# ---- router_out_fifo ----
--- src/rtl/router_pkg.sv ---
// Constants shared by the 1x4 router, its per-port egress FIFOs and their benches.
package router_pkg;
  localparam int DATA_WIDTH_DEF = 8;

  localparam logic [1:0] PORT0 = 2'b00;
  localparam logic [1:0] PORT1 = 2'b01;
  localparam logic [1:0] PORT2 = 2'b10;
  localparam logic [1:0] PORT3 = 2'b11;

  function automatic int ptr_w(input int depth);
    return (depth <= 2) ? 1 : $clog2(depth);
  endfunction
endpackage

--- src/rtl/router_fifo_mem.sv ---
// Simple dual-port register array: synchronous write, asynchronous read.
module router_fifo_mem #(
  parameter int DATA_WIDTH = 8,
  parameter int DEPTH      = 8,
  parameter int AW         = 3
) (
  input  logic                  clk,
  input  logic                  we,
  input  logic [AW-1:0]         waddr,
  input  logic [DATA_WIDTH-1:0] wdata,
  input  logic [AW-1:0]         raddr,
  output logic [DATA_WIDTH-1:0] rdata
);
  logic [DATA_WIDTH-1:0] mem [DEPTH];

  always_ff @(posedge clk)
    if (we) mem[waddr] <= wdata;

  assign rdata = mem[raddr];
endmodule

--- src/rtl/router_out_fifo.sv ---
// Per-port egress FWFT FIFO behind the router; converts valid pulses to valid/ready.
// Optional occupancy statistics (pkt_count, hwm) when ROUTER_FIFO_STATS_EN is defined.
module router_out_fifo
  import router_pkg::*;
#(
  parameter int  DATA_WIDTH = DATA_WIDTH_DEF,
  parameter int  DEPTH      = 8,
  localparam int AW         = ptr_w(DEPTH)
) (
  input  logic                  clk,
  input  logic                  rst_n,
  input  logic [DATA_WIDTH-1:0] in_data,
  input  logic                  in_valid,
  output logic                  in_ready,
  output logic [DATA_WIDTH-1:0] out_data,
  output logic                  out_valid,
  input  logic                  out_ready,
  output logic [AW:0]           count,
  output logic                  overflow
`ifdef ROUTER_FIFO_STATS_EN
  ,
  output logic [15:0]           pkt_count,
  output logic [AW:0]           hwm
`endif
);
  localparam logic [AW:0] FULL_CNT = (AW+1)'(DEPTH);
  localparam logic [AW:0] RDY_MAX  = (AW+1)'(DEPTH-2);

  logic [AW-1:0]         wr_ptr, rd_ptr;
  logic [DATA_WIDTH-1:0] rdata;
  logic                  full, pop, push, drop;

  assign full      = (count == FULL_CNT);
  assign out_valid = (count != '0);
  assign pop       = out_valid && out_ready;
  // A pop frees the head slot in the same edge, so a full FIFO can still take a beat.
  assign push      = in_valid && (!full || pop);
  assign drop      = in_valid && full && !pop;
  // Two free slots: one beat already in the router's output register, one accepted now.
  assign in_ready  = (count <= RDY_MAX);
  assign out_data  = out_valid ? rdata : '0;

  router_fifo_mem #(
    .DATA_WIDTH(DATA_WIDTH),
    .DEPTH     (DEPTH),
    .AW        (AW)
  ) u_mem (
    .clk  (clk),
    .we   (push && rst_n),
    .waddr(wr_ptr),
    .wdata(in_data),
    .raddr(rd_ptr),
    .rdata(rdata)
  );

  always_ff @(posedge clk) begin
    if (!rst_n) begin
      wr_ptr   <= '0;
      rd_ptr   <= '0;
      count    <= '0;
      overflow <= 1'b0;
    end else begin
      if (push) wr_ptr <= wr_ptr + AW'(1);
      if (pop)  rd_ptr <= rd_ptr + AW'(1);
      case ({push, pop})
        2'b10:   count <= count + (AW+1)'(1);
        2'b01:   count <= count - (AW+1)'(1);
        default: count <= count;
      endcase
      if (drop) overflow <= 1'b1;
    end
  end

`ifdef ROUTER_FIFO_STATS_EN
  always_ff @(posedge clk) begin
    if (!rst_n) begin
      pkt_count <= '0;
      hwm       <= '0;
    end else begin
      if (push && pkt_count != 16'hFFFF) pkt_count <= pkt_count + 16'd1;
      if (count > hwm) hwm <= count;
    end
  end
`endif
endmodule

--- config.mk ---
export PLATFORM = sky130hd
export DESIGN_NAME = router_out_fifo
export DESIGN_NICKNAME = d
export VERILOG_FILES = /design/src/rtl/router_pkg.sv /design/src/rtl/router_fifo_mem.sv /design/src/rtl/router_out_fifo.sv
export SDC_FILE = /design/constraint.sdc
export NUM_CORES = 1
export LEC_CHECK = 0
export CORE_ASPECT_RATIO = 0.8
export CORE_MARGIN = 10
export CORE_UTILIZATION = 51
export DETAILED_ROUTE_END_ITERATION = 8
export GPL_ROUTABILITY_DRIVEN = 0
export PLACE_DENSITY_LB_ADDON = 0.2
export SLEW_MARGIN = 0
export SYNTH_ARGS = -nofsm -noshare
export SYNTH_HDL_FRONTEND = slang
export SYNTH_SLANG_ARGS = --single-unit
--- constraint.sdc ---
create_clock -name clk -period 1.9 [get_ports clk]
set_input_delay 0.19 -clock clk [delete_from_list [all_inputs] [get_ports clk]]
set_output_delay 0.19 -clock clk [all_outputs]
set_load 0.01 [all_outputs]
==> out/results.ini <==
[logic_synthesis]
synthTopCellsByArea=edfxtp_1 (60%), mux4_2 (11%), dfxtp_1 (8.7%), mux2i_1 (3.7%), nor2_1 (1.5%)
ys_area_sq_mm=0.00323
synth.most_common_cell=edfxtp_1
top_cell_area_share_pct=59.6

[status]
violations=setup timing
status=finished, violations left

[floorplanning]
num_rows=25

[grt]
grt_pass1_vias=1958

[sta]
setup_viol=3
max_slew.worst_pin.slew_ns=0.323
finClkSkew_ns=0.00867
setup_ws_ns=-0.0347

[power]
clock_power_share_pct=22.8

[finish]
lay_top_cells=edfxtp_1 (64), buf_4 (22), clkdlybuf4s50_1 (17)

[cts]
cts_buffers=9
clk_latency_ns=0.34

[placement]
hpwl_microns=4360

[drt]
route.antenna.remaining_nets=0

[worst_setup_path]
path_buffers=2
r2r-end=u_mem.mem[5][5]

[layout make-up]
cell class | instances | area [sq um]
repair buffers | 55 | 512
well taps | 81 | 101
clock buffers | 10 | 128
flip-flops and latches | 78 | 2210
inverters | 2 | 7.51
fillers | 421 | 2070
multi-input cells | 97 | 972
clock inverters | 5 | 36.3
[how the worst max path moves through the flow]
| stage | start | endpoint | slack, ns |
|---|---|---|---|
| floorplan | count[0] | u_mem.mem[1][0] | -0.21 |
| global placement | out_ready | count[2] | -0.04 |
| detailed placement | flip-flop | out_data[4] | -0.09 |
| CTS | flip-flop | out_data[5] | -0.08 |
| global route | flip-flop | out_data[6] | -0.10 |
| finish | flip-flop | out_data[4] | -0.03 |
[logic make-up after synthesis]
kind of cell               after synthesis  share of synthesized area [%]
buffers and inverters                   13                           2.02
DFF                                     78                           68.3
xor gates and xnor gates                 5                           1.36
muxes                                   28                           14.9
adders and majority gates                3                           1.16
AOI/OAI and AO/OA                       12                           3.80
and+or+nand+nor                         49                           8.50
[per-layer routing]
layer  track usage, %  vias up  share of wire, %
li1                 -      847                 -
met3             5.44        4               4.3
met1             17.0      939                43
met5                0        -                 0
met4             3.84        0              0.38
met2             22.5       37                52
router_out_fifo, power grid:
Drawn at 3 px/micron. Pins as bars on the die edge. Tap cells in gray.
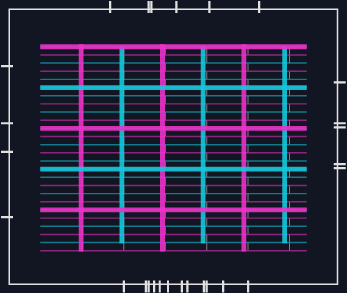
legend:
  VDD:
    color: cyan
  VSS:
    color: magenta
rows: 25
tap cells: 81
met1 rails: 26
met5 straps: 5
met4 straps: 6
Die H: 91.1 microns
core footprint: 0.00604 sq mm

router_out_fifo, cell area per tile:
Drawn at 3 px/micron. The die is cut into 11 by 9 equal tiles; white is low, dark blue is high, 0 to 100% covered.
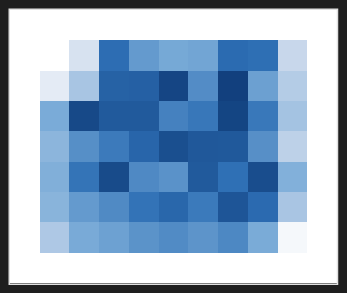
nearly empty tiles: 37%
emptiest ninth of the die: north-west
fullest tile: 93%
tiles over 75% full: 20%
mean over tiles: 39%


# ---- moore_pattern_tx_flat ----
moore_pattern_tx_flat, register map, names as in the netlist:
Drawn at 12 px/micron. Other cells in gray.
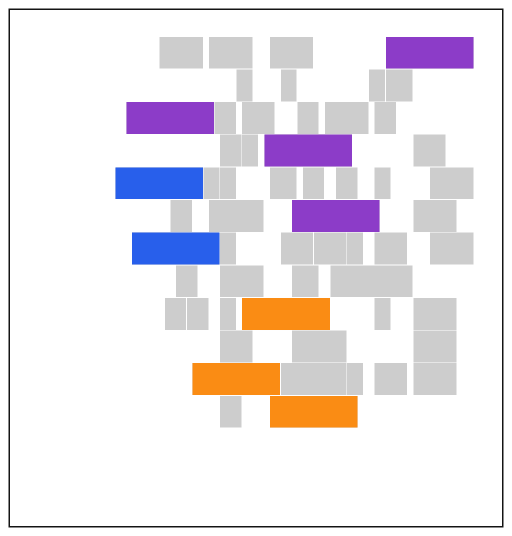
moore_pattern_tx_flat, cell area per tile:
Drawn at 8 px/micron. The die is cut into 8 by 9 equal tiles; white is low, dark blue is high, 0 to 100% covered.
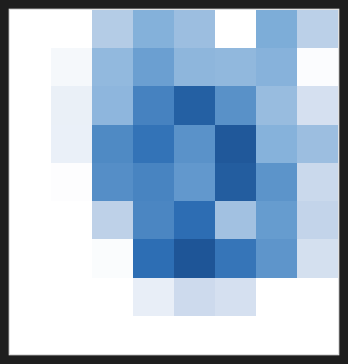
**config.mk**
```make
export PLATFORM = sky130hd
export DESIGN_NAME = moore_pattern_tx_flat
export DESIGN_NICKNAME = d
export VERILOG_FILES = /design/src/rtl/moore_pattern_tx_pkg.sv /design/src/rtl/moore_pattern_tx_if.sv /design/src/rtl/moore_pattern_tx.sv /design/src/flat_wrapper.sv
export SDC_FILE = /design/constraint.sdc
export NUM_CORES = 1
export LEC_CHECK = 0
export CORE_AREA = 2 2 39 41
export DETAILED_ROUTE_END_ITERATION = 6
export DIE_AREA = 0 0 41 43
export PLACE_DENSITY = 0.66
export SKIP_LAST_GASP = 1
export SLEW_MARGIN = 40
export SYNTH_ARGS = -nofsm -noshare
export SYNTH_HDL_FRONTEND = slang
export SYNTH_SLANG_ARGS = --single-unit
```
**constraint.sdc**
```tcl
create_clock -name Clk -period 2.6 [get_ports Clk]
set_input_delay 0.52 -clock Clk [delete_from_list [all_inputs] [get_ports Clk]]
set_output_delay 0.52 -clock Clk [all_outputs]
set_load 0.02 [all_outputs]
```
**src/rtl/moore_pattern_tx_pkg.sv**
```systemverilog
// Shared encodings and defaults for the Moore pattern transmitter and the
// sequence detectors it feeds.
package moore_pkg;

    localparam int DEF_WIDTH      = 4;
    localparam int DEF_GAP_CYCLES = 1;

    localparam logic [2:0] S_IDLE   = 3'd0;
    localparam logic [2:0] S_SHIFT  = 3'd1;
    localparam logic [2:0] S_PARITY = 3'd2;
    localparam logic [2:0] S_GAP    = 3'd3;
    localparam logic [2:0] S_DONE   = 3'd4;

    typedef enum logic [2:0] {
        ST_IDLE   = S_IDLE,
        ST_SHIFT  = S_SHIFT,
        ST_PARITY = S_PARITY,
        ST_GAP    = S_GAP,
        ST_DONE   = S_DONE
    } state_t;

endpackage

```
**src/rtl/moore_pattern_tx_if.sv**
```systemverilog
// Load handshake plus serial output bundle of the pattern transmitter.
// The transmitter takes the slave side; whoever supplies words takes master.
interface moore_pattern_tx_if
    import moore_pkg::*;
#(
    parameter int WIDTH = DEF_WIDTH
);
    logic [WIDTH-1:0] Data;
    logic             Start;
    logic             Ready;
    logic             Output;
    logic             Frame;
    logic             Done;

    modport master (output Data, Start, input Ready, Output, Frame, Done);
    modport slave  (input Data, Start, output Ready, Output, Frame, Done);
endinterface

```
**src/rtl/moore_pattern_tx.sv**
```systemverilog
// Moore serial pattern transmitter: WIDTH-bit word out MSB-first, optional
// even-parity bit (MOORE_PATTERN_TX_PARITY_EN), GAP_CYCLES idle, Done pulse.
module moore_pattern_tx
    import moore_pkg::*;
#(
    parameter int WIDTH      = DEF_WIDTH,
    parameter int GAP_CYCLES = DEF_GAP_CYCLES
) (
    input  logic              Clk,
    input  logic              Rst,
    moore_pattern_tx_if.slave bus
);
    localparam int CW = (WIDTH > 1) ? $clog2(WIDTH) : 1;
    localparam int GW = (GAP_CYCLES > 0) ? $clog2(GAP_CYCLES + 1) : 1;
    localparam int GAP_LAST_I = (GAP_CYCLES > 0) ? GAP_CYCLES - 1 : 0;
    localparam logic [CW-1:0] CNT_LAST = CW'(WIDTH - 1);
    localparam logic [GW-1:0] GAP_LAST = GW'(GAP_LAST_I);
    // Where the word ends up once its data bits (and parity) have gone out.
    localparam state_t POST_WORD = (GAP_CYCLES > 0) ? ST_GAP : ST_DONE;

    state_t           r_state;
    logic [WIDTH-1:0] r_shreg;
    logic [CW-1:0]    r_cnt;
    logic [GW-1:0]    r_gcnt;
`ifdef MOORE_PATTERN_TX_PARITY_EN
    logic             r_parity;
`endif

    logic w_ready;
    logic w_out;
    logic w_frame;
    logic w_done;

    always_ff @(posedge Clk) begin
        if (Rst) begin
            r_state  <= ST_IDLE;
            r_shreg  <= '0;
            r_cnt    <= '0;
            r_gcnt   <= '0;
`ifdef MOORE_PATTERN_TX_PARITY_EN
            r_parity <= 1'b0;
`endif
        end else begin
            case (r_state)
                ST_IDLE: begin
                    if (bus.Start) begin
                        r_shreg  <= bus.Data;
                        r_cnt    <= '0;
`ifdef MOORE_PATTERN_TX_PARITY_EN
                        r_parity <= ^bus.Data;
`endif
                        r_state  <= ST_SHIFT;
                    end
                end
                ST_SHIFT: begin
                    r_shreg <= r_shreg << 1;
                    r_cnt   <= r_cnt + 1'b1;
                    if (r_cnt == CNT_LAST) begin
                        r_cnt  <= '0;
                        r_gcnt <= '0;
`ifdef MOORE_PATTERN_TX_PARITY_EN
                        r_state <= ST_PARITY;
`else
                        r_state <= POST_WORD;
`endif
                    end
                end
`ifdef MOORE_PATTERN_TX_PARITY_EN
                ST_PARITY: r_state <= POST_WORD;
`endif
                ST_GAP: begin
                    if (r_gcnt == GAP_LAST) r_state <= ST_DONE;
                    else                    r_gcnt  <= r_gcnt + 1'b1;
                end
                ST_DONE:  r_state <= ST_IDLE;
                default:  r_state <= ST_IDLE;
            endcase
        end
    end

    // Outputs depend on the state registers only.
    always_comb begin
        w_ready = 1'b0;
        w_out   = 1'b0;
        w_frame = 1'b0;
        w_done  = 1'b0;
        case (r_state)
            ST_IDLE:  w_ready = 1'b1;
            ST_SHIFT: begin
                w_out   = r_shreg[WIDTH-1];
                w_frame = 1'b1;
            end
`ifdef MOORE_PATTERN_TX_PARITY_EN
            ST_PARITY: begin
                w_out   = r_parity;
                w_frame = 1'b1;
            end
`endif
            ST_DONE:  w_done = 1'b1;
            default:  w_out  = 1'b0;
        endcase
    end

    assign bus.Ready  = w_ready;
    assign bus.Output = w_out;
    assign bus.Frame  = w_frame;
    assign bus.Done   = w_done;

endmodule
```
**src/flat_wrapper.sv**
```systemverilog
// flat-port wrapper written by rule: the top's interface ports become plain ports
module moore_pattern_tx_flat import moore_pkg::*;
#(
    parameter int WIDTH      = DEF_WIDTH,
    parameter int GAP_CYCLES = DEF_GAP_CYCLES
)
  (Clk, Rst, bus_Data, bus_Start, bus_Ready, bus_Output, bus_Frame, bus_Done);
  moore_pattern_tx_if #(.WIDTH(WIDTH)) bus_i ();
  input  logic Clk;
  input  logic Rst;
  input wire logic [$bits(bus_i.Data)-1:0] bus_Data;
  input wire logic [$bits(bus_i.Start)-1:0] bus_Start;
  output wire logic [$bits(bus_i.Ready)-1:0] bus_Ready;
  output wire logic [$bits(bus_i.Output)-1:0] bus_Output;
  output wire logic [$bits(bus_i.Frame)-1:0] bus_Frame;
  output wire logic [$bits(bus_i.Done)-1:0] bus_Done;
  assign bus_i.Data = bus_Data;
  assign bus_i.Start = bus_Start;
  assign bus_Ready = bus_i.Ready;
  assign bus_Output = bus_i.Output;
  assign bus_Frame = bus_i.Frame;
  assign bus_Done = bus_i.Done;
  moore_pattern_tx #(.WIDTH(WIDTH), .GAP_CYCLES(GAP_CYCLES)) u_core (.Clk(Clk), .Rst(Rst), .bus(bus_i));
endmodule
```
==> out/results.ini <==
[status]
status=completed

[logic_synthesis]
synth_flops=9
synthArstFlopShare_pct=0
xor_share_pct=0
ys_types=19
synth.logic.top_family=simple AND/OR/NAND/NOR gates

[sta]
hold_viol=0
period_needed_ns=2.35
finClkSkew_ns=0.00348
max_freq_ghz=0.426

[cts]
cts_hold_buffers=0
cts_buffer_depth=2
cts_num_sinks=9
htree_levels=1

[worst_setup_path]
path_buffers=1
critical_path_cell_count=3
cp.required_ns=2.08
worst_setup_path_start_kind=flip-flop
critPathTopFamily=buffers and inverters
r2r_cells=3
r2r_start=u_core.r_state[2]

[floorplanning]
die_x_microns=41
tapCellCount=16
dieHeight_microns=43
ioPinCount=11

[grt]
antenna_found_initial=0

[finish]
buffers=10
final_common_cell=clkdlybuf4s50_1
clock_area_share_pct=4.86
clockBufferCount=4
fin_nets=66

[drt]
route.antenna.remaining_nets=0

[power]
cellPowerDensity_mw_per_mm2=545
pg_seq_uw=149

Notes on 'register map, names as in the netlist' of moore_pattern_tx_flat above:
legend:
  u_core.r_shreg:
    color: purple
    sequential_cells: 4
  u_core.r_state:
    color: orange
    sequential_cells: 3
  u_core.r_cnt:
    color: blue
    sequential_cells: 2

Notes on 'cell area per tile' of moore_pattern_tx_flat above:
nearly empty tiles: 36%
tiles over 75% full: 8.3%
fullest tile: 85%
FP Core Util: 29.6%
core footprint: 0.00138 sq mm
post-layout util: 39.1%

[stage by stage]
stage / instance area [sq um] / hold slack [ns] / instances / setup WS, ns / util [%]
2_1_floorplan: 409 / 0.443 / 45 / 0.990 / -
3_3_place_gp: 514 / 0.458 / 69 / 0.557 / 37.2
3_5_place_dp: 514 / 0.463 / 69 / 0.521 / 37.2
4_1_cts: 541 / 0.472 / 73 / 0.239 / 39.1
5_1_grt: 541 / 0.492 / 73 / 0.135 / 39.1
6_report: 541 / 0.467 / 73 / 0.255 / 39.1
[tightest hold or removal path, delay by kind of cell, from the launching register on]
family / cells / cell delay [ns]
AND-OR/OR-AND: 1 / 0.06
flip-flops: 1 / 0.31
AND/OR/NAND/NOR: 1 / 0.05
[cells in the mapped netlist (all sizes together), types with 2 or more instances]
master	count	area, sq um
o21ai	6	30.0
nor3b	2	26.3
nor2	3	11.3
dfxtp	9	180
nand2	8	30.0
a21oi	4	20.0
a31oi	2	12.5
[routing by layer]
metal	part of all wire (%)	vias to the layer above	global-route usage (%)
met4	0	0	6.00
met1	45	167	13.3
met2	50	9	16.9
met3	5.1	0	3.14
li1	-	182	-
met5	0	-	0

# ---- calc_token_sequencer ----
calc_token_sequencer, cell area per tile:
Drawn at 4 px/micron. The die is cut into 9 by 9 equal tiles; white is low, dark blue is high, 0 to 100% covered.
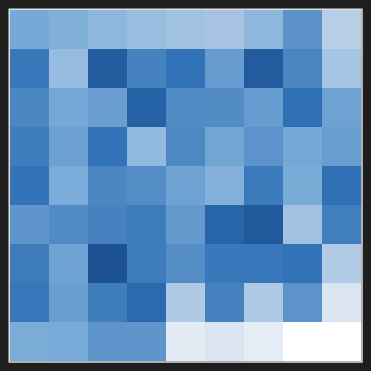
calc_token_sequencer, register map, names as in the netlist:
Drawn at 6 px/micron. Other sequential cells in the stronger gray, the rest of the logic in the fainter gray.
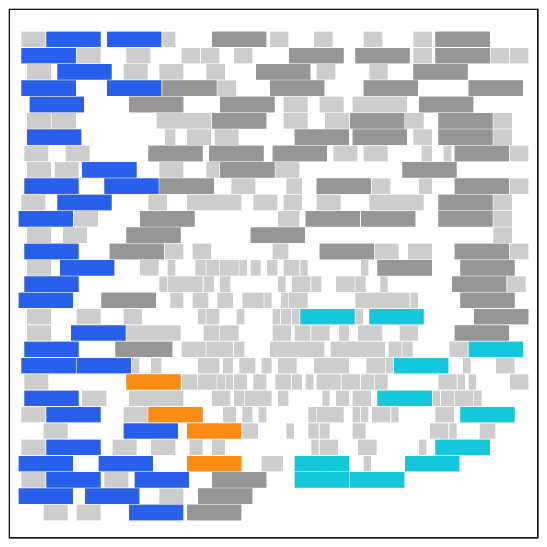
calc_token_sequencer, power grid:
Drawn at 4 px/micron. Pins as bars on the die edge. Tap cells in gray.
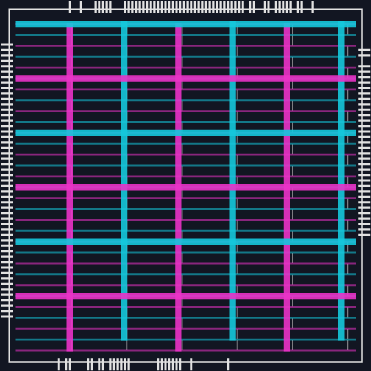
$ cat config.mk
export PLATFORM = sky130hd
export DESIGN_NAME = calc_token_sequencer
export DESIGN_NICKNAME = d
export VERILOG_FILES = /design/src/rtl/calc_seq_pkg.sv /design/src/rtl/calc_seq_watchdog.sv /design/src/rtl/calc_token_sequencer.sv
export SDC_FILE = /design/constraint.sdc
export NUM_CORES = 1
export LEC_CHECK = 0
export CORE_UTILIZATION = 55
export CTS_BUF_LIST = sky130_fd_sc_hd__clkbuf_16
export CTS_CLUSTER_DIAMETER = 50
export DETAILED_ROUTE_END_ITERATION = 6
export DONT_BUFFER_PORTS = 1
export HOLD_SLACK_MARGIN = 0.08
export MAX_ROUTING_LAYER = met4
export PLACE_DENSITY = 0.68
export SETUP_SLACK_MARGIN = 0.02
export SLEW_MARGIN = 0
export SYNTH_ARGS = -nofsm -noshare
export SYNTH_HDL_FRONTEND = slang
export SYNTH_SLANG_ARGS = --single-unit
$ cat constraint.sdc
create_clock -name clock -period 4.3 [get_ports clock]
set_input_delay 0.43 -clock clock [delete_from_list [all_inputs] [get_ports clock]]
set_output_delay 0.43 -clock clock [all_outputs]
set_load 0.02 [all_outputs]
$ cat src/rtl/calc_seq_pkg.sv
// Shared state encoding and operator-word helper for the calculator token sequencer.
package calc_seq_pkg;

  localparam int MAX_DATA_W  = 64;
  localparam int MAX_TOKEN_W = 16;

  typedef enum logic [3:0] {
    ST_IDLE     = 4'd0,
    ST_SEND_NUM = 4'd1,
    ST_SEND_OP  = 4'd2,
    ST_WAIT_ANS = 4'd3,
    ST_DONE     = 4'd4,
    ST_ERROR    = 4'd5
  } seq_state_t;

  // Operator word: MSB of the data_w-wide word set, operator code in the LSBs.
  function automatic logic [MAX_DATA_W-1:0] op_word(input int data_w,
                                                    input logic [MAX_TOKEN_W-1:0] code);
    logic [MAX_DATA_W-1:0] word;
    word = '0;
    word[MAX_TOKEN_W-1:0] = code;
    word = word | (MAX_DATA_W'(1) << (data_w - 1));
    return word;
  endfunction

endpackage

$ cat src/rtl/calc_seq_watchdog.sv
// Wait-state watchdog: counts cycles while enabled; o_trip marks the cycle on which
// the count reaches TIMEOUT_CYC. TIMEOUT_CYC = 0 never trips.
module calc_seq_watchdog #(
  parameter int TIMEOUT_CYC = 1024,
  parameter int CNT_W       = 11
) (
  input  logic i_clock,
  input  logic i_reset,
  input  logic i_clear,
  input  logic i_enable,
  output logic o_trip
);

  localparam logic [CNT_W-1:0] LAST = CNT_W'(TIMEOUT_CYC - 1);

  logic [CNT_W-1:0] r_cnt;

  always_ff @(posedge i_clock or posedge i_reset) begin
    if (i_reset) begin
      r_cnt <= '0;
    end else if (i_clear) begin
      r_cnt <= '0;
    end else if (i_enable) begin
      r_cnt <= r_cnt + 1'b1;
    end
  end

  // r_cnt holds the number of completed cycles in the state, so the limit is hit
  // while the TIMEOUT_CYC-th waiting cycle is in progress.
  assign o_trip = (TIMEOUT_CYC != 0) && i_enable && (r_cnt == LAST);

endmodule

$ cat src/rtl/calc_token_sequencer.sv
// Token sequencer between the decoder/number builder and the calculation core.
// Build option SEQ_STRICT_SYNTAX_EN: an operator with no pending operand faults to ERROR.
module calc_token_sequencer
  import calc_seq_pkg::*;
#(
  parameter int                 DATA_W      = 32,
  parameter int                 TOKEN_W     = 4,
  parameter logic [TOKEN_W-1:0] EQ_CODE     = 4'hE,
  parameter logic [TOKEN_W-1:0] CLR_CODE    = 4'hF,
  parameter int                 TIMEOUT_CYC = 1024,
  parameter int                 CNT_W       = 11
) (
  input  logic               clock,
  input  logic               reset,
  input  logic               tok_valid,
  output logic               tok_ready,
  input  logic               tok_is_number,
  input  logic [TOKEN_W-1:0] tok_code,
  input  logic [DATA_W-1:0]  built_number,
  output logic               digit_valid,
  output logic [TOKEN_W-1:0] digit_code,
  output logic               op_disp_valid,
  output logic [TOKEN_W-1:0] op_disp_code,
  output logic               nb_clear,
  output logic               calc_valid,
  input  logic               calc_ready,
  output logic               calc_is_op,
  output logic [DATA_W-1:0]  calc_data,
  input  logic               ans_valid_in,
  input  logic [DATA_W-1:0]  calc_answer,
  output logic               ans_valid,
  output logic [DATA_W-1:0]  ans_data,
  output logic               busy,
  output logic               error,
  output logic [3:0]         state_dbg
);

  // state    | meaning
  // IDLE     | taking digits, operators and clear
  // SEND_NUM | operand offered to core
  // SEND_OP  | operator word offered to core
  // WAIT_ANS | "=" sent, waiting for the core answer
  // DONE     | answer shown, only clear accepted
  // ERROR    | fault latched, only clear accepted

  seq_state_t         r_state, w_state_nxt;
  logic               r_have_operand, w_have_operand_nxt;
  logic [TOKEN_W-1:0] r_op, w_op_nxt;
  logic               r_tok_ready, r_busy, r_error;
  logic               r_digit_valid, w_digit_valid_nxt;
  logic [TOKEN_W-1:0] r_digit_code, w_digit_code_nxt;
  logic               r_op_disp_valid, w_op_disp_valid_nxt;
  logic [TOKEN_W-1:0] r_op_disp_code, w_op_disp_code_nxt;
  logic               r_nb_clear, w_nb_clear_nxt;
  logic               r_calc_valid, w_calc_valid_nxt;
  logic               r_calc_is_op, w_calc_is_op_nxt;
  logic [DATA_W-1:0]  r_calc_data, w_calc_data_nxt;
  logic               r_ans_valid, w_ans_valid_nxt;
  logic [DATA_W-1:0]  r_ans_data, w_ans_data_nxt;

  logic              w_tok_accept, w_tok_is_clr;
  logic              w_wd_clear, w_wd_enable, w_wd_trip;
  logic [DATA_W-1:0] w_op_word;

  assign w_tok_accept = tok_valid & r_tok_ready;
  assign w_tok_is_clr = ~tok_is_number & (tok_code == CLR_CODE);
  assign w_op_word    = DATA_W'(op_word(DATA_W, MAX_TOKEN_W'(r_op)));

  assign w_wd_enable = (r_state == ST_SEND_NUM) || (r_state == ST_SEND_OP) ||
                       (r_state == ST_WAIT_ANS);
  assign w_wd_clear  = (w_state_nxt != r_state);

  calc_seq_watchdog #(
    .TIMEOUT_CYC(TIMEOUT_CYC),
    .CNT_W      (CNT_W)
  ) u_watchdog (
    .i_clock (clock),
    .i_reset (reset),
    .i_clear (w_wd_clear),
    .i_enable(w_wd_enable),
    .o_trip  (w_wd_trip)
  );

  always_comb begin
    w_state_nxt         = r_state;
    w_have_operand_nxt  = r_have_operand;
    w_op_nxt            = r_op;
    w_digit_valid_nxt   = 1'b0;
    w_digit_code_nxt    = r_digit_code;
    w_op_disp_valid_nxt = 1'b0;
    w_op_disp_code_nxt  = r_op_disp_code;
    w_nb_clear_nxt      = 1'b0;
    w_calc_valid_nxt    = r_calc_valid;
    w_calc_is_op_nxt    = r_calc_is_op;
    w_calc_data_nxt     = r_calc_data;
    w_ans_valid_nxt     = 1'b0;
    w_ans_data_nxt      = r_ans_data;
    case (r_state)
      ST_IDLE: begin
        if (w_tok_accept) begin
          if (tok_is_number) begin
            w_digit_valid_nxt  = 1'b1;
            w_digit_code_nxt   = tok_code;
            w_have_operand_nxt = 1'b1;
          end else if (w_tok_is_clr) begin
            w_nb_clear_nxt     = 1'b1;
            w_have_operand_nxt = 1'b0;
          end else if (r_have_operand) begin
            w_op_nxt            = tok_code;
            w_op_disp_valid_nxt = 1'b1;
            w_op_disp_code_nxt  = tok_code;
            w_calc_data_nxt     = built_number;
            w_calc_is_op_nxt    = 1'b0;
            w_calc_valid_nxt    = 1'b1;
            w_state_nxt         = ST_SEND_NUM;
          end
`ifdef SEQ_STRICT_SYNTAX_EN
          else begin
            w_state_nxt = ST_ERROR;
          end
`endif
        end
      end
      ST_SEND_NUM: begin
        if (calc_ready) begin
          w_nb_clear_nxt     = 1'b1;
          w_have_operand_nxt = 1'b0;
          w_calc_data_nxt    = w_op_word;
          w_calc_is_op_nxt   = 1'b1;
          w_state_nxt        = ST_SEND_OP;
        end else if (w_wd_trip) begin
          w_calc_valid_nxt = 1'b0;
          w_calc_is_op_nxt = 1'b0;
          w_state_nxt      = ST_ERROR;
        end
      end
      ST_SEND_OP: begin
        if (calc_ready) begin
          w_calc_valid_nxt = 1'b0;
          w_calc_is_op_nxt = 1'b0;
          w_state_nxt      = (r_op == EQ_CODE) ? ST_WAIT_ANS : ST_IDLE;
        end else if (w_wd_trip) begin
          w_calc_valid_nxt = 1'b0;
          w_calc_is_op_nxt = 1'b0;
          w_state_nxt      = ST_ERROR;
        end
      end
      ST_WAIT_ANS: begin
        if (ans_valid_in) begin
          w_ans_data_nxt  = calc_answer;
          w_ans_valid_nxt = 1'b1;
          w_state_nxt     = ST_DONE;
        end else if (w_wd_trip) begin
          w_state_nxt = ST_ERROR;
        end
      end
      ST_DONE, ST_ERROR: begin
        if (w_tok_accept && w_tok_is_clr) begin
          w_nb_clear_nxt     = 1'b1;
          w_have_operand_nxt = 1'b0;
          w_state_nxt        = ST_IDLE;
        end
      end
      default: w_state_nxt = ST_IDLE;
    endcase
  end

  always_ff @(posedge clock or posedge reset) begin
    if (reset) begin
      r_state         <= ST_IDLE;
      r_have_operand  <= 1'b0;
      r_op            <= '0;
      r_tok_ready     <= 1'b1;
      r_busy          <= 1'b0;
      r_error         <= 1'b0;
      r_digit_valid   <= 1'b0;
      r_digit_code    <= '0;
      r_op_disp_valid <= 1'b0;
      r_op_disp_code  <= '0;
      r_nb_clear      <= 1'b0;
      r_calc_valid    <= 1'b0;
      r_calc_is_op    <= 1'b0;
      r_calc_data     <= '0;
      r_ans_valid     <= 1'b0;
      r_ans_data      <= '0;
    end else begin
      r_state         <= w_state_nxt;
      r_have_operand  <= w_have_operand_nxt;
      r_op            <= w_op_nxt;
      r_tok_ready     <= (w_state_nxt == ST_IDLE) || (w_state_nxt == ST_DONE) ||
                         (w_state_nxt == ST_ERROR);
      r_busy          <= (w_state_nxt != ST_IDLE);
      r_error         <= (w_state_nxt == ST_ERROR);
      r_digit_valid   <= w_digit_valid_nxt;
      r_digit_code    <= w_digit_code_nxt;
      r_op_disp_valid <= w_op_disp_valid_nxt;
      r_op_disp_code  <= w_op_disp_code_nxt;
      r_nb_clear      <= w_nb_clear_nxt;
      r_calc_valid    <= w_calc_valid_nxt;
      r_calc_is_op    <= w_calc_is_op_nxt;
      r_calc_data     <= w_calc_data_nxt;
      r_ans_valid     <= w_ans_valid_nxt;
      r_ans_data      <= w_ans_data_nxt;
    end
  end

  assign tok_ready     = r_tok_ready;
  assign digit_valid   = r_digit_valid;
  assign digit_code    = r_digit_code;
  assign op_disp_valid = r_op_disp_valid;
  assign op_disp_code  = r_op_disp_code;
  assign nb_clear      = r_nb_clear;
  assign calc_valid    = r_calc_valid;
  assign calc_is_op    = r_calc_is_op;
  assign calc_data     = r_calc_data;
  assign ans_valid     = r_ans_valid;
  assign ans_data      = r_ans_data;
  assign busy          = r_busy;
  assign error         = r_error;
  assign state_dbg     = r_state;

endmodule

==> out/results.ini <==
[worst_setup_path]
crit_start=state_dbg[1]
slowest_delay_ns=0.72
worst_setup_path_start_kind=flip-flop
r2r_start=state_dbg[1]
r2r-end=op_disp_code[3]
critPathCaptureType=flip-flop
r2r_cells=4

[cts]
clk_latency_ns=0.34
cts_num_sinks=97
cts_tree=built
htree_levels=3
cts_buffer_depth=2

[finish]
final_common_cell=dfrtp_1
flops=97
instances_no_fill=406
buffers=3
sh_comb_area_pct=34.6
clock_area_share_pct=6.46
layout.area.comb_sq_mm=0.00152

[sta]
max_freq_ghz=0.387
fin_crit_sh_pct=60.1

[floorplanning]
core-area_sq_mm=0.00694
num_rows=30

[placement]
place_congestion=0.836

[drt]
drt-total-wl_microns=8160
avgViaCountPerCell=6.10

[status]
status=completed

[logic_synthesis]
synthTopCellsByArea=dfrtp_1 (59%), mux2_2 (13%), a22o_1 (5.8%), nor2_1 (2.0%), xor2_1 (1.5%)

## Picture notes: 'cell area per tile' of calc_token_sequencer
mean over tiles: 55%
tiles over 75% full: 8.6%
fullest tile: 86%

## Picture notes: 'register map, names as in the netlist' of calc_token_sequencer
legend:
  u_watchdog.r_cnt:
    color: cyan
    sequential_cells: 11
  state_dbg:
    color: orange
    sequential_cells: 4
  ans_data:
    color: blue
    sequential_cells: 32
    where: a vertical strip on the left
storage element area: 0.00243 sq mm
Seq. pwr: 1310 uW
sequential portion of the cell area: 55.3%

## Picture notes: 'power grid' of calc_token_sequencer
legend:
  VDD:
    color: cyan
  VSS:
    color: magenta
signal pins: 159
met1 rails: 31
met5 straps: 6

-- cells in the mapped netlist (3+ instances only) --
cell and number:
buf_4 3, nor2_1 22, nand4_1 5, dfrtp_1 96, buf_2 7, a22o_1 27, and4_1 3, nand2_1 11
inv_1 4, mux2_2 48, o21ai_0 5, clkbuf_1 4, xor2_1 7, nand4b_1 3, a21oi_1 9, nand3_1 4
-- state kept, by name, summed over array words and instances, names as in the netlist, 4 cells and up --
signal / count
digit_code: 4
state_dbg: 4
calc_data: 32
op_disp_code: 4
u_watchdog.r_cnt: 11
ans_data: 32
-- worst max-delay path: cells and delay by family, from the launching register on --
family,cells,cell delay [ns]
flip-flops,1,0.61
buffers and inverters,1,0.36
AND/OR/NAND/NOR,2,1.14
multiplexers,1,0.36
-- cells by family after synthesis --
logic type | share of synthesized area, %
AOI/OAI and AO/OA | 11.5
buffers and inverters | 2.53
and+or+nand+nor | 10.1
DFF | 59.9
muxes | 13.6
xor gates and xnor gates | 1.95
other | 0.0925
adders and majority gates | 0.309
-- report_power, final --
part	internal, uW	total, uW	switching, uW
logic	107	198	90.9
registers	1040	1310	272
clock network	403	757	354
total	1550	2270	717

# ---- turn_sequencer ----
$ cat src/rtl/turn_sequencer.sv
// turn_sequencer: deal and turn sequencer for the multi-board card game.
// Every board runs an identical copy, so the deal order, the current turn and
// the round count stay in lock-step across boards. This board drives the bus
// (transmit) whenever it owns the current deal or the current turn.
module turn_sequencer #(
    parameter int NUM_PLAYERS = 2,   // 2..4
    parameter int PLAYER      = 0,   // this board, 0..NUM_PLAYERS-1
    parameter int INIT_HAND   = 14,  // cards dealt to each player up front
    parameter int TURN_LIMIT  = 0    // cycles per local turn, 0 = no timeout
) (
    input  logic       clk,
    input  logic       rst,             // asynchronous, active-low
    input  logic       interboard_rst,  // synchronous, active-high
    input  logic       start_game,
    input  logic       done_and_next,
    input  logic       draw_and_next,
    input  logic       remote_next,
    input  logic       deal_ack,
    output logic       deal_req,
    output logic [1:0] deal_player,
    output logic [1:0] turn_player,
    output logic       my_turn,
    output logic       transmit,
    output logic       init_done,
    output logic       timeout,
    output logic [7:0] round_cnt
);

    // ------------------------------------------------------------------
    // Constants
    // ------------------------------------------------------------------
    localparam logic [1:0] ST_IDLE     = 2'd0;
    localparam logic [1:0] ST_DEAL     = 2'd1;
    localparam logic [1:0] ST_TURN     = 2'd2;
    localparam logic [1:0] ST_DRAW_REQ = 2'd3;

    localparam logic [1:0] LOCAL_PLAYER = 2'(PLAYER);
    localparam logic [1:0] LAST_PLAYER  = 2'(NUM_PLAYERS - 1);

    // Index of the final card of the initial deal.
    localparam logic [6:0] DEAL_LAST = 7'(NUM_PLAYERS * INIT_HAND - 1);

    // The turn timer keeps one bit even when the timeout is disabled, so the
    // declarations stay legal; it then simply never leaves zero.
    localparam bit TIMER_EN = (TURN_LIMIT > 0);
    localparam int TIMER_W  = TIMER_EN ? $clog2(TURN_LIMIT + 1) : 1;
    localparam logic [TIMER_W-1:0] TIMER_LAST = TIMER_W'(TIMER_EN ? TURN_LIMIT - 1 : 0);

    // ------------------------------------------------------------------
    // State and next-state signals
    // ------------------------------------------------------------------
    logic [1:0]         state, state_nxt;
    logic [6:0]         deal_idx, deal_idx_nxt;
    logic [TIMER_W-1:0] timer, timer_nxt;

    logic       deal_req_nxt;
    logic [1:0] deal_player_nxt;
    logic [1:0] turn_player_nxt;
    logic       my_turn_nxt;
    logic       transmit_nxt;
    logic       init_done_nxt;
    logic       timeout_nxt;
    logic [7:0] round_cnt_nxt;

    logic ack_ok;        // a deck draw completed while one was pending
    logic turn_advance;  // hand the turn to the next player this cycle
    logic turn_wrap;     // the advance wraps back to player 0

    assign ack_ok    = deal_ack & deal_req;
    assign turn_wrap = (turn_player == LAST_PLAYER);

    // Next-state logic for the FSM, the deal counter and the turn timer.
    always_comb begin
        // NOTE: every variable written here gets a default first so that no
        // path leaves one unassigned and no latch is inferred.
        state_nxt       = state;
        deal_idx_nxt    = deal_idx;
        timer_nxt       = '0;
        deal_player_nxt = '0;
        init_done_nxt   = init_done;
        timeout_nxt     = 1'b0;
        turn_advance    = 1'b0;
        turn_player_nxt = turn_player;
        round_cnt_nxt   = round_cnt;

        case (state)
            ST_IDLE: begin
                if (start_game) begin
                    state_nxt    = ST_DEAL;
                    deal_idx_nxt = '0;
                end
            end

            ST_DEAL: begin
                // Turn pulses are meaningless before the deal has finished.
                deal_player_nxt = deal_player;
                if (ack_ok) begin
                    if (deal_idx == DEAL_LAST) begin
                        state_nxt       = ST_TURN;
                        deal_idx_nxt    = '0;
                        deal_player_nxt = '0;
                        init_done_nxt   = 1'b1;
                        turn_player_nxt = '0;
                        round_cnt_nxt   = '0;
                    end else begin
                        deal_idx_nxt    = deal_idx + 7'd1;
                        // Round-robin by wrap compare rather than a modulo.
                        deal_player_nxt = (deal_player == LAST_PLAYER) ? 2'd0
                                                                       : deal_player + 2'd1;
                    end
                end
            end

            ST_TURN: begin
                if (my_turn) begin
                    // User pulses outrank the timer, and ending the turn
                    // outranks drawing when both arrive together.
                    if (done_and_next) begin
                        turn_advance = 1'b1;
                    end else if (draw_and_next) begin
                        state_nxt = ST_DRAW_REQ;
                    end else if (TIMER_EN && (timer == TIMER_LAST)) begin
                        timeout_nxt = 1'b1;
                        state_nxt   = ST_DRAW_REQ;
                    end else if (TIMER_EN) begin
                        timer_nxt = timer + 1'b1;
                    end
                end else if (remote_next) begin
                    turn_advance = 1'b1;
                end
            end

            ST_DRAW_REQ: begin
                // The local player waits for the deck; everything else waits.
                if (ack_ok) begin
                    turn_advance = 1'b1;
                    state_nxt    = ST_TURN;
                end
            end

            default: begin
                state_nxt = ST_IDLE;
            end
        endcase

        if (turn_advance) begin
            turn_player_nxt = turn_wrap ? 2'd0 : turn_player + 2'd1;
            if (turn_wrap && (round_cnt != 8'hFF)) begin
                round_cnt_nxt = round_cnt + 8'd1;
            end
        end

        // A draw for the local player is the only pending draw outside DEAL.
        if (state_nxt == ST_DRAW_REQ) begin
            deal_player_nxt = LOCAL_PLAYER;
        end
    end

    // Output decode from the next state, so every output comes from a flop.
    always_comb begin
        deal_req_nxt = (state_nxt == ST_DEAL) || (state_nxt == ST_DRAW_REQ);
        my_turn_nxt  = ((state_nxt == ST_TURN) || (state_nxt == ST_DRAW_REQ)) &&
                       (turn_player_nxt == LOCAL_PLAYER);
        transmit_nxt = (state_nxt == ST_DEAL) ? (deal_player_nxt == LOCAL_PLAYER)
                                              : my_turn_nxt;
    end

    // State and output registers; both resets return to IDLE with all zeros.
    always_ff @(posedge clk or negedge rst) begin
        if (!rst) begin
            state       <= ST_IDLE;
            deal_idx    <= '0;
            timer       <= '0;
            deal_req    <= 1'b0;
            deal_player <= '0;
            turn_player <= '0;
            my_turn     <= 1'b0;
            transmit    <= 1'b0;
            init_done   <= 1'b0;
            timeout     <= 1'b0;
            round_cnt   <= '0;
        end else if (interboard_rst) begin
            state       <= ST_IDLE;
            deal_idx    <= '0;
            timer       <= '0;
            deal_req    <= 1'b0;
            deal_player <= '0;
            turn_player <= '0;
            my_turn     <= 1'b0;
            transmit    <= 1'b0;
            init_done   <= 1'b0;
            timeout     <= 1'b0;
            round_cnt   <= '0;
        end else begin
            // NOTE: non-blocking assignments so every register samples the
            // pre-edge values and the update order does not matter.
            state       <= state_nxt;
            deal_idx    <= deal_idx_nxt;
            timer       <= timer_nxt;
            deal_req    <= deal_req_nxt;
            deal_player <= deal_player_nxt;
            turn_player <= turn_player_nxt;
            my_turn     <= my_turn_nxt;
            transmit    <= transmit_nxt;
            init_done   <= init_done_nxt;
            timeout     <= timeout_nxt;
            round_cnt   <= round_cnt_nxt;
        end
    end

endmodule

$ cat config.mk
export PLATFORM = sky130hd
export DESIGN_NAME = turn_sequencer
export DESIGN_NICKNAME = d
export VERILOG_FILES = /design/src/rtl/turn_sequencer.sv
export SDC_FILE = /design/constraint.sdc
export NUM_CORES = 1
export LEC_CHECK = 0
export CAP_MARGIN = 20
export CORE_ASPECT_RATIO = 0.9
export CORE_MARGIN = 8
export CORE_UTILIZATION = 52
export CTS_BUF_LIST = sky130_fd_sc_hd__clkbuf_4 sky130_fd_sc_hd__clkbuf_8 sky130_fd_sc_hd__clkbuf_16
export DETAILED_ROUTE_END_ITERATION = 16
export PLACE_DENSITY_LB_ADDON = 0.05
export SLEW_MARGIN = 40
export SYNTH_ARGS = -nofsm -noshare
export SYNTH_HDL_FRONTEND = slang
export SYNTH_SLANG_ARGS = --single-unit
$ cat constraint.sdc
create_clock -name clk -period 2.3 [get_ports clk]
set_input_delay 0.46 -clock clk [delete_from_list [all_inputs] [get_ports clk]]
set_output_delay 0.46 -clock clk [all_outputs]
set_load 0.05 [all_outputs]
turn_sequencer, wiring by layer:
Drawn at 6 px/micron.
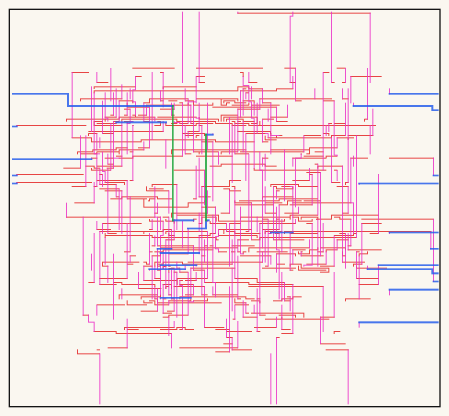
legend:
  metal 3:
    color: blue
    wire_length: 181 microns
  metal 2:
    color: magenta
    wire_length: 1,420 microns
  metal 4:
    color: green
    wire_length: 33.3 microns
  metal 1:
    color: red
    wire_length: 1,550 microns

turn_sequencer, clock nets:
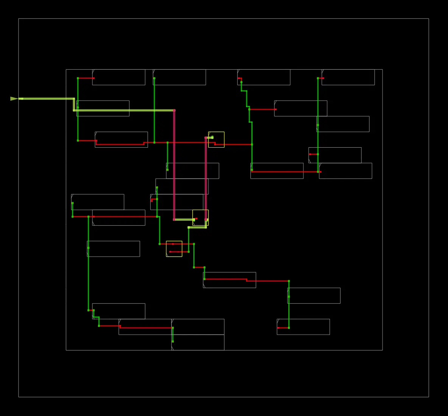
number of clock-tree buffers in the layout: 3
clock buffer count from CTS: 3

==> out/results.ini <==
[worst_setup_path]
r2r_start=round_cnt[0]
critPathSlowestCell=clkdlybuf4s50_1
crit_arrival_ns=1.71
reg2reg_setup_slack_ns=0.38
path_cells=clkdlybuf4s50_1
critPathTopFamily=buffers and inverters
path_buffers=1

[drt]
wl_per_cell_microns=15.1
num_vias=1272

[grt]
use_met2_pct=22.9
antenna_found_initial=0

[status]
status=completed

[floorplanning]
dieHeight_microns=66.0
fp_util_pct=53.4
core-area_sq_mm=0.00270

[placement]
placed_cells=207
place_congestion=0.830
hpwl_microns=2330

[logic_synthesis]
synth_flops=24
avgSynthCellArea_sq_um=9.32
flop_cell=dfrtp_1
ys_seq_share_pct=41.6
synthArstFlopShare_pct=100
syn-cell-area_sq_mm=0.00144
ys_warn_count=0

[finish]
multiInputCombCellCount=123
fin_area_sq_mm=0.00173
layout.area.comb_sq_um=787
flops=24
fin_nets=192
instances_no_fill=210
buffer_area_share_pct=16.1
drive_above_1_share_pct=11.7

[run]
warnings=26

[sta]
setup_viol=0
max_slew.worst_pin.slew_ns=0.513

## registers in the layout, indices dropped and copies added (netlist names)
name and flops:
my_turn 1, transmit 1, turn_player 2, deal_idx 7, deal_player 2, round_cnt 8, state 2, init_done 1
## power by group
part / internal, uW / leakage, uW / switching (uW)
Sequential: 426 / 0.000332 / 6.05
Clock: 61.2 / 0.0000138 / 118
Combinational: 36.2 / 0.000429 / 51.3
## kinds of logic (layout without fill, tap and decap cells)
logic type                 count (synthesis)  after routing  share of synthesized area (%)
AOI/OAI and AO/OA                         31             31                           16.4
xor gates and xnor gates                   5              5                           3.03
adders and majority gates                  2              2                           1.73
buffers and inverters                      8             33                           3.90
DFF                                       24             24                           41.6
muxes                                      5              5                           3.90
other                                      1              1                          0.260
and+or+nand+nor                           79             79                           29.2
## stage by stage
step | hold WS [ns] | utilization [%] | power (uW) | setup WS (ns)
6_report | 0.492 | 64.0 | 699 | 0.134
5_1_grt | 0.496 | 64.0 | 738 | 0.0688
3_3_place_gp | 0.482 | 63.1 | 528 | 0.176
2_1_floorplan | 0.164 | - | 494 | 0.196
3_5_place_dp | 0.495 | 63.1 | 529 | 0.172
4_1_cts | 0.483 | 63.9 | 715 | 0.0298

# ---- gray_decoder ----
gray_decoder, power grid:
Drawn at 6 px/micron. Pins as bars on the die edge. Tap cells in gray.
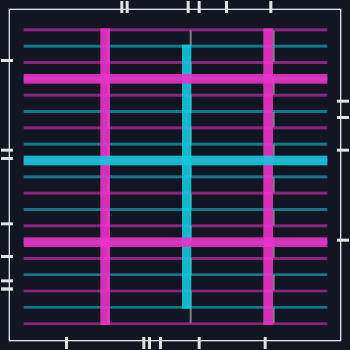
`src/rtl/gray_pkg.sv`:
```
// +------------------------------------------------------------------+
// | gray_pkg : shared types and constants for the Gray decoder        |
// | Rev 1.0                                                           |
// +------------------------------------------------------------------+
`default_nettype none

package gray_pkg;

    typedef enum logic [1:0] {
        ST_INIT  = 2'd0,
        ST_TRACK = 2'd1,
        ST_FAULT = 2'd2
    } gray_dec_state_t;

    localparam int ERR_CNT_W = 8;

endpackage

`default_nettype wire

```
`src/rtl/gray_to_bin.sv`:
```
// +------------------------------------------------------------------+
// | gray_to_bin : combinational WIDTH-bit Gray to binary converter    |
// | Rev 1.0                                                           |
// +------------------------------------------------------------------+
`default_nettype none

module gray_to_bin #(
    parameter int WIDTH = 4
) (
    input  logic [WIDTH-1:0] gray,
    output logic [WIDTH-1:0] bin
);

    // Each binary bit is the parity of all Gray bits at and above it.
    for (genvar i = 0; i < WIDTH; i++) begin : g_bit
        assign bin[i] = ^gray[WIDTH-1:i];
    end

endmodule

`default_nettype wire

```
`src/rtl/gray_decoder.sv`:
```
// +------------------------------------------------------------------+
// | gray_decoder : synchronise, decode and step-check a Gray count bus |
// | Rev 1.0                                                           |
// +------------------------------------------------------------------+
`default_nettype none

module gray_decoder
    import gray_pkg::*;
#(
    parameter int WIDTH       = 4,
    parameter int SYNC_STAGES = 2
) (
    input  logic                 i_clk,
    input  logic                 i_rst_n,
    input  logic [WIDTH-1:0]     i_gray,
    input  logic                 i_clr,
    output logic [WIDTH-1:0]     o_bin,
    output logic                 o_valid,
    output logic                 o_dir,
    output logic                 o_step_err,
    output logic                 o_fault,
    output logic [ERR_CNT_W-1:0] o_err_cnt
);

    localparam int FILL_W = $clog2(SYNC_STAGES + 1);
    localparam logic [FILL_W-1:0]    FILL_DONE = FILL_W'(SYNC_STAGES);
    localparam logic [ERR_CNT_W-1:0] ERR_MAX   = {ERR_CNT_W{1'b1}};

    logic [SYNC_STAGES-1:0][WIDTH-1:0] sync_q;
    logic [WIDTH-1:0]                  dec;
    logic [WIDTH-1:0]                  bin_up;
    logic [WIDTH-1:0]                  bin_dn;
    logic [FILL_W-1:0]                 fill_cnt;
    gray_dec_state_t                   state;

    // A whole-bus flop chain is safe: only one Gray bit moves per step.
    always_ff @(posedge i_clk or negedge i_rst_n) begin
        if (!i_rst_n) begin
            sync_q <= '0;
        end else begin
            sync_q <= {sync_q[SYNC_STAGES-2:0], i_gray};
        end
    end

    gray_to_bin #(
        .WIDTH (WIDTH)
    ) u_gray_to_bin (
        .gray (sync_q[SYNC_STAGES-1]),
        .bin  (dec)
    );

    assign bin_up = o_bin + WIDTH'(1);
    assign bin_dn = o_bin - WIDTH'(1);

    always_ff @(posedge i_clk or negedge i_rst_n) begin
        if (!i_rst_n) begin
            state      <= ST_INIT;
            fill_cnt   <= '0;
            o_bin      <= '0;
            o_valid    <= 1'b0;
            o_dir      <= 1'b0;
            o_step_err <= 1'b0;
            o_fault    <= 1'b0;
            o_err_cnt  <= '0;
        end else begin
            o_valid    <= 1'b0;
            o_step_err <= 1'b0;
            case (state)
                ST_INIT: begin
                    if (fill_cnt == FILL_DONE) begin
                        o_bin   <= dec;
                        o_valid <= 1'b1;
                        state   <= ST_TRACK;
                    end else begin
                        fill_cnt <= fill_cnt + 1'b1;
                    end
                end
                default: begin
                    if (dec == bin_up) begin
                        o_bin   <= dec;
                        o_valid <= 1'b1;
                        o_dir   <= 1'b1;
                    end else if (dec == bin_dn) begin
                        o_bin   <= dec;
                        o_valid <= 1'b1;
                        o_dir   <= 1'b0;
                    end else if (dec != o_bin) begin
                        o_bin      <= dec;
                        o_valid    <= 1'b1;
                        o_step_err <= 1'b1;
                        o_fault    <= 1'b1;
                        state      <= ST_FAULT;
                        if (o_err_cnt != ERR_MAX) begin
                            o_err_cnt <= o_err_cnt + 1'b1;
                        end
                    end
                    // Clear wins over a same-cycle illegal step's bookkeeping.
                    if (i_clr) begin
                        o_err_cnt <= '0;
                        o_fault   <= 1'b0;
                        state     <= ST_TRACK;
                    end
                end
            endcase
        end
    end

endmodule

`default_nettype wire

```
`config.mk`:
```
export PLATFORM = sky130hd
export DESIGN_NAME = gray_decoder
export DESIGN_NICKNAME = d
export VERILOG_FILES = /design/src/rtl/gray_pkg.sv /design/src/rtl/gray_to_bin.sv /design/src/rtl/gray_decoder.sv
export SDC_FILE = /design/constraint.sdc
export NUM_CORES = 1
export LEC_CHECK = 0
export CAP_MARGIN = 20
export CORE_MARGIN = 2
export CORE_UTILIZATION = 57
export DETAILED_ROUTE_END_ITERATION = 8
export PLACE_DENSITY = 0.92
export SLEW_MARGIN = 20
export SYNTH_ARGS = -nofsm -noshare
export SYNTH_HDL_FRONTEND = slang
export SYNTH_SLANG_ARGS = --single-unit
```
`constraint.sdc`:
```
create_clock -name i_clk -period 4.78 [get_ports i_clk]
set_input_delay 0.717 -clock i_clk [delete_from_list [all_inputs] [get_ports i_clk]]
set_output_delay 0.717 -clock i_clk [all_outputs]
set_load 0.02 [all_outputs]
```
==> out/results.ini <==
[cts]
htree_levels=1
cts_buffers=3
cts_tree=built

[logic_synthesis]
synthArstFlopShare_pct=100
synthSimpleGateAreaFrac_pct=19.2
fa_ha_area_share_pct=3.38
ys_area_sq_mm=0.00148
synth_flops=28
edf_count=0

[placement]
post_dp_cell_area_sq_mm=0.00170
place.port_buffers=22

[floorplanning]
dieArea_sq_mm=0.00303
core-area_sq_mm=0.00248
die_x_microns=55

[power]
p_leak_uw=0.000756

[sta]
finClkSkew_ns=0.00258
setup_ws_ns=1.88

[worst_setup_path]
r2r_cells=8
path_max_fanout=8
crit_start=o_bin[0]

[status]
status=completed

[finish]
final_common_cell=dfrtp_1
drive_above_1_share_pct=10.5
final_util_pct=70.9

[drt]
num_vias=1190
wl_met3_microns=180

[grt]
antenna_found_initial=0

## Picture notes: 'power grid' of gray_decoder
legend:
  VSS:
    color: magenta
  VDD:
    color: cyan
met5 straps: 3
met4 straps: 3
tap cells: 30
signal pins: 23

==> final cells by class <==
| class | count | area, sq um | area share (%) |
|---|---|---|---|
| Multi-Input combinational cell | 99 | 707 | 40.3 |
| Sequential cell | 28 | 701 | 39.9 |
| Timing Repair Buffer | 23 | 228 | 13.0 |
| Tap cell | 30 | 37.5 | 2.14 |
| Clock inverter | 1 | 30.0 | 1.71 |
| Inverter | 8 | 30.0 | 1.71 |
| Clock buffer | 3 | 22.5 | 1.28 |
==> power by group <==
part | leakage, uW | switching (uW) | internal [uW]
registers | 0.000343 | 75.0 | 306
logic | 0.000385 | 334 | 254
clock network | 0.0000279 | 75.5 | 85.0
total | 0.000756 | 485 | 645
==> worst max path at each step <==
stage,cells after the start,endpoint,slack (ns)
finish,8,o_err_cnt[6],1.88
global route,8,o_err_cnt[3],1.74
CTS,8,o_err_cnt[6],1.91
detailed placement,8,o_err_cnt[6],1.98
global placement,8,o_err_cnt[6],2.10
floorplan,9,o_err_cnt[6],2.03
==> routing by layer <==
layer | vias up | GRT usage, %
met4 | 0 | 12.2
met5 | - | 0
met3 | 7 | 4.03
met1 | 579 | 31.0
li1 | 550 | -
met2 | 54 | 38.5

# ---- fetch_queue ----
fetch_queue, register map, names as in the netlist:
Drawn at 1 px/micron. Other sequential cells in the stronger gray, the rest of the logic in the fainter gray.
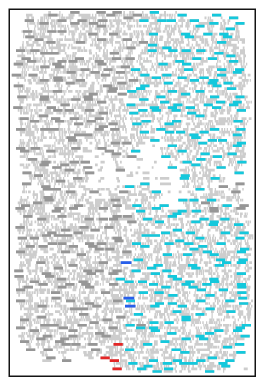
fetch_queue, signal wires on met4:
Drawn at 1.5 px/micron. Supply wires on this layer in gray.
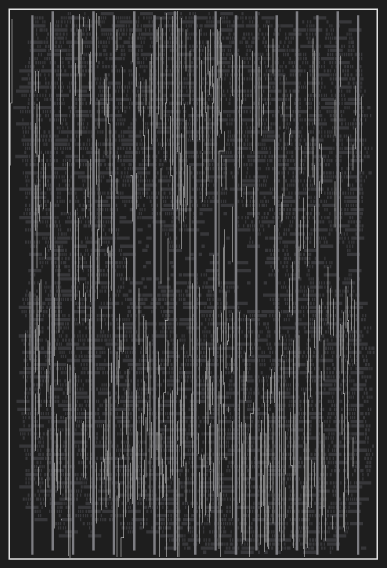
--- src/rtl/fetch_queue.sv ---
`default_nettype none
// ============================================================================
//  Module      : fetch_queue
//  Description : Instruction buffer between fetch and decode. Circular buffer
//                that accepts up to FETCH_W instructions per cycle (compacted,
//                in slot order) and presents the FETCH_W oldest entries to
//                decode in program order. A flush empties it in one cycle.
//  Ports       : clk, reset       - clock, asynchronous active-high reset
//                if_valid/pc/instr - fetch group (per-slot valid)
//                fq_stall         - queue cannot take a full fetch group
//                flush            - discard all contents
//                id_valid/pc/instr - oldest entries toward decode
//                id_ready         - decode consumes all presented entries
//                fq_count         - current occupancy
//  Revision    : 1.0 - initial release
// ============================================================================
module fetch_queue #(
    parameter int FETCH_W = 2,
    parameter int DEPTH   = 8,
    parameter int PC_W    = 32,
    parameter int INSTR_W = 32
) (
    input  logic                              clk,
    input  logic                              reset,
    input  logic [FETCH_W-1:0]                if_valid,
    input  logic [FETCH_W-1:0][PC_W-1:0]      if_pc,
    input  logic [FETCH_W-1:0][INSTR_W-1:0]   if_instr,
    output logic                              fq_stall,
    input  logic                              flush,
    output logic [FETCH_W-1:0]                id_valid,
    output logic [FETCH_W-1:0][PC_W-1:0]      id_pc,
    output logic [FETCH_W-1:0][INSTR_W-1:0]   id_instr,
    input  logic                              id_ready,
    output logic [$clog2(DEPTH):0]            fq_count
);

    localparam int PTR_W = $clog2(DEPTH);
    localparam int CNT_W = PTR_W + 1;
    localparam logic [CNT_W-1:0] c_depth_cnt = CNT_W'(DEPTH);
    localparam logic [CNT_W-1:0] c_fetch_cnt = CNT_W'(FETCH_W);

    logic [PC_W-1:0]    r_pc_mem    [DEPTH];
    logic [INSTR_W-1:0] r_instr_mem [DEPTH];
    logic [PTR_W-1:0]   r_head;
    logic [PTR_W-1:0]   r_tail;
    logic [CNT_W-1:0]   r_count;

    logic               w_enq_ok;
    logic [PTR_W-1:0]   w_acc;
    logic [PTR_W-1:0]   w_wr_idx [FETCH_W];
    logic [CNT_W-1:0]   w_n_enq;
    logic [CNT_W-1:0]   w_n_deq;

    // Stall depends only on the registered count, never on live inputs.
    assign fq_stall = (c_depth_cnt - r_count) < c_fetch_cnt;
    assign fq_count = r_count;
    assign w_enq_ok = !fq_stall && !flush;

    // Compaction: each valid slot lands at tail + (number of valid slots
    // below it), so invalid slots leave no hole.
    always_comb begin
        w_acc   = '0;
        w_n_enq = '0;
        for (int i = 0; i < FETCH_W; i++) begin
            w_wr_idx[i] = r_tail + w_acc;
            if (if_valid[i]) begin
                w_acc = w_acc + PTR_W'(1);
            end
        end
        if (w_enq_ok) begin
            w_n_enq = {1'b0, w_acc};
        end
    end

    // Presented entries are always contiguous from slot 0, so consuming them
    // all is a popcount of id_valid.
    always_comb begin
        w_n_deq = '0;
        if (id_ready && !flush) begin
            for (int i = 0; i < FETCH_W; i++) begin
                w_n_deq = w_n_deq + CNT_W'(id_valid[i]);
            end
        end
    end

    generate
        for (genvar g = 0; g < FETCH_W; g++) begin : g_present
            logic [PTR_W-1:0] w_rd_idx;
            assign w_rd_idx    = r_head + PTR_W'(g);
            assign id_valid[g] = r_count > CNT_W'(g);
            assign id_pc[g]    = r_pc_mem[w_rd_idx];
            assign id_instr[g] = r_instr_mem[w_rd_idx];
        end
    endgenerate

    always_ff @(posedge clk or posedge reset) begin
        if (reset) begin
            r_head  <= '0;
            r_tail  <= '0;
            r_count <= '0;
            for (int k = 0; k < DEPTH; k++) begin
                r_pc_mem[k]    <= '0;
                r_instr_mem[k] <= '0;
            end
        end else if (flush) begin
            // Storage is left as is; only the bookkeeping is cleared.
            r_head  <= '0;
            r_tail  <= '0;
            r_count <= '0;
        end else begin
            if (w_enq_ok) begin
                for (int i = 0; i < FETCH_W; i++) begin
                    if (if_valid[i]) begin
                        r_pc_mem[w_wr_idx[i]]    <= if_pc[i];
                        r_instr_mem[w_wr_idx[i]] <= if_instr[i];
                    end
                end
            end
            r_tail  <= r_tail + w_n_enq[PTR_W-1:0];
            r_head  <= r_head + w_n_deq[PTR_W-1:0];
            r_count <= r_count + w_n_enq - w_n_deq;
        end
    end

endmodule
`default_nettype wire

--- config.mk ---
export PLATFORM = sky130hd
export DESIGN_NAME = fetch_queue
export DESIGN_NICKNAME = d
export VERILOG_FILES = /design/src/rtl/fetch_queue.sv
export SDC_FILE = /design/constraint.sdc
export NUM_CORES = 2
export LEC_CHECK = 0
export ABC_AREA = 1
export CAP_MARGIN = 10
export CORE_ASPECT_RATIO = 1.5
export CORE_UTILIZATION = 50
export DETAILED_ROUTE_END_ITERATION = 16
export DONT_BUFFER_PORTS = 1
export PLACE_DENSITY = 0.66
export SYNTH_ARGS = -nofsm -noshare
export SYNTH_HDL_FRONTEND = slang
export SYNTH_SLANG_ARGS = --single-unit
--- constraint.sdc ---
create_clock -name clk -period 62.7 [get_ports clk]
set_clock_uncertainty 0.15 [all_clocks]
set_input_delay 18.81 -clock clk [delete_from_list [all_inputs] [get_ports clk]]
set_output_delay 18.81 -clock clk [all_outputs]
set_load 0.1 [all_outputs]
==> out/results.ini <==
[worst_setup_path]
crit_arrival_ns=5.17
critical_path_cell_count=7
r2r-end=r_instr_mem[15]

[grt]
use_met3_pct=8.92
grt_pass1_wl_microns=291000
use_met2_pct=67.6
antenna_found_initial=4

[floorplanning]
num_rows=133

[logic_synthesis]
syn_nets=7950
fa_ha_area_share_pct=0.608
mux_share_pct=0
ys_types=24
post-synth-top-area-cell=nand2_1
ys_cells=7797

[power]
p_clk_uw=388
vdd_drop_max_mv=0.0508
p_leak_uw=0.0250
pwr.group.combinational_uw=1970

[placement]
placed_cells=8272

[cts]
cts_setup_buffers=0
cts_tree=built
cts_num_sinks=522

[sta]
max_freq_ghz=0.0414
final_max_slew_viol_count=0
hold_viol=0
setup_ws_ns=38.57

[drt]
num_vias=51400
wl_per_cell_microns=22.9
avgViaCountPerCell=6.14

[min_path]
holdCritPathClass=reg2reg

[status]
status=completed

[finish]
final_util_pct=51.6
drive_above_1_share_pct=3.01

About 'register map, names as in the netlist' of fetch_queue:
legend:
  r_head:
    color: blue
    sequential_cells: 3
  fq_count:
    color: red
    sequential_cells: 4
    where: south
  r_pc_mem:
    color: cyan
    sequential_cells: 256

About 'signal wires on met4' of fetch_queue:
wire length on this layer: 15,100 microns
main direction: vertical
share of all routed wire: 7.9%

metal layers:
layer | part of all wire (%) | vias to the layer above | wire [microns]
met5 | 0.0068 | - | 13
met4 | 7.8 | 2 | 15100
met3 | 11 | 853 | 21000
met2 | 46 | 3294 | 87600
met1 | 36 | 23900 | 68100
li1 | - | 23400 | -
synth_stat cells:
master and count:
o211ai_1 64, nor2_1 147, nand2_1 3996, clkbuf_1 267, nand3_2 2, buf_4 11, buf_1 67, xnor2_1 2
fa_1 4, a22oi_1 1, xor2_1 1, o21ai_0 577, inv_1 282, a21oi_1 324, dfrtp_1 522, and3_1 2
nand2_2 2, inv_2 7, o21a_1 64, ha_1 15, nand3_1 1031, nor2_2 4, buf_2 326, clkbuf_2 79
cell type report:
| class | count | area (sq um) | area share [%] |
|---|---|---|---|
| multi-input combinational | 6236 | 26800 | 59.4 |
| inverter | 289 | 1120 | 2.48 |
| antenna | 3 | 7.51 | 0.0166 |
| timing repair buffer | 78 | 636 | 1.41 |
| sequential | 522 | 13100 | 29.0 |
| tap | 1147 | 1440 | 3.18 |
| clock buffer | 88 | 1780 | 3.94 |
| clock inverter | 20 | 280 | 0.621 |

# ---- char_blitter ----
`config.mk`:
```
export PLATFORM = sky130hd
export DESIGN_NAME = char_blitter
export DESIGN_NICKNAME = d
export VERILOG_FILES = /design/src/rtl/char_blitter_pkg.sv /design/src/rtl/char_blitter_cell_scan_counter.sv /design/src/rtl/char_blitter.sv
export SDC_FILE = /design/constraint.sdc
export NUM_CORES = 1
export LEC_CHECK = 0
export CAP_MARGIN = 15
export CORE_ASPECT_RATIO = 0.8
export CORE_MARGIN = 5
export CORE_UTILIZATION = 30
export CTS_BUF_LIST = sky130_fd_sc_hd__clkbuf_4 sky130_fd_sc_hd__clkbuf_8
export CTS_CLUSTER_DIAMETER = 40
export CTS_CLUSTER_SIZE = 8
export DETAILED_ROUTE_END_ITERATION = 8
export SLEW_MARGIN = 10
export SYNTH_ARGS = -nofsm -noshare
export SYNTH_HDL_FRONTEND = slang
export SYNTH_SLANG_ARGS = --single-unit
```
`constraint.sdc`:
```
create_clock -name i_clock -period 4.4 [get_ports i_clock]
set_clock_uncertainty 0.2 [all_clocks]
set_input_delay 0.88 -clock i_clock [delete_from_list [all_inputs] [get_ports i_clock]]
set_output_delay 0.88 -clock i_clock [all_outputs]
set_load 0.01 [all_outputs]
```
`src/rtl/char_blitter_pkg.sv`:
```
// rtl/char_blitter_pkg.sv - shared constants and state encoding for the character blitter
//
// Purpose: default cell geometry, datapath widths and the blitter FSM encoding,
//          shared by char_blitter and its scan counter.
// Ports:   none (package).

package char_blitter_pkg;

    localparam int CELL_W_DEF = 8;
    localparam int CELL_H_DEF = 10;
    localparam int COLOUR_W   = 6;
    localparam int COORD_W    = 8;

    typedef enum logic [1:0] {
        ST_IDLE  = 2'd0,
        ST_SCAN  = 2'd1,
        ST_DRAIN = 2'd2,
        ST_DONE  = 2'd3
    } blit_state_t;

endpackage

```
`src/rtl/char_blitter_cell_scan_counter.sv`:
```
// rtl/char_blitter_cell_scan_counter.sv - row-major dx/dy walker over one character cell
//
// Purpose: steps (dx, dy) through a CELL_W x CELL_H cell, one pixel per enabled cycle.
// Ports:
//   i_clock   system clock
//   i_reset   synchronous active-high reset
//   i_clear   return to pixel (0,0)
//   i_enable  advance to the next pixel
//   o_dx      current column within the cell
//   o_dy      current row within the cell
//   o_last    current pixel is (CELL_W-1, CELL_H-1)

module char_blitter_cell_scan_counter
    import char_blitter_pkg::*;
#(
    parameter int CELL_W = CELL_W_DEF,
    parameter int CELL_H = CELL_H_DEF
) (
    input  logic               i_clock,
    input  logic               i_reset,
    input  logic               i_clear,
    input  logic               i_enable,
    output logic [COORD_W-1:0] o_dx,
    output logic [COORD_W-1:0] o_dy,
    output logic               o_last
);

    logic [COORD_W-1:0] r_dx;
    logic [COORD_W-1:0] r_dy;
    logic               w_row_end;

    assign w_row_end = (r_dx == COORD_W'(CELL_W - 1));
    assign o_last    = w_row_end && (r_dy == COORD_W'(CELL_H - 1));
    assign o_dx      = r_dx;
    assign o_dy      = r_dy;

    always_ff @(posedge i_clock) begin
        if (i_reset || i_clear) begin
            r_dx <= '0;
            r_dy <= '0;
        end else if (i_enable) begin
            if (w_row_end) begin
                r_dx <= '0;
                // Wrap back to the origin after the last pixel so the counter
                // never leaves the cell even if left enabled.
                r_dy <= o_last ? '0 : r_dy + COORD_W'(1);
            end else begin
                r_dx <= r_dx + COORD_W'(1);
            end
        end
    end

endmodule

```
`src/rtl/char_blitter.sv`:
```
// rtl/char_blitter.sv - walks one character cell and emits plot writes to the VGA adapter
//
// Purpose: on start, latches origin and char code, presents each pixel of the cell to the
//          glyph decoder bank and forwards set (or background) pixels as plot writes
//          over a valid/ready handshake.
// Ports:
//   i_clock, i_reset          clock, synchronous active-high reset
//   i_start                   blit request (accepted only in IDLE)
//   i_origin_x/y, i_char_code cell origin and character select, latched on accept
//   o_busy, o_done            busy through DONE cycle; one-cycle completion pulse
//   o_char_sel, o_char_x/y    latched character select and origin to the decoders
//   o_scan_x/y                absolute coordinates of the pixel being presented
//   i_glyph_enable/colour     decoder response for the presented pixel
//   o_vga_x/y/colour          registered plot data
//   o_vga_plot, i_vga_ready   plot valid / adapter ready

module char_blitter
    import char_blitter_pkg::*;
#(
    parameter int                  CELL_W    = CELL_W_DEF,
    parameter int                  CELL_H    = CELL_H_DEF,
    parameter bit                  CLEAR_BG  = 1'b0,
    parameter logic [COLOUR_W-1:0] BG_COLOUR = '0
) (
    input  logic                i_clock,
    input  logic                i_reset,
    input  logic                i_start,
    input  logic [COORD_W-1:0]  i_origin_x,
    input  logic [COORD_W-1:0]  i_origin_y,
    input  logic [COLOUR_W-1:0] i_char_code,
    output logic                o_busy,
    output logic                o_done,
    output logic [COLOUR_W-1:0] o_char_sel,
    output logic [COORD_W-1:0]  o_char_x,
    output logic [COORD_W-1:0]  o_char_y,
    output logic [COORD_W-1:0]  o_scan_x,
    output logic [COORD_W-1:0]  o_scan_y,
    input  logic                i_glyph_enable,
    input  logic [COLOUR_W-1:0] i_glyph_colour,
    output logic [COORD_W-1:0]  o_vga_x,
    output logic [COORD_W-1:0]  o_vga_y,
    output logic [COLOUR_W-1:0] o_vga_colour,
    output logic                o_vga_plot,
    input  logic                i_vga_ready
);

    blit_state_t         r_state;
    logic                r_busy;
    logic                r_done;
    logic [COLOUR_W-1:0] r_char_sel;
    logic [COORD_W-1:0]  r_char_x;
    logic [COORD_W-1:0]  r_char_y;
    logic [COORD_W-1:0]  r_vga_x;
    logic [COORD_W-1:0]  r_vga_y;
    logic [COLOUR_W-1:0] r_vga_colour;
    logic                r_vga_plot;

    logic [COORD_W-1:0]  w_dx;
    logic [COORD_W-1:0]  w_dy;
    logic                w_last;
    logic                w_free;
    logic                w_accept;
    logic                w_step;

    // Output register can take a new pixel when empty or being consumed this cycle.
    assign w_free   = !r_vga_plot || i_vga_ready;
    assign w_accept = (r_state == ST_IDLE) && i_start;
    assign w_step   = (r_state == ST_SCAN) && w_free;

    char_blitter_cell_scan_counter #(
        .CELL_W (CELL_W),
        .CELL_H (CELL_H)
    ) u_scan (
        .i_clock  (i_clock),
        .i_reset  (i_reset),
        .i_clear  (w_accept),
        .i_enable (w_step),
        .o_dx     (w_dx),
        .o_dy     (w_dy),
        .o_last   (w_last)
    );

    // Counters hold on a stall, so the decoder inputs stay stable with them.
    assign o_scan_x = r_char_x + w_dx;
    assign o_scan_y = r_char_y + w_dy;

    always_ff @(posedge i_clock) begin
        if (i_reset) begin
            r_state      <= ST_IDLE;
            r_busy       <= 1'b0;
            r_done       <= 1'b0;
            r_char_sel   <= '0;
            r_char_x     <= '0;
            r_char_y     <= '0;
            r_vga_x      <= '0;
            r_vga_y      <= '0;
            r_vga_colour <= '0;
            r_vga_plot   <= 1'b0;
        end else begin
            case (r_state)
                ST_IDLE: begin
                    r_done <= 1'b0;
                    if (i_start) begin
                        r_char_sel <= i_char_code;
                        r_char_x   <= i_origin_x;
                        r_char_y   <= i_origin_y;
                        r_busy     <= 1'b1;
                        r_state    <= ST_SCAN;
                    end
                end
                ST_SCAN: begin
                    if (w_free) begin
                        if (i_glyph_enable || CLEAR_BG) begin
                            r_vga_x      <= o_scan_x;
                            r_vga_y      <= o_scan_y;
                            r_vga_colour <= i_glyph_enable ? i_glyph_colour : BG_COLOUR;
                            r_vga_plot   <= 1'b1;
                        end else begin
                            r_vga_plot   <= 1'b0;
                        end
                        if (w_last) begin
                            r_state <= ST_DRAIN;
                        end
                    end
                end
                ST_DRAIN: begin
                    // Wait for the final plot to be taken before signalling completion.
                    if (w_free) begin
                        r_vga_plot <= 1'b0;
                        r_done     <= 1'b1;
                        r_state    <= ST_DONE;
                    end
                end
                ST_DONE: begin
                    r_done  <= 1'b0;
                    r_busy  <= 1'b0;
                    r_state <= ST_IDLE;
                end
                default: begin
                    r_state <= ST_IDLE;
                end
            endcase
        end
    end

    assign o_busy       = r_busy;
    assign o_done       = r_done;
    assign o_char_sel   = r_char_sel;
    assign o_char_x     = r_char_x;
    assign o_char_y     = r_char_y;
    assign o_vga_x      = r_vga_x;
    assign o_vga_y      = r_vga_y;
    assign o_vga_colour = r_vga_colour;
    assign o_vga_plot   = r_vga_plot;

endmodule

```
char_blitter, wiring by layer:
Drawn at 4 px/micron.
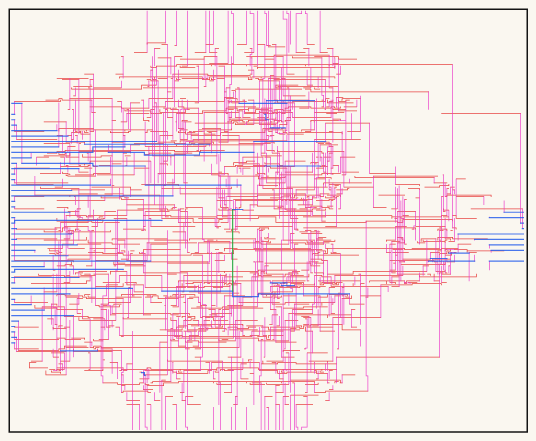
legend:
  metal 1:
    color: red
    wire_length: 5,030 microns
  metal 3:
    color: blue
    wire_length: 831 microns
  metal 4:
    color: green
    wire_length: 20.4 microns
  metal 2:
    color: magenta
    wire_length: 4,430 microns

char_blitter, clock nets:
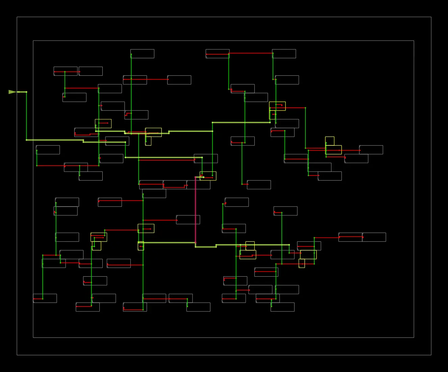
clock buffer count from CTS: 9
P_clk: 447 uW
Clk Latency, worst-skew pair: 0.35 ns

==> out/results.ini <==
[status]
status=completed

[drt]
drt-total-wl_microns=10300
route.antenna.remaining_nets=0
wl_met3_microns=831

[worst_setup_path]
path_cells=ha_1 -> inv_1 -> fa_1 -> nand2b_1 -> a21o_1 -> a211o_1 -> clkdlybuf4s50_1
r2r_start=r_state[1]
slowest_delay_ns=0.49
path_buffers=2
critPathSlowestCell=dfxtp_1

[finish]
multiInputCombCellCount=320
fin_area_sq_mm=0.00466
fin_nets=573
fillers=1141

[floorplanning]
num_rows=34

[grt]
use_met1_pct=20.4
use_met3_pct=7.43
top_usage_layer=met2

[sta]
slew_headroom_pct=36.8
max_freq_ghz=0.264
setup_ws_ns=0.615

[logic_synthesis]
syn-cell-area_sq_mm=0.00341
ys_warn_count=0
ys_cells=424
syn_nets=481

[power]
pwr-share-comb_pct=38.0
p_int_uw=1210
pwr.group.combinational_uw=718
clock_power_share_pct=23.7
cellPowerDensity_mw_per_mm2=405

[cts]
cts_buffer_depth=2

==> cells by family (layout without fill, tap and decap cells) <==
kind of cell / after synthesis / after routing / synth area share, %
flops: 65 / 65 / 38.2
xor+xnor: 13 / 13 / 3.34
buf+inv: 39 / 136 / 4.45
simple gates: 177 / 177 / 25.5
fa+ha+maj: 24 / 24 / 9.26
compound gates: 104 / 104 / 18.7
mux: 2 / 2 / 0.588
==> flip-flops by register name, summed over array words and instances, names as in the netlist <==
| signal | cells |
|---|---|
| o_busy | 1 |
| o_char_sel | 6 |
| o_char_x | 8 |
| o_char_y | 8 |
| o_done | 1 |
| o_vga_colour | 6 |
| o_vga_plot | 1 |
| o_vga_x | 8 |
| o_vga_y | 8 |
| r_state | 2 |
| u_scan.o_dx | 8 |
| u_scan.o_dy | 8 |
==> stage by stage <==
| stage | total power [uW] | utilization [%] |
|---|---|---|
| final | 1890 | 42.5 |
| after global routing | 2020 | 42.5 |
| after CTS | 1920 | 42.5 |
| after detailed placement | 1460 | 40.9 |
| after global placement | 1450 | 40.9 |
| after floorplan | 1120 | - |

# ---- pdm_pcm_fifo ----
pdm_pcm_fifo, register map, names as in the netlist:
Drawn at 4 px/micron. Other sequential cells in the stronger gray, the rest of the logic in the fainter gray.
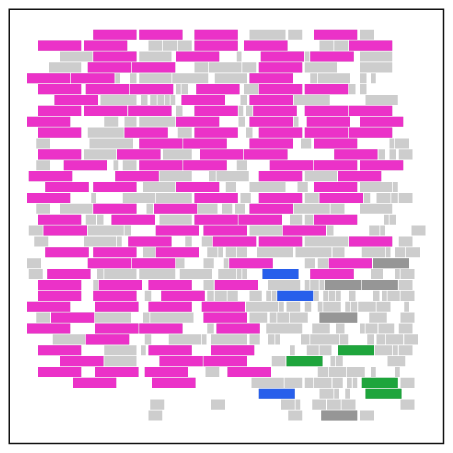
pdm_pcm_fifo, wiring by layer:
Drawn at 4 px/micron.
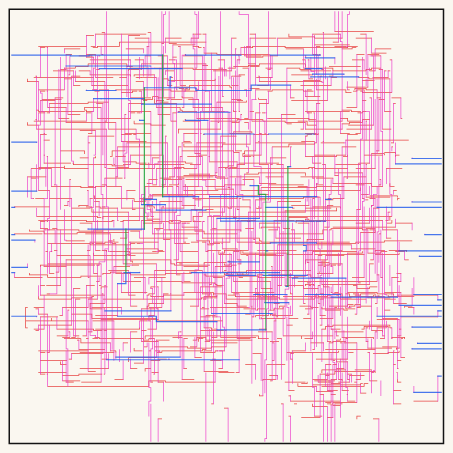
<file path="src/rtl/pdm_pkg.sv">
// -----------------------------------------------------------------------------
// pdm_pkg
// Shared constants and types for the PDM microphone PCM path.
//   PCM_WIDTH      : default PCM sample width (two's complement)
//   PCM_DEPTH_LOG2 : default log2 of the PCM FIFO depth
//   PCM_DC_SHIFT   : default leaky-integrator shift of the DC blocker
//   PCM_MAX/MIN    : 16-bit saturation limits
//   pcm_t          : signed 16-bit PCM sample
// -----------------------------------------------------------------------------
package pdm_pkg;

  localparam int PCM_WIDTH      = 16;
  localparam int PCM_DEPTH_LOG2 = 3;
  localparam int PCM_DC_SHIFT   = 6;

  localparam logic [15:0] PCM_MAX = 16'h7FFF;
  localparam logic [15:0] PCM_MIN = 16'h8000;

  typedef logic signed [15:0] pcm_t;

endpackage : pdm_pkg

</file>
<file path="src/rtl/pdm_dc_block.sv">
// -----------------------------------------------------------------------------
// pdm_dc_block
// One-stage DC blocker placed in front of the PCM FIFO when the design is
// built with PDM_PCM_DCBLOCK_EN. A leaky integrator tracks the DC estimate
// (est = acc >>> DC_SHIFT); each accepted sample produces the saturated
// difference in - est one cycle later.
// Ports:
//   clk, rst     : clock, asynchronous active-high reset
//   accept_i     : input sample strobe (already qualified by enable)
//   pcm_i        : input sample
//   flush_i      : drops an output sample still pending in this stage
//   valid_o      : registered output strobe (FIFO push event)
//   pcm_o        : registered, saturated output sample
// -----------------------------------------------------------------------------
module pdm_dc_block
  import pdm_pkg::*;
#(
  parameter int WIDTH    = PCM_WIDTH,
  parameter int DC_SHIFT = PCM_DC_SHIFT
) (
  input  logic             clk,
  input  logic             rst,
  input  logic             accept_i,
  input  logic [WIDTH-1:0] pcm_i,
  input  logic             flush_i,
  output logic             valid_o,
  output logic [WIDTH-1:0] pcm_o
);

  localparam int ACC_W = WIDTH + DC_SHIFT;

  logic signed [ACC_W-1:0] acc_q, acc_d;
  logic signed [ACC_W-1:0] in_ext;
  logic signed [ACC_W-1:0] est;
  logic signed [ACC_W:0]   diff;   // one guard bit so in - est never wraps
  logic [WIDTH-1:0]        y_sat;
  logic                    valid_q;
  logic [WIDTH-1:0]        pcm_q;

  always_comb begin
    in_ext = {{DC_SHIFT{pcm_i[WIDTH-1]}}, pcm_i};
    est    = acc_q >>> DC_SHIFT;
    diff   = {in_ext[ACC_W-1], in_ext} - {est[ACC_W-1], est};
    acc_d  = acc_q + in_ext - est;
    // The difference fits in WIDTH bits only when every bit above the WIDTH
    // sign bit repeats it; otherwise clamp toward the sign of diff.
    if (diff[ACC_W:WIDTH-1] == {(ACC_W-WIDTH+2){diff[WIDTH-1]}})
      y_sat = diff[WIDTH-1:0];
    else if (diff[ACC_W])
      y_sat = {1'b1, {(WIDTH-1){1'b0}}};
    else
      y_sat = {1'b0, {(WIDTH-1){1'b1}}};
  end

  // NOTE: sequential state uses non-blocking assignments so every register
  // samples the pre-edge values regardless of statement order.
  always_ff @(posedge clk or posedge rst) begin
    if (rst) begin
      acc_q   <= '0;
      valid_q <= 1'b0;
      pcm_q   <= '0;
    end else begin
      valid_q <= accept_i && !flush_i;
      if (accept_i) begin
        acc_q <= acc_d;
        pcm_q <= y_sat;
      end
    end
  end

  assign valid_o = valid_q;
  assign pcm_o   = pcm_q;

endmodule : pdm_dc_block

</file>
<file path="src/rtl/pdm_pcm_fifo.sv">
// -----------------------------------------------------------------------------
// pdm_pcm_fifo
// First-word fall-through FIFO for PCM samples from the CIC3 decimator, with
// fill level, level-threshold interrupt and sticky overflow flag.
// Build option: define PDM_PCM_DCBLOCK_EN to insert pdm_dc_block in front of
// the FIFO (adds one cycle of push latency).
// Ports:
//   clk, rst   : clock, asynchronous active-high reset
//   enable     : gates in_valid; reads keep working when low
//   in_pcm     : sample from the decimator, in_valid its one-cycle strobe
//   rd_en      : pop the head sample (ignored when empty)
//   rd_data    : head sample, 0 when empty
//   level      : stored sample count 0..DEPTH; empty / full decode it
//   threshold  : interrupt level (0 disables); irq is registered
//   overflow   : sticky drop flag, cleared by ovf_clear
//   flush      : empties the FIFO, beats push and pop
// -----------------------------------------------------------------------------
module pdm_pcm_fifo
  import pdm_pkg::*;
#(
  parameter int WIDTH      = PCM_WIDTH,
  parameter int DEPTH_LOG2 = PCM_DEPTH_LOG2,
  parameter int DC_SHIFT   = PCM_DC_SHIFT
) (
  input  logic                  clk,
  input  logic                  rst,
  input  logic                  enable,
  input  logic [WIDTH-1:0]      in_pcm,
  input  logic                  in_valid,
  input  logic                  rd_en,
  output logic [WIDTH-1:0]      rd_data,
  output logic [DEPTH_LOG2:0]   level,
  output logic                  empty,
  output logic                  full,
  input  logic [DEPTH_LOG2:0]   threshold,
  output logic                  irq,
  output logic                  overflow,
  input  logic                  ovf_clear,
  input  logic                  flush
);

  localparam int DEPTH = 1 << DEPTH_LOG2;
  localparam int LVL_W = DEPTH_LOG2 + 1;
  localparam logic [LVL_W-1:0] DEPTH_LVL = LVL_W'(DEPTH);

  logic             push_valid;
  logic [WIDTH-1:0] push_data;

`ifdef PDM_PCM_DCBLOCK_EN
  pdm_dc_block #(
    .WIDTH    (WIDTH),
    .DC_SHIFT (DC_SHIFT)
  ) u_dc_block (
    .clk      (clk),
    .rst      (rst),
    .accept_i (in_valid && enable),
    .pcm_i    (in_pcm),
    .flush_i  (flush),
    .valid_o  (push_valid),
    .pcm_o    (push_data)
  );
`else
  assign push_valid = in_valid && enable;
  assign push_data  = in_pcm;
`endif

  logic [WIDTH-1:0]      mem [DEPTH];
  logic [DEPTH_LOG2-1:0] wr_ptr_q, wr_ptr_d;
  logic [DEPTH_LOG2-1:0] rd_ptr_q, rd_ptr_d;
  logic [LVL_W-1:0]      level_q, level_d;
  logic                  ovf_q, ovf_d;
  logic                  irq_q, irq_d;
  logic                  is_empty, is_full;
  logic                  pop, push_ok, drop;

  assign is_empty = (level_q == '0);
  assign is_full  = (level_q == DEPTH_LVL);

  // NOTE: every always_comb output gets a default first, so no path leaves a
  // signal unassigned and no latch is inferred.
  always_comb begin
    pop      = rd_en && !is_empty;
    // A push into a full FIFO still succeeds when the same cycle pops.
    push_ok  = push_valid && (!is_full || pop);
    drop     = push_valid && is_full && !pop && !flush;
    wr_ptr_d = wr_ptr_q;
    rd_ptr_d = rd_ptr_q;
    level_d  = level_q;
    if (flush) begin
      wr_ptr_d = '0;
      rd_ptr_d = '0;
      level_d  = '0;
    end else begin
      if (push_ok) wr_ptr_d = wr_ptr_q + 1'b1;
      if (pop)     rd_ptr_d = rd_ptr_q + 1'b1;
      level_d = level_q + LVL_W'(push_ok) - LVL_W'(pop);
    end
    // A drop in the same cycle wins over ovf_clear.
    ovf_d = drop ? 1'b1 : (ovf_clear ? 1'b0 : ovf_q);
    // Registered from next-state level so irq tracks level without a lag.
    irq_d = (threshold != '0) && (level_d >= threshold);
  end

  always_ff @(posedge clk or posedge rst) begin
    if (rst) begin
      wr_ptr_q <= '0;
      rd_ptr_q <= '0;
      level_q  <= '0;
      ovf_q    <= 1'b0;
      irq_q    <= 1'b0;
    end else begin
      wr_ptr_q <= wr_ptr_d;
      rd_ptr_q <= rd_ptr_d;
      level_q  <= level_d;
      ovf_q    <= ovf_d;
      irq_q    <= irq_d;
    end
  end

  // NOTE: the storage array has no reset; stale words are never visible
  // because rd_data is forced to 0 while the FIFO is empty.
  always_ff @(posedge clk) begin
    if (push_ok && !flush) mem[wr_ptr_q] <= push_data;
  end

  assign rd_data  = is_empty ? '0 : mem[rd_ptr_q];
  assign level    = level_q;
  assign empty    = is_empty;
  assign full     = is_full;
  assign irq      = irq_q;
  assign overflow = ovf_q;

endmodule : pdm_pcm_fifo

</file>
<file path="config.mk">
export PLATFORM = sky130hd
export DESIGN_NAME = pdm_pcm_fifo
export DESIGN_NICKNAME = d
export VERILOG_FILES = /design/src/rtl/pdm_pkg.sv /design/src/rtl/pdm_dc_block.sv /design/src/rtl/pdm_pcm_fifo.sv
export SDC_FILE = /design/constraint.sdc
export NUM_CORES = 1
export LEC_CHECK = 0
export ABC_CLOCK_PERIOD_IN_PS = 4400
export CORE_MARGIN = 4
export CORE_UTILIZATION = 57
export DETAILED_ROUTE_END_ITERATION = 12
export PLACE_DENSITY = 0.79
export SYNTH_ARGS = -nofsm -noshare
export SYNTH_HDL_FRONTEND = slang
export SYNTH_SLANG_ARGS = --single-unit
</file>
<file path="constraint.sdc">
create_clock -name clk -period 4.4 [get_ports clk]
set_input_delay 0.88 -clock clk [delete_from_list [all_inputs] [get_ports clk]]
set_output_delay 0.88 -clock clk [all_outputs]
set_load 0.02 [all_outputs]
</file>
==> out/results.ini <==
[status]
status=completed

[power]
clock_power_share_pct=33.9
switchingPower_uw=1210
netSwitchingFraction_pct=29.1
cellPowerDensity_mw_per_mm2=591

[drt]
wl_per_cell_microns=21.8
num_vias=3055
drt_iter0_drc=260
drc=0

[worst_setup_path]
crit_arrival_ns=3.09
r2r_start=level[2]
r2r_cells=12

[finish]
fin_area_sq_mm=0.00701
max_flop_register=mem
drive_above_1_share_pct=21.8
fin_nets=420

[placement]
place_ws_ns=0.753
place_congestion=0.741

[cts]
cts_tree=built
cts_hold_buffers=0
cts_buffers=17
cts_num_sinks=140

[logic_synthesis]
synthArstFlopShare_pct=8.57
synth.logic.top_family=multiplexers
ys_warn_count=0
synthTopCellsByArea=edfxtp_1 (67%), mux4_2 (13%), dfrtp_1 (5.2%), ha_1 (2.4%), inv_1 (1.7%)
top_cell_area_share_pct=67.2
synth.most_common_cell=edfxtp_1
xor_share_pct=0.766

[sta]
period_needed_ns=3.97
rsz0062_at_grt=no
setup_ws_ns=0.434
finalSetupTns_ns=0

[min_path]
whs_path_depth=2
holdPathEnd=overflow

[floorplanning]
die_x_microns=108
dieHeight_microns=108

[grt]
antenna_found_initial=0
top_usage_layer=met2

About 'register map, names as in the netlist' of pdm_pcm_fifo:
legend:
  mem:
    color: magenta
    sequential_cells: 128
    where: widely spread
  level:
    color: green
    sequential_cells: 4
    where: south-east
  wr_ptr_q:
    color: blue
    sequential_cells: 3
not colored: 5
storage element area: 0.00415 sq mm
sequential portion of the cell area: 59.1%
Seq. pwr: 1560 uW
post-layout util: 71.8%

About 'wiring by layer' of pdm_pcm_fifo:
legend:
  metal 3:
    color: blue
    wire_length: 777 microns
  metal 2:
    color: magenta
    wire_length: 6,060 microns
  metal 1:
    color: red
    wire_length: 4,520 microns
  metal 4:
    color: green
    wire_length: 149 microns

[area by class of cell]
cell class	instances	area, sq um
inverters	26	97.6
multi-input cells	130	1390
clock inverters	13	165
clock buffers	19	422
fillers	613	2760
well taps	133	166
flip-flops and latches	140	4150
repair buffers	66	633
[worst max-delay path, delay by kind of cell, from the launching register on]
kind,cells,cell delay (ns)
AND-OR/OR-AND,1,0.19
adder cells (fa/ha/maj),1,0.20
buffers and inverters,3,1.01
flip-flops,1,0.34
AND/OR/NAND/NOR,2,0.82
[cell usage in the layout (no fill, tap or decap), drive strengths merged, types with 4 or more instances in the layout]
master / Yosys / layout
a21oi: 4 / 4
buf: 11 / 16
clkbuf: 3 / 19
clkdlybuf4s50: 0 / 50
clkinv: 0 / 5
dfrtp: 12 / 12
edfxtp: 128 / 128
ha: 11 / 11
inv: 26 / 28
mux4: 32 / 32
nand2: 8 / 8
nand2b: 6 / 6
nand3: 19 / 19
nor2: 12 / 12
o21ai: 16 / 16
[power groups by stage]
stage                     combinational [uW]  sequential [uW]  clock (uW)
after global placement                  1160             1590           0
after detailed placement                1180             1590           0
after floorplan                          822             1570           0
after global routing                    1270             1580        1480
after CTS                               1190             1570        1420
final                                   1180             1560        1400

# ---- pc_sequencer ----
$ cat src/rtl/pc_sequencer.sv
// pc_sequencer: program counter, next-PC selection, link-write generation,
// retired-instruction counter and RUN/HALT/FAULT control for a single-cycle
// MIPS core. Link outputs are combinational; all other outputs are registered.
module pc_sequencer #(
  parameter logic [31:0] RESET_PC = 32'h0000_0000
) (
  input  logic        clk,
  input  logic        reset_n,
  input  logic        stall,
  input  logic [31:0] instr,
  input  logic [31:0] rs_data,
  input  logic [31:0] rt_data,
  output logic [31:0] pc,
  output logic        link_we,
  output logic [4:0]  link_reg,
  output logic [31:0] link_data,
  output logic        halted,
  output logic        fault,
  output logic [31:0] retired
);

  typedef enum logic [1:0] {
    ST_RUN   = 2'b00,
    ST_HALT  = 2'b01,
    ST_FAULT = 2'b10
  } state_t;

  state_t      state_r;
  logic [31:0] pc_r;
  logic [31:0] retired_r;
  logic        halted_r;
  logic        fault_r;

  logic [5:0]  op_s;
  logic [5:0]  funct_s;
  logic [4:0]  rt_f_s;
  logic [4:0]  rd_s;
  logic [31:0] pc4_s;
  logic [31:0] br_tgt_s;
  logic [31:0] j_tgt_s;
  logic        rs_neg_s;
  logic        rs_zero_s;
  logic [31:0] next_pc_s;
  logic        is_link_s;
  logic        is_break_s;
  logic [4:0]  link_reg_s;
  logic        misaligned_s;
  logic        run_s;

  assign op_s      = instr[31:26];
  assign funct_s   = instr[5:0];
  assign rt_f_s    = instr[20:16];
  assign rd_s      = instr[15:11];
  assign pc4_s     = pc_r + 32'd4;
  assign br_tgt_s  = pc4_s + {{14{instr[15]}}, instr[15:0], 2'b00};
  assign j_tgt_s   = {pc4_s[31:28], instr[25:0], 2'b00};
  assign rs_neg_s  = rs_data[31];
  assign rs_zero_s = (rs_data == 32'd0);

  // Decode the fetched instruction into next PC, link and break indications.
  always_comb begin
    next_pc_s  = pc4_s;
    is_link_s  = 1'b0;
    is_break_s = 1'b0;
    link_reg_s = 5'd31;
    case (op_s)
      6'b000100: if (rs_data == rt_data) next_pc_s = br_tgt_s; else next_pc_s = pc4_s;
      6'b000101: if (rs_data != rt_data) next_pc_s = br_tgt_s; else next_pc_s = pc4_s;
      6'b000110: if (rs_neg_s || rs_zero_s) next_pc_s = br_tgt_s; else next_pc_s = pc4_s;
      6'b000111: if (!rs_neg_s && !rs_zero_s) next_pc_s = br_tgt_s; else next_pc_s = pc4_s;
      6'b000001: begin
        // Bit 0 of the rt field selects >= 0 versus < 0; bit 4 selects the
        // and-link form, which links regardless of the outcome.
        case (rt_f_s)
          5'b00000, 5'b00001, 5'b10000, 5'b10001: begin
            if (rs_neg_s != rt_f_s[0]) next_pc_s = br_tgt_s; else next_pc_s = pc4_s;
            is_link_s = rt_f_s[4];
          end
          default: next_pc_s = pc4_s;
        endcase
      end
      6'b000010: next_pc_s = j_tgt_s;
      6'b000011: begin
        next_pc_s = j_tgt_s;
        is_link_s = 1'b1;
      end
      6'b000000: begin
        case (funct_s)
          6'b001000: next_pc_s = rs_data;
          6'b001001: begin
            next_pc_s  = rs_data;
            is_link_s  = 1'b1;
            link_reg_s = rd_s;
          end
          6'b001101: is_break_s = 1'b1;
          default:   next_pc_s = pc4_s;
        endcase
      end
      default: next_pc_s = pc4_s;
    endcase
  end

  assign misaligned_s = (next_pc_s[1:0] != 2'b00);
  assign run_s        = (state_r == ST_RUN);

  // A misaligned target suppresses the link, so a faulting JALR writes nothing.
  assign link_we   = reset_n & run_s & ~stall & is_link_s & ~is_break_s & ~misaligned_s;
  assign link_reg  = link_reg_s;
  assign link_data = pc4_s;

  // Run-state control, PC update and retire counting.
  always_ff @(posedge clk) begin
    if (!reset_n) begin
      state_r   <= ST_RUN;
      pc_r      <= RESET_PC;
      retired_r <= 32'd0;
      halted_r  <= 1'b0;
      fault_r   <= 1'b0;
    end else begin
      case (state_r)
        ST_RUN: begin
          if (stall) begin
            state_r <= ST_RUN;
          end else if (is_break_s) begin
            state_r  <= ST_HALT;
            halted_r <= 1'b1;
          end else if (misaligned_s) begin
            state_r  <= ST_FAULT;
            halted_r <= 1'b1;
            fault_r  <= 1'b1;
          end else begin
            pc_r      <= next_pc_s;
            retired_r <= retired_r + 32'd1;
          end
        end
        ST_HALT, ST_FAULT: begin
          state_r <= state_r;
        end
        default: begin
          // Unreachable encoding: stop the core rather than run on.
          state_r  <= ST_FAULT;
          halted_r <= 1'b1;
          fault_r  <= 1'b1;
        end
      endcase
    end
  end

  assign pc      = pc_r;
  assign retired = retired_r;
  assign halted  = halted_r;
  assign fault   = fault_r;

endmodule

$ cat config.mk
export PLATFORM = sky130hd
export DESIGN_NAME = pc_sequencer
export DESIGN_NICKNAME = d
export VERILOG_FILES = /design/src/rtl/pc_sequencer.sv
export SDC_FILE = /design/constraint.sdc
export NUM_CORES = 1
export LEC_CHECK = 0
export CORE_ASPECT_RATIO = 0.5
export CORE_UTILIZATION = 43
export CTS_BUF_LIST = sky130_fd_sc_hd__clkbuf_8 sky130_fd_sc_hd__clkbuf_16
export CTS_CLUSTER_DIAMETER = 200
export CTS_CLUSTER_SIZE = 28
export DETAILED_ROUTE_END_ITERATION = 10
export GPL_TIMING_DRIVEN = 1
export PLACE_DENSITY = 0.78
export REMOVE_ABC_BUFFERS = 1
export SLEW_MARGIN = 20
export SYNTH_ARGS = -nofsm -noshare
export SYNTH_HDL_FRONTEND = slang
export SYNTH_SLANG_ARGS = --single-unit
$ cat constraint.sdc
create_clock -name clk -period 3.8 [get_ports clk]
set_input_delay 0.76 -clock clk [delete_from_list [all_inputs] [get_ports clk]]
set_output_delay 0.76 -clock clk [all_outputs]
set_load 0.1 [all_outputs]
pc_sequencer, wiring by layer:
Drawn at 4 px/micron.
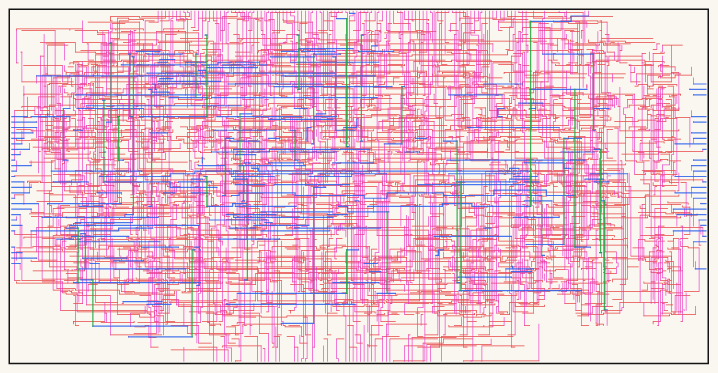
legend:
  metal 4:
    color: green
    wire_length: 795 microns
  metal 1:
    color: red
    wire_length: 11,400 microns
  metal 2:
    color: magenta
    wire_length: 12,800 microns
  metal 3:
    color: blue
    wire_length: 2,370 microns

pc_sequencer, register map, names as in the netlist:
Drawn at 4 px/micron. Other sequential cells in the stronger gray, the rest of the logic in the fainter gray.
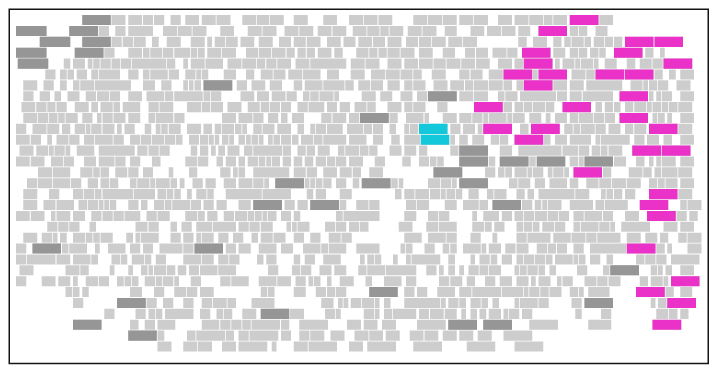
legend:
  retired:
    color: magenta
    sequential_cells: 32
    where: a vertical strip on the right
  state_r:
    color: cyan
    sequential_cells: 2
Seq. pwr: 791 uW
storage element area: 0.00137 sq mm
sequential portion of the cell area: 13.0%

==> out/results.ini <==
[placement]
post_dp_cell_area_sq_mm=0.00985
place.port_buffers=202
placed_cells=1336

[worst_setup_path]
cp.required_ns=3.04
endpoint=link_we
critical_path_class=in2out
worst_setup_path_start_kind=input port
cpMostUsedCell=buf_4
path_max_fanout=6
crit_start=instr[1]

[power]
p_clk_uw=916
p_leak_uw=0.00434
netSwitchingFraction_pct=43.8
p_int_uw=1920

[logic_synthesis]
synth.logic.top_family=AND-OR/OR-AND gates
synthAoiAreaFrac_pct=26.0
xor_share_pct=15.2
avgSynthCellArea_sq_um=7.78
synthSimpleGateAreaFrac_pct=24.7
edf_count=0
synthArstFlopShare_pct=0

[cts]
root_buffer=clkbuf_16
cts_setup_buffers=1
cts_resized=14
clk_latency_ns=0.36

[finish]
fin_nets=1295
instances_no_fill=1359
final_common_cell=buf_4

[run]
warnings=32

[drt]
drc=0
route.antenna.remaining_nets=0
drt-total-wl_microns=27400

[sta]
max_slew.worst_pin.slew_ns=1.03
final_max_slew_viol_count=0
period_needed_ns=3.74
finalHoldWorstSlack_ns=0.486
setup_viol=0
max_freq_ghz=0.268
slew_headroom_pct=31.3
finClkSkew_ns=0.0160

[floorplanning]
ioPinCount=203

[status]
status=completed

[min_path]
holdCritPathClass=reg2reg

[grt]
grt_pass1_wl_microns=41200

pc_sequencer, cell area per tile:
Drawn at 3 px/micron. The die is cut into 17 by 9 equal tiles; white is low, dark blue is high, 0 to 100% covered.
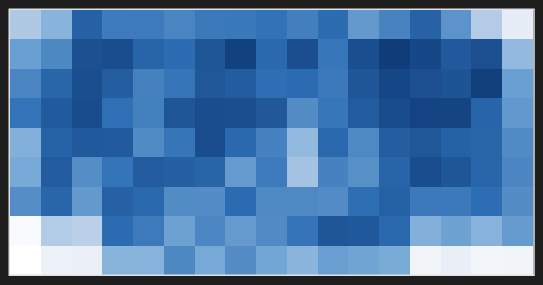
tiles over 75% full: 43%
fullest tile: 95%
mean over tiles: 67%

## cell usage after synthesis (all sizes together), types with 13 or more instances
library cell,count
dfxtp,68
a21oi,65
nand2,58
o21ai,57
xnor2,56
xor2,55
nor2,41
ha,39
clkbuf,30
and2,28
nand3,26
inv,22
nand4,21
nor4,20
a221oi,19
nor3,18
and3,16
or3,16
a21o,13
## routing by layer
layer,GRT usage [%],vias up,routed length (microns)
met5,0,-,0
met4,10.5,0,794
met3,4.90,80,2370
met2,57.6,430,12800
met1,46.3,3883,11400
li1,-,3753,-
## flip-flops by register name, summed over array words and instances (netlist names)
name / count
state_r: 2
fault: 1
halted: 1
retired: 32
pc: 32
## critical path: cells and delay by family
family / cells / cell delay (ns)
AOI/OAI and AO/OA: 3 / 0.52
buffers and inverters: 4 / 1.09
and+or+nand+nor: 3 / 0.62
## layout make-up
class	count	area [sq um]	area share (%)
timing repair buffer	366	3460	32.9
tap	198	248	2.36
multi-input combinational	689	5040	48.0
inverter	22	82.6	0.786
clock inverter	7	82.6	0.786
clock buffer	9	225	2.14
sequential	68	1370	13.0

# ---- upsp_pixel_serializer ----
--- config.mk ---
export PLATFORM = sky130hd
export DESIGN_NAME = upsp_pixel_serializer
export DESIGN_NICKNAME = d
export VERILOG_FILES = /design/src/rtl/upsp_pkg.sv /design/src/rtl/upsp_bundle_fifo.sv /design/src/rtl/upsp_pixel_serializer.sv
export SDC_FILE = /design/constraint.sdc
export NUM_CORES = 1
export LEC_CHECK = 0
export CAP_MARGIN = 10
export CORE_ASPECT_RATIO = 0.5
export CORE_MARGIN = 5
export CORE_UTILIZATION = 30
export DETAILED_ROUTE_END_ITERATION = 7
export HOLD_SLACK_MARGIN = 0.05
export PLACE_DENSITY = 0.61
export SLEW_MARGIN = 20
export SYNTH_ARGS = -nofsm -noshare
export SYNTH_HDL_FRONTEND = slang
export SYNTH_SLANG_ARGS = --single-unit
export TNS_END_PERCENT = 20
--- constraint.sdc ---
create_clock -name clk -period 7.6 [get_ports clk]
set_input_delay 1.52 -clock clk [delete_from_list [all_inputs] [get_ports clk]]
set_output_delay 1.52 -clock clk [all_outputs]
set_load 0.02 [all_outputs]
--- src/rtl/upsp_pkg.sv ---
// Shared types and helpers for the upscaler pixel serializer.
package upsp_pkg;

    localparam int PIXEL_WIDTH  = 24;
    localparam int PIX_PER_BEAT = 4;
    localparam int BEAT_W       = $clog2(PIX_PER_BEAT);

    typedef logic [PIXEL_WIDTH-1:0] pixel_t;
    typedef pixel_t [PIX_PER_BEAT-1:0] bundle_t;

    // Pixel 0 sits in the most significant slot of the bundle.
    function automatic pixel_t pix_sel(input bundle_t bundle, input logic [BEAT_W-1:0] idx);
        return bundle[BEAT_W'(PIX_PER_BEAT-1) - idx];
    endfunction

endpackage

--- src/rtl/upsp_bundle_fifo.sv ---
// Generic synchronous FIFO with single-cycle push/pop and an occupancy count.
module upsp_bundle_fifo #(
    parameter int WIDTH = 96,
    parameter int DEPTH = 2
) (
    input  logic                   clk,
    input  logic                   rst,
    input  logic                   push,
    input  logic [WIDTH-1:0]       wdata,
    input  logic                   pop,
    output logic [WIDTH-1:0]       rdata,
    output logic                   full,
    output logic                   empty,
    output logic [$clog2(DEPTH):0] count
);

    localparam int PTR_W = $clog2(DEPTH);

    logic [WIDTH-1:0] mem [DEPTH];
    logic [PTR_W-1:0] wr_ptr;
    logic [PTR_W-1:0] rd_ptr;
    logic             do_push;
    logic             do_pop;

    assign full    = (count == (PTR_W+1)'(DEPTH));
    assign empty   = (count == '0);
    assign do_push = push & ~full;
    assign do_pop  = pop & ~empty;
    assign rdata   = mem[rd_ptr];

    // Storage carries no reset; occupancy alone decides what is valid.
    always_ff @(posedge clk) begin
        if (do_push) begin
            mem[wr_ptr] <= wdata;
        end
    end

    always_ff @(posedge clk) begin
        if (rst) begin
            wr_ptr <= '0;
            rd_ptr <= '0;
            count  <= '0;
        end else begin
            if (do_push) wr_ptr <= wr_ptr + 1'b1;
            if (do_pop)  rd_ptr <= rd_ptr + 1'b1;
            case ({do_push, do_pop})
                2'b10:   count <= count + 1'b1;
                2'b01:   count <= count - 1'b1;
                default: count <= count;
            endcase
        end
    end

endmodule

--- src/rtl/upsp_pixel_serializer.sv ---
// Splits 4-pixel bundles into a 24-bit pixel stream with line/frame markers.
// Optional stall counters are built when UPSP_SER_PERF_CNT_EN is defined.
module upsp_pixel_serializer #(
    parameter int PIXEL_WIDTH  = 24,
    parameter int PIX_PER_BEAT = 4,
    parameter int DST_WIDTH    = 3840,
    parameter int DST_HEIGHT   = 2160,
    parameter int FIFO_DEPTH   = 2
) (
    input  logic                            clk,
    input  logic                            rst,
    input  logic [PIXEL_WIDTH*PIX_PER_BEAT-1:0] upsp_ac_wdata,
    input  logic                            upsp_ac_wvalid,
    output logic                            ac_upsp_wready,
    output logic [PIXEL_WIDTH-1:0]          m_tdata,
    output logic                            m_tvalid,
    input  logic                            m_tready,
    output logic                            m_tlast,
    output logic                            m_tuser,
    output logic                            frame_done
`ifdef UPSP_SER_PERF_CNT_EN
    ,
    output logic [31:0]                     stall_in_cnt,
    output logic [31:0]                     stall_out_cnt
`endif
);

    import upsp_pkg::*;

    localparam int COL_W  = $clog2(DST_WIDTH);
    localparam int ROW_W  = $clog2(DST_HEIGHT);
    localparam int CNT_W  = $clog2(FIFO_DEPTH) + 1;
    localparam int BEAT_N = $clog2(PIX_PER_BEAT);

    logic [PIXEL_WIDTH*PIX_PER_BEAT-1:0] head;
    logic [CNT_W-1:0]  count;
    logic              full;
    logic              empty;
    logic [BEAT_N-1:0] beat;
    logic [COL_W-1:0]  col;
    logic [ROW_W-1:0]  row;
    logic              push;
    logic              pop;
    logic              handshake;
    logic              last_col;
    logic              last_row;

    // Ready looks only at registered occupancy, so m_tready never reaches it.
    assign ac_upsp_wready = ~rst & (count != CNT_W'(FIFO_DEPTH));
    assign push           = upsp_ac_wvalid & ac_upsp_wready & ~full;
    assign m_tvalid       = ~empty;
    assign handshake      = m_tvalid & m_tready;
    assign pop            = handshake & (beat == BEAT_N'(PIX_PER_BEAT-1));
    assign last_col       = (col == COL_W'(DST_WIDTH-1));
    assign last_row       = (row == ROW_W'(DST_HEIGHT-1));

    assign m_tdata = m_tvalid ? pix_sel(bundle_t'(head), beat) : '0;
    assign m_tlast = m_tvalid & last_col;
    assign m_tuser = m_tvalid & (col == '0) & (row == '0);

    upsp_bundle_fifo #(
        .WIDTH (PIXEL_WIDTH*PIX_PER_BEAT),
        .DEPTH (FIFO_DEPTH)
    ) u_fifo (
        .clk   (clk),
        .rst   (rst),
        .push  (push),
        .wdata (upsp_ac_wdata),
        .pop   (pop),
        .rdata (head),
        .full  (full),
        .empty (empty),
        .count (count)
    );

    always_ff @(posedge clk) begin
        if (rst) begin
            beat       <= '0;
            col        <= '0;
            row        <= '0;
            frame_done <= 1'b0;
        end else begin
            frame_done <= handshake & last_col & last_row;
            if (handshake) begin
                beat <= beat + 1'b1;
                if (last_col) begin
                    col <= '0;
                    row <= last_row ? '0 : row + 1'b1;
                end else begin
                    col <= col + 1'b1;
                end
            end
        end
    end

`ifdef UPSP_SER_PERF_CNT_EN
    // Both counters stick at all-ones instead of wrapping.
    always_ff @(posedge clk) begin
        if (rst) begin
            stall_in_cnt  <= '0;
            stall_out_cnt <= '0;
        end else begin
            if (upsp_ac_wvalid & ~ac_upsp_wready & (stall_in_cnt != '1))
                stall_in_cnt <= stall_in_cnt + 1'b1;
            if (m_tvalid & ~m_tready & (stall_out_cnt != '1))
                stall_out_cnt <= stall_out_cnt + 1'b1;
        end
    end
`endif

endmodule

==> out/results.ini <==
[logic_synthesis]
synthTopCellsByArea=edfxtp_1 (64%), mux4_2 (12%), dfxtp_1 (7.1%), mux2i_1 (2.7%), nor2_1 (1.8%)
synth.most_common_cell=edfxtp_1
syn_inst=510
syn-cell-area_sq_mm=0.00897
xor_share_pct=1.37
synthSimpleGateAreaFrac_pct=7.38
common_cells=edfxtp_1 (192), mux4_2 (48), nor2_1 (44)

[worst_setup_path]
path_buffers=4
r2r_start=beat[1]
critPathSlowestCell=clkdlybuf4s50_1
path_max_fanout=32
crit_start=rst

[drt]
wl_per_cell_microns=18.1
drt-total-wl_microns=19000
drt_pass1_iterations=4

[sta]
hold_viol=0
finalHoldWorstSlack_ns=0.517
rsz0062_at_grt=no
max_freq_ghz=0.213

[cts]
cts_buffer_depth=3
cts_setup_buffers=0
cts_hold_buffers=0

[finish]
final_util_pct=38.9
reg.largest.list=u_fifo.mem x192, col x12, row x12
max_flop_register=u_fifo.mem
fin_area_sq_mm=0.0114

[power]
pwr-share-comb_pct=8.0
pwr.group.combinational_uw=204
fin_total_pwr_uw=2570

[floorplanning]
fp_util_pct=30.7
ioPinCount=129

[grt]
antenna_found_initial=2

[min_path]
hp-start=col[1]
holdCritPathClass=reg2reg

[run]
cap_violations=0

[status]
status=completed

-- worst paths after layout --
path / slack [ns] / to / depth (start not counted)
setup / recovery: 2.90 / ac_upsp_wready / 5
hold / removal: 0.52 / col[1] / 2
setup reg to reg: 5.32 / u_fifo.count[1] / 5
hold reg to reg: 0.52 / col[1] / 2
-- cells by family (layout without fill, tap and decap cells) --
group,after synthesis,after routing
flops,224,224
simple gates,125,125
mux,74,74
buf+inv,34,183
compound gates,33,33
xor+xnor,14,14
fa+ha+maj,6,6
-- area by class of cell --
| type | count | share of cell area [%] |
|---|---|---|
| flip-flops and latches | 224 | 56.4 |
| multi-input cells | 252 | 21.4 |
| well taps | 391 | 4.31 |
| clock buffers | 29 | 5.08 |
| inverters | 10 | 0.330 |
| clock inverters | 8 | 0.485 |
| repair buffers | 136 | 12.0 |
-- layer usage --
layer	vias up	part of all wire [%]	global-route usage, %
met5	-	0.14	0
met4	4	1.2	1.97
met3	25	4.0	2.58
met2	73	55	21.1
met1	2529	40	13.2
li1	2298	-	-
-- worst min-delay path, delay by kind of cell, from the launching register on --
family          cells  cell delay, ns
flops               1            0.35
simple gates        1            0.07
compound gates      1            0.05
upsp_pixel_serializer, register map, names as in the netlist:
Drawn at 2 px/micron. Other sequential cells in the stronger gray, the rest of the logic in the fainter gray.
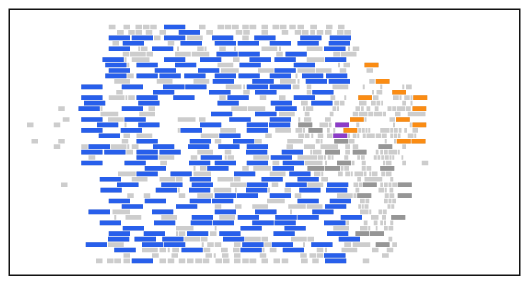
legend:
  u_fifo.mem:
    color: blue
    sequential_cells: 192
  u_fifo.count:
    color: purple
    sequential_cells: 2
  col:
    color: orange
    sequential_cells: 12
    where: east
not colored: 18

upsp_pixel_serializer, clock nets:
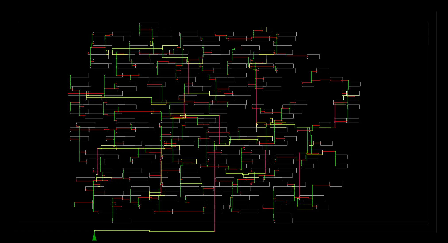
clock buffer count from CTS: 22
flop count: 224
clk sinks: 224


# ---- mod_tx_sequencer ----
$ cat config.mk
export PLATFORM = sky130hd
export DESIGN_NAME = mod_tx_sequencer
export DESIGN_NICKNAME = d
export VERILOG_FILES = /design/src/rtl/mod_tx_sequencer.sv
export SDC_FILE = /design/constraint.sdc
export NUM_CORES = 1
export LEC_CHECK = 0
export ABC_AREA = 1
export CORE_MARGIN = 4
export CORE_UTILIZATION = 59
export CTS_CLUSTER_DIAMETER = 200
export CTS_CLUSTER_SIZE = 25
export DETAILED_ROUTE_END_ITERATION = 10
export MAX_ROUTING_LAYER = met4
export PLACE_DENSITY = 0.84
export SETUP_SLACK_MARGIN = 0.4
export SLEW_MARGIN = 30
export SYNTH_ARGS = -nofsm -noshare
export SYNTH_HDL_FRONTEND = slang
export SYNTH_SLANG_ARGS = --single-unit
export TNS_END_PERCENT = 30
$ cat constraint.sdc
create_clock -name clk -period 4.85 [get_ports clk]
set_input_delay 0.485 -clock clk [delete_from_list [all_inputs] [get_ports clk]]
set_output_delay 0.485 -clock clk [all_outputs]
set_load 0.05 [all_outputs]
$ cat src/rtl/mod_tx_sequencer.sv
// Transmit sequencer for the modulator datapath.
// Produces the sample-rate strobe, the once-per-symbol valid / PRBS advance and
// the zero-fill control. It walks IDLE -> WARMUP -> RUN -> FLUSH -> IDLE so that
// the shaping filter output is flagged valid only while its symbol history holds
// real data, and the filter tail is drained with zeros after a stop.
module mod_tx_sequencer #(
  parameter int OVER_SAMP = 8,
  parameter int NB_COUNT  = 3,
  parameter int N_BAUDS   = 7,
  parameter int NB_RATE   = 4
) (
  input  logic                clk,
  input  logic                i_rst_n,
  input  logic                i_start,
  input  logic                i_stop,
  input  logic [NB_RATE-1:0]  i_rate,
  output logic                o_enable,
  output logic                o_valid,
  output logic                o_prbs_en,
  output logic                o_zero_fill,
  output logic [NB_COUNT-1:0] o_phase,
  output logic                o_out_valid,
  output logic                o_busy
);

  localparam int NB_SYM = $clog2(N_BAUDS + 1);

  typedef enum logic [1:0] {S_IDLE, S_WARMUP, S_RUN, S_FLUSH} state_t;

  state_t              state_q, state_d;
  logic [NB_RATE-1:0]  div_q, div_d, rate_q, rate_d;
  logic [NB_COUNT-1:0] phase_q, phase_d;
  logic [NB_SYM-1:0]   sym_q, sym_d;
  logic                stop_pend_q, stop_pend_d;
  logic                enable_q, enable_d, valid_q, valid_d, prbs_en_q, prbs_en_d;
  logic                zero_fill_q, zero_fill_d, out_valid_q, out_valid_d;
  logic                busy_q, busy_d;
  logic                tick, last_phase, last_sym;

  assign tick       = (state_q != S_IDLE) && (div_q == rate_q);
  assign last_phase = (phase_q == NB_COUNT'(OVER_SAMP - 1));
  assign last_sym   = (sym_q == NB_SYM'(N_BAUDS));

  // Next-state and registered-output logic; the sample divider and phase
  // counter run in every busy state, the case below layers the sequencing.
  always_comb begin
    state_d     = state_q;
    div_d       = div_q;
    rate_d      = rate_q;
    phase_d     = phase_q;
    sym_d       = sym_q;
    stop_pend_d = stop_pend_q;
    enable_d    = 1'b0;
    valid_d     = 1'b0;
    prbs_en_d   = 1'b0;
    zero_fill_d = zero_fill_q;
    out_valid_d = out_valid_q;

    if (state_q != S_IDLE) begin
      div_d = tick ? '0 : div_q + NB_RATE'(1);
      if (tick) begin
        enable_d = 1'b1;
        phase_d  = phase_q + NB_COUNT'(1);
        if (phase_q == '0) begin
          valid_d   = 1'b1;
          prbs_en_d = (state_q != S_FLUSH);
          sym_d     = sym_q + NB_SYM'(1);
        end
      end
    end

    case (state_q)
      S_IDLE: begin
        div_d       = '0;
        zero_fill_d = 1'b0;
        out_valid_d = 1'b0;
        // a simultaneous stop cancels the start
        if (i_start && !i_stop) begin
          rate_d      = i_rate;
          phase_d     = '0;
          sym_d       = '0;
          stop_pend_d = 1'b0;
          state_d     = S_WARMUP;
        end
      end
      S_WARMUP: begin
        if (i_stop) begin
          // abort without flushing: history never held valid data
          state_d     = S_IDLE;
          enable_d    = 1'b0;
          valid_d     = 1'b0;
          prbs_en_d   = 1'b0;
          div_d       = '0;
          phase_d     = '0;
          sym_d       = '0;
          out_valid_d = 1'b0;
        end else if (tick && last_phase && last_sym) begin
          state_d     = S_RUN;
          sym_d       = '0;
          out_valid_d = 1'b1;
        end
      end
      S_RUN: begin
        if (i_stop) stop_pend_d = 1'b1;
        // leave only at a symbol boundary so no symbol is cut short
        if (tick && last_phase && stop_pend_q) begin
          state_d     = S_FLUSH;
          stop_pend_d = 1'b0;
          sym_d       = '0;
          zero_fill_d = 1'b1;
        end
      end
      S_FLUSH: begin
        if (tick && last_phase && last_sym) begin
          state_d     = S_IDLE;
          phase_d     = '0;
          div_d       = '0;
          zero_fill_d = 1'b0;
          out_valid_d = 1'b0;
        end
      end
      default: state_d = S_IDLE;
    endcase

    busy_d = (state_d != S_IDLE);
  end

  // State and output registers
  always_ff @(posedge clk or negedge i_rst_n) begin
    if (!i_rst_n) begin
      state_q     <= S_IDLE;
      div_q       <= '0;
      rate_q      <= '0;
      phase_q     <= '0;
      sym_q       <= '0;
      stop_pend_q <= 1'b0;
      enable_q    <= 1'b0;
      valid_q     <= 1'b0;
      prbs_en_q   <= 1'b0;
      zero_fill_q <= 1'b0;
      out_valid_q <= 1'b0;
      busy_q      <= 1'b0;
    end else begin
      state_q     <= state_d;
      div_q       <= div_d;
      rate_q      <= rate_d;
      phase_q     <= phase_d;
      sym_q       <= sym_d;
      stop_pend_q <= stop_pend_d;
      enable_q    <= enable_d;
      valid_q     <= valid_d;
      prbs_en_q   <= prbs_en_d;
      zero_fill_q <= zero_fill_d;
      out_valid_q <= out_valid_d;
      busy_q      <= busy_d;
    end
  end

  assign o_enable    = enable_q;
  assign o_valid     = valid_q;
  assign o_prbs_en   = prbs_en_q;
  assign o_zero_fill = zero_fill_q;
  assign o_phase     = phase_q;
  assign o_out_valid = out_valid_q;
  assign o_busy      = busy_q;

endmodule

==> out/results.ini <==
[floorplanning]
dieArea_sq_mm=0.00318
die_x_microns=56.4
fp_util_pct=62.4
num_rows=17

[finish]
diodes=0

[cts]
htree_levels=1
cts_buffers=3
cts_tree=built

[grt]
grtUsageTotal_pct=19.9
grt_overflow=0

[logic_synthesis]
ys_cells=175
ys_types=25
ys_seq_share_pct=41.7
top_cell_area_share_pct=41.7

[power]
p_leak_uw=0.000879

[worst_setup_path]
endpoint=o_phase[0]
critPathSlowestCell=clkdlybuf4s50_1
path_buffers=1

[sta]
max_freq_ghz=0.478
max_slew.worst_pin.slew_ns=0.504
finalSetupTns_ns=0

[placement]
place.port_buffers=16

[drt]
route.antenna.remaining_nets=0

[status]
status=completed

[min_path]
holdCritPathClass=in2async

==> metrics by stage <==
stage	util [%]	instance area, sq um	hold WS, ns	std cells	total power (uW)
after floorplan	-	1380	0.189	175	478
after global placement	70.4	1560	0.461	218	532
after detailed placement	70.1	1550	0.470	218	544
after CTS	71.3	1580	0.135	222	633
after global routing	71.3	1580	0.148	222	685
final	71.3	1580	0.115	222	630
==> kinds of logic (layout without fill, tap and decap cells) <==
family                   Yosys count  after routing  share of synthesized area (%)
AND/OR/NAND/NOR                   84             84                           28.3
XOR/XNOR                           3              3                           1.90
flip-flops                        23             23                           41.7
adder cells (fa/ha/maj)           10             10                           9.06
buffers and inverters             37             56                           11.6
AND-OR/OR-AND                     18             18                           7.52
==> area by class of cell <==
| class | instances | area, sq um |
|---|---|---|
| multi-input combinational | 115 | 646 |
| fill | 181 | 634 |
| sequential | 23 | 576 |
| timing repair buffer | 16 | 155 |
| inverter | 36 | 140 |
| tap | 28 | 35.0 |
| clock buffer | 4 | 26.3 |
==> registers in the layout, indices dropped and copies added (netlist names), 2 cells and up <==
register and cells:
div_q 4, rate_q 4, state_q 2, o_phase 3, sym_q 3
mod_tx_sequencer, wiring by layer:
Drawn at 8 px/micron.
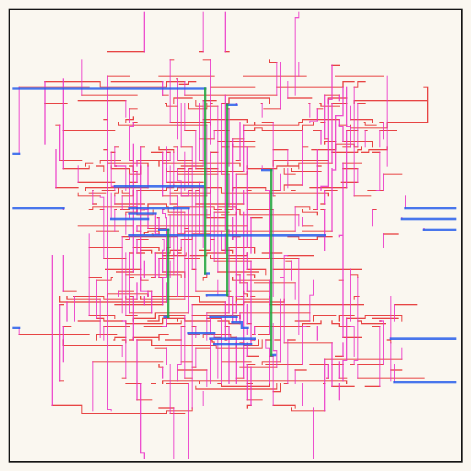
legend:
  metal 1:
    color: red
    wire_length: 1,200 microns
  metal 3:
    color: blue
    wire_length: 140 microns
  metal 2:
    color: magenta
    wire_length: 1,280 microns
  metal 4:
    color: green
    wire_length: 80.9 microns

mod_tx_sequencer, clock nets:
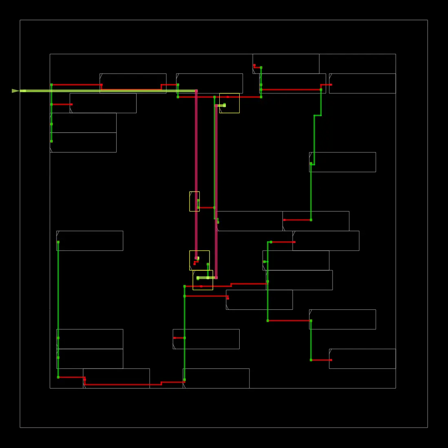
number of clock-tree buffers in the layout: 4
P_clk: 89.0 uW
clk sinks: 23
Worst Skew: 0.00513 ns


# ---- mem_arbiter ----
--- src/rtl/orion_types.sv ---
// rtl/orion_types.sv - shared widths and types for the memory arbiter
package orion_types;
  localparam int ADDRW = 32;
  localparam int XLEN  = 32;
  localparam int MASKW = 4;

  typedef struct packed {
    logic [ADDRW-1:0] addr;
    logic [XLEN-1:0]  wdata;
    logic [MASKW-1:0] mask;
    logic             we;
  } mem_req_t;

  typedef enum logic [1:0] {
    ARB_IDLE  = 2'd0,
    ARB_GNT_I = 2'd1,
    ARB_GNT_D = 2'd2
  } arb_state_t;
endpackage

--- src/rtl/pipe_reg.sv ---
// rtl/pipe_reg.sv - enable-gated register with synchronous active-high clear
module pipe_reg #(
  parameter int WIDTH = 1
) (
  input  logic             clk_i,
  input  logic             rst_i,
  input  logic             en_i,
  input  logic [WIDTH-1:0] d_i,
  output logic [WIDTH-1:0] q_o
);
  logic [WIDTH-1:0] q_q, q_d;

  always_comb begin
    q_d = q_q;
    if (en_i) q_d = d_i;
  end

  always_ff @(posedge clk_i) begin
    if (rst_i) q_q <= '0;
    else       q_q <= q_d;
  end

  assign q_o = q_q;
endmodule

--- src/rtl/mem_arbiter.sv ---
// rtl/mem_arbiter.sv - I$/D$ to single backing port arbiter, D preferred with I starvation guard
module mem_arbiter
  import orion_types::*;
#(
  parameter int STARVE_LIMIT = 4
) (
  input  logic             clk_i,
  input  logic             rst_i,
  input  logic [ADDRW-1:0] imem_addr_i,
  input  logic             imem_valid_i,
  output logic [XLEN-1:0]  imem_rdata_o,
  output logic             imem_resp_o,
  input  logic [ADDRW-1:0] dmem_addr_i,
  input  logic [XLEN-1:0]  dmem_wdata_i,
  input  logic [MASKW-1:0] dmem_mask_i,
  input  logic             dmem_we_i,
  input  logic             dmem_valid_i,
  output logic [XLEN-1:0]  dmem_rdata_o,
  output logic             dmem_resp_o,
  output logic [ADDRW-1:0] mem_addr_o,
  output logic [XLEN-1:0]  mem_wdata_o,
  output logic [MASKW-1:0] mem_mask_o,
  output logic             mem_we_o,
  output logic             mem_valid_o,
  input  logic [XLEN-1:0]  mem_rdata_i,
  input  logic             mem_resp_i
);
  localparam int CNTW = $clog2(STARVE_LIMIT + 1);
  localparam logic [CNTW-1:0] STARVE_MAX = CNTW'(STARVE_LIMIT);

  arb_state_t      state_q, state_d;
  logic [CNTW-1:0] starve_q, starve_d;
  logic            grant_en;
  logic            imem_starved;
  mem_req_t        req_d, req_q;
  logic [$bits(mem_req_t)-1:0] req_bits;

  always_comb begin
    state_d      = state_q;
    starve_d     = starve_q;
    grant_en     = 1'b0;
    req_d        = '0;
    imem_starved = imem_valid_i && (starve_q == STARVE_MAX);
    case (state_q)
      ARB_IDLE: begin
        if (dmem_valid_i && !imem_starved) begin
          state_d  = ARB_GNT_D;
          grant_en = 1'b1;
          req_d    = '{addr: dmem_addr_i, wdata: dmem_wdata_i, mask: dmem_mask_i, we: dmem_we_i};
          // Only losses against a waiting fetch count toward starvation.
          if (imem_valid_i && starve_q != STARVE_MAX) starve_d = starve_q + CNTW'(1);
        end else if (imem_valid_i) begin
          state_d  = ARB_GNT_I;
          grant_en = 1'b1;
          req_d    = '{addr: imem_addr_i, wdata: '0, mask: '1, we: 1'b0};
          starve_d = '0;
        end
      end
      default: begin
        if (mem_resp_i) state_d = ARB_IDLE;
      end
    endcase
  end

  always_ff @(posedge clk_i) begin
    if (rst_i) begin
      state_q  <= ARB_IDLE;
      starve_q <= '0;
    end else begin
      state_q  <= state_d;
      starve_q <= starve_d;
    end
  end

  pipe_reg #(.WIDTH($bits(mem_req_t))) u_req (
    .clk_i (clk_i),
    .rst_i (rst_i),
    .en_i  (grant_en),
    .d_i   (req_d),
    .q_o   (req_bits)
  );

  assign req_q       = mem_req_t'(req_bits);
  assign mem_addr_o  = req_q.addr;
  assign mem_wdata_o = req_q.wdata;
  assign mem_mask_o  = req_q.mask;
  assign mem_we_o    = req_q.we;
  assign mem_valid_o = (state_q != ARB_IDLE);

  // Response is steered combinationally to the owner so zero-wait memories add no latency.
  assign imem_resp_o  = (state_q == ARB_GNT_I) && mem_resp_i;
  assign imem_rdata_o = (state_q == ARB_GNT_I) ? mem_rdata_i : '0;
  assign dmem_resp_o  = (state_q == ARB_GNT_D) && mem_resp_i;
  assign dmem_rdata_o = (state_q == ARB_GNT_D) ? mem_rdata_i : '0;
endmodule

--- config.mk ---
export PLATFORM = sky130hd
export DESIGN_NAME = mem_arbiter
export DESIGN_NICKNAME = d
export VERILOG_FILES = /design/src/rtl/orion_types.sv /design/src/rtl/pipe_reg.sv /design/src/rtl/mem_arbiter.sv
export SDC_FILE = /design/constraint.sdc
export NUM_CORES = 1
export LEC_CHECK = 0
export CAP_MARGIN = 20
export CORE_MARGIN = 4
export CORE_UTILIZATION = 32
export CTS_BUF_LIST = sky130_fd_sc_hd__clkbuf_8
export DETAILED_ROUTE_END_ITERATION = 6
export PLACE_DENSITY = 0.76
export SKIP_LAST_GASP = 1
export SYNTH_ARGS = -nofsm -noshare
export SYNTH_HDL_FRONTEND = slang
export SYNTH_HIERARCHICAL = 1
export SYNTH_SLANG_ARGS = --single-unit
--- constraint.sdc ---
create_clock -name clk_i -period 1.58 [get_ports clk_i]
set_input_delay 0.316 -clock clk_i [delete_from_list [all_inputs] [get_ports clk_i]]
set_output_delay 0.316 -clock clk_i [all_outputs]
set_load 0.01 [all_outputs]
mem_arbiter, signal wires on met4:
Drawn at 4 px/micron. Supply wires on this layer in gray.
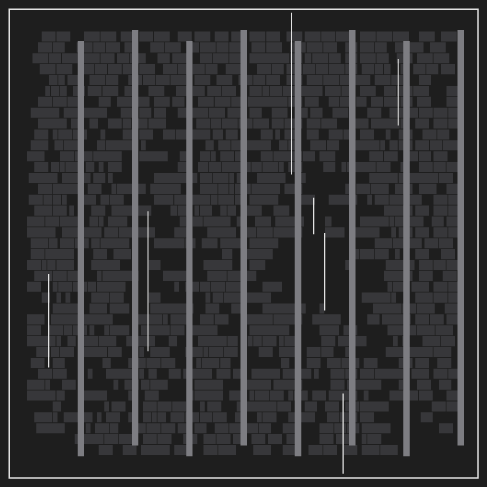
wire length on this layer: 162 microns
nets with wire on the layer: 5
share of all routed wire: 1.0%
main direction: vertical
DR vias: 4,042
WL final: 15,700 microns

==> out/results.ini <==
[floorplanning]
die_x_microns=117

[sta]
setup_viol=106
setup_ws_ns=-0.206
finClkSkew_ns=0.0109

[placement]
post_dp_cell_area_sq_mm=0.00672

[cts]
cts_buffer_depth=2

[run]
cap_violations=0
warnings=29

[status]
status=finished, violations left
violations=setup timing

[grt]
top_usage_layer=met2
grtUsageTotal_pct=20.1

[logic_synthesis]
syn-cell-area_sq_mm=0.00379
ys_warn_count=6
synthTopCellsByArea=dfxtp_1 (39%), mux2i_1 (19%), and2_1 (16%), a22o_1 (7.4%), nor2_1 (7.2%)
syn_inst=408

[drt]
wl_met1_microns=6050

mem_arbiter, clock nets:
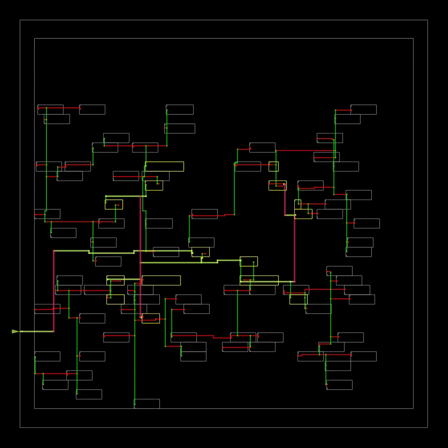
flop count: 74
P_clk: 1770 uW

[metrics by stage]
step                      TNS (ns)  hold WS (ns)  instances
after floorplan                  0         0.388        408
after global placement      -30.17         0.472        811
after detailed placement    -33.95         0.485        811
after CTS                   -11.07         0.439        853
after global routing        -22.23         0.464        862
final                       -13.12         0.457        862
[worst min-delay path, stage by stage]
cell and delay [ns]:
buf_2 0.11, buf_4 0.21, nor2_1 0.12
[cell type report]
type                    instances  area, sq um  area share, %
clock inverters                 5          103           1.29
clock buffers                  10          138           1.73
flip-flops and latches         74         1490           18.7
multi-input cells             296         2270           28.5
well taps                     143          179           2.25
inverters                       4         15.0          0.189
repair buffers                330         3760           47.3
[path summary, 6_finish.rpt]
| check | start | to | slack [ns] |
|---|---|---|---|
| max | state_q[1] | imem_rdata_o[16] | -0.21 |
| min | rst_i | u_req/q_o[54] | 0.46 |
| max reg2reg | state_q[0] | u_req/q_o[49] | -0.16 |
| min reg2reg | u_req/q_o[50] | u_req/q_o[50] | 0.49 |
[state kept, by name (all words and copies together), names as in the netlist]
signal     cells
state_q        2
u_req/q_o     69
starve_q       3

# ---- traffic_lamp_safety_monitor ----
`config.mk`:
```
export PLATFORM = sky130hd
export DESIGN_NAME = traffic_lamp_safety_monitor
export DESIGN_NICKNAME = d
export VERILOG_FILES = /design/src/rtl/traffic_defs_pkg.sv /design/src/rtl/traffic_head_checker.sv /design/src/rtl/traffic_lamp_safety_monitor.sv
export SDC_FILE = /design/constraint.sdc
export NUM_CORES = 1
export LEC_CHECK = 0
export CORE_UTILIZATION = 61
export DETAILED_ROUTE_END_ITERATION = 12
export PLACE_DENSITY = 0.91
export RECOVER_POWER = 25
export SKIP_CTS_REPAIR_TIMING = 1
export SLEW_MARGIN = 20
export SYNTH_ARGS = -nofsm -noshare
export SYNTH_HDL_FRONTEND = slang
export SYNTH_SLANG_ARGS = --single-unit
```
`constraint.sdc`:
```
create_clock -name clk -period 4.7 [get_ports clk]
set_input_delay 0.94 -clock clk [delete_from_list [all_inputs] [get_ports clk]]
set_output_delay 0.94 -clock clk [all_outputs]
set_load 0.03 [all_outputs]
```
`src/rtl/traffic_defs_pkg.sv`:
```
// Shared definitions for the traffic light controller and its lamp safety monitor:
// FSM states, fault codes and the one-hot {red, yellow, green} lamp aspect encoding.
package traffic_defs;

  typedef enum logic [1:0] {
    ST_STARTUP = 2'd0,
    ST_RUN     = 2'd1,
    ST_FAULT   = 2'd2
  } state_t;

  typedef enum logic [1:0] {
    FC_NONE         = 2'b00,
    FC_CONFLICT     = 2'b01,
    FC_ILLEGAL      = 2'b10,
    FC_SHORT_YELLOW = 2'b11
  } fault_code_t;

  typedef enum logic [2:0] {
    ASPECT_DARK   = 3'b000,
    ASPECT_GREEN  = 3'b001,
    ASPECT_YELLOW = 3'b010,
    ASPECT_RED    = 3'b100
  } aspect_t;

  // True when more than one lamp of a {red, yellow, green} head is requested.
  function automatic logic multi_lamp(input logic [2:0] aspect);
    return (aspect[0] & aspect[1]) | (aspect[0] & aspect[2]) | (aspect[1] & aspect[2]);
  endfunction

endpackage

```
`src/rtl/traffic_head_checker.sv`:
```
// Per-head rule checker: tracks dark run length and yellow dwell, and flags
// illegal aspects and red entered too early after green/yellow.
module traffic_head_checker
  import traffic_defs::*;
#(
  parameter int unsigned MIN_YELLOW = 4,
  parameter int unsigned BLANK_MAX  = 2
) (
  input  logic       clk,
  input  logic       reset_n,
  input  logic [2:0] req,
  input  logic       prev_green,
  input  logic       run,
  output logic       illegal,
  output logic       short_yellow
);

  localparam int unsigned DW = $clog2(BLANK_MAX + 2);
  localparam int unsigned YW = $clog2(MIN_YELLOW + 2);
  localparam logic [DW-1:0] DARK_SAT = DW'(BLANK_MAX + 1);
  localparam logic [YW-1:0] YEL_SAT  = YW'(MIN_YELLOW + 1);

  logic [DW-1:0] r_dark_cnt;
  logic [YW-1:0] r_yel_cnt;
  logic          r_yellow_valid;
  logic          w_dark;
  logic          w_yellow;
  logic          w_red;

  assign w_dark   = (req == ASPECT_DARK);
  assign w_yellow = req[1];
  assign w_red    = req[2];

  always_ff @(posedge clk or negedge reset_n) begin
    if (!reset_n) begin
      r_dark_cnt     <= '0;
      r_yel_cnt      <= '0;
      r_yellow_valid <= 1'b0;
    end else begin
      if (!w_dark)
        r_dark_cnt <= '0;
      else if (r_dark_cnt != DARK_SAT)
        r_dark_cnt <= r_dark_cnt + 1'b1;

      if (!w_yellow)
        r_yel_cnt <= '0;
      else if (r_yel_cnt != YEL_SAT)
        r_yel_cnt <= r_yel_cnt + 1'b1;

      // A yellow phase is only judged if its first cycle was observed in RUN.
      if (!w_yellow)
        r_yellow_valid <= 1'b0;
      else if (r_yel_cnt == '0)
        r_yellow_valid <= run;
    end
  end

  assign illegal = multi_lamp(req) | (w_dark & (r_dark_cnt >= DW'(BLANK_MAX)));

  assign short_yellow = w_red & (prev_green |
                        (r_yellow_valid & (r_yel_cnt != '0) & (r_yel_cnt < YW'(MIN_YELLOW))));

endmodule

```
`src/rtl/traffic_lamp_safety_monitor.sv`:
```
// Lamp safety monitor: registers legal aspects through to the lamps and latches a
// fault with flashing red on any conflicting, illegal or short-yellow request.
module traffic_lamp_safety_monitor
  import traffic_defs::*;
#(
  parameter int unsigned MIN_YELLOW  = 4,
  parameter int unsigned BLANK_MAX   = 2,
  parameter int unsigned STARTUP_CYC = 8,
  parameter int unsigned FLASH_HALF  = 16
) (
  input  logic       clk,
  input  logic       reset_n,
  input  logic       req_red_a,
  input  logic       req_yellow_a,
  input  logic       req_green_a,
  input  logic       req_red_b,
  input  logic       req_yellow_b,
  input  logic       req_green_b,
  input  logic       fault_clr,
  output logic       red_a,
  output logic       yellow_a,
  output logic       green_a,
  output logic       red_b,
  output logic       yellow_b,
  output logic       green_b,
  output logic       fault,
  output logic [1:0] fault_code
);

  localparam int unsigned SW = $clog2(STARTUP_CYC + 2);
  localparam int unsigned FW = $clog2(FLASH_HALF + 2);

  state_t        r_state;
  logic [SW-1:0] r_startup_cnt;
  logic [FW-1:0] r_flash_cnt;
  logic          r_phase;
  logic          r_prev_green_a;
  logic          r_prev_green_b;

  logic [2:0]    w_req_a;
  logic [2:0]    w_req_b;
  logic          w_run;
  logic          w_illegal_a;
  logic          w_illegal_b;
  logic          w_short_a;
  logic          w_short_b;
  logic          w_conflict;
  fault_code_t   w_code;

  assign w_req_a    = {req_red_a, req_yellow_a, req_green_a};
  assign w_req_b    = {req_red_b, req_yellow_b, req_green_b};
  assign w_run      = (r_state == ST_RUN);
  assign w_conflict = (req_green_a | req_yellow_a) & (req_green_b | req_yellow_b);

  traffic_head_checker #(
    .MIN_YELLOW(MIN_YELLOW),
    .BLANK_MAX (BLANK_MAX)
  ) u_head_a (
    .clk         (clk),
    .reset_n     (reset_n),
    .req         (w_req_a),
    .prev_green  (r_prev_green_a),
    .run         (w_run),
    .illegal     (w_illegal_a),
    .short_yellow(w_short_a)
  );

  traffic_head_checker #(
    .MIN_YELLOW(MIN_YELLOW),
    .BLANK_MAX (BLANK_MAX)
  ) u_head_b (
    .clk         (clk),
    .reset_n     (reset_n),
    .req         (w_req_b),
    .prev_green  (r_prev_green_b),
    .run         (w_run),
    .illegal     (w_illegal_b),
    .short_yellow(w_short_b)
  );

  always_comb begin
    w_code = FC_NONE;
    if (w_conflict)
      w_code = FC_CONFLICT;
    else if (w_illegal_a | w_illegal_b)
      w_code = FC_ILLEGAL;
    else if (w_short_a | w_short_b)
      w_code = FC_SHORT_YELLOW;
  end

  always_ff @(posedge clk or negedge reset_n) begin
    if (!reset_n) begin
      r_state                      <= ST_STARTUP;
      r_startup_cnt                <= '0;
      r_flash_cnt                  <= '0;
      r_phase                      <= 1'b1;
      r_prev_green_a               <= 1'b0;
      r_prev_green_b               <= 1'b0;
      {red_a, yellow_a, green_a}   <= ASPECT_RED;
      {red_b, yellow_b, green_b}   <= ASPECT_RED;
      fault                        <= 1'b0;
      fault_code                   <= FC_NONE;
    end else begin
      r_prev_green_a <= req_green_a;
      r_prev_green_b <= req_green_b;
      case (r_state)
        ST_STARTUP: begin
          {red_a, yellow_a, green_a} <= ASPECT_RED;
          {red_b, yellow_b, green_b} <= ASPECT_RED;
          fault                      <= 1'b0;
          if (r_startup_cnt == SW'(STARTUP_CYC - 1)) begin
            r_state       <= ST_RUN;
            r_startup_cnt <= '0;
          end else begin
            r_startup_cnt <= r_startup_cnt + 1'b1;
          end
        end
        ST_RUN: begin
          // The violating aspect is replaced by solid red on the same edge.
          if (w_code != FC_NONE) begin
            r_state                    <= ST_FAULT;
            r_phase                    <= 1'b1;
            r_flash_cnt                <= '0;
            fault                      <= 1'b1;
            fault_code                 <= w_code;
            {red_a, yellow_a, green_a} <= ASPECT_RED;
            {red_b, yellow_b, green_b} <= ASPECT_RED;
          end else begin
            {red_a, yellow_a, green_a} <= w_req_a;
            {red_b, yellow_b, green_b} <= w_req_b;
          end
        end
        ST_FAULT: begin
          if (fault_clr) begin
            r_state                    <= ST_STARTUP;
            r_startup_cnt              <= '0;
            fault                      <= 1'b0;
            fault_code                 <= FC_NONE;
            {red_a, yellow_a, green_a} <= ASPECT_RED;
            {red_b, yellow_b, green_b} <= ASPECT_RED;
          end else begin
            {yellow_a, green_a, yellow_b, green_b} <= '0;
            if (r_flash_cnt == FW'(FLASH_HALF - 1)) begin
              r_flash_cnt <= '0;
              r_phase     <= ~r_phase;
              red_a       <= ~r_phase;
              red_b       <= ~r_phase;
            end else begin
              r_flash_cnt <= r_flash_cnt + 1'b1;
              red_a       <= r_phase;
              red_b       <= r_phase;
            end
          end
        end
        default: r_state <= ST_STARTUP;
      endcase
    end
  end

endmodule

```
traffic_lamp_safety_monitor, power grid:
Drawn at 6 px/micron. Pins as bars on the die edge. Tap cells in gray.
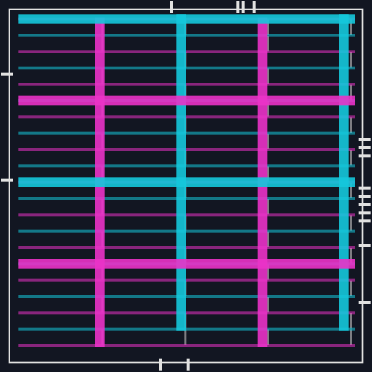
legend:
  VSS:
    color: magenta
  VDD:
    color: cyan
tap cells: 44
met4 straps: 4

==> out/results.ini <==
[cts]
root_buffer=clkbuf_4
cts_buffers=5

[sta]
final_max_slew_viol_count=36

[finish]
final_util_pct=73.3
largest_register_ffs=5
reg.largest.list=r_flash_cnt x5, r_startup_cnt x4

[status]
status=finished, violations left
violations=capacitance limit, slew limit

[worst_setup_path]
slowest_delay_ns=0.61
critPathTopFamily=simple AND/OR/NAND/NOR gates

[logic_synthesis]
synth_flops=35
syn-cell-area_sq_mm=0.00196

[drt]
wl_met3_microns=162
num_vias=1493

[run]
cap_violations=1

[grt]
grtUsageTotal_pct=24.7

[placement]
place_ws_ns=1.63

traffic_lamp_safety_monitor, clock nets:
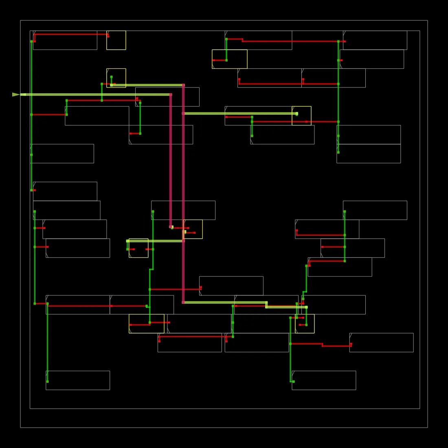
clk sinks: 35
Worst Skew: 0.00822 ns
Clk Latency, worst-skew pair: 0.34 ns
flop count: 35

## worst register-to-register path: cells and delay by family, from the launching register on
kind / cells / cell delay, ns
AND/OR/NAND/NOR: 3 / 0.81
flip-flops: 1 / 0.40
multiplexers: 1 / 0.36
adder cells (fa/ha/maj): 1 / 0.21
AND-OR/OR-AND: 1 / 0.20
buffers and inverters: 1 / 0.09
## cell type report
class	count	area, sq um	share of cell area, %
multi-input combinational	141	1010	45.2
sequential	35	880	39.3
timing repair buffer	18	174	7.77
clock buffer	7	65.1	2.91
tap	44	55.1	2.46
inverter	12	45.0	2.01
clock inverter	1	7.51	0.335
## synthesized netlist by cell type (3+ instances only)
master,number
mux2i_1,4
a21boi_0,3
o21ai_0,14
nand3_1,8
ha_1,16
nor3_1,3
a21oi_1,10
dfrtp_1,32
xnor2_1,3
nor2b_1,5
a22o_1,4
nand2b_1,6
dfstp_2,3
inv_1,12
nand2_1,11
clkbuf_1,5
xor2_1,3
a31oi_1,4
nor2_1,14
## metrics by stage
stage | area [sq um] | std cells
after global placement | 2170 | 250
after floorplan | 1960 | 193
after CTS | 2240 | 258
after detailed placement | 2170 | 250
final | 2240 | 258
after global routing | 2240 | 258

# ---- regfile_arbiter ----
regfile_arbiter, cell area per tile:
Drawn at 3 px/micron. The die is cut into 11 by 9 equal tiles; white is low, dark blue is high, 0 to 100% covered.
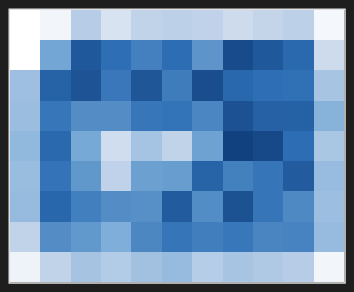
regfile_arbiter, signal wires on met4:
Drawn at 4 px/micron. Supply wires on this layer in gray.
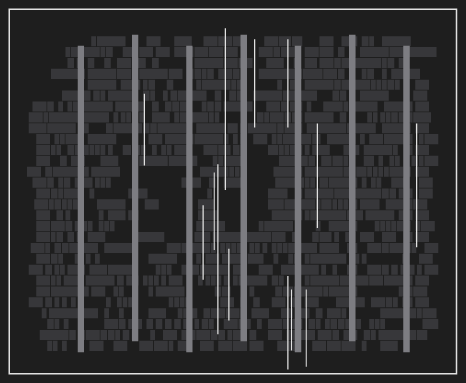
[src/rtl/regfile_pkg.sv]
// Shared types and constants for the register-file arbiter slice.
package regfile_pkg;

    localparam int RF_ADDR_W      = 5;
    localparam int RF_LANE_W      = 8;
    localparam int RF_LANES       = 2;
    localparam int RF_DATA_W      = RF_LANE_W * RF_LANES;
    localparam int RF_PAIR_ADDR_W = RF_ADDR_W * RF_LANES;

    typedef struct packed {
        logic [RF_LANES-1:0]       wr_en;
        logic [RF_LANES-1:0]       rd_en;
        logic [RF_PAIR_ADDR_W-1:0] wr_addr;
        logic [RF_PAIR_ADDR_W-1:0] rd_addr;
        logic [RF_DATA_W-1:0]      wdata;
    } rf_req_t;

    typedef enum logic {
        UNLOCKED = 1'b0,
        LOCKED   = 1'b1
    } lock_state_t;

endpackage

[src/rtl/rf_rsp_pipe.sv]
// Two-stage {valid, port} tracker for accepted reads; masks unread lanes and
// presents the read data two edges after acceptance.
module rf_rsp_pipe
    import regfile_pkg::*;
(
    input  logic                 clock,
    input  logic                 reset,
    input  logic                 acc_valid,
    input  logic                 acc_port,
    input  logic [RF_LANES-1:0]  acc_rd_en,
    input  logic [RF_DATA_W-1:0] rf_data_out,
    output logic [1:0]           rsp_valid,
    output logic [RF_DATA_W-1:0] rsp_rdata
);

    logic                 s1_valid_reg;
    logic                 s1_port_reg;
    logic [RF_LANES-1:0]  s1_rd_en_reg;
    logic                 s2_valid_reg;
    logic                 s2_port_reg;
    logic [RF_DATA_W-1:0] s2_rdata_reg;
    logic [RF_DATA_W-1:0] lane_data;

    // rf_data_out is valid one edge after acceptance; lanes not read return zero
    generate
        for (genvar gi = 0; gi < RF_LANES; gi++) begin : g_lane
            assign lane_data[gi*RF_LANE_W +: RF_LANE_W] =
                s1_rd_en_reg[gi] ? rf_data_out[gi*RF_LANE_W +: RF_LANE_W] : '0;
        end
    endgenerate

    always_ff @(posedge clock) begin
        if (reset) begin
            s1_valid_reg <= 1'b0;
            s1_port_reg  <= 1'b0;
            s1_rd_en_reg <= '0;
            s2_valid_reg <= 1'b0;
            s2_port_reg  <= 1'b0;
            s2_rdata_reg <= '0;
            rsp_valid    <= 2'b00;
            rsp_rdata    <= '0;
        end else begin
            s1_valid_reg <= acc_valid;
            s1_port_reg  <= acc_port;
            s1_rd_en_reg <= acc_rd_en;
            s2_valid_reg <= s1_valid_reg;
            s2_port_reg  <= s1_port_reg;
            if (s1_valid_reg) begin
                s2_rdata_reg <= lane_data;
            end
            rsp_valid <= {s2_valid_reg && s2_port_reg, s2_valid_reg && !s2_port_reg};
            if (s2_valid_reg) begin
                rsp_rdata <= s2_rdata_reg;
            end
        end
    end

endmodule

[src/rtl/regfile_arbiter.sv]
// Two-port arbiter/sequencer sharing the register file between core (port 0) and debug (port 1).
// Define REGFILE_ARB_LOCK_EN to add req_lock1 and the port-1 lock FSM.
module regfile_arbiter
    import regfile_pkg::*;
#(
    parameter int STARVE_LIMIT = 7,
    parameter int CNT_W        = 3
) (
    input  logic        clock,
    input  logic        reset,
    input  logic [1:0]  req_valid,
    output logic [1:0]  req_ready,
    input  logic [1:0]  req_wr_en0,
    input  logic [1:0]  req_wr_en1,
    input  logic [1:0]  req_rd_en0,
    input  logic [1:0]  req_rd_en1,
    input  logic [9:0]  req_wr_addr0,
    input  logic [9:0]  req_wr_addr1,
    input  logic [9:0]  req_rd_addr0,
    input  logic [9:0]  req_rd_addr1,
    input  logic [15:0] req_wdata0,
    input  logic [15:0] req_wdata1,
`ifdef REGFILE_ARB_LOCK_EN
    input  logic        req_lock1,
`endif
    output logic [1:0]  rsp_valid,
    output logic [15:0] rsp_rdata,
    output logic [1:0]  rf_wr_en,
    output logic [1:0]  rf_rd_en,
    output logic [9:0]  rf_wr_addr,
    output logic [9:0]  rf_rd_addr,
    output logic [15:0] rf_data_in,
    input  logic [15:0] rf_data_out
);

    localparam logic [CNT_W-1:0] STARVE_MAX = CNT_W'(STARVE_LIMIT);

    rf_req_t          req [2];
    rf_req_t          sel;
    logic [1:0]       grant;
    logic             xfer;
    logic             locked;
    logic [CNT_W-1:0] starve_cnt_reg;

    assign req[0] = '{wr_en: req_wr_en0, rd_en: req_rd_en0, wr_addr: req_wr_addr0,
                      rd_addr: req_rd_addr0, wdata: req_wdata0};
    assign req[1] = '{wr_en: req_wr_en1, rd_en: req_rd_en1, wr_addr: req_wr_addr1,
                      rd_addr: req_rd_addr1, wdata: req_wdata1};

    always_comb begin
        grant = 2'b00;
        if (reset) begin
            grant = 2'b00;
        end else if (locked) begin
            grant = {req_valid[1], 1'b0};
        end else if (req_valid == 2'b11) begin
            grant = (starve_cnt_reg == STARVE_MAX) ? 2'b10 : 2'b01;
        end else begin
            grant = req_valid;
        end
    end

    assign req_ready = grant;
    assign xfer      = |grant;
    assign sel       = grant[1] ? req[1] : req[0];

`ifdef REGFILE_ARB_LOCK_EN
    lock_state_t lock_state_reg;

    assign locked = (lock_state_reg == LOCKED);

    // While locked, port 1 always wins whenever valid, so any idle cycle or unlocking beat releases
    always_ff @(posedge clock) begin
        if (reset) begin
            lock_state_reg <= UNLOCKED;
        end else begin
            case (lock_state_reg)
                UNLOCKED: if (grant[1] && req_lock1) lock_state_reg <= LOCKED;
                LOCKED:   if (!req_valid[1] || !req_lock1) lock_state_reg <= UNLOCKED;
                default:  lock_state_reg <= UNLOCKED;
            endcase
        end
    end
`else
    assign locked = 1'b0;
`endif

    always_ff @(posedge clock) begin
        if (reset) begin
            starve_cnt_reg <= '0;
        end else if (locked || !req_valid[1] || grant[1]) begin
            starve_cnt_reg <= '0;
        end else if (starve_cnt_reg != STARVE_MAX) begin
            starve_cnt_reg <= starve_cnt_reg + 1'b1;
        end
    end

    always_ff @(posedge clock) begin
        if (reset) begin
            rf_wr_en   <= 2'b00;
            rf_rd_en   <= 2'b00;
            rf_wr_addr <= '0;
            rf_rd_addr <= '0;
            rf_data_in <= '0;
        end else if (xfer) begin
            rf_wr_en   <= sel.wr_en;
            rf_rd_en   <= sel.rd_en;
            rf_wr_addr <= sel.wr_addr;
            rf_rd_addr <= sel.rd_addr;
            rf_data_in <= sel.wdata;
        end else begin
            rf_wr_en <= 2'b00;
            rf_rd_en <= 2'b00;
        end
    end

    rf_rsp_pipe u_rsp_pipe (
        .clock       (clock),
        .reset       (reset),
        .acc_valid   (xfer && (|sel.rd_en)),
        .acc_port    (grant[1]),
        .acc_rd_en   (sel.rd_en),
        .rf_data_out (rf_data_out),
        .rsp_valid   (rsp_valid),
        .rsp_rdata   (rsp_rdata)
    );

endmodule
[config.mk]
export PLATFORM = sky130hd
export DESIGN_NAME = regfile_arbiter
export DESIGN_NICKNAME = d
export VERILOG_FILES = /design/src/rtl/regfile_pkg.sv /design/src/rtl/rf_rsp_pipe.sv /design/src/rtl/regfile_arbiter.sv
export SDC_FILE = /design/constraint.sdc
export NUM_CORES = 1
export LEC_CHECK = 0
export ABC_AREA = 1
export ABC_CLOCK_PERIOD_IN_PS = 1800
export CAP_MARGIN = 20
export CORE_ASPECT_RATIO = 0.8
export CORE_MARGIN = 4
export CORE_UTILIZATION = 42
export CTS_CLUSTER_DIAMETER = 100
export DETAILED_ROUTE_END_ITERATION = 10
export GPL_TIMING_DRIVEN = 0
export PLACE_DENSITY = 0.8
export REMOVE_ABC_BUFFERS = 1
export SYNTH_ARGS = -nofsm -noshare
export SYNTH_HDL_FRONTEND = slang
export SYNTH_SLANG_ARGS = --single-unit
[constraint.sdc]
create_clock -name clock -period 1.8 [get_ports clock]
set_clock_uncertainty 0.1 [all_clocks]
set_input_delay 0.36 -clock clock [delete_from_list [all_inputs] [get_ports clock]]
set_output_delay 0.36 -clock clock [all_outputs]
set_load 0.02 [all_outputs]
==> out/results.ini <==
[drt]
wl_met3_microns=880
wl_per_cell_microns=14.8
drt_pass1_iterations=5
route.antenna.remaining_nets=0

[finish]
diodes=0
instances_no_fill=779

[sta]
setup_viol=2
max_freq_ghz=0.524
setup_ws_ns=-0.107
finalHoldWorstSlack_ns=0.254

[logic_synthesis]
avgSynthCellArea_sq_um=6.94
top_cell_area_share_pct=46.2

[min_path]
holdPathEnd=u_rsp_pipe.s2_rdata_reg[4]
hp-start=reset

[cts]
clk_pin_slew_worst_paths_ns=0.10

[status]
status=finished, violations left
violations=setup timing

[power]
p_int_uw=3000
pwr.group.combinational_uw=968

[worst_setup_path]
r2r_start=starve_cnt_reg[0]
critPathTopFamily=flip-flops
path_max_fanout=3

[grt]
use_met1_pct=27.2

## Picture notes: 'cell area per tile' of regfile_arbiter
nearly empty tiles: 2.0%
mean over tiles: 54%
densest ninth of the die: east
tiles over 75% full: 22%

## Picture notes: 'signal wires on met4' of regfile_arbiter
share of all routed wire: 2.7%
wire length on this layer: 312 microns
WL final: 11,600 microns
DR vias: 3,832

## synth_stat cells
library cell and number:
nor2_1 116, nand2_1 97, nand3_1 91, dfxtp_1 83
inv_1 45, a21oi_1 19, o21ai_0 16, buf_2 9
buf_6 9, clkbuf_1 9, buf_4 6, buf_1 3
clkinv_1 2, ha_1 2, o21ai_1 2, a211oi_1 1
clkbuf_2 1, inv_2 1, inv_4 1, nand2_2 1
nand3b_1 1, nor2_2 1, nor3_1 1, o21ai_2 1
## layout make-up
class	count	area (sq um)	area share (%)
timing repair buffer	169	1770	31.7
sequential	83	1670	29.8
multi-input combinational	354	1630	29.1
inverter	49	199	3.56
clock buffer	10	138	2.46
tap	108	135	2.42
clock inverter	6	56.3	1.01
## cell usage in the layout, fill, tap and decap left out, drive strengths merged
cell type	synthesis	final
a21oi	19	19
nand3b	1	1
buf	27	13
clkdlybuf4s15	0	1
nand3	91	92
dlymetal6s2s	0	25
dfxtp	83	83
dlygate4sd2	0	3
clkinvlp	0	2
clkbuf	10	10
ha	2	2
inv	47	50
a211oi	1	1
clkinv	2	3
nand2	98	100
nor3	1	1
o21ai	19	19
nor2	117	119
clkdlybuf4s50	0	127

# ---- mem_port_arbiter ----
==> src/rtl/mem_port_arbiter.sv <==
// Shares one data-memory port between instruction fetch (IF) and load/store (LS).
// One outstanding transaction, LS priority with an IF anti-starvation limit, response timeout.
module mem_port_arbiter #(
   parameter int unsigned MAX_LS_STREAK  = 4,
   parameter int unsigned TIMEOUT_CYCLES = 64
) (
   input  logic        clk,
   input  logic        rst_n,
   input  logic        if_req,
   input  logic [31:0] if_addr,
   output logic        if_gnt,
   output logic        if_rvalid,
   output logic [31:0] if_rdata,
   output logic        if_err,
   input  logic        ls_req,
   input  logic        ls_we,
   input  logic [31:0] ls_addr,
   input  logic [31:0] ls_wdata,
   input  logic [3:0]  ls_mask,
   output logic        ls_gnt,
   output logic        ls_rvalid,
   output logic [31:0] ls_rdata,
   output logic        ls_err,
   output logic        mem_req,
   output logic        mem_we,
   output logic [31:0] mem_addr,
   output logic [31:0] mem_wdata,
   output logic [3:0]  mem_mask,
   input  logic        mem_gnt,
   input  logic        mem_rvalid,
   input  logic [31:0] mem_rdata,
   output logic        stall
);
   localparam int unsigned STREAK_W = $clog2(MAX_LS_STREAK + 1);
   localparam int unsigned TMO_W    = $clog2(TIMEOUT_CYCLES);
   localparam logic [STREAK_W-1:0] STREAK_MAX = STREAK_W'(MAX_LS_STREAK);
   localparam logic [TMO_W-1:0]    TMO_LAST   = TMO_W'(TIMEOUT_CYCLES - 1);

   typedef enum logic {S_IDLE, S_WAIT} state_t;
   typedef enum logic {OWN_IF, OWN_LS} owner_t;

   state_t              r_state, w_state_nxt;
   owner_t              r_owner, w_owner_nxt;
   logic [STREAK_W-1:0] r_streak, w_streak_nxt;
   logic [TMO_W-1:0]    r_tmo, w_tmo_nxt;

   logic w_resp, w_timeout, w_issue_win, w_sel_ls, w_sel_if, w_accept;

   always_ff @(posedge clk or negedge rst_n) begin
      if (!rst_n) begin
         r_state  <= S_IDLE;
         r_owner  <= OWN_IF;
         r_streak <= '0;
         r_tmo    <= '0;
      end else begin
         r_state  <= w_state_nxt;
         r_owner  <= w_owner_nxt;
         r_streak <= w_streak_nxt;
         r_tmo    <= w_tmo_nxt;
      end
   end

   // Issue window and arbitration: LS wins unless its streak has hit the limit with IF waiting.
   always_comb begin
      w_resp      = (r_state == S_WAIT) && mem_rvalid;
      w_timeout   = (r_state == S_WAIT) && !mem_rvalid && (r_tmo == TMO_LAST);
      w_issue_win = (r_state == S_IDLE) || w_resp;
      w_sel_ls    = ls_req && !(if_req && (r_streak == STREAK_MAX));
      w_sel_if    = if_req && !w_sel_ls;
      w_accept    = rst_n && w_issue_win && (w_sel_ls || w_sel_if) && mem_gnt;
   end

   always_comb begin
      w_state_nxt  = r_state;
      w_owner_nxt  = r_owner;
      w_streak_nxt = r_streak;
      w_tmo_nxt    = r_tmo;
      case (r_state)
         S_IDLE: begin
            if (w_accept) w_state_nxt = S_WAIT;
         end
         S_WAIT: begin
            if (w_resp)         w_state_nxt = w_accept ? S_WAIT : S_IDLE;
            else if (w_timeout) w_state_nxt = S_IDLE;
            else                w_tmo_nxt   = r_tmo + TMO_W'(1);
         end
         default: w_state_nxt = S_IDLE;
      endcase
      if (w_accept) begin
         w_owner_nxt = w_sel_ls ? OWN_LS : OWN_IF;
         w_tmo_nxt   = '0;
         if (w_sel_ls && if_req) begin
            if (r_streak != STREAK_MAX) w_streak_nxt = r_streak + STREAK_W'(1);
         end else begin
            w_streak_nxt = '0;
         end
      end
   end

   // Everything is held at zero while reset is asserted.
   always_comb begin
      mem_req   = 1'b0;
      mem_we    = 1'b0;
      mem_addr  = '0;
      mem_wdata = '0;
      mem_mask  = '0;
      if_gnt    = 1'b0;
      ls_gnt    = 1'b0;
      if_rvalid = 1'b0;
      ls_rvalid = 1'b0;
      if_err    = 1'b0;
      ls_err    = 1'b0;
      if_rdata  = '0;
      ls_rdata  = '0;
      stall     = 1'b0;
      if (rst_n) begin
         mem_req = w_issue_win && (if_req || ls_req);
         if (w_sel_ls) begin
            mem_we    = ls_we;
            mem_addr  = ls_addr;
            mem_wdata = ls_wdata;
            mem_mask  = ls_mask;
         end else if (w_sel_if) begin
            mem_addr  = if_addr;
            mem_mask  = 4'b1111;
         end
         ls_gnt = mem_req && w_sel_ls && mem_gnt;
         if_gnt = mem_req && w_sel_if && mem_gnt;
         if (r_owner == OWN_LS) begin
            ls_rvalid = w_resp || w_timeout;
            ls_err    = w_timeout;
            ls_rdata  = w_resp ? mem_rdata : '0;
         end else begin
            if_rvalid = w_resp || w_timeout;
            if_err    = w_timeout;
            if_rdata  = w_resp ? mem_rdata : '0;
         end
         stall = (ls_req && !ls_gnt) ||
                 ((r_state == S_WAIT) && (r_owner == OWN_LS) && !mem_rvalid);
      end
   end
endmodule

==> config.mk <==
export PLATFORM = sky130hd
export DESIGN_NAME = mem_port_arbiter
export DESIGN_NICKNAME = d
export VERILOG_FILES = /design/src/rtl/mem_port_arbiter.sv
export SDC_FILE = /design/constraint.sdc
export NUM_CORES = 1
export LEC_CHECK = 0
export CELL_PAD_IN_SITES_DETAIL_PLACEMENT = 1
export CELL_PAD_IN_SITES_GLOBAL_PLACEMENT = 1
export CORE_MARGIN = 5
export CORE_UTILIZATION = 13
export DETAILED_ROUTE_END_ITERATION = 8
export HOLD_SLACK_MARGIN = 0.05
export PLACE_DENSITY_LB_ADDON = 0.3
export SETUP_SLACK_MARGIN = 0.5
export SLEW_MARGIN = 40
export SYNTH_ARGS = -nofsm -noshare
export SYNTH_HDL_FRONTEND = slang
export SYNTH_SLANG_ARGS = --single-unit
==> constraint.sdc <==
create_clock -name clk -period 1.7 [get_ports clk]
set_clock_uncertainty 0.05 [all_clocks]
set_input_delay 0.17 -clock clk [delete_from_list [all_inputs] [get_ports clk]]
set_output_delay 0.17 -clock clk [all_outputs]
set_load 0.005 [all_outputs]
mem_port_arbiter, signal wires on met4:
Drawn at 4 px/micron. Supply wires on this layer in gray.
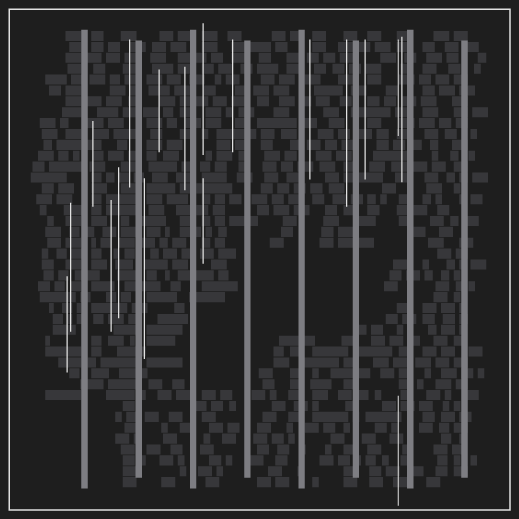
share of all routed wire: 3.0%
wire length on this layer: 559 microns

mem_port_arbiter, register map, names as in the netlist:
Drawn at 4 px/micron. Other sequential cells in the stronger gray, the rest of the logic in the fainter gray.
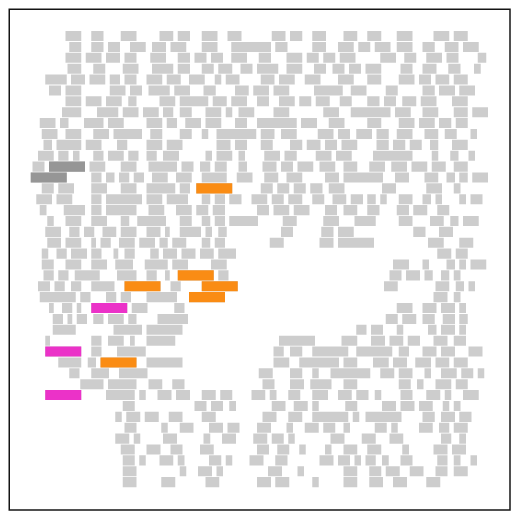
legend:
  r_tmo:
    color: orange
    sequential_cells: 6
  r_streak:
    color: magenta
    sequential_cells: 3
not colored: 2
storage element area: 275 sq um
post-layout util: 50.3%
Seq. pwr: 351 uW

mem_port_arbiter, clock nets:
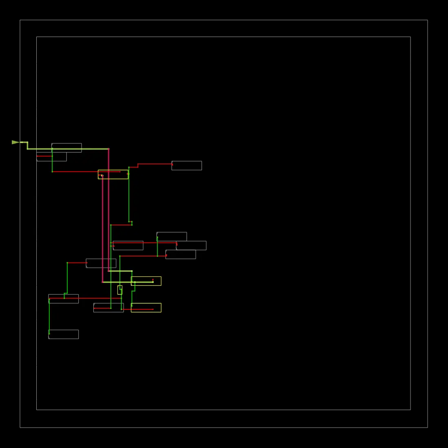
clk sinks: 11
P_clk: 475 uW
clock buffer count from CTS: 3

==> out/results.ini <==
[worst_setup_path]
r2r_cells=14
slowest_delay_ns=0.40
r2r-end=r_streak[0]
cpMostUsedCell=buf_6
worst_setup_path_start_kind=flip-flop
path_max_fanout=2
critical_path_cell_count=12

[logic_synthesis]
ys_types=35
synthAoiAreaFrac_pct=27.8
top_cell_area_share_pct=35.8
ys_area_sq_mm=0.00171
edf_count=0
avgSynthCellArea_sq_um=7.49
synthTopCellsByArea=and2_1 (36%), a22o_1 (16%), dfrtp_1 (16%), ha_1 (2.2%), buf_2 (2.0%)
ys_seq_share_pct=16.1

[placement]
hpwl_microns=11500
placed_cells=708
post_dp_cell_area_sq_mm=0.00510

[finish]
fin_nets=762
layout.area.comb_sq_mm=0.00180

[run]
cap_violations=0

[power]
fin_total_pwr_uw=2520

[drt]
drt_iter0_drc=165

[min_path]
holdCritPathClass=in2async

[sta]
max_slew.worst_pin.slew_ns=0.292
setup_ws_ns=-0.580
setup_viol=143

[cts]
root_buffer=clkbuf_16

[status]
violations=setup timing
status=finished, violations left

[grt]
antenna_found_initial=0

[floorplanning]
dieHeight_microns=125
num_rows=42
die_x_microns=125

## power by group
group	internal, uW	switching, uW
combinational	1070	618
sequential	303	47.6
clock	318	156
total	1700	822
## layer usage
layer | share of wire [%] | track usage [%] | up-vias
li1 | - | - | 1593
met1 | 37 | 20.6 | 1675
met2 | 55 | 38.7 | 159
met3 | 5.0 | 3.69 | 37
met4 | 3.0 | 4.46 | 0
met5 | 0 | 0 | -
## area by class of cell
cell class	count	share of cell area, %
clock buffer	4	1.20
inverter	6	0.399
multi-input combinational	194	27.3
sequential	11	4.18
tap	176	3.35
timing repair buffer	404	63.6
## state kept, by name (all words and copies together), names as in the netlist
register	cells
r_tmo	6
r_owner	1
r_streak	3
r_state	1
## cells in the final DEF, fill, tap and decap left out, drive strengths merged, types with 3 or more instances in the layout
cell type	synthesis	routed
dfrtp	11	11
o31ai	4	4
and2	98	98
nand2b	4	4
a21o	4	4
clkdlybuf4s50	0	134
a21oi	4	4
inv	6	5
a22o	32	32
mux2i	3	3
nor2	6	6
dlygate4sd2	0	4
ha	3	3
buf	9	235
nand3	4	4
clkbuf	9	34
nand2	7	7

# ---- ram_port_arbiter ----
<file path="config.mk">
export PLATFORM = sky130hd
export DESIGN_NAME = ram_port_arbiter
export DESIGN_NICKNAME = d
export VERILOG_FILES = /design/src/rtl/ram_arb_pkg.sv /design/src/rtl/rr_pick.sv /design/src/rtl/ram_port_arbiter.sv
export SDC_FILE = /design/constraint.sdc
export NUM_CORES = 1
export LEC_CHECK = 0
export ABC_CLOCK_PERIOD_IN_PS = 2300
export CELL_PAD_IN_SITES_DETAIL_PLACEMENT = 0
export CELL_PAD_IN_SITES_GLOBAL_PLACEMENT = 1
export CORE_MARGIN = 1
export CORE_UTILIZATION = 27
export DETAILED_ROUTE_END_ITERATION = 6
export PLACE_DENSITY_LB_ADDON = 0.15
export SETUP_SLACK_MARGIN = 0.4
export SLEW_MARGIN = 20
export SYNTH_ARGS = -nofsm -noshare
export SYNTH_HDL_FRONTEND = slang
export SYNTH_SLANG_ARGS = --single-unit
</file>
<file path="constraint.sdc">
create_clock -name clk -period 2.3 [get_ports clk]
set_input_delay 0.46 -clock clk [delete_from_list [all_inputs] [get_ports clk]]
set_output_delay 0.46 -clock clk [all_outputs]
set_load 0.03 [all_outputs]
</file>
<file path="src/rtl/ram_arb_pkg.sv">
// Shared definitions for the RAM port arbiter: FSM state encoding and
// default RAM address/data widths.
package ram_arb_pkg;

  typedef enum logic [1:0] {
    IDLE  = 2'd0,
    ISSUE = 2'd1,
    RDATA = 2'd2
  } state_t;

  localparam int ADDR_W_DEF = 8;
  localparam int DATA_W_DEF = 32;

endpackage

</file>
<file path="src/rtl/rr_pick.sv">
// Round-robin winner selection, purely combinational.
// Ports: req (request vector), last (previous winner index) ->
//        vld (some request present), idx (winner index).
module rr_pick #(
  parameter int NUM_REQ = 2,
  parameter int IDX_W   = 1
) (
  input  logic [NUM_REQ-1:0] req,
  input  logic [IDX_W-1:0]   last,
  output logic               vld,
  output logic [IDX_W-1:0]   idx
);

  // Walk candidates from lowest to highest priority so the highest-priority
  // one (last+1) is the final assignment and wins.
  always_comb begin
    vld = 1'b0;
    idx = '0;
    for (int i = NUM_REQ; i >= 1; i--) begin
      if (req[(int'(last) + i) % NUM_REQ]) begin
        vld = 1'b1;
        idx = IDX_W'((int'(last) + i) % NUM_REQ);
      end
    end
  end

endmodule

</file>
<file path="src/rtl/ram_port_arbiter.sv">
// Arbitrates NUM_REQ requesters onto one single-port RAM with round-robin
// priority. One transaction at a time: IDLE picks and latches a winner,
// ISSUE drives the RAM command and gnt, RDATA returns read data with rvalid.
// Ports: clk, rst_n (async, active-low); req/req_we/req_addr/req_wdata per
// requester; gnt/rvalid one-hot pulses, shared rdata, busy; ram_* RAM port.
module ram_port_arbiter
  import ram_arb_pkg::*;
#(
  parameter int NUM_REQ = 2,
  parameter int ADDR_W  = ADDR_W_DEF,
  parameter int DATA_W  = DATA_W_DEF
) (
  input  logic                           clk,
  input  logic                           rst_n,
  input  logic [NUM_REQ-1:0]             req,
  input  logic [NUM_REQ-1:0]             req_we,
  input  logic [NUM_REQ-1:0][ADDR_W-1:0] req_addr,
  input  logic [NUM_REQ-1:0][DATA_W-1:0] req_wdata,
  output logic [NUM_REQ-1:0]             gnt,
  output logic [NUM_REQ-1:0]             rvalid,
  output logic [DATA_W-1:0]              rdata,
  output logic                           busy,
  output logic                           ram_rd_en,
  output logic                           ram_wr_en,
  output logic [ADDR_W-1:0]              ram_addr,
  output logic [DATA_W-1:0]              ram_wdata,
  input  logic [DATA_W-1:0]              ram_rdata
);

  localparam int IDX_W = (NUM_REQ > 1) ? $clog2(NUM_REQ) : 1;

  state_t              state_q, state_d;
  logic [IDX_W-1:0]    owner_q, owner_d;
  logic [IDX_W-1:0]    last_q,  last_d;
  logic                we_q,    we_d;
  logic [ADDR_W-1:0]   addr_q,  addr_d;
  logic [DATA_W-1:0]   wdata_q, wdata_d;

  logic                pick_vld;
  logic [IDX_W-1:0]    pick_idx;

  rr_pick #(
    .NUM_REQ (NUM_REQ),
    .IDX_W   (IDX_W)
  ) u_rr_pick (
    .req  (req),
    .last (last_q),
    .vld  (pick_vld),
    .idx  (pick_idx)
  );

  always_ff @(posedge clk or negedge rst_n) begin
    if (!rst_n) begin
      state_q <= IDLE;
      owner_q <= '0;
      last_q  <= IDX_W'(NUM_REQ - 1);
      we_q    <= 1'b0;
      addr_q  <= '0;
      wdata_q <= '0;
    end else begin
      state_q <= state_d;
      owner_q <= owner_d;
      last_q  <= last_d;
      we_q    <= we_d;
      addr_q  <= addr_d;
      wdata_q <= wdata_d;
    end
  end

  // Outputs decode from registered state only; req never reaches the RAM
  // strobes in the same cycle. Command fields are zeroed outside ISSUE so
  // the RAM bus is quiet when idle.
  always_comb begin
    state_d   = state_q;
    owner_d   = owner_q;
    last_d    = last_q;
    we_d      = we_q;
    addr_d    = addr_q;
    wdata_d   = wdata_q;
    gnt       = '0;
    rvalid    = '0;
    rdata     = '0;
    ram_rd_en = 1'b0;
    ram_wr_en = 1'b0;
    ram_addr  = '0;
    ram_wdata = '0;

    case (state_q)
      IDLE: begin
        if (pick_vld) begin
          owner_d = pick_idx;
          we_d    = req_we[pick_idx];
          addr_d  = req_addr[pick_idx];
          wdata_d = req_wdata[pick_idx];
          state_d = ISSUE;
        end
      end
      ISSUE: begin
        gnt       = NUM_REQ'(1) << owner_q;
        ram_rd_en = ~we_q;
        ram_wr_en = we_q;
        ram_addr  = addr_q;
        ram_wdata = wdata_q;
        last_d    = owner_q;
        state_d   = we_q ? IDLE : RDATA;
      end
      RDATA: begin
        // RAM read port is registered: data for the ISSUE-cycle read is
        // present now.
        rvalid  = NUM_REQ'(1) << owner_q;
        rdata   = ram_rdata;
        state_d = IDLE;
      end
      default: state_d = IDLE;
    endcase
  end

  assign busy = (state_q != IDLE);

endmodule
</file>
ram_port_arbiter, register map, names as in the netlist:
Drawn at 4 px/micron. Other sequential cells in the stronger gray, the rest of the logic in the fainter gray.
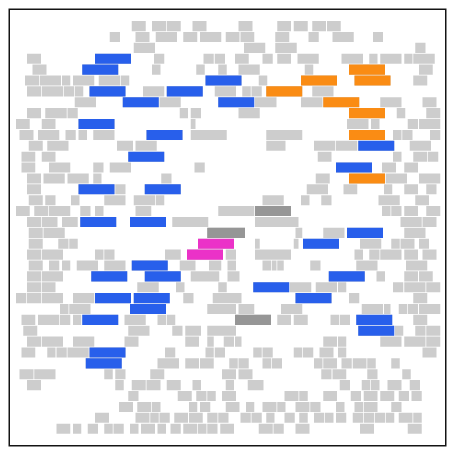
legend:
  addr_q:
    color: orange
    sequential_cells: 8
    where: north-east
  wdata_q:
    color: blue
    sequential_cells: 32
  state_q:
    color: magenta
    sequential_cells: 2
not colored: 3

ram_port_arbiter, wiring by layer:
Drawn at 4 px/micron.
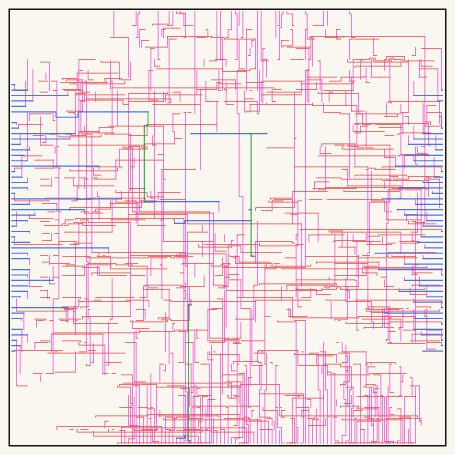
legend:
  metal 3:
    color: blue
    wire_length: 638 microns
  metal 1:
    color: red
    wire_length: 3,890 microns
  metal 2:
    color: magenta
    wire_length: 4,030 microns
  metal 4:
    color: green
    wire_length: 88.0 microns
WL per Instance: 15.2 microns
GRT Util Overall: 13.9%
WL final: 8650 microns

==> out/results.ini <==
[status]
status=completed

[finish]
instances_no_fill=570

[cts]
clk_pin_slew_worst_paths_ns=0.06
clk_latency_ns=0.28
cts_buffers=5

[sta]
setup_ws_ns=0.390
rsz0062_at_grt=yes

[logic_synthesis]
post-synth-top-area-cell=mux2_4
syn-cell-area_sq_mm=0.00308
syn_nets=351
ys_cells=233
synthArstFlopShare_pct=100

[power]
switchingPower_uw=2580
p_int_uw=3750

[worst_setup_path]
slowest_delay_ns=0.38
cp.required_ns=1.84
critPathSlowestCell=dfrtp_1
crit_start=state_q[0]

[floorplanning]
fp_util_pct=28.0

[grt]
top_usage_layer=met2

[drt]
drt_pass1_iterations=4

ram_port_arbiter, power grid:
Drawn at 3 px/micron. Pins as bars on the die edge. Tap cells in gray.
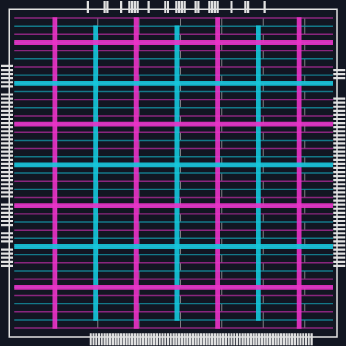
legend:
  VDD:
    color: cyan
  VSS:
    color: magenta
met5 straps: 7
signal pins: 197
met1 rails: 39
met4 straps: 7

-- registers in the layout (all words and copies together), names as in the netlist --
name     cells
wdata_q     32
addr_q       8
state_q      2
last_q       1
owner_q      1
we_q         1
-- cell type report --
class,instances,share of cell area (%)
clock buffer,7,2.77
clock inverter,1,0.583
multi-input combinational,173,35.2
sequential,45,21.9
tap,140,3.40
timing repair buffer,204,36.1
-- cell families (layout without fill, tap and decap cells) --
| group | after synthesis | count (layout) | share of synthesized area, % |
|---|---|---|---|
| muxes | 82 | 82 | 39.5 |
| DFF | 45 | 45 | 36.6 |
| and+or+nand+nor | 85 | 87 | 17.4 |
| buffers and inverters | 17 | 212 | 5.45 |
| AOI/OAI and AO/OA | 4 | 4 | 0.976 |
-- what timing repair did --
item                       4_1_cts  5_1_grt
hold buffers                     0        0
setup buffers                    0        0
gates cloned                     2        1
resized                          6       14
pin swaps                        2        0
setup endpoints to repair       53       87
-- power groups by stage --
stage               registers [uW]  clock network, uW  logic (uW)
global placement              1430                  0        3990
detailed placement            1430                  0        4030
finish                        1430                828        4080
CTS                           1430                856        4080
global route                  1470                893        4310
floorplan                     1360                  0        2840

# ---- dma_csr_slave_flat ----
dma_csr_slave_flat, clock nets:
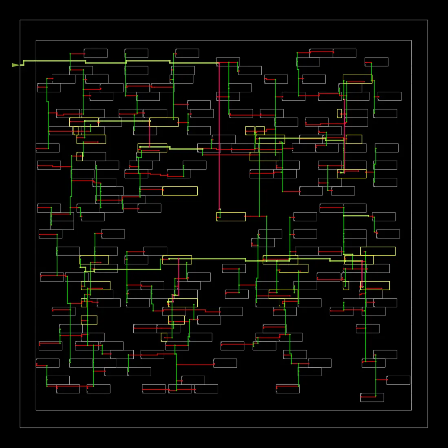
dma_csr_slave_flat, power grid:
Drawn at 3 px/micron. Pins as bars on the die edge. Tap cells in gray.
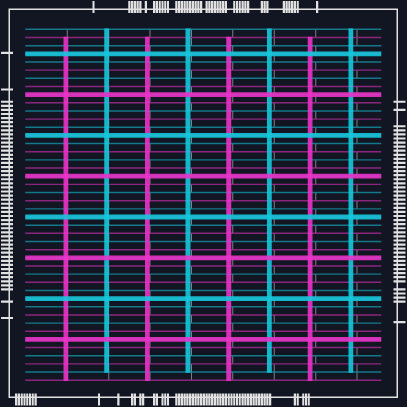
dma_csr_slave_flat, cell area per tile:
Drawn at 3 px/micron. The die is cut into 13 by 13 equal tiles; white is low, dark blue is high, 0 to 100% covered.
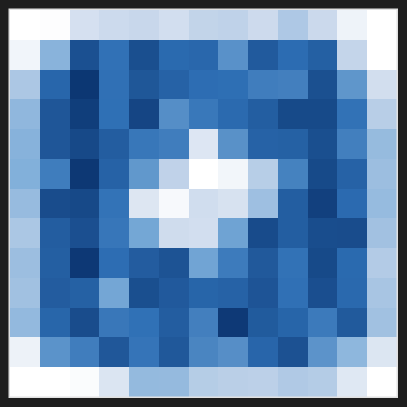
File: config.mk
export PLATFORM = sky130hd
export DESIGN_NAME = dma_csr_slave_flat
export DESIGN_NICKNAME = d
export VERILOG_FILES = /design/src/rtl/dma_csr_slave_if.sv /design/src/rtl/dma_csr_slave.sv /design/src/flat_wrapper.sv
export SDC_FILE = /design/constraint.sdc
export NUM_CORES = 1
export LEC_CHECK = 0
export CAP_MARGIN = 40
export CORE_MARGIN = 5
export CORE_UTILIZATION = 52
export DETAILED_ROUTE_END_ITERATION = 8
export MAX_ROUTING_LAYER = met4
export PLACE_DENSITY = 0.86
export RECOVER_POWER = 100
export SYNTH_ARGS = -nofsm -noshare
export SYNTH_HDL_FRONTEND = slang
export SYNTH_SLANG_ARGS = --single-unit
File: constraint.sdc
create_clock -name clk -period 5.75 [get_ports clk]
set_input_delay 1.15 -clock clk [delete_from_list [all_inputs] [get_ports clk]]
set_output_delay 1.15 -clock clk [all_outputs]
set_load 0.01 [all_outputs]
File: src/rtl/dma_csr_slave_if.sv
// AXI-Lite bundle between the interconnect (master) and the DMA CSR block (slave).
interface dma_csr_slave_if #(
    parameter int ADDR_W = 8
);
    logic [ADDR_W-1:0] awaddr;
    logic              awvalid;
    logic              awready;
    logic [31:0]       wdata;
    logic [3:0]        wstrb;
    logic              wvalid;
    logic              wready;
    logic [1:0]        bresp;
    logic              bvalid;
    logic              bready;
    logic [ADDR_W-1:0] araddr;
    logic              arvalid;
    logic              arready;
    logic [31:0]       rdata;
    logic [1:0]        rresp;
    logic              rvalid;
    logic              rready;

    modport master (
        output awaddr, awvalid, wdata, wstrb, wvalid, bready, araddr, arvalid, rready,
        input  awready, wready, bresp, bvalid, arready, rdata, rresp, rvalid
    );

    modport slave (
        input  awaddr, awvalid, wdata, wstrb, wvalid, bready, araddr, arvalid, rready,
        output awready, wready, bresp, bvalid, arready, rdata, rresp, rvalid
    );
endinterface

File: src/rtl/dma_csr_slave.sv
// DMA controller register file behind an AXI-Lite slave port.
// Holds SRC/DST/LEN/CONTROL/STATUS/BURST, turns CONTROL.start into a one-cycle
// engine start pulse and folds engine done/err events into STATUS and irq.
// Optional feature macro: DMA_CSR_WSTRB_EN (per-byte write strobes on RW registers).
module dma_csr_slave #(
    parameter int ADDR_W = 8
) (
    input  logic                  clk,
    input  logic                  rst,
    dma_csr_slave_if.slave        s_axil,
    output logic [31:0]           dma_src,
    output logic [31:0]           dma_dst,
    output logic [31:0]           dma_len,
    output logic [1:0]            dma_burst,
    output logic                  dma_start,
    input  logic                  dma_busy,
    input  logic                  dma_done,
    input  logic                  dma_err,
    output logic                  irq
);
    localparam int          DATA_W      = 32;
    localparam int          IW          = ADDR_W - 2;
    localparam logic [1:0]  RESP_OKAY   = 2'b00;
    localparam logic [1:0]  RESP_SLVERR = 2'b10;

    // Register state
    logic [DATA_W-1:0] src_q, src_d, dst_q, dst_d, len_q, len_d;
    logic [1:0]        burst_q, burst_d;
    logic              irq_en_q, irq_en_d;
    logic              done_q, done_d, err_q, err_d;
    logic              irq_q, start_q, start_d;

    // Write channel buffers and response
    logic              aw_held_q, w_held_q;
    logic [ADDR_W-1:0] awaddr_q;
    logic [DATA_W-1:0] wdata_q;
    logic [3:0]        wstrb_q;
    logic              bvalid_q;
    logic [1:0]        bresp_q, wr_resp;

    // Read channel
    logic              rvalid_q;
    logic [1:0]        rresp_q, rd_resp;
    logic [DATA_W-1:0] rdata_q, rd_val;

    logic              aw_hs, w_hs, ar_hs, commit;
    logic [ADDR_W-1:0] wr_addr, rd_addr;
    logic [DATA_W-1:0] wr_data, wmask;
    logic [3:0]        wr_strb;
    logic [IW-1:0]     wr_idx, rd_idx;
    logic              wr_map, rd_map, start_en;
    logic              clr_status, set_err_cmd;

    assign s_axil.awready = !aw_held_q && !bvalid_q;
    assign s_axil.wready  = !w_held_q && !bvalid_q;
    assign s_axil.arready = !rvalid_q;
    assign s_axil.bvalid  = bvalid_q;
    assign s_axil.bresp   = bresp_q;
    assign s_axil.rvalid  = rvalid_q;
    assign s_axil.rresp   = rresp_q;
    assign s_axil.rdata   = rdata_q;

    assign dma_src   = src_q;
    assign dma_dst   = dst_q;
    assign dma_len   = len_q;
    assign dma_burst = burst_q;
    assign dma_start = start_q;
    assign irq       = irq_q;

    assign aw_hs = s_axil.awvalid && s_axil.awready;
    assign w_hs  = s_axil.wvalid && s_axil.wready;
    assign ar_hs = s_axil.arvalid && s_axil.arready;

    // A write commits on the edge that completes the AW/W pair; a fresh beat
    // bypasses its buffer so commit needs no extra cycle.
    assign commit  = (aw_hs || w_hs) && (aw_hs || aw_held_q) && (w_hs || w_held_q);
    assign wr_addr = aw_hs ? s_axil.awaddr : awaddr_q;
    assign wr_data = w_hs ? s_axil.wdata : wdata_q;
    assign wr_strb = w_hs ? s_axil.wstrb : wstrb_q;
    assign wr_idx  = wr_addr[ADDR_W-1:2];
    assign wr_map  = wr_idx < IW'(6);

    assign rd_addr = s_axil.araddr;
    assign rd_idx  = rd_addr[ADDR_W-1:2];
    assign rd_map  = rd_idx < IW'(6);

`ifdef DMA_CSR_WSTRB_EN
    assign wmask    = {{8{wr_strb[3]}}, {8{wr_strb[2]}}, {8{wr_strb[1]}}, {8{wr_strb[0]}}};
    assign start_en = wr_strb[0];
    logic unused_addr;
    assign unused_addr = ^{wr_addr[1:0], rd_addr[1:0]};
`else
    assign wmask    = '1;
    assign start_en = 1'b1;
    logic unused_addr;
    assign unused_addr = ^{wr_addr[1:0], rd_addr[1:0], wr_strb};
`endif

    // Write decode: next register values, start request and write response
    always_comb begin
        src_d       = src_q;
        dst_d       = dst_q;
        len_d       = len_q;
        burst_d     = burst_q;
        irq_en_d    = irq_en_q;
        start_d     = 1'b0;
        clr_status  = 1'b0;
        set_err_cmd = 1'b0;
        wr_resp     = RESP_OKAY;
        if (commit) begin
            if (!wr_map) begin
                wr_resp = RESP_SLVERR;
            end else begin
                case (wr_idx[2:0])
                    3'd0: if (dma_busy) wr_resp = RESP_SLVERR;
                          else src_d = (src_q & ~wmask) | (wr_data & wmask);
                    3'd1: if (dma_busy) wr_resp = RESP_SLVERR;
                          else dst_d = (dst_q & ~wmask) | (wr_data & wmask);
                    3'd2: if (dma_busy) wr_resp = RESP_SLVERR;
                          else len_d = (len_q & ~wmask) | (wr_data & wmask);
                    3'd5: if (dma_busy) wr_resp = RESP_SLVERR;
                          else burst_d = (burst_q & ~wmask[1:0]) | (wr_data[1:0] & wmask[1:0]);
                    3'd3: begin
                        if (wmask[1]) irq_en_d = wr_data[1];
                        if (wr_data[0] && start_en) begin
                            if (dma_busy)              wr_resp = RESP_SLVERR;
                            else if (burst_q == 2'b11) set_err_cmd = 1'b1;
                            else begin
                                clr_status = 1'b1;
                                start_d    = 1'b1;
                            end
                        end
                    end
                    default: wr_resp = RESP_SLVERR;  // STATUS is read-only
                endcase
            end
        end
        // Engine events win over a same-edge clear from start
        done_d = dma_done | (done_q & ~clr_status);
        err_d  = dma_err | set_err_cmd | (err_q & ~clr_status);
    end

    // Read mux: snapshot of current (pre-write) register contents
    always_comb begin
        rd_val  = '0;
        rd_resp = RESP_OKAY;
        if (!rd_map) begin
            rd_resp = RESP_SLVERR;
        end else begin
            case (rd_idx[2:0])
                3'd0:    rd_val = src_q;
                3'd1:    rd_val = dst_q;
                3'd2:    rd_val = len_q;
                3'd3:    rd_val = {30'd0, irq_en_q, 1'b0};
                3'd4:    rd_val = {30'd0, err_q, done_q};
                3'd5:    rd_val = {30'd0, burst_q};
                default: rd_resp = RESP_SLVERR;
            endcase
        end
    end

    // State update: registers, channel buffers, responses
    always_ff @(posedge clk) begin
        if (rst) begin
            src_q     <= '0;
            dst_q     <= '0;
            len_q     <= '0;
            burst_q   <= 2'b01;
            irq_en_q  <= 1'b0;
            done_q    <= 1'b0;
            err_q     <= 1'b0;
            irq_q     <= 1'b0;
            start_q   <= 1'b0;
            aw_held_q <= 1'b0;
            w_held_q  <= 1'b0;
            awaddr_q  <= '0;
            wdata_q   <= '0;
            wstrb_q   <= '0;
            bvalid_q  <= 1'b0;
            bresp_q   <= RESP_OKAY;
            rvalid_q  <= 1'b0;
            rresp_q   <= RESP_OKAY;
            rdata_q   <= '0;
        end else begin
            src_q    <= src_d;
            dst_q    <= dst_d;
            len_q    <= len_d;
            burst_q  <= burst_d;
            irq_en_q <= irq_en_d;
            done_q   <= done_d;
            err_q    <= err_d;
            irq_q    <= irq_en_d & done_d;
            start_q  <= start_d;

            if (commit) begin
                aw_held_q <= 1'b0;
                w_held_q  <= 1'b0;
            end else begin
                if (aw_hs) begin
                    aw_held_q <= 1'b1;
                    awaddr_q  <= s_axil.awaddr;
                end
                if (w_hs) begin
                    w_held_q <= 1'b1;
                    wdata_q  <= s_axil.wdata;
                    wstrb_q  <= s_axil.wstrb;
                end
            end

            if (commit) begin
                bvalid_q <= 1'b1;
                bresp_q  <= wr_resp;
            end else if (bvalid_q && s_axil.bready) begin
                bvalid_q <= 1'b0;
            end

            if (ar_hs) begin
                rvalid_q <= 1'b1;
                rdata_q  <= rd_val;
                rresp_q  <= rd_resp;
            end else if (rvalid_q && s_axil.rready) begin
                rvalid_q <= 1'b0;
            end
        end
    end
endmodule

File: src/flat_wrapper.sv
// flat-port wrapper written by rule: the top's interface ports become plain ports
module dma_csr_slave_flat 
#(
    parameter int ADDR_W = 8
)
  (clk, rst, dma_src, dma_dst, dma_len, dma_burst, dma_start, dma_busy, dma_done, dma_err, irq, s_axil_awaddr, s_axil_awvalid, s_axil_wdata, s_axil_wstrb, s_axil_wvalid, s_axil_bready, s_axil_araddr, s_axil_arvalid, s_axil_rready, s_axil_awready, s_axil_wready, s_axil_bresp, s_axil_bvalid, s_axil_arready, s_axil_rdata, s_axil_rresp, s_axil_rvalid);
  dma_csr_slave_if #(.ADDR_W(ADDR_W)) s_axil_i ();
  input  logic clk;
  input  logic rst;
  output logic [31:0] dma_src;
  output logic [31:0] dma_dst;
  output logic [31:0] dma_len;
  output logic [1:0] dma_burst;
  output logic dma_start;
  input  logic dma_busy;
  input  logic dma_done;
  input  logic dma_err;
  output logic irq;
  input wire logic [$bits(s_axil_i.awaddr)-1:0] s_axil_awaddr;
  input wire logic [$bits(s_axil_i.awvalid)-1:0] s_axil_awvalid;
  input wire logic [$bits(s_axil_i.wdata)-1:0] s_axil_wdata;
  input wire logic [$bits(s_axil_i.wstrb)-1:0] s_axil_wstrb;
  input wire logic [$bits(s_axil_i.wvalid)-1:0] s_axil_wvalid;
  input wire logic [$bits(s_axil_i.bready)-1:0] s_axil_bready;
  input wire logic [$bits(s_axil_i.araddr)-1:0] s_axil_araddr;
  input wire logic [$bits(s_axil_i.arvalid)-1:0] s_axil_arvalid;
  input wire logic [$bits(s_axil_i.rready)-1:0] s_axil_rready;
  output wire logic [$bits(s_axil_i.awready)-1:0] s_axil_awready;
  output wire logic [$bits(s_axil_i.wready)-1:0] s_axil_wready;
  output wire logic [$bits(s_axil_i.bresp)-1:0] s_axil_bresp;
  output wire logic [$bits(s_axil_i.bvalid)-1:0] s_axil_bvalid;
  output wire logic [$bits(s_axil_i.arready)-1:0] s_axil_arready;
  output wire logic [$bits(s_axil_i.rdata)-1:0] s_axil_rdata;
  output wire logic [$bits(s_axil_i.rresp)-1:0] s_axil_rresp;
  output wire logic [$bits(s_axil_i.rvalid)-1:0] s_axil_rvalid;
  assign s_axil_i.awaddr = s_axil_awaddr;
  assign s_axil_i.awvalid = s_axil_awvalid;
  assign s_axil_i.wdata = s_axil_wdata;
  assign s_axil_i.wstrb = s_axil_wstrb;
  assign s_axil_i.wvalid = s_axil_wvalid;
  assign s_axil_i.bready = s_axil_bready;
  assign s_axil_i.araddr = s_axil_araddr;
  assign s_axil_i.arvalid = s_axil_arvalid;
  assign s_axil_i.rready = s_axil_rready;
  assign s_axil_awready = s_axil_i.awready;
  assign s_axil_wready = s_axil_i.wready;
  assign s_axil_bresp = s_axil_i.bresp;
  assign s_axil_bvalid = s_axil_i.bvalid;
  assign s_axil_arready = s_axil_i.arready;
  assign s_axil_rdata = s_axil_i.rdata;
  assign s_axil_rresp = s_axil_i.rresp;
  assign s_axil_rvalid = s_axil_i.rvalid;
  dma_csr_slave #(.ADDR_W(ADDR_W)) u_core (.clk(clk), .rst(rst), .s_axil(s_axil_i), .dma_src(dma_src), .dma_dst(dma_dst), .dma_len(dma_len), .dma_burst(dma_burst), .dma_start(dma_start), .dma_busy(dma_busy), .dma_done(dma_done), .dma_err(dma_err), .irq(irq));
endmodule
==> out/results.ini <==
[cts]
clk_pin_slew_worst_paths_ns=0.06
clk_latency_ns=0.42

[min_path]
whs_path_depth=2
holdPathEnd=u_core.wdata_q[12]

[floorplanning]
fp_util_pct=52.9
tapCellCount=180

[worst_setup_path]
critPathSlowestCell=clkbuf_1
critPathTopFamily=buffers and inverters
endpoint=u_core.wdata_q[11]
r2r_start=u_core.s_axil.bvalid
crit_start=s_axil_wvalid

[drt]
drc=0

[logic_synthesis]
mux_share_pct=11.0
synthArstFlopShare_pct=0
synth.most_common_cell=dfxtp_1
edf_count=0
ys_area_sq_mm=0.00734
syn-cell-area_sq_mm=0.00734
ys_cells=834
ys_types=35
syn_inst=834
ys_warn_count=0

[power]
pwr.group.combinational_uw=410
vdd_drop_max_mv=0.265
netSwitchingFraction_pct=25.3
p_seq_share_pct=45.7

[sta]
setup_ws_ns=1.59
final_max_slew_viol_count=106

[run]
cap_violations=2

[finish]
clock_area_share_pct=6.13
lay_top_cells=dfxtp_1 (179), nor2_1 (148), dlygate4sd3_1 (142)
buffers=206
multiInputCombCellCount=579
seq_area_sq_mm=0.00358

[placement]
place.port_buffers=192
place_congestion=0.833
hpwl_microns=13400

[status]
violations=capacitance limit, slew limit
status=finished, violations left

[grt]
grt_start_max_net_pins=81
antenna_found_initial=1

About 'clock nets' of dma_csr_slave_flat:
Worst Skew: 0.00530 ns
clk sinks: 179

About 'power grid' of dma_csr_slave_flat:
legend:
  VDD:
    color: cyan
  VSS:
    color: magenta
met5 straps: 8
met1 rails: 44
die width: 129 microns
Die H: 129 microns

About 'cell area per tile' of dma_csr_slave_flat:
mean over tiles: 58%
nearly empty tiles: 4.7%
tiles over 75% full: 41%
fullest tile: 97%
emptiest ninth of the die: center

==> routing by layer <==
| metal | track usage [%] | vias up | share of wire [%] |
|---|---|---|---|
| met4 | 8.52 | 0 | 2.0 |
| met2 | 40.5 | 240 | 48 |
| met1 | 31.2 | 3080 | 41 |
| met3 | 7.43 | 37 | 9.0 |
| li1 | - | 3250 | - |
| met5 | - | - | 0 |
==> flip-flops by register name, indices dropped and copies added, names as in the netlist <==
signal	flops
u_core.irq_en_q	1
u_core.dma_src	32
u_core.s_axil.bvalid	1
u_core.s_axil.rresp	1
u_core.dma_len	32
u_core.wdata_q	32
u_core.err_q	1
u_core.awaddr_q	6
u_core.dma_burst	2
u_core.s_axil.rdata	32
u_core.s_axil.rvalid	1
u_core.w_held_q	1
u_core.irq	1
u_core.aw_held_q	1
u_core.dma_dst	32
u_core.s_axil.bresp	1
u_core.dma_start	1
u_core.done_q	1
==> worst register-to-register path: cells and delay by family, from the launching register on <==
kind | cells | cell delay [ns]
flops | 1 | 0.39
buf+inv | 2 | 1.83
compound gates | 1 | 0.20
simple gates | 3 | 0.76

# ---- reg_nway_mux ----
reg_nway_mux, wiring by layer:
Drawn at 8 px/micron.
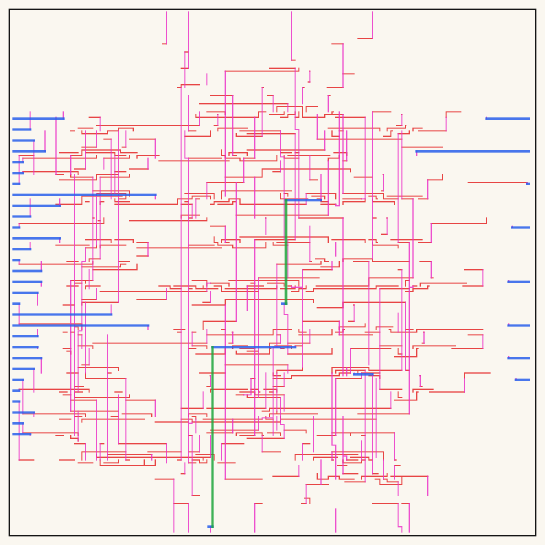
reg_nway_mux, cell area per tile:
Drawn at 6 px/micron. The die is cut into 7 by 7 equal tiles; white is low, dark blue is high, 0 to 100% covered.
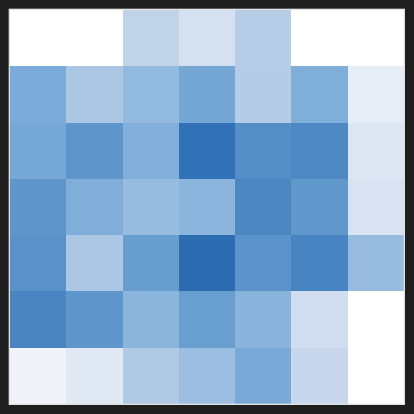
## config.mk

```make
export PLATFORM = sky130hd
export DESIGN_NAME = reg_nway_mux
export DESIGN_NICKNAME = d
export VERILOG_FILES = /design/src/rtl/reg_nway_mux.sv
export SDC_FILE = /design/constraint.sdc
export NUM_CORES = 1
export LEC_CHECK = 0
export ABC_AREA = 1
export ABC_CLOCK_PERIOD_IN_PS = 2600
export CORE_MARGIN = 2
export CORE_UTILIZATION = 30
export CTS_CLUSTER_DIAMETER = 100
export DETAILED_ROUTE_END_ITERATION = 16
export GPL_ROUTABILITY_DRIVEN = 0
export SKIP_LAST_GASP = 1
export SLEW_MARGIN = 20
export SYNTH_ARGS = -nofsm -noshare
export SYNTH_HDL_FRONTEND = slang
export SYNTH_SLANG_ARGS = --single-unit
```

## constraint.sdc

```tcl
create_clock -name clk -period 2.6 [get_ports clk]
set_input_delay 0.78 -clock clk [delete_from_list [all_inputs] [get_ports clk]]
set_output_delay 0.78 -clock clk [all_outputs]
set_load 0.03 [all_outputs]
```

## src/rtl/reg_nway_mux.sv

```systemverilog
`timescale 1ns / 1ps
// reg_nway_mux
//
// Registered N-to-1 datapath multiplexer with valid/ready flow control and a
// two-entry skid buffer. One channel of in_bus is picked by in_sel at each
// accepted transfer and delivered in FIFO order on out_data.
//
// A transfer whose select is out of range (in_sel >= NUM_INPUTS) still
// completes its handshake, but it stores nothing and sets err_sticky.
//
// Optional feature macro: MUX_ERRCNT_EN. When it is defined, the err_count
// port is added. It is an 8-bit saturating count of dropped transfers.
//
// Ports:
//   clk        rising-edge clock
//   reset      synchronous, active-high reset
//   in_bus     flattened channels; channel i at in_bus[i*BUS_WIDTH +: BUS_WIDTH]
//   in_sel     channel index, sampled with in_valid
//   in_valid   upstream transfer request
//   in_ready   block can accept a transfer this cycle
//   out_data   registered selected data (head of the buffer)
//   out_valid  out_data holds a pending result
//   out_ready  downstream accepts out_data this cycle
//   err_sticky an out-of-range select was accepted since the last clear
//   err_clr    clears err_sticky (and err_count when built in)
//   err_count  (MUX_ERRCNT_EN only) saturating dropped-transfer count
module reg_nway_mux #(
  parameter int unsigned NUM_INPUTS = 4,
  parameter int unsigned BUS_WIDTH  = 8,
  parameter int unsigned SEL_WIDTH  = 2
) (
  input  logic                            clk,
  input  logic                            reset,
  input  logic [NUM_INPUTS*BUS_WIDTH-1:0] in_bus,
  input  logic [SEL_WIDTH-1:0]            in_sel,
  input  logic                            in_valid,
  output logic                            in_ready,
  output logic [BUS_WIDTH-1:0]            out_data,
  output logic                            out_valid,
  input  logic                            out_ready,
  output logic                            err_sticky,
`ifdef MUX_ERRCNT_EN
  input  logic                            err_clr,
  output logic [7:0]                      err_count
`else
  input  logic                            err_clr
`endif
);

  typedef enum logic [1:0] {StEmpty, StOne, StFull} state_e;

  state_e               state_q, state_d;
  logic [BUS_WIDTH-1:0] main_q, main_d;
  logic [BUS_WIDTH-1:0] skid_q, skid_d;
  logic                 err_sticky_q, err_sticky_d;

  logic [BUS_WIDTH-1:0] payload;
  logic                 sel_ok;
  logic                 push;
  logic                 push_ok;
  logic                 drop;
  logic                 pop;

  // Handshake outputs come only from the state register.
  assign in_ready  = (state_q != StFull);
  assign out_valid = (state_q != StEmpty);
  assign out_data  = main_q;
  assign err_sticky = err_sticky_q;

  assign sel_ok  = (32'(in_sel) < NUM_INPUTS);
  assign push    = in_valid && in_ready;
  assign push_ok = push && sel_ok;
  assign drop    = push && !sel_ok;
  assign pop     = out_valid && out_ready;

  // Channel select. An out-of-range select yields zero, but the result is never stored.
  always_comb begin
    payload = '0;
    for (int unsigned i = 0; i < NUM_INPUTS; i++) begin
      if (32'(in_sel) == i) begin
        payload = in_bus[i*BUS_WIDTH +: BUS_WIDTH];
      end
    end
  end

  always_comb begin
    state_d = state_q;
    main_d  = main_q;
    skid_d  = skid_q;
    case (state_q)
      StEmpty: begin
        if (push_ok) begin
          main_d  = payload;
          state_d = StOne;
        end
      end
      StOne: begin
        if (pop && push_ok) begin
          main_d = payload;
        end else if (pop) begin
          state_d = StEmpty;
        end else if (push_ok) begin
          skid_d  = payload;
          state_d = StFull;
        end
      end
      StFull: begin
        // in_ready is low here, so only a pop can happen.
        if (pop) begin
          main_d  = skid_q;
          state_d = StOne;
        end
      end
      default: state_d = StEmpty;
    endcase
  end

  // A set takes priority over a clear in the same cycle.
  always_comb begin
    err_sticky_d = err_sticky_q;
    if (drop) begin
      err_sticky_d = 1'b1;
    end else if (err_clr) begin
      err_sticky_d = 1'b0;
    end
  end

  always_ff @(posedge clk) begin
    if (reset) begin
      state_q      <= StEmpty;
      main_q       <= '0;
      skid_q       <= '0;
      err_sticky_q <= 1'b0;
    end else begin
      state_q      <= state_d;
      main_q       <= main_d;
      skid_q       <= skid_d;
      err_sticky_q <= err_sticky_d;
    end
  end

`ifdef MUX_ERRCNT_EN
  logic [7:0] err_count_q, err_count_d;

  assign err_count = err_count_q;

  // A clear that coincides with a drop leaves a count of one.
  always_comb begin
    err_count_d = err_count_q;
    if (err_clr) begin
      err_count_d = drop ? 8'd1 : 8'd0;
    end else if (drop && (err_count_q != 8'hFF)) begin
      err_count_d = err_count_q + 8'd1;
    end
  end

  always_ff @(posedge clk) begin
    if (reset) begin
      err_count_q <= 8'd0;
    end else begin
      err_count_q <= err_count_d;
    end
  end
`endif

endmodule
```

==> out/results.ini <==
[worst_setup_path]
critPathSlowestCell=clkdlybuf4s50_1
slowest_delay_ns=0.65

[logic_synthesis]
synth.most_common_cell=inv_1
post-synth-top-area-cell=dfxtp_1
synthArstFlopShare_pct=0
syn_inst=185
synth_flops=18

[grt]
grt_overflow=0
use_met2_pct=21.0

[drt]
route.antenna.remaining_nets=0
drc=0
avgViaCountPerCell=4.19

[sta]
setup_ws_ns=0.310
finalSetupTns_ns=0
setup_viol=0
max_freq_ghz=0.437
fin_crit_sh_pct=88.1

[placement]
placed_cells=279

[floorplanning]
fp_util_pct=31.1
dieArea_sq_mm=0.00430

[power]
p_int_uw=558
switchingPower_uw=234
p_leak_uw=0.000760
vdd_drop_max_mv=0.182

[cts]
cts_num_sinks=18
cts_setup_buffers=0

[status]
status=completed

[finish]
fin_nets=275

## Picture notes: 'wiring by layer' of reg_nway_mux
legend:
  metal 2:
    color: magenta
    wire_length: 1,060 microns
  metal 1:
    color: red
    wire_length: 1,370 microns
  metal 4:
    color: green
    wire_length: 35.4 microns
  metal 3:
    color: blue
    wire_length: 161 microns
WL final: 2620 microns
DR vias: 1,187
GRT Util Overall: 13.4%
WL per Instance: 9.27 microns

## Picture notes: 'cell area per tile' of reg_nway_mux
tiles over 75% full: 2.0%
fullest tile: 76%
densest ninth of the die: center
nearly empty tiles: 12%
mean over tiles: 39%

==> registers in the layout, summed over array words and instances (netlist names) <==
| signal | cells |
|---|---|
| skid_q | 8 |
| state_q | 2 |
| out_data | 8 |
==> path summary, 6_finish.rpt <==
check | endpoint | slack, ns
max | out_valid | 0.31
max reg2reg | out_data[0] | 1.35
min reg2reg | out_data[3] | 0.52
min | out_data[3] | 0.52
==> final cells by class <==
| type | instances | area [sq um] |
|---|---|---|
| Multi-Input combinational cell | 128 | 613 |
| Sequential cell | 18 | 360 |
| Clock buffer | 4 | 55.1 |
| Inverter | 33 | 124 |
| Timing Repair Buffer | 52 | 508 |
| Tap cell | 48 | 60.1 |
| Fill cell | 376 | 1940 |
==> power by group through the flow <==
stage / combinational [uW] / clock [uW] / sequential [uW]
after floorplan: 118 / 0 / 347
after global placement: 257 / 0 / 316
after detailed placement: 258 / 0 / 317
after CTS: 259 / 234 / 311
after global routing: 285 / 248 / 313
final: 257 / 225 / 310
==> cell families (layout without fill, tap and decap cells) <==
group / Yosys count / count (layout) / synth area share (%)
flops: 18 / 18 / 31.6
other cells: 1 / 1 / 0.329
simple gates: 93 / 93 / 37.8
compound gates: 34 / 34 / 15.7
buf+inv: 39 / 89 / 14.5

# ---- bounce_counter_flat ----
bounce_counter_flat, power grid:
Drawn at 4 px/micron. Pins as bars on the die edge. Tap cells in gray.
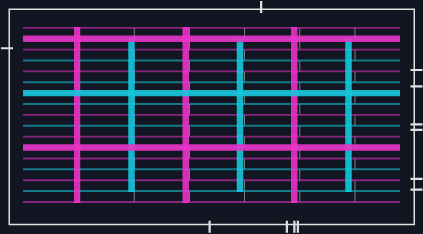
bounce_counter_flat, wiring by layer:
Drawn at 6 px/micron.
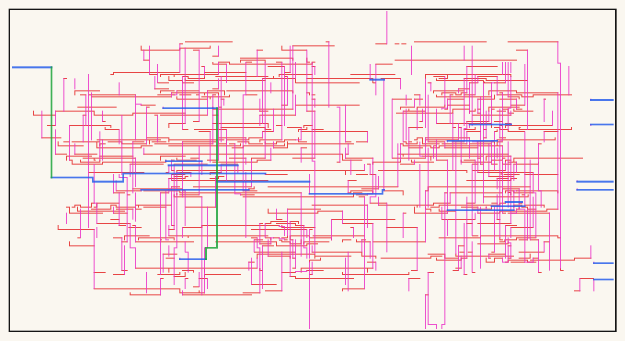
**config.mk**
```make
export PLATFORM = sky130hd
export DESIGN_NAME = bounce_counter_flat
export DESIGN_NICKNAME = d
export VERILOG_FILES = /design/src/rtl/bounce_counter_pkg.sv /design/src/rtl/bounce_counter_if.sv /design/src/rtl/bounce_counter_tick_strobe.sv /design/src/rtl/bounce_counter.sv /design/src/flat_wrapper.sv
export SDC_FILE = /design/constraint.sdc
export NUM_CORES = 1
export LEC_CHECK = 0
export CORE_ASPECT_RATIO = 0.5
export CORE_MARGIN = 3
export CORE_UTILIZATION = 43
export DETAILED_ROUTE_END_ITERATION = 8
export PLACE_DENSITY = 0.58
export SLEW_MARGIN = 20
export SYNTH_ARGS = -nofsm -noshare
export SYNTH_HDL_FRONTEND = slang
export SYNTH_SLANG_ARGS = --single-unit
```
**constraint.sdc**
```tcl
create_clock -name clk -period 2.53 [get_ports clk]
set_input_delay 0.3795 -clock clk [delete_from_list [all_inputs] [get_ports clk]]
set_output_delay 0.3795 -clock clk [all_outputs]
set_load 0.01 [all_outputs]
```
**src/rtl/bounce_counter_pkg.sv**
```systemverilog
// bounce_counter_pkg
// Shared definitions for the bounce_counter slice: the run-mode encodings
// presented on the mode input and the direction state machine's states.
// The HOLD_TOP/HOLD_BOT states are only entered when the design is built
// with BOUNCE_COUNTER_DWELL_EN defined.
package bounce_counter_pkg;

  // Run modes, sampled by the counter on strobe cycles only.
  typedef enum logic [1:0] {
    MODE_UP_WRAP   = 2'b00,
    MODE_DOWN_WRAP = 2'b01,
    MODE_BOUNCE    = 2'b10,
    MODE_HOLD      = 2'b11
  } mode_e;

  // Direction state machine used by bounce mode.
  typedef enum logic [1:0] {
    UP       = 2'b00,
    DOWN     = 2'b01,
    HOLD_TOP = 2'b10,
    HOLD_BOT = 2'b11
  } state_e;

endpackage

```
**src/rtl/bounce_counter_if.sv**
```systemverilog
// bounce_counter_if
// Groups the control and LED-side signals of bounce_counter.
//   en   : run enable (driven by master)
//   mode : run mode, see bounce_counter_pkg::mode_e (driven by master)
//   out  : current count / LED pattern (driven by slave)
//   dir  : 1 = counting up, 0 = counting down (driven by slave)
//   tick : one-cycle pulse on each newly stepped value (driven by slave)
//   turn : one-cycle pulse with tick on a wrap or reversal (driven by slave)
interface bounce_counter_if #(
  parameter int WIDTH = 4
);
  import bounce_counter_pkg::*;

  logic             en;
  mode_e            mode;
  logic [WIDTH-1:0] out;
  logic             dir;
  logic             tick;
  logic             turn;

  modport master (output en, mode, input out, dir, tick, turn);
  modport slave  (input en, mode, output out, dir, tick, turn);

endinterface

```
**src/rtl/bounce_counter_tick_strobe.sv**
```systemverilog
// tick_strobe
// One-cycle enable generator: raises stb for one clk cycle every DIV_COUNT
// cycles while en is high. Dropping en clears the divider, so the next
// strobe comes a full DIV_COUNT cycles after en returns.
// Ports: clk, rst (async, active high), en (run enable), stb (strobe out).
module tick_strobe #(
  parameter int DIV_COUNT = 1500000,
  parameter int DIV_WIDTH = 24
) (
  input  logic clk,
  input  logic rst,
  input  logic en,
  output logic stb
);

  localparam logic [DIV_WIDTH-1:0] LAST = DIV_WIDTH'(DIV_COUNT - 1);

  if (DIV_COUNT < 1 || longint'(DIV_COUNT) > (longint'(1) << DIV_WIDTH)) begin : g_bad_div
    $error("tick_strobe: DIV_COUNT must be >= 1 and fit in DIV_WIDTH bits");
  end

  logic [DIV_WIDTH-1:0] div_cnt_q, div_cnt_d;

  // Strobe on the last count of the period; with DIV_COUNT=1 LAST is 0 and
  // the counter never leaves 0, so stb simply follows en.
  always_comb begin
    stb       = en && (div_cnt_q == LAST);
    div_cnt_d = div_cnt_q + 1'b1;
    if (!en || stb) begin
      div_cnt_d = '0;
    end
  end

  // Divider register.
  always_ff @(posedge clk or posedge rst) begin
    if (rst) begin
      div_cnt_q <= '0;
    end else begin
      div_cnt_q <= div_cnt_d;
    end
  end

endmodule

```
**src/rtl/bounce_counter.sv**
```systemverilog
// bounce_counter
// LED pattern counter stepping between MIN_VAL and MAX_VAL once per internal
// tick, in up-wrap, down-wrap, bounce or hold mode. All outputs are
// registered; tick/turn rise one cycle after the internal strobe, on the
// same edge the new count appears.
// Ports: clk, rst (async, active high), bus (bounce_counter_if.slave:
//   en, mode in; out, dir, tick, turn out).
// Build option: BOUNCE_COUNTER_DWELL_EN makes bounce mode dwell one extra
//   tick at each endpoint via the HOLD_TOP/HOLD_BOT states.
module bounce_counter
  import bounce_counter_pkg::*;
#(
  parameter int WIDTH     = 4,
  parameter int MIN_VAL   = 0,
  parameter int MAX_VAL   = 15,
  parameter int DIV_COUNT = 1500000,
  parameter int DIV_WIDTH = 24
) (
  input  logic              clk,
  input  logic              rst,
  bounce_counter_if.slave   bus
);

  if (MIN_VAL < 0 || MIN_VAL >= MAX_VAL ||
      longint'(MAX_VAL) > (longint'(1) << WIDTH) - 1) begin : g_bad_bounds
    $error("bounce_counter: need 0 <= MIN_VAL < MAX_VAL <= 2**WIDTH-1");
  end

  localparam logic [WIDTH-1:0] MIN_V    = WIDTH'(MIN_VAL);
  localparam logic [WIDTH-1:0] MAX_V    = WIDTH'(MAX_VAL);
  localparam logic [WIDTH-1:0] MIN_P1_V = WIDTH'(MIN_VAL + 1);
  localparam logic [WIDTH-1:0] MAX_M1_V = WIDTH'(MAX_VAL - 1);

  logic             stb;
  logic [WIDTH-1:0] out_q, out_d;
  logic             dir_q, dir_d;
  logic             tick_q, tick_d;
  logic             turn_q, turn_d;
  state_e           state_q, state_d;

  tick_strobe #(
    .DIV_COUNT(DIV_COUNT),
    .DIV_WIDTH(DIV_WIDTH)
  ) u_tick_strobe (
    .clk(clk),
    .rst(rst),
    .en (bus.en),
    .stb(stb)
  );

  // Next-state logic: everything holds unless this is a strobe cycle.
  // Wrap modes keep the bounce state aligned with the forced direction so
  // that a later switch to bounce resumes without a jump.
  always_comb begin
    out_d   = out_q;
    dir_d   = dir_q;
    state_d = state_q;
    tick_d  = stb;
    turn_d  = 1'b0;
    if (stb) begin
      case (bus.mode)
        MODE_UP_WRAP: begin
          dir_d   = 1'b1;
          state_d = UP;
          if (out_q == MAX_V) begin
            out_d  = MIN_V;
            turn_d = 1'b1;
          end else begin
            out_d = out_q + 1'b1;
          end
        end
        MODE_DOWN_WRAP: begin
          dir_d   = 1'b0;
          state_d = DOWN;
          if (out_q == MIN_V) begin
            out_d  = MAX_V;
            turn_d = 1'b1;
          end else begin
            out_d = out_q - 1'b1;
          end
        end
        MODE_BOUNCE: begin
          case (state_q)
            UP: begin
              if (out_q == MAX_V) begin
                dir_d  = 1'b0;
                turn_d = 1'b1;
`ifdef BOUNCE_COUNTER_DWELL_EN
                state_d = HOLD_TOP;
`else
                state_d = DOWN;
                out_d   = MAX_M1_V;
`endif
              end else begin
                out_d = out_q + 1'b1;
              end
            end
            DOWN: begin
              if (out_q == MIN_V) begin
                dir_d  = 1'b1;
                turn_d = 1'b1;
`ifdef BOUNCE_COUNTER_DWELL_EN
                state_d = HOLD_BOT;
`else
                state_d = UP;
                out_d   = MIN_P1_V;
`endif
              end else begin
                out_d = out_q - 1'b1;
              end
            end
`ifdef BOUNCE_COUNTER_DWELL_EN
            HOLD_TOP: begin
              out_d   = out_q - 1'b1;
              state_d = DOWN;
            end
            HOLD_BOT: begin
              out_d   = out_q + 1'b1;
              state_d = UP;
            end
`endif
            default: begin
              state_d = dir_q ? UP : DOWN;
            end
          endcase
        end
        MODE_HOLD: begin
          out_d = out_q;
        end
        default: begin
          out_d = out_q;
        end
      endcase
    end
  end

  // State and output registers.
  always_ff @(posedge clk or posedge rst) begin
    if (rst) begin
      out_q   <= MIN_V;
      dir_q   <= 1'b1;
      tick_q  <= 1'b0;
      turn_q  <= 1'b0;
      state_q <= UP;
    end else begin
      out_q   <= out_d;
      dir_q   <= dir_d;
      tick_q  <= tick_d;
      turn_q  <= turn_d;
      state_q <= state_d;
    end
  end

  assign bus.out  = out_q;
  assign bus.dir  = dir_q;
  assign bus.tick = tick_q;
  assign bus.turn = turn_q;

endmodule

```
**src/flat_wrapper.sv**
```systemverilog
// flat-port wrapper written by rule: the top's interface ports become plain ports
module bounce_counter_flat import bounce_counter_pkg::*;
#(
  parameter int WIDTH     = 4,
  parameter int MIN_VAL   = 0,
  parameter int MAX_VAL   = 15,
  parameter int DIV_COUNT = 1500000,
  parameter int DIV_WIDTH = 24
)
  (clk, rst, bus_en, bus_mode, bus_out, bus_dir, bus_tick, bus_turn);
  bounce_counter_if #(.WIDTH(WIDTH)) bus_i ();
  input  logic clk;
  input  logic rst;
  input wire logic [$bits(bus_i.en)-1:0] bus_en;
  input wire logic [$bits(bus_i.mode)-1:0] bus_mode;
  output wire logic [$bits(bus_i.out)-1:0] bus_out;
  output wire logic [$bits(bus_i.dir)-1:0] bus_dir;
  output wire logic [$bits(bus_i.tick)-1:0] bus_tick;
  output wire logic [$bits(bus_i.turn)-1:0] bus_turn;
  assign bus_i.en = bus_en;
  assign bus_i.mode = bus_mode;
  assign bus_out = bus_i.out;
  assign bus_dir = bus_i.dir;
  assign bus_tick = bus_i.tick;
  assign bus_turn = bus_i.turn;
  bounce_counter #(.WIDTH(WIDTH), .MIN_VAL(MIN_VAL), .MAX_VAL(MAX_VAL), .DIV_COUNT(DIV_COUNT), .DIV_WIDTH(DIV_WIDTH)) u_core (.clk(clk), .rst(rst), .bus(bus_i));
endmodule
```
==> out/results.ini <==
[status]
status=completed

[logic_synthesis]
synthAoiAreaFrac_pct=9.96
synth_flops=32
syn_nets=222
flop_cell=dfrtp_1

[worst_setup_path]
r2r_cells=7
r2r_start=u_core.bus.out[0]
cpMostUsedCell=o21ai_0
critPathSlowestCell=or3b_2

[grt]
grtUsageTotal_pct=17.1

[finish]
layout.area.comb_sq_mm=0.00107
fin_nets=237
inverters=10
diodes=0

[drt]
avgViaCountPerCell=5.51

[cts]
cts_setup_buffers=0
cts_tree=built
cts_resized=0

[sta]
period_needed_ns=2.20
hold_viol=0

[floorplanning]
dieHeight_microns=53.4
tapCellCount=54
die_x_microns=101

[placement]
hpwl_microns=2850
place.port_buffers=11

Notes on 'power grid' of bounce_counter_flat above:
legend:
  VDD:
    color: cyan
  VSS:
    color: magenta
met5 straps: 3
met4 straps: 6
signal pins: 12

Notes on 'wiring by layer' of bounce_counter_flat above:
legend:
  metal 4:
    color: green
    wire_length: 45.4 microns
  metal 1:
    color: red
    wire_length: 2,130 microns
  metal 2:
    color: magenta
    wire_length: 1,660 microns
  metal 3:
    color: blue
    wire_length: 184 microns

## sequential cells by signal (all words and copies together) (netlist names)
signal and count:
u_core.state_q 1, u_core.bus.turn 1, u_core.bus.tick 1, u_core.bus.dir 1, u_core.bus.out 4, u_core.u_tick_strobe.div_cnt_q 24
## through the flow
stage	util, %	std cells
2_1_floorplan	-	209
3_3_place_gp	51.4	271
3_5_place_dp	51.4	271
4_1_cts	53.3	279
5_1_grt	53.3	279
6_report	53.3	279
## final timing paths
| kind | endpoint | slack (ns) |
|---|---|---|
| min reg2reg | u_core.u_tick_strobe.div_cnt_q[0] | 0.49 |
| max in group asynchronous | u_core.bus.dir | 1.73 |
| max reg2reg | u_core.bus.out[1] | 0.33 |
| min in group clk | u_core.u_tick_strobe.div_cnt_q[0] | 0.49 |
| min | u_core.u_tick_strobe.div_cnt_q[16] | 0.48 |
| max | u_core.bus.out[1] | 0.33 |
## where the power goes
part           total [uW]  internal, uW  switching (uW)
Combinational        59.5          21.5            38.0
Sequential            520           516            4.26
Clock                 377           195             182
## per-layer routing
layer  GRT usage, %  routed length [microns]
met5              0                        0
met4           7.16                       45
met3           4.74                      183
met2           24.4                     1660
met1           24.0                     2130

# ---- pc_unit_flat ----
`src/rtl/pc_pkg.sv`:
```
// Shared definitions for the program-counter unit: next-PC select codes and defaults.
package pc_pkg;

   localparam int          DEF_WIDTH   = 32;
   localparam int          DEF_INC     = 4;
   localparam logic [31:0] DEF_EXC_VEC = 32'h0000_0080;

   typedef enum logic [2:0] {
      SEL_RST,
      SEL_EXC,
      SEL_BR,
      SEL_HOLD,
      SEL_JMP,
      SEL_RET,
      SEL_SEQ
   } pc_sel_e;

   // Any source other than hold/sequential/reset flushes IF/ID on the next cycle.
   function automatic logic is_redirect(pc_sel_e sel);
      return sel inside {SEL_EXC, SEL_BR, SEL_JMP, SEL_RET};
   endfunction

endpackage

```
`src/rtl/pc_if.sv`:
```
// Redirect sources into, and fetch address/status out of, the program-counter unit.
interface pc_if #(parameter int WIDTH = pc_pkg::DEF_WIDTH);

   logic             stall;
   logic             exc;
   logic [WIDTH-1:0] exc_pc;
   logic             br_taken;
   logic [WIDTH-1:0] br_target;
   logic             jump;
   logic [WIDTH-1:0] jump_target;
   logic             call;
   logic [WIDTH-1:0] call_ret_addr;
   logic             ret;
   logic [WIDTH-1:0] ret_target;
   logic [WIDTH-1:0] pc;
   logic [WIDTH-1:0] pc_plus;
   logic [WIDTH-1:0] epc;
   logic             redirect;
   logic             ras_empty;

   modport master (
      output stall, exc, exc_pc, br_taken, br_target, jump, jump_target,
             call, call_ret_addr, ret, ret_target,
      input  pc, pc_plus, epc, redirect, ras_empty
   );

   modport slave (
      input  stall, exc, exc_pc, br_taken, br_target, jump, jump_target,
             call, call_ret_addr, ret, ret_target,
      output pc, pc_plus, epc, redirect, ras_empty
   );

endinterface

```
`src/rtl/pc_ras.sv`:
```
// Circular return-address stack: push overwrites the oldest entry when full,
// pop on empty is ignored, pop+push replaces the top.
module pc_ras import pc_pkg::*; #(
   parameter int WIDTH = DEF_WIDTH,
   parameter int DEPTH = 4
) (
   input  logic             clk,
   input  logic             rst,
   input  logic             push,
   input  logic             pop,
   input  logic             clear,
   input  logic [WIDTH-1:0] din,
   output logic [WIDTH-1:0] top,
   output logic             empty,
   output logic             full
);

   localparam int PW = (DEPTH > 1) ? $clog2(DEPTH) : 1;
   localparam int CW = $clog2(DEPTH + 1);

   logic [WIDTH-1:0] mem [DEPTH];
   logic [PW-1:0]    sp;      // next free slot; top lives just below it
   logic [PW-1:0]    sp_dec;
   logic [PW-1:0]    sp_inc;
   logic [CW-1:0]    count;
   logic             pop_ok;
   logic             wr_en;

   assign sp_dec = (sp == '0) ? PW'(DEPTH - 1) : sp - PW'(1);
   assign sp_inc = (sp == PW'(DEPTH - 1)) ? '0 : sp + PW'(1);
   assign empty  = (count == '0);
   assign full   = (count == CW'(DEPTH));
   assign top    = mem[sp_dec];
   assign pop_ok = pop && !empty;
   assign wr_en  = push && !rst && !clear;

   // NOTE: storage has no reset; entries are only ever read when count says they are valid.
   always_ff @(posedge clk) begin
      if (wr_en) mem[pop_ok ? sp_dec : sp] <= din;
   end

   // NOTE: sequential state uses non-blocking assignments so every register samples pre-edge values.
   always_ff @(posedge clk) begin
      if (rst) begin
         sp    <= '0;
         count <= '0;
      end else if (clear) begin
         count <= '0;
      end else if (pop_ok && !push) begin
         sp    <= sp_dec;
         count <= count - CW'(1);
      end else if (push && !pop_ok) begin
         sp <= sp_inc;
         if (!full) count <= count + CW'(1);
      end
   end

endmodule

```
`src/rtl/pc_unit.sv`:
```
// Program-counter unit: prioritised next-PC select, EPC capture and redirect pulse.
// Define PC_RAS_EN to build the return-address stack that predicts jr $ra targets.
module pc_unit import pc_pkg::*; #(
   parameter int               WIDTH     = DEF_WIDTH,
   parameter int               INC       = DEF_INC,
   parameter logic [WIDTH-1:0] RESET_VEC = '0,
   parameter logic [WIDTH-1:0] EXC_VEC   = WIDTH'(DEF_EXC_VEC),
   parameter int               RAS_DEPTH = 4
) (
   input logic  clk,
   input logic  rst,
   pc_if.slave  bus
);

   logic [WIDTH-1:0] pc_q;
   logic [WIDTH-1:0] epc_q;
   logic             redirect_q;
   logic [WIDTH-1:0] pc_plus;
   logic [WIDTH-1:0] pc_next;
   logic [WIDTH-1:0] ret_pc;
   logic             stack_go;
   pc_sel_e          sel;

   assign pc_plus  = pc_q + WIDTH'(INC);
   // Stack only moves when the ID-stage decode actually advances.
   assign stack_go = !bus.exc && !bus.br_taken && !bus.stall;

`ifdef PC_RAS_EN
   logic [WIDTH-1:0] ras_top;
   logic             ras_empty;
   logic             unused_full;

   pc_ras #(.WIDTH(WIDTH), .DEPTH(RAS_DEPTH)) u_ras (
      .clk   (clk),
      .rst   (rst),
      .push  (stack_go && bus.call),
      .pop   (stack_go && bus.ret),
      .clear (bus.exc),
      .din   (bus.call_ret_addr),
      .top   (ras_top),
      .empty (ras_empty),
      .full  (unused_full)
   );

   assign ret_pc        = ras_empty ? bus.ret_target : ras_top;
   assign bus.ras_empty = ras_empty;
`else
   logic unused_ras;
   assign unused_ras    = ^{bus.call, bus.call_ret_addr, (RAS_DEPTH > 1)};
   assign ret_pc        = bus.ret_target;
   assign bus.ras_empty = 1'b1;
`endif

   // NOTE: every always_comb output gets a default first so no path can infer a latch.
   always_comb begin
      sel = SEL_SEQ;
      if      (rst)          sel = SEL_RST;
      else if (bus.exc)      sel = SEL_EXC;
      else if (bus.br_taken) sel = SEL_BR;
      else if (bus.stall)    sel = SEL_HOLD;
      else if (bus.jump)     sel = SEL_JMP;
      else if (bus.ret)      sel = SEL_RET;
   end

   always_comb begin
      pc_next = pc_plus;
      unique case (sel)
         SEL_RST:  pc_next = RESET_VEC;
         SEL_EXC:  pc_next = EXC_VEC;
         SEL_BR:   pc_next = bus.br_target;
         SEL_HOLD: pc_next = pc_q;
         SEL_JMP:  pc_next = bus.jump_target;
         SEL_RET:  pc_next = ret_pc;
         default:  pc_next = pc_plus;
      endcase
   end

   always_ff @(posedge clk) begin
      if (rst) begin
         pc_q       <= RESET_VEC;
         epc_q      <= '0;
         redirect_q <= 1'b0;
      end else begin
         pc_q       <= pc_next;
         redirect_q <= is_redirect(sel);
         if (sel == SEL_EXC) epc_q <= bus.exc_pc;
      end
   end

   assign bus.pc       = pc_q;
   assign bus.pc_plus  = pc_plus;
   assign bus.epc      = epc_q;
   assign bus.redirect = redirect_q;

endmodule

```
`src/flat_wrapper.sv`:
```
// flat-port wrapper written by rule: the top's interface ports become plain ports
module pc_unit_flat import pc_pkg::*;
#(
   parameter int               WIDTH     = DEF_WIDTH,
   parameter int               INC       = DEF_INC,
   parameter logic [WIDTH-1:0] RESET_VEC = '0,
   parameter logic [WIDTH-1:0] EXC_VEC   = WIDTH'(DEF_EXC_VEC),
   parameter int               RAS_DEPTH = 4
)
  (clk, rst, bus_stall, bus_exc, bus_exc_pc, bus_br_taken, bus_br_target, bus_jump, bus_jump_target, bus_call, bus_call_ret_addr, bus_ret, bus_ret_target, bus_pc, bus_pc_plus, bus_epc, bus_redirect, bus_ras_empty);
  pc_if #(.WIDTH(WIDTH)) bus_i ();
  input logic clk;
  input logic rst;
  input wire logic [$bits(bus_i.stall)-1:0] bus_stall;
  input wire logic [$bits(bus_i.exc)-1:0] bus_exc;
  input wire logic [$bits(bus_i.exc_pc)-1:0] bus_exc_pc;
  input wire logic [$bits(bus_i.br_taken)-1:0] bus_br_taken;
  input wire logic [$bits(bus_i.br_target)-1:0] bus_br_target;
  input wire logic [$bits(bus_i.jump)-1:0] bus_jump;
  input wire logic [$bits(bus_i.jump_target)-1:0] bus_jump_target;
  input wire logic [$bits(bus_i.call)-1:0] bus_call;
  input wire logic [$bits(bus_i.call_ret_addr)-1:0] bus_call_ret_addr;
  input wire logic [$bits(bus_i.ret)-1:0] bus_ret;
  input wire logic [$bits(bus_i.ret_target)-1:0] bus_ret_target;
  output wire logic [$bits(bus_i.pc)-1:0] bus_pc;
  output wire logic [$bits(bus_i.pc_plus)-1:0] bus_pc_plus;
  output wire logic [$bits(bus_i.epc)-1:0] bus_epc;
  output wire logic [$bits(bus_i.redirect)-1:0] bus_redirect;
  output wire logic [$bits(bus_i.ras_empty)-1:0] bus_ras_empty;
  assign bus_i.stall = bus_stall;
  assign bus_i.exc = bus_exc;
  assign bus_i.exc_pc = bus_exc_pc;
  assign bus_i.br_taken = bus_br_taken;
  assign bus_i.br_target = bus_br_target;
  assign bus_i.jump = bus_jump;
  assign bus_i.jump_target = bus_jump_target;
  assign bus_i.call = bus_call;
  assign bus_i.call_ret_addr = bus_call_ret_addr;
  assign bus_i.ret = bus_ret;
  assign bus_i.ret_target = bus_ret_target;
  assign bus_pc = bus_i.pc;
  assign bus_pc_plus = bus_i.pc_plus;
  assign bus_epc = bus_i.epc;
  assign bus_redirect = bus_i.redirect;
  assign bus_ras_empty = bus_i.ras_empty;
  pc_unit #(.WIDTH(WIDTH), .INC(INC), .RESET_VEC(RESET_VEC), .EXC_VEC(EXC_VEC), .RAS_DEPTH(RAS_DEPTH)) u_core (.clk(clk), .rst(rst), .bus(bus_i));
endmodule
```
`config.mk`:
```
export PLATFORM = sky130hd
export DESIGN_NAME = pc_unit_flat
export DESIGN_NICKNAME = d
export VERILOG_FILES = /design/src/rtl/pc_pkg.sv /design/src/rtl/pc_if.sv /design/src/rtl/pc_ras.sv /design/src/rtl/pc_unit.sv /design/src/flat_wrapper.sv
export SDC_FILE = /design/constraint.sdc
export NUM_CORES = 1
export LEC_CHECK = 0
export ABC_CLOCK_PERIOD_IN_PS = 2800
export CAP_MARGIN = 20
export CORE_MARGIN = 4
export CORE_UTILIZATION = 35
export CTS_CLUSTER_DIAMETER = 60
export CTS_CLUSTER_SIZE = 12
export DETAILED_ROUTE_END_ITERATION = 8
export PLACE_DENSITY = 0.89
export REMOVE_ABC_BUFFERS = 1
export SYNTH_ARGS = -nofsm -noshare
export SYNTH_HDL_FRONTEND = slang
export SYNTH_SLANG_ARGS = --single-unit
```
`constraint.sdc`:
```
create_clock -name clk -period 2.8 [get_ports clk]
set_clock_uncertainty 0.05 [all_clocks]
set_input_delay 0.28 -clock clk [delete_from_list [all_inputs] [get_ports clk]]
set_output_delay 0.28 -clock clk [all_outputs]
set_load 0.03 [all_outputs]
```
==> out/results.ini <==
[status]
status=completed

[power]
switchingPower_uw=754
p_seq_share_pct=40.1
vdd_drop_max_mv=0.290

[cts]
clk_latency_ns=0.33
clk_pin_slew_worst_paths_ns=0.07

[finish]
buffer_area_share_pct=39.1
syn_to_final_growth_pct=73.9
sh_comb_area_pct=34.1
diodes=0
final_util_pct=62.1
buffers=257
fin_nets=824

[logic_synthesis]
post-synth-top-area-cell=dfxtp_1
top_cell_area_share_pct=35.6
ys_seq_share_pct=35.6
edf_count=0
flop_cell=dfxtp_1

[worst_setup_path]
crit_start=u_core.bus.pc[3]
crit_arrival_ns=2.30
critPathTopFamily=simple AND/OR/NAND/NOR gates
reg2reg_setup_slack_ns=0.62
critical_path_cell_count=7
path_buffers=2
path_max_fanout=8
critPathSlowestCell=dfxtp_1
r2r-end=u_core.bus.pc[30]

[grt]
grt_start_max_net_pins=36
top_usage_layer=met2
grt_pass1_wl_microns=22700

[floorplanning]
tapCellCount=136
num_rows=37

[min_path]
hp-start=rst

[placement]
hpwl_microns=11700

[sta]
period_needed_ns=2.63
setup_viol=0

[routing by layer]
metal	wire length (microns)	vias to the layer above	share of wire (%)
li1	-	2013	-
met1	5510	2023	37
met2	7320	242	49
met3	1900	27	13
met4	357	0	2.4
met5	0	-	0
[flip-flops by register name, indices dropped and copies added, names as in the netlist]
signal and cells:
u_core.bus.epc 32, u_core.bus.pc 32, u_core.bus.redirect 1
[cell families after synthesis]
logic type	share of synthesized area (%)
xor gates and xnor gates	6.92
and+or+nand+nor	22.2
DFF	35.6
AOI/OAI and AO/OA	20.4
buffers and inverters	5.65
muxes	8.77
other	0.103
adders and majority gates	0.342
[through the flow]
| step | std cells | setup slack, ns | power [uW] |
|---|---|---|---|
| after floorplan | 387 | 0.0384 | 1330 |
| after global placement | 780 | 0.280 | 1750 |
| after detailed placement | 780 | 0.252 | 1770 |
| after CTS | 795 | 0.0527 | 2580 |
| after global routing | 795 | 0.00465 | 2670 |
| final | 795 | 0.171 | 2560 |
[power by group through the flow]
stage | Sequential (uW) | Combinational, uW | Clock [uW]
finish | 1020 | 720 | 813
global route | 1030 | 763 | 879
CTS | 1020 | 722 | 836
detailed placement | 1040 | 726 | 0
global placement | 1040 | 713 | 0
floorplan | 1150 | 184 | 0
pc_unit_flat, wiring by layer:
Drawn at 4 px/micron.
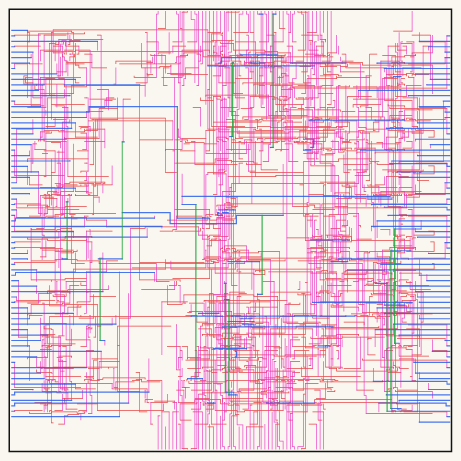
legend:
  metal 2:
    color: magenta
    wire_length: 7,320 microns
  metal 1:
    color: red
    wire_length: 5,510 microns
  metal 3:
    color: blue
    wire_length: 1,900 microns
  metal 4:
    color: green
    wire_length: 358 microns
GRT Util Overall: 24.3%
WL final: 15,100 microns
DR vias: 4,305

pc_unit_flat, signal wires on met4:
Drawn at 4 px/micron. Supply wires on this layer in gray.
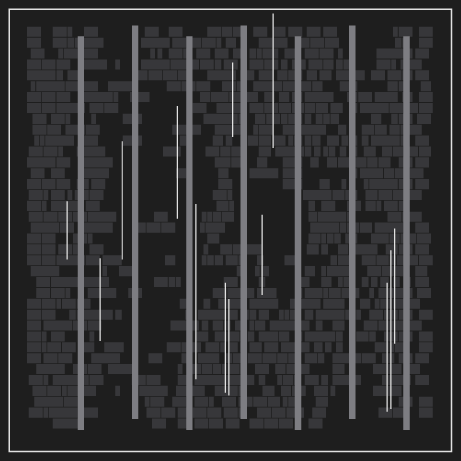
longest straight run: 43.5 microns
nets with wire on the layer: 11
wire length on this layer: 358 microns
main direction: vertical


# ---- led_multiblink ----
led_multiblink, cell area per tile:
Drawn at 2 px/micron. The die is cut into 17 by 17 equal tiles; white is low, dark blue is high, 0 to 100% covered.
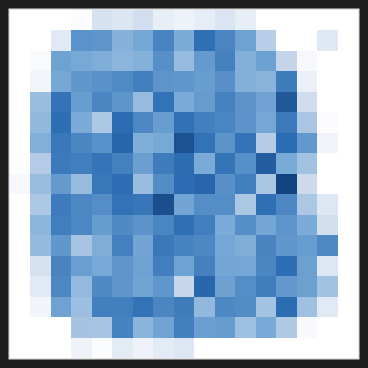
[src/rtl/led_pkg.sv]
// led_pkg: shared mode encoding for the multi-channel LED driver.
package led_pkg;
  localparam int MODE_W = 2;
  typedef enum logic [MODE_W-1:0] {
    LED_OFF     = 2'd0,
    LED_ON      = 2'd1,
    LED_BLINK   = 2'd2,
    LED_BREATHE = 2'd3
  } led_mode_e;
endpackage

[src/rtl/led_channel.sv]
// led_channel: one LED channel with divider, mode mux and breathe stepper.
// LED_MULTIBLINK_BREATHE_EN adds the duty/dir stepper and PWM compare.
module led_channel
  import led_pkg::*;
#(
  parameter int              DIV_W   = 27,
  parameter logic [DIV_W-1:0] DEF_DIV = DIV_W'(49_999_999)
`ifdef LED_MULTIBLINK_BREATHE_EN
  ,
  parameter int              PWM_W   = 8
`endif
) (
  input  logic             clk,
  input  logic             rst_n,
  input  logic             we,
  input  led_mode_e        cfg_mode,
  input  logic [DIV_W-1:0] cfg_div,
`ifdef LED_MULTIBLINK_BREATHE_EN
  input  logic [PWM_W-1:0] pwm_cnt,
`endif
  output logic             led,
  output logic             tick
);
  led_mode_e        mode;
  logic [DIV_W-1:0] div, cnt;
  logic             term, led_nxt;
  assign term = cnt == div;
`ifdef LED_MULTIBLINK_BREATHE_EN
  logic [PWM_W-1:0] duty, duty_nxt;
  logic             dir, dir_nxt, step, flip;
  // At either end of the ramp one tick is spent turning around instead of stepping.
  always_comb begin
    step     = mode == LED_BREATHE && term;
    flip     = step && (dir ? duty == '0 : &duty);
    dir_nxt  = flip ? ~dir : dir;
    duty_nxt = (step && !flip) ? (dir ? duty - 1'b1 : duty + 1'b1) : duty;
    led_nxt  = mode == LED_OFF ? 1'b0 :
               mode == LED_ON  ? 1'b1 :
               mode == LED_BREATHE ? pwm_cnt < duty : led ^ term;
  end
  always_ff @(posedge clk or negedge rst_n) begin
    if (!rst_n) begin
      duty <= '0;
      dir  <= 1'b0;
    end else if (!we) begin
      duty <= duty_nxt;
      dir  <= dir_nxt;
    end
  end
`else
  always_comb begin
    led_nxt = mode == LED_OFF ? 1'b0 : mode == LED_ON ? 1'b1 : led ^ term;
  end
`endif
  always_ff @(posedge clk or negedge rst_n) begin
    if (!rst_n) begin
      mode <= LED_BLINK;
      div  <= DEF_DIV;
      cnt  <= '0;
      led  <= 1'b0;
      tick <= 1'b0;
    end else if (we) begin
      mode <= cfg_mode;
      div  <= cfg_div;
      cnt  <= '0;
      tick <= 1'b0;
    end else begin
      cnt  <= term ? '0 : cnt + 1'b1;
      tick <= term;
      led  <= led_nxt;
    end
  end
endmodule

[src/rtl/led_multiblink.sv]
// led_multiblink: CHANNELS independent LED drivers behind a single write port.
// LED_MULTIBLINK_BREATHE_EN enables the shared PWM counter and BREATHE mode.
module led_multiblink
  import led_pkg::*;
#(
  parameter int  CHANNELS = 4,
  parameter int  DIV_W    = 27,
  parameter int  DEF_DIV  = 49_999_999,
  parameter int  PWM_W    = 8,
  localparam int CH_W     = CHANNELS > 1 ? $clog2(CHANNELS) : 1
) (
  input  logic                clk,
  input  logic                rst_n,
  input  logic                cfg_we,
  input  logic [CH_W-1:0]     cfg_ch,
  input  logic [MODE_W-1:0]   cfg_mode,
  input  logic [DIV_W-1:0]    cfg_div,
  output logic [CHANNELS-1:0] led,
  output logic [CHANNELS-1:0] tick
);
  if (CHANNELS < 1 || CHANNELS > 16) begin : g_bad_ch
    $error("led_multiblink: CHANNELS out of range");
  end
  if (PWM_W < 1) begin : g_bad_pwm
    $error("led_multiblink: PWM_W must be positive");
  end
`ifdef LED_MULTIBLINK_BREATHE_EN
  logic [PWM_W-1:0] pwm_cnt;
  always_ff @(posedge clk or negedge rst_n) begin
    if (!rst_n) pwm_cnt <= '0;
    else        pwm_cnt <= pwm_cnt + 1'b1;
  end
`endif
  // Out-of-range cfg_ch matches no channel, so such writes fall on the floor.
  for (genvar i = 0; i < CHANNELS; i++) begin : g_ch
    led_channel #(
      .DIV_W   (DIV_W),
      .DEF_DIV (DIV_W'(DEF_DIV))
`ifdef LED_MULTIBLINK_BREATHE_EN
      ,
      .PWM_W   (PWM_W)
`endif
    ) u_ch (
      .clk      (clk),
      .rst_n    (rst_n),
      .we       (cfg_we && cfg_ch == CH_W'(i)),
      .cfg_mode (led_mode_e'(cfg_mode)),
      .cfg_div  (cfg_div),
`ifdef LED_MULTIBLINK_BREATHE_EN
      .pwm_cnt  (pwm_cnt),
`endif
      .led      (led[i]),
      .tick     (tick[i])
    );
  end
endmodule

[config.mk]
export PLATFORM = sky130hd
export DESIGN_NAME = led_multiblink
export DESIGN_NICKNAME = d
export VERILOG_FILES = /design/src/rtl/led_pkg.sv /design/src/rtl/led_channel.sv /design/src/rtl/led_multiblink.sv
export SDC_FILE = /design/constraint.sdc
export NUM_CORES = 1
export LEC_CHECK = 0
export CAP_MARGIN = 5
export CORE_MARGIN = 8
export CORE_UTILIZATION = 45
export CTS_CLUSTER_SIZE = 40
export DETAILED_ROUTE_END_ITERATION = 16
export SLEW_MARGIN = 20
export SYNTH_ARGS = -nofsm -noshare
export SYNTH_HDL_FRONTEND = slang
export SYNTH_SLANG_ARGS = --single-unit
[constraint.sdc]
create_clock -name clk -period 4.1 [get_ports clk]
set_input_delay 0.41 -clock clk [delete_from_list [all_inputs] [get_ports clk]]
set_output_delay 0.41 -clock clk [all_outputs]
set_load 0.1 [all_outputs]
==> out/results.ini <==
[placement]
place.port_buffers=41
placed_cells=1347
hpwl_microns=17400

[drt]
met2_length_microns=12300
drc=0
wl_met3_microns=794

[worst_setup_path]
critical_path_class=reg2out
slowest_delay_ns=1.16
r2r_cells=5
worst_setup_path_start_kind=flip-flop

[finish]
seq_area_sq_mm=0.00590
diodes=0
buffers=47
sh_comb_area_pct=39.6
sh_seq_area_pct=46.6
syn_to_final_growth_pct=12.8
fillers=2335
clock_area_share_pct=6.47

[logic_synthesis]
top_cell_area_share_pct=34.8
synthTopCellsByArea=dfrtp_1 (35%), dfstp_2 (18%), xnor2_1 (10%), mux2_2 (8.7%), xor2_1 (6.0%)
avgSynthCellArea_sq_um=11.0
synth_flops=232
common_cells=dfrtp_1 (156), nor2_1 (140), xnor2_1 (131)
ys_warn_count=0
xor_share_pct=16.2

[power]
p_leak_uw=0.00528
clock_power_share_pct=35.8

[sta]
finalHoldWorstSlack_ns=-0.0657
finalSetupTns_ns=0
hold_viol=18
rsz0062_at_grt=no
setup_ws_ns=1.60

[floorplanning]
num_rows=58
dieHeight_microns=174

[cts]
cts_buffers=27
cts_num_sinks=232
cts_hold_buffers=0
cts_buffer_depth=3

[status]
violations=hold timing
status=finished, violations left

[run]
warnings=28

About 'cell area per tile' of led_multiblink:
tiles over 75% full: 5.2%
emptiest ninth of the die: north-east
nearly empty tiles: 21%
densest ninth of the die: center
core footprint: 0.0248 sq mm
FP Core Util: 45.2%
post-layout util: 51.0%

-- metal layers --
| layer | vias to the layer above | global-route usage [%] |
|---|---|---|
| li1 | 3472 | - |
| met1 | 3535 | 23.6 |
| met2 | 87 | 27.9 |
| met3 | 34 | 2.17 |
| met4 | 0 | 4.06 |
| met5 | - | 0 |
-- layout by cell type, fill, tap and decap left out, types with 8 or more instances in the layout --
cell and instances:
dfrtp_1 156, nor2_1 139, xnor2_1 131, nand2_1 113, mux2_2 87, xor2_1 77, dfstp_2 76, nand4_1 55
clkdlybuf4s50_1 40, nand3_1 39, clkbuf_16 27, nor3_1 13, and3_1 12, inv_1 12, clkbuf_1 11, and4_1 8
-- how the worst min path moves through the flow --
stage	from	endpoint	slack, ns
3_3_place_gp	g_ch[2].u_ch.div[12]	g_ch[2].u_ch.div[12]	0.46
5_1_grt	rst_n	g_ch[3].u_ch.cnt[17]	0.05
4_1_cts	rst_n	g_ch[3].u_ch.cnt[17]	0.04
2_1_floorplan	rst_n	g_ch[0].u_ch.cnt[0]	0.11
3_5_place_dp	g_ch[2].u_ch.div[17]	g_ch[2].u_ch.div[17]	0.46
6_report	rst_n	g_ch[3].u_ch.cnt[17]	-0.07

# ---- mdr_mem_ctrl_flat ----
mdr_mem_ctrl_flat, wiring by layer:
Drawn at 8 px/micron.
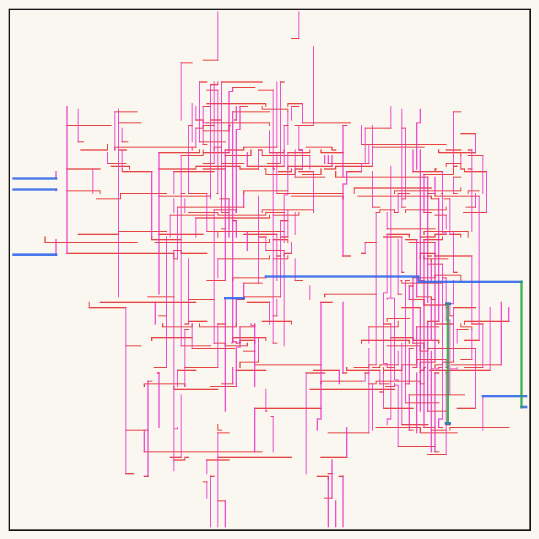
mdr_mem_ctrl_flat, cell area per tile:
Drawn at 6 px/micron. The die is cut into 6 by 6 equal tiles; white is low, dark blue is high, 0 to 100% covered.
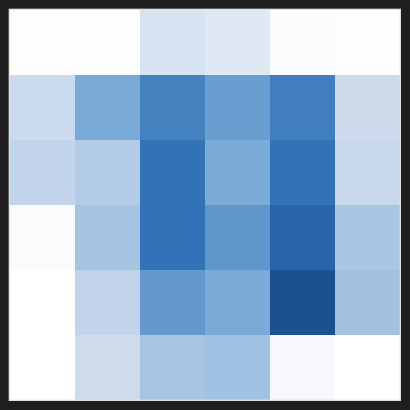
$ cat src/rtl/mdr_mem_ctrl_if.sv
// rtl/mdr_mem_ctrl_if.sv - request, memory handshake and MAR/MDR control signals of mdr_mem_ctrl
interface mdr_mem_ctrl_if;
    logic rd_req;
    logic wr_req;
    logic mem_ready;
    logic MARin;
    logic MDRin;
    logic Read;
    logic mem_rd;
    logic mem_wr;
    logic busy;
    logic done;
    logic err;

    modport master (
        output rd_req, wr_req, mem_ready,
        input  MARin, MDRin, Read, mem_rd, mem_wr, busy, done, err
    );

    modport slave (
        input  rd_req, wr_req, mem_ready,
        output MARin, MDRin, Read, mem_rd, mem_wr, busy, done, err
    );
endinterface

$ cat src/rtl/mdr_mem_ctrl.sv
// rtl/mdr_mem_ctrl.sv - MAR/MDR and memory strobe sequencer with ready timeout
module mdr_mem_ctrl #(
    parameter int TIMEOUT = 16,
    parameter int CNT_W   = 8
) (
    input  logic           clk,
    input  logic           clr,
    mdr_mem_ctrl_if.slave  bus
);

    typedef enum logic [2:0] {
        S_IDLE, S_ADDR, S_RD_WAIT, S_RD_LATCH, S_WR_LOAD, S_WR_WAIT, S_FIN, S_ERR
    } state_t;

    localparam logic [CNT_W-1:0] CNT_LAST = CNT_W'(TIMEOUT - 1);
    localparam logic [CNT_W-1:0] CNT_MAX  = CNT_W'(TIMEOUT);

    state_t           state;
    state_t           nxt;
    logic             dir_wr;
    logic [CNT_W-1:0] cnt;
    logic             nxt_is_wait;
    logic             cur_is_wait;

    always_comb begin
        nxt = state;
        case (state)
            S_IDLE:     if (bus.rd_req || bus.wr_req) nxt = S_ADDR;
            S_ADDR:     nxt = dir_wr ? S_WR_LOAD : S_RD_WAIT;
            S_RD_WAIT: begin
                if (bus.mem_ready)        nxt = S_RD_LATCH;
                else if (cnt >= CNT_LAST) nxt = S_ERR;
            end
            S_RD_LATCH: nxt = S_FIN;
            S_WR_LOAD:  nxt = S_WR_WAIT;
            S_WR_WAIT: begin
                if (bus.mem_ready)        nxt = S_FIN;
                else if (cnt >= CNT_LAST) nxt = S_ERR;
            end
            S_FIN:      nxt = S_IDLE;
            S_ERR:      nxt = S_IDLE;
            default:    nxt = S_IDLE;
        endcase
    end

    assign nxt_is_wait = (nxt == S_RD_WAIT) || (nxt == S_WR_WAIT);
    assign cur_is_wait = (state == S_RD_WAIT) || (state == S_WR_WAIT);

    // Outputs are registered from the next state, so they always reflect the state register.
    always_ff @(posedge clk or negedge clr) begin
        if (!clr) begin
            state      <= S_IDLE;
            dir_wr     <= 1'b0;
            cnt        <= '0;
            bus.MARin  <= 1'b0;
            bus.MDRin  <= 1'b0;
            bus.Read   <= 1'b0;
            bus.mem_rd <= 1'b0;
            bus.mem_wr <= 1'b0;
            bus.busy   <= 1'b0;
            bus.done   <= 1'b0;
            bus.err    <= 1'b0;
        end else begin
            state <= nxt;
            // Read wins a simultaneous request, so the direction is write only when rd_req is low.
            if (state == S_IDLE && nxt == S_ADDR)
                dir_wr <= ~bus.rd_req;

            if (nxt_is_wait && nxt != state)
                cnt <= '0;
            else if (cur_is_wait && cnt != CNT_MAX)
                cnt <= cnt + CNT_W'(1);

            bus.MARin  <= (nxt == S_ADDR);
            bus.MDRin  <= (nxt == S_RD_LATCH) || (nxt == S_WR_LOAD);
            bus.Read   <= (nxt == S_RD_WAIT) || (nxt == S_RD_LATCH);
            bus.mem_rd <= (nxt == S_RD_WAIT) || (nxt == S_RD_LATCH);
            bus.mem_wr <= (nxt == S_WR_WAIT);
            bus.busy   <= (nxt != S_IDLE);
            bus.done   <= (nxt == S_FIN) || (nxt == S_ERR);
            bus.err    <= (nxt == S_ERR);
        end
    end

endmodule

$ cat src/flat_wrapper.sv
// flat-port wrapper written by rule: the top's interface ports become plain ports
module mdr_mem_ctrl_flat 
#(
    parameter int TIMEOUT = 16,
    parameter int CNT_W   = 8
)
  (clk, clr, bus_rd_req, bus_wr_req, bus_mem_ready, bus_MARin, bus_MDRin, bus_Read, bus_mem_rd, bus_mem_wr, bus_busy, bus_done, bus_err);
  mdr_mem_ctrl_if bus_i ();
  input  logic clk;
  input  logic clr;
  input wire logic [$bits(bus_i.rd_req)-1:0] bus_rd_req;
  input wire logic [$bits(bus_i.wr_req)-1:0] bus_wr_req;
  input wire logic [$bits(bus_i.mem_ready)-1:0] bus_mem_ready;
  output wire logic [$bits(bus_i.MARin)-1:0] bus_MARin;
  output wire logic [$bits(bus_i.MDRin)-1:0] bus_MDRin;
  output wire logic [$bits(bus_i.Read)-1:0] bus_Read;
  output wire logic [$bits(bus_i.mem_rd)-1:0] bus_mem_rd;
  output wire logic [$bits(bus_i.mem_wr)-1:0] bus_mem_wr;
  output wire logic [$bits(bus_i.busy)-1:0] bus_busy;
  output wire logic [$bits(bus_i.done)-1:0] bus_done;
  output wire logic [$bits(bus_i.err)-1:0] bus_err;
  assign bus_i.rd_req = bus_rd_req;
  assign bus_i.wr_req = bus_wr_req;
  assign bus_i.mem_ready = bus_mem_ready;
  assign bus_MARin = bus_i.MARin;
  assign bus_MDRin = bus_i.MDRin;
  assign bus_Read = bus_i.Read;
  assign bus_mem_rd = bus_i.mem_rd;
  assign bus_mem_wr = bus_i.mem_wr;
  assign bus_busy = bus_i.busy;
  assign bus_done = bus_i.done;
  assign bus_err = bus_i.err;
  mdr_mem_ctrl #(.TIMEOUT(TIMEOUT), .CNT_W(CNT_W)) u_core (.clk(clk), .clr(clr), .bus(bus_i));
endmodule
$ cat config.mk
export PLATFORM = sky130hd
export DESIGN_NAME = mdr_mem_ctrl_flat
export DESIGN_NICKNAME = d
export VERILOG_FILES = /design/src/rtl/mdr_mem_ctrl_if.sv /design/src/rtl/mdr_mem_ctrl.sv /design/src/flat_wrapper.sv
export SDC_FILE = /design/constraint.sdc
export NUM_CORES = 1
export LEC_CHECK = 0
export ABC_AREA = 1
export CORE_MARGIN = 2
export CORE_UTILIZATION = 30
export DETAILED_ROUTE_END_ITERATION = 10
export REMOVE_ABC_BUFFERS = 1
export SETUP_SLACK_MARGIN = 0.2
export SYNTH_ARGS = -nofsm -noshare
export SYNTH_HDL_FRONTEND = slang
export SYNTH_SLANG_ARGS = --single-unit
$ cat constraint.sdc
create_clock -name clk -period 1.9 [get_ports clk]
set_input_delay 0.57 -clock clk [delete_from_list [all_inputs] [get_ports clk]]
set_output_delay 0.57 -clock clk [all_outputs]
set_load 0.05 [all_outputs]
==> out/results.ini <==
[cts]
cts_hold_buffers=0
clk_latency_ns=0.25

[worst_setup_path]
slowest_delay_ns=0.43
critical_path_cell_count=9

[grt]
grt_start_max_net_pins=20
grt_overflow=0

[logic_synthesis]
syn_inst=128
ys_cells=128
mux_share_pct=0

[drt]
drt_iter0_drc=12

[power]
p_seq_share_pct=24.0
p_int_uw=1420
clock_power_share_pct=10.0
cellPowerDensity_mw_per_mm2=1830
pg_seq_uw=665

[status]
status=completed

[floorplanning]
ioPinCount=13

[sta]
setup_viol=0
finalSetupTns_ns=0

[finish]
fin_nets=170
dominant_cells=combinational gates
multiInputCombCellCount=87

[run]
cap_violations=0

[placement]
placed_cells=198

Notes on 'wiring by layer' of mdr_mem_ctrl_flat above:
legend:
  metal 4:
    color: green
    wire_length: 30.6 microns
  metal 2:
    color: magenta
    wire_length: 1,370 microns
  metal 1:
    color: red
    wire_length: 1,010 microns
  metal 3:
    color: blue
    wire_length: 57.3 microns

Notes on 'cell area per tile' of mdr_mem_ctrl_flat above:
emptiest ninth of the die: south-west
fullest tile: 87%
densest ninth of the die: center
nearly empty tiles: 19%

[metrics by stage]
stage	total power [uW]	worst slack, ns	instance area, sq um	hold WS [ns]
2_1_floorplan	1850	0.281	1110	0.274
3_3_place_gp	2300	-0.150	1350	0.492
3_5_place_dp	2330	-0.190	1350	0.510
4_1_cts	2660	0.212	1420	0.530
5_1_grt	2990	0.134	1520	0.572
6_report	2770	0.268	1520	0.522
[routing by layer]
| layer | global-route usage [%] | wire [microns] |
|---|---|---|
| met5 | 0 | 0 |
| met4 | 5.32 | 30 |
| met3 | 2.78 | 57 |
| met2 | 22.9 | 1360 |
| met1 | 12.9 | 1010 |
[worst min-delay path by stage]
stage / endpoint / slack [ns] / from / cells past startpoint
final: u_core.dir_wr / 0.52 / u_core.dir_wr / 2
after global routing: u_core.dir_wr / 0.57 / u_core.dir_wr / 2
after CTS: u_core.dir_wr / 0.53 / u_core.dir_wr / 2
after detailed placement: u_core.dir_wr / 0.51 / u_core.dir_wr / 2
after global placement: u_core.dir_wr / 0.49 / u_core.dir_wr / 2
after floorplan: u_core.bus.MARin / 0.27 / clr / 0
[what timing repair did]
action	CTS	global route
pin swaps	3	13
gates resized	4	13
buffers inserted	2	6
setup endpoints to repair	10	10

# ---- fir_sample_feeder ----
==> src/rtl/fir_sample_feeder.sv <==
// Buffered sample source for fir_filter: FIFO-backed, rate-divided strobes, zero flush on stop.
// Build option FEEDER_LOOP_EN: popped samples are rewritten at the tail for circular playback.
module fir_sample_feeder #(
  parameter int DATA_W    = 8,
  parameter int DEPTH     = 16,
  parameter int ADDR_W    = 4,
  parameter int FLUSH_LEN = 4,
  parameter int DIV_W     = 8
) (
  input  logic              clk,
  input  logic              rst,
  input  logic              wr_en,
  input  logic [DATA_W-1:0] wr_data,
  output logic              full,
  output logic [ADDR_W:0]   level,
  input  logic              start,
  input  logic              stop,
  input  logic [DIV_W-1:0]  rate_div,
  output logic [DATA_W-1:0] x_out,
  output logic              x_valid,
  output logic              busy,
  output logic              underrun,
  output logic [1:0]        dbg_state
);

  typedef enum logic [1:0] {
    S_IDLE  = 2'd0,
    S_RUN   = 2'd1,
    S_FLUSH = 2'd2
  } state_t;

  localparam int              FC_W       = $clog2(FLUSH_LEN) + 1;
  localparam logic [FC_W-1:0] FLUSH_LAST = FC_W'(FLUSH_LEN - 1);
  localparam logic [ADDR_W:0] LEVEL_FULL = (ADDR_W + 1)'(DEPTH);

  state_t              r_state;
  state_t              w_state_nxt;
  logic [DATA_W-1:0]   r_mem [DEPTH];
  logic [ADDR_W-1:0]   r_wr_ptr;
  logic [ADDR_W-1:0]   r_rd_ptr;
  logic [ADDR_W:0]     r_level;
  logic [DIV_W-1:0]    r_div_cnt;
  logic [FC_W-1:0]     r_flush_cnt;
  logic [DATA_W-1:0]   r_x_out;
  logic                r_x_valid;
  logic                r_busy;
  logic                r_underrun;

  logic                w_tick;
  logic                w_run_strobe;
  logic                w_flush_strobe;
  logic                w_empty;
  logic                w_pop;
  logic                w_push;
  logic [DATA_W-1:0]   w_push_data;
  logic [DATA_W-1:0]   w_head;
  logic                w_entry;

  assign w_empty = (r_level == '0);
  assign w_head  = r_mem[r_rd_ptr];
  // >= rather than == so a live shrink of rate_div below the count still ticks at once.
  assign w_tick  = (r_state != S_IDLE) && (r_div_cnt >= rate_div);

  always_comb begin
    w_state_nxt    = r_state;
    w_run_strobe   = 1'b0;
    w_flush_strobe = 1'b0;
    case (r_state)
      S_IDLE: begin
        if (start && !stop) w_state_nxt = S_RUN;
      end
      S_RUN: begin
        if (stop)        w_state_nxt  = S_FLUSH;
        else if (w_tick) w_run_strobe = 1'b1;
      end
      S_FLUSH: begin
        if (w_tick) begin
          w_flush_strobe = 1'b1;
          if (r_flush_cnt == FLUSH_LAST) w_state_nxt = S_IDLE;
        end
      end
      default: w_state_nxt = S_IDLE;
    endcase
  end

  assign w_pop   = w_run_strobe && !w_empty;
  assign w_entry = (w_state_nxt != r_state) && (w_state_nxt != S_IDLE);

`ifdef FEEDER_LOOP_EN
  // The popped head goes back in at the tail; host writes are locked out while streaming.
  assign w_push      = w_pop || (wr_en && !full && !r_busy);
  assign w_push_data = w_pop ? w_head : wr_data;
`else
  assign w_push      = wr_en && !full;
  assign w_push_data = wr_data;
`endif

  always_ff @(posedge clk) begin
    if (w_push) r_mem[r_wr_ptr] <= w_push_data;
  end

  always_ff @(posedge clk or negedge rst) begin
    if (!rst) begin
      r_wr_ptr <= '0;
      r_rd_ptr <= '0;
      r_level  <= '0;
    end else begin
      if (w_push) r_wr_ptr <= r_wr_ptr + 1'b1;
      if (w_pop)  r_rd_ptr <= r_rd_ptr + 1'b1;
      case ({w_push, w_pop})
        2'b10:   r_level <= r_level + 1'b1;
        2'b01:   r_level <= r_level - 1'b1;
        default: r_level <= r_level;
      endcase
    end
  end

  always_ff @(posedge clk or negedge rst) begin
    if (!rst) begin
      r_state     <= S_IDLE;
      r_div_cnt   <= '0;
      r_flush_cnt <= '0;
      r_busy      <= 1'b0;
    end else begin
      r_state <= w_state_nxt;
      r_busy  <= (w_state_nxt != S_IDLE);
      if (w_entry || (r_state == S_IDLE) || w_tick) r_div_cnt <= '0;
      else                                          r_div_cnt <= r_div_cnt + 1'b1;
      if (w_entry)             r_flush_cnt <= '0;
      else if (w_flush_strobe) r_flush_cnt <= r_flush_cnt + 1'b1;
    end
  end

  always_ff @(posedge clk or negedge rst) begin
    if (!rst) begin
      r_x_out    <= '0;
      r_x_valid  <= 1'b0;
      r_underrun <= 1'b0;
    end else begin
      r_x_valid <= w_run_strobe || w_flush_strobe;
      if (w_pop)                                r_x_out <= w_head;
      else if (w_run_strobe || w_flush_strobe)  r_x_out <= '0;
      if ((r_state == S_IDLE) && start && !stop) r_underrun <= 1'b0;
      else if (w_run_strobe && w_empty)          r_underrun <= 1'b1;
    end
  end

  assign full      = (r_level == LEVEL_FULL);
  assign level     = r_level;
  assign x_out     = r_x_out;
  assign x_valid   = r_x_valid;
  assign busy      = r_busy;
  assign underrun  = r_underrun;
  assign dbg_state = r_state;

endmodule

==> config.mk <==
export PLATFORM = sky130hd
export DESIGN_NAME = fir_sample_feeder
export DESIGN_NICKNAME = d
export VERILOG_FILES = /design/src/rtl/fir_sample_feeder.sv
export SDC_FILE = /design/constraint.sdc
export NUM_CORES = 1
export LEC_CHECK = 0
export CAP_MARGIN = 10
export CORE_MARGIN = 3
export CORE_UTILIZATION = 45
export CTS_CLUSTER_SIZE = 40
export DETAILED_ROUTE_END_ITERATION = 10
export PLACE_DENSITY = 0.64
export SLEW_MARGIN = 10
export SYNTH_ARGS = -nofsm -noshare
export SYNTH_HDL_FRONTEND = slang
export SYNTH_SLANG_ARGS = --single-unit
==> constraint.sdc <==
create_clock -name clk -period 3.1 [get_ports clk]
set_clock_uncertainty 0.1 [all_clocks]
set_input_delay 0.62 -clock clk [delete_from_list [all_inputs] [get_ports clk]]
set_output_delay 0.62 -clock clk [all_outputs]
set_load 0.01 [all_outputs]
fir_sample_feeder, wiring by layer:
Drawn at 4 px/micron.
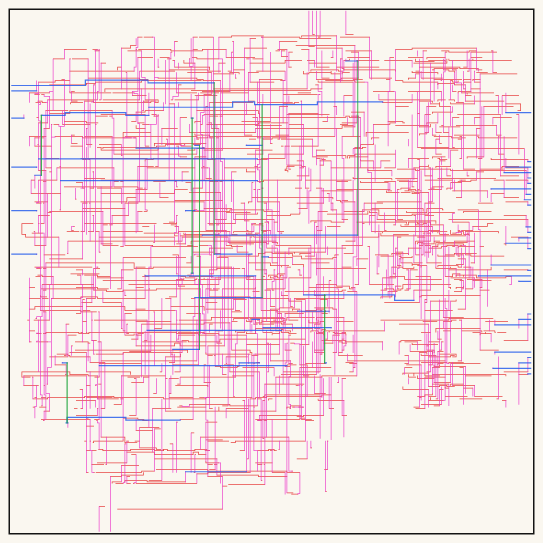
legend:
  metal 2:
    color: magenta
    wire_length: 6,440 microns
  metal 3:
    color: blue
    wire_length: 701 microns
  metal 4:
    color: green
    wire_length: 271 microns
  metal 1:
    color: red
    wire_length: 6,030 microns

fir_sample_feeder, cell area per tile:
Drawn at 3 px/micron. The die is cut into 13 by 13 equal tiles; white is low, dark blue is high, 0 to 100% covered.
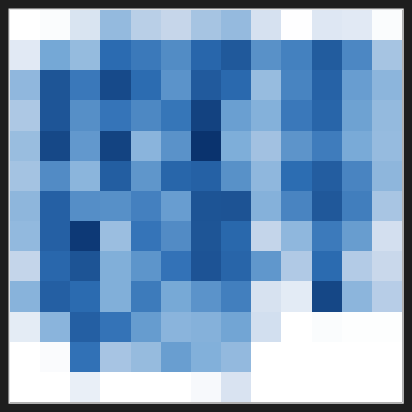
fullest tile: 99%
nearly empty tiles: 12%
mean over tiles: 48%
densest ninth of the die: center
core footprint: 0.0149 sq mm
post-layout util: 56.9%
FP Core Util: 47.1%

fir_sample_feeder, clock nets:
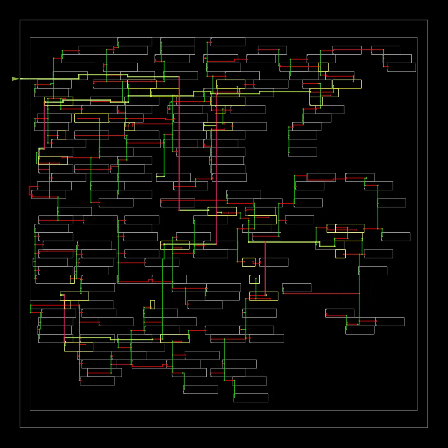
clk sinks: 165
flop count: 165
number of clock-tree buffers in the layout: 18

==> worst paths after layout <==
| check | start | to | cells after the start |
|---|---|---|---|
| max in group asynchronous | rst | r_rd_ptr[0] | 1 |
| min in group clk | x_out[3] | x_out[3] | 1 |
| setup reg to reg | r_div_cnt[0] | level[4] | 13 |
| setup / recovery | rate_div[0] | level[4] | 13 |
| hold / removal | rst | level[0] | 1 |
| hold reg to reg | x_out[3] | x_out[3] | 1 |
==> power breakdown <==
group / internal [uW] / switching (uW)
Clock: 1200 / 858
Sequential: 2650 / 166
Combinational: 500 / 503
==> metal layers <==
layer / wire (microns) / global-route usage [%]
met5: 0 / 0
met4: 271 / 5.99
met3: 700 / 4.84
met2: 6440 / 27.8
met1: 6030 / 22.6
==> worst max-delay path: cells and delay by family <==
family | cells | cell delay (ns)
XOR/XNOR | 2 | 0.28
AND/OR/NAND/NOR | 3 | 0.29
AND-OR/OR-AND | 4 | 0.85
buffers and inverters | 1 | 0.50
adder cells (fa/ha/maj) | 3 | 0.69
==> registers in the layout (all words and copies together) (netlist names) <==
register	count
level	5
r_wr_ptr	4
r_div_cnt	8
busy	1
x_valid	1
r_mem	128
r_flush_cnt	3
underrun	1
dbg_state	2
x_out	8
r_rd_ptr	4
==> out/results.ini <==
[status]
status=completed

[logic_synthesis]
synth.logic.top_family=multiplexers
synthArstFlopShare_pct=22.4
synthAoiAreaFrac_pct=5.41
syn_inst=415
xor_share_pct=2.13
flop_cell=edfxtp_1
ys_warn_count=0
ys_cells=415
synth_flops=165
edf_count=128
fa_ha_area_share_pct=3.86
syn-cell-area_sq_mm=0.00700

[sta]
max_slew.worst_pin.slew_ns=0.868
slew_headroom_pct=42.1
rsz0062_at_grt=yes

[cts]
htree_levels=4
cts_resized=0
clk_latency_ns=0.42
cts_tree=built

[power]
p_leak_uw=0.00311
cellPowerDensity_mw_per_mm2=694
vdd_drop_max_mv=0.525

[finish]
lay_top_cells=edfxtp_1 (128), buf_4 (39), clkdlybuf4s50_1 (38)
sh_comb_area_pct=25.3
layout.area.comb_sq_mm=0.00214
fin_nets=535
dominant_cells=registers
buffers=78

[drt]
wl_per_cell_microns=19.5
drc=0
drt_iter0_drc=222

[run]
cap_violations=0

[placement]
place.port_buffers=39
place_ws_ns=-0.403

[grt]
antenna_found_initial=0

[worst_setup_path]
cp.required_ns=3.31
path_max_fanout=3
slowest_delay_ns=0.50

[floorplanning]
dieArea_sq_mm=0.0171
die_x_microns=131

[min_path]
holdCritPathClass=in2async



==> notes/layouts.md <==
Pictures saved along the way, in no particular order.

Power grid.
(a)
Drawn at 6 px/micron. Pins as bars on the die edge. Tap cells in gray.
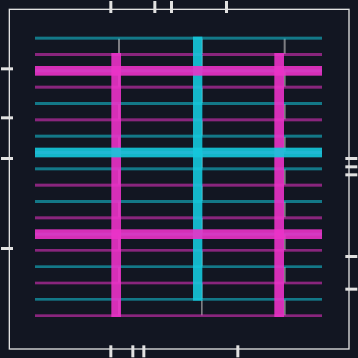
(b)
Drawn at 4 px/micron. Pins as bars on the die edge. Tap cells in gray.
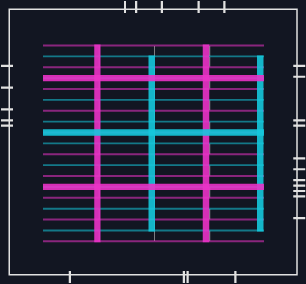
(c)
Drawn at 3 px/micron. Pins as bars on the die edge. Tap cells in gray.
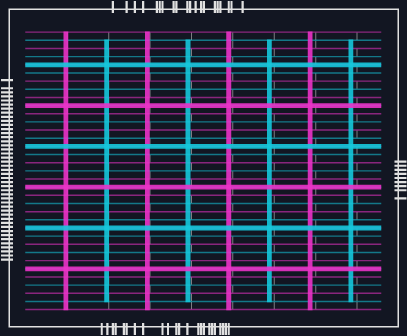
(d)
Drawn at 6 px/micron. Pins as bars on the die edge. Tap cells in gray.
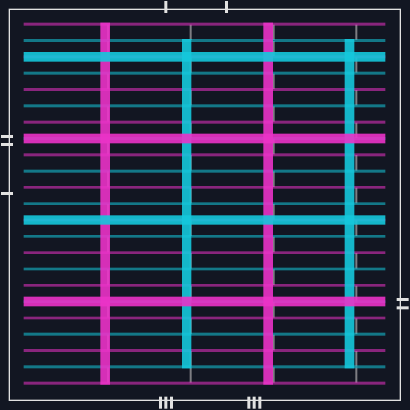
(e)
Drawn at 3 px/micron. Pins as bars on the die edge. Tap cells in gray.
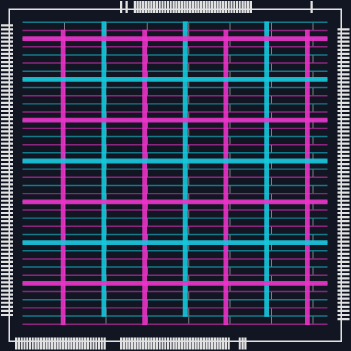
(f)
Drawn at 8 px/micron. Pins as bars on the die edge. Tap cells in gray.
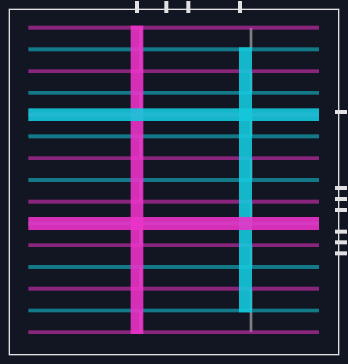
(c) -> char_blitter
(b) -> turn_sequencer
(a) -> mod_tx_sequencer
(d) -> mdr_mem_ctrl_flat
(f) -> moore_pattern_tx_flat
(e) -> pc_unit_flat


==> notes/layouts.md <==
Pictures saved along the way, in no particular order.

Signal wires on met4.
Plate I
Drawn at 4 px/micron. Supply wires on this layer in gray.
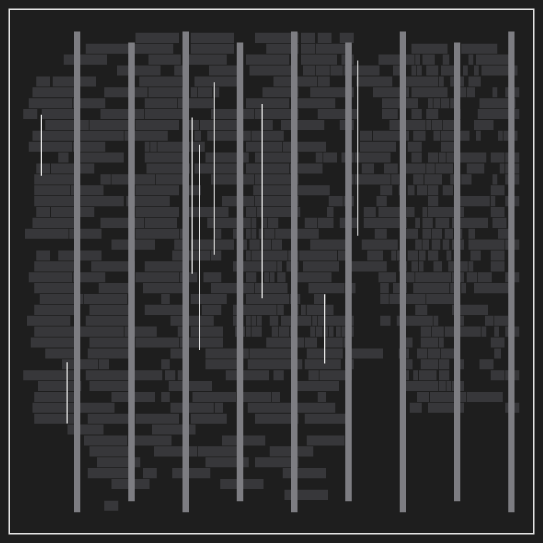
Plate II
Drawn at 4 px/micron. Supply wires on this layer in gray.
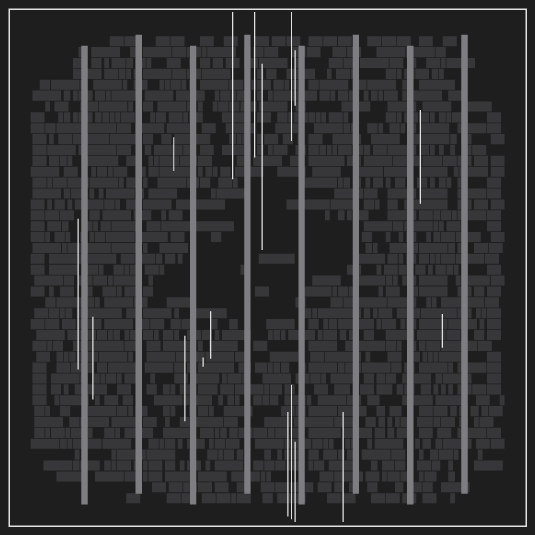
Plate III
Drawn at 4 px/micron. Supply wires on this layer in gray.
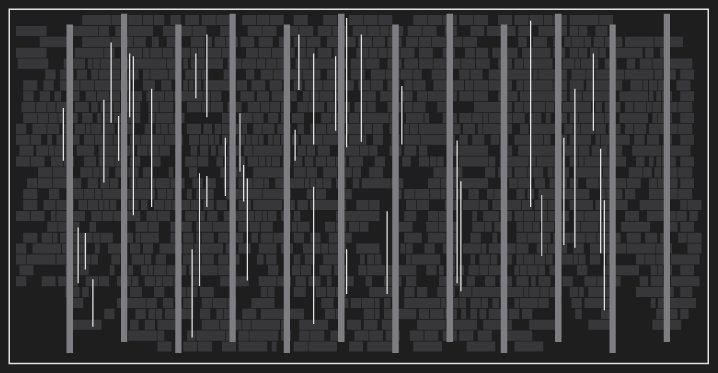
Plate IV
Drawn at 3 px/micron. Supply wires on this layer in gray.
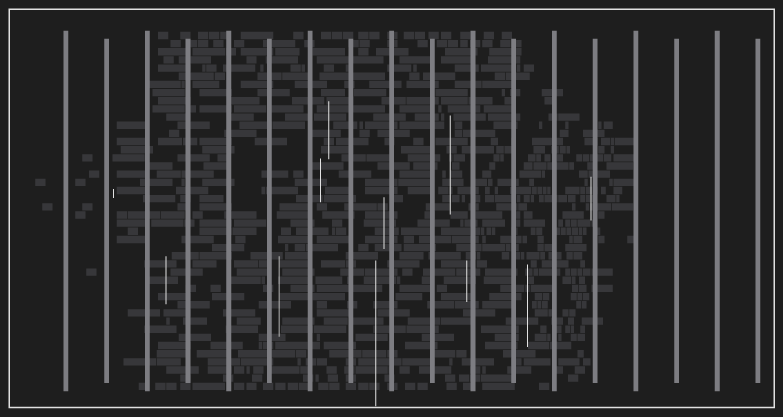
Plate V
Drawn at 6 px/micron. Supply wires on this layer in gray.
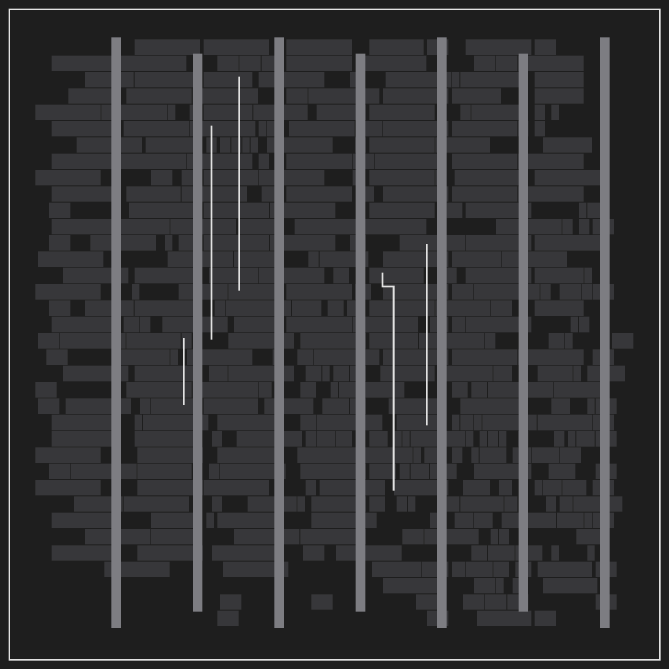
Plate VI
Drawn at 3 px/micron. Supply wires on this layer in gray.
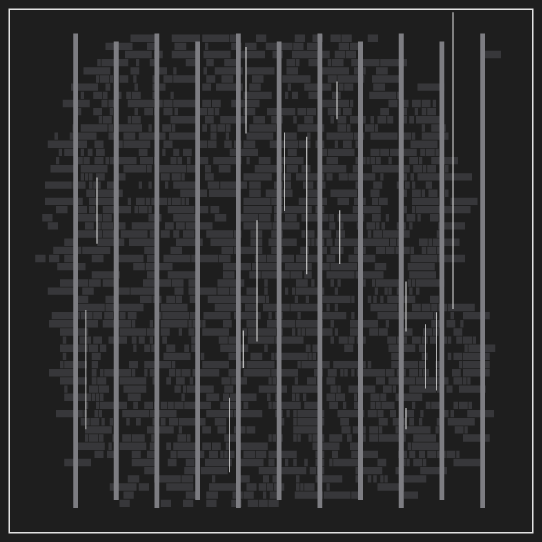
Plate VI is led_multiblink.
Plate II is dma_csr_slave_flat.
Plate V is pdm_pcm_fifo.
Plate I is fir_sample_feeder.
Plate III is pc_sequencer.
Plate IV is upsp_pixel_serializer.
The one with the smallest die is Plate V.

Power and IR drop assume default switching activity.
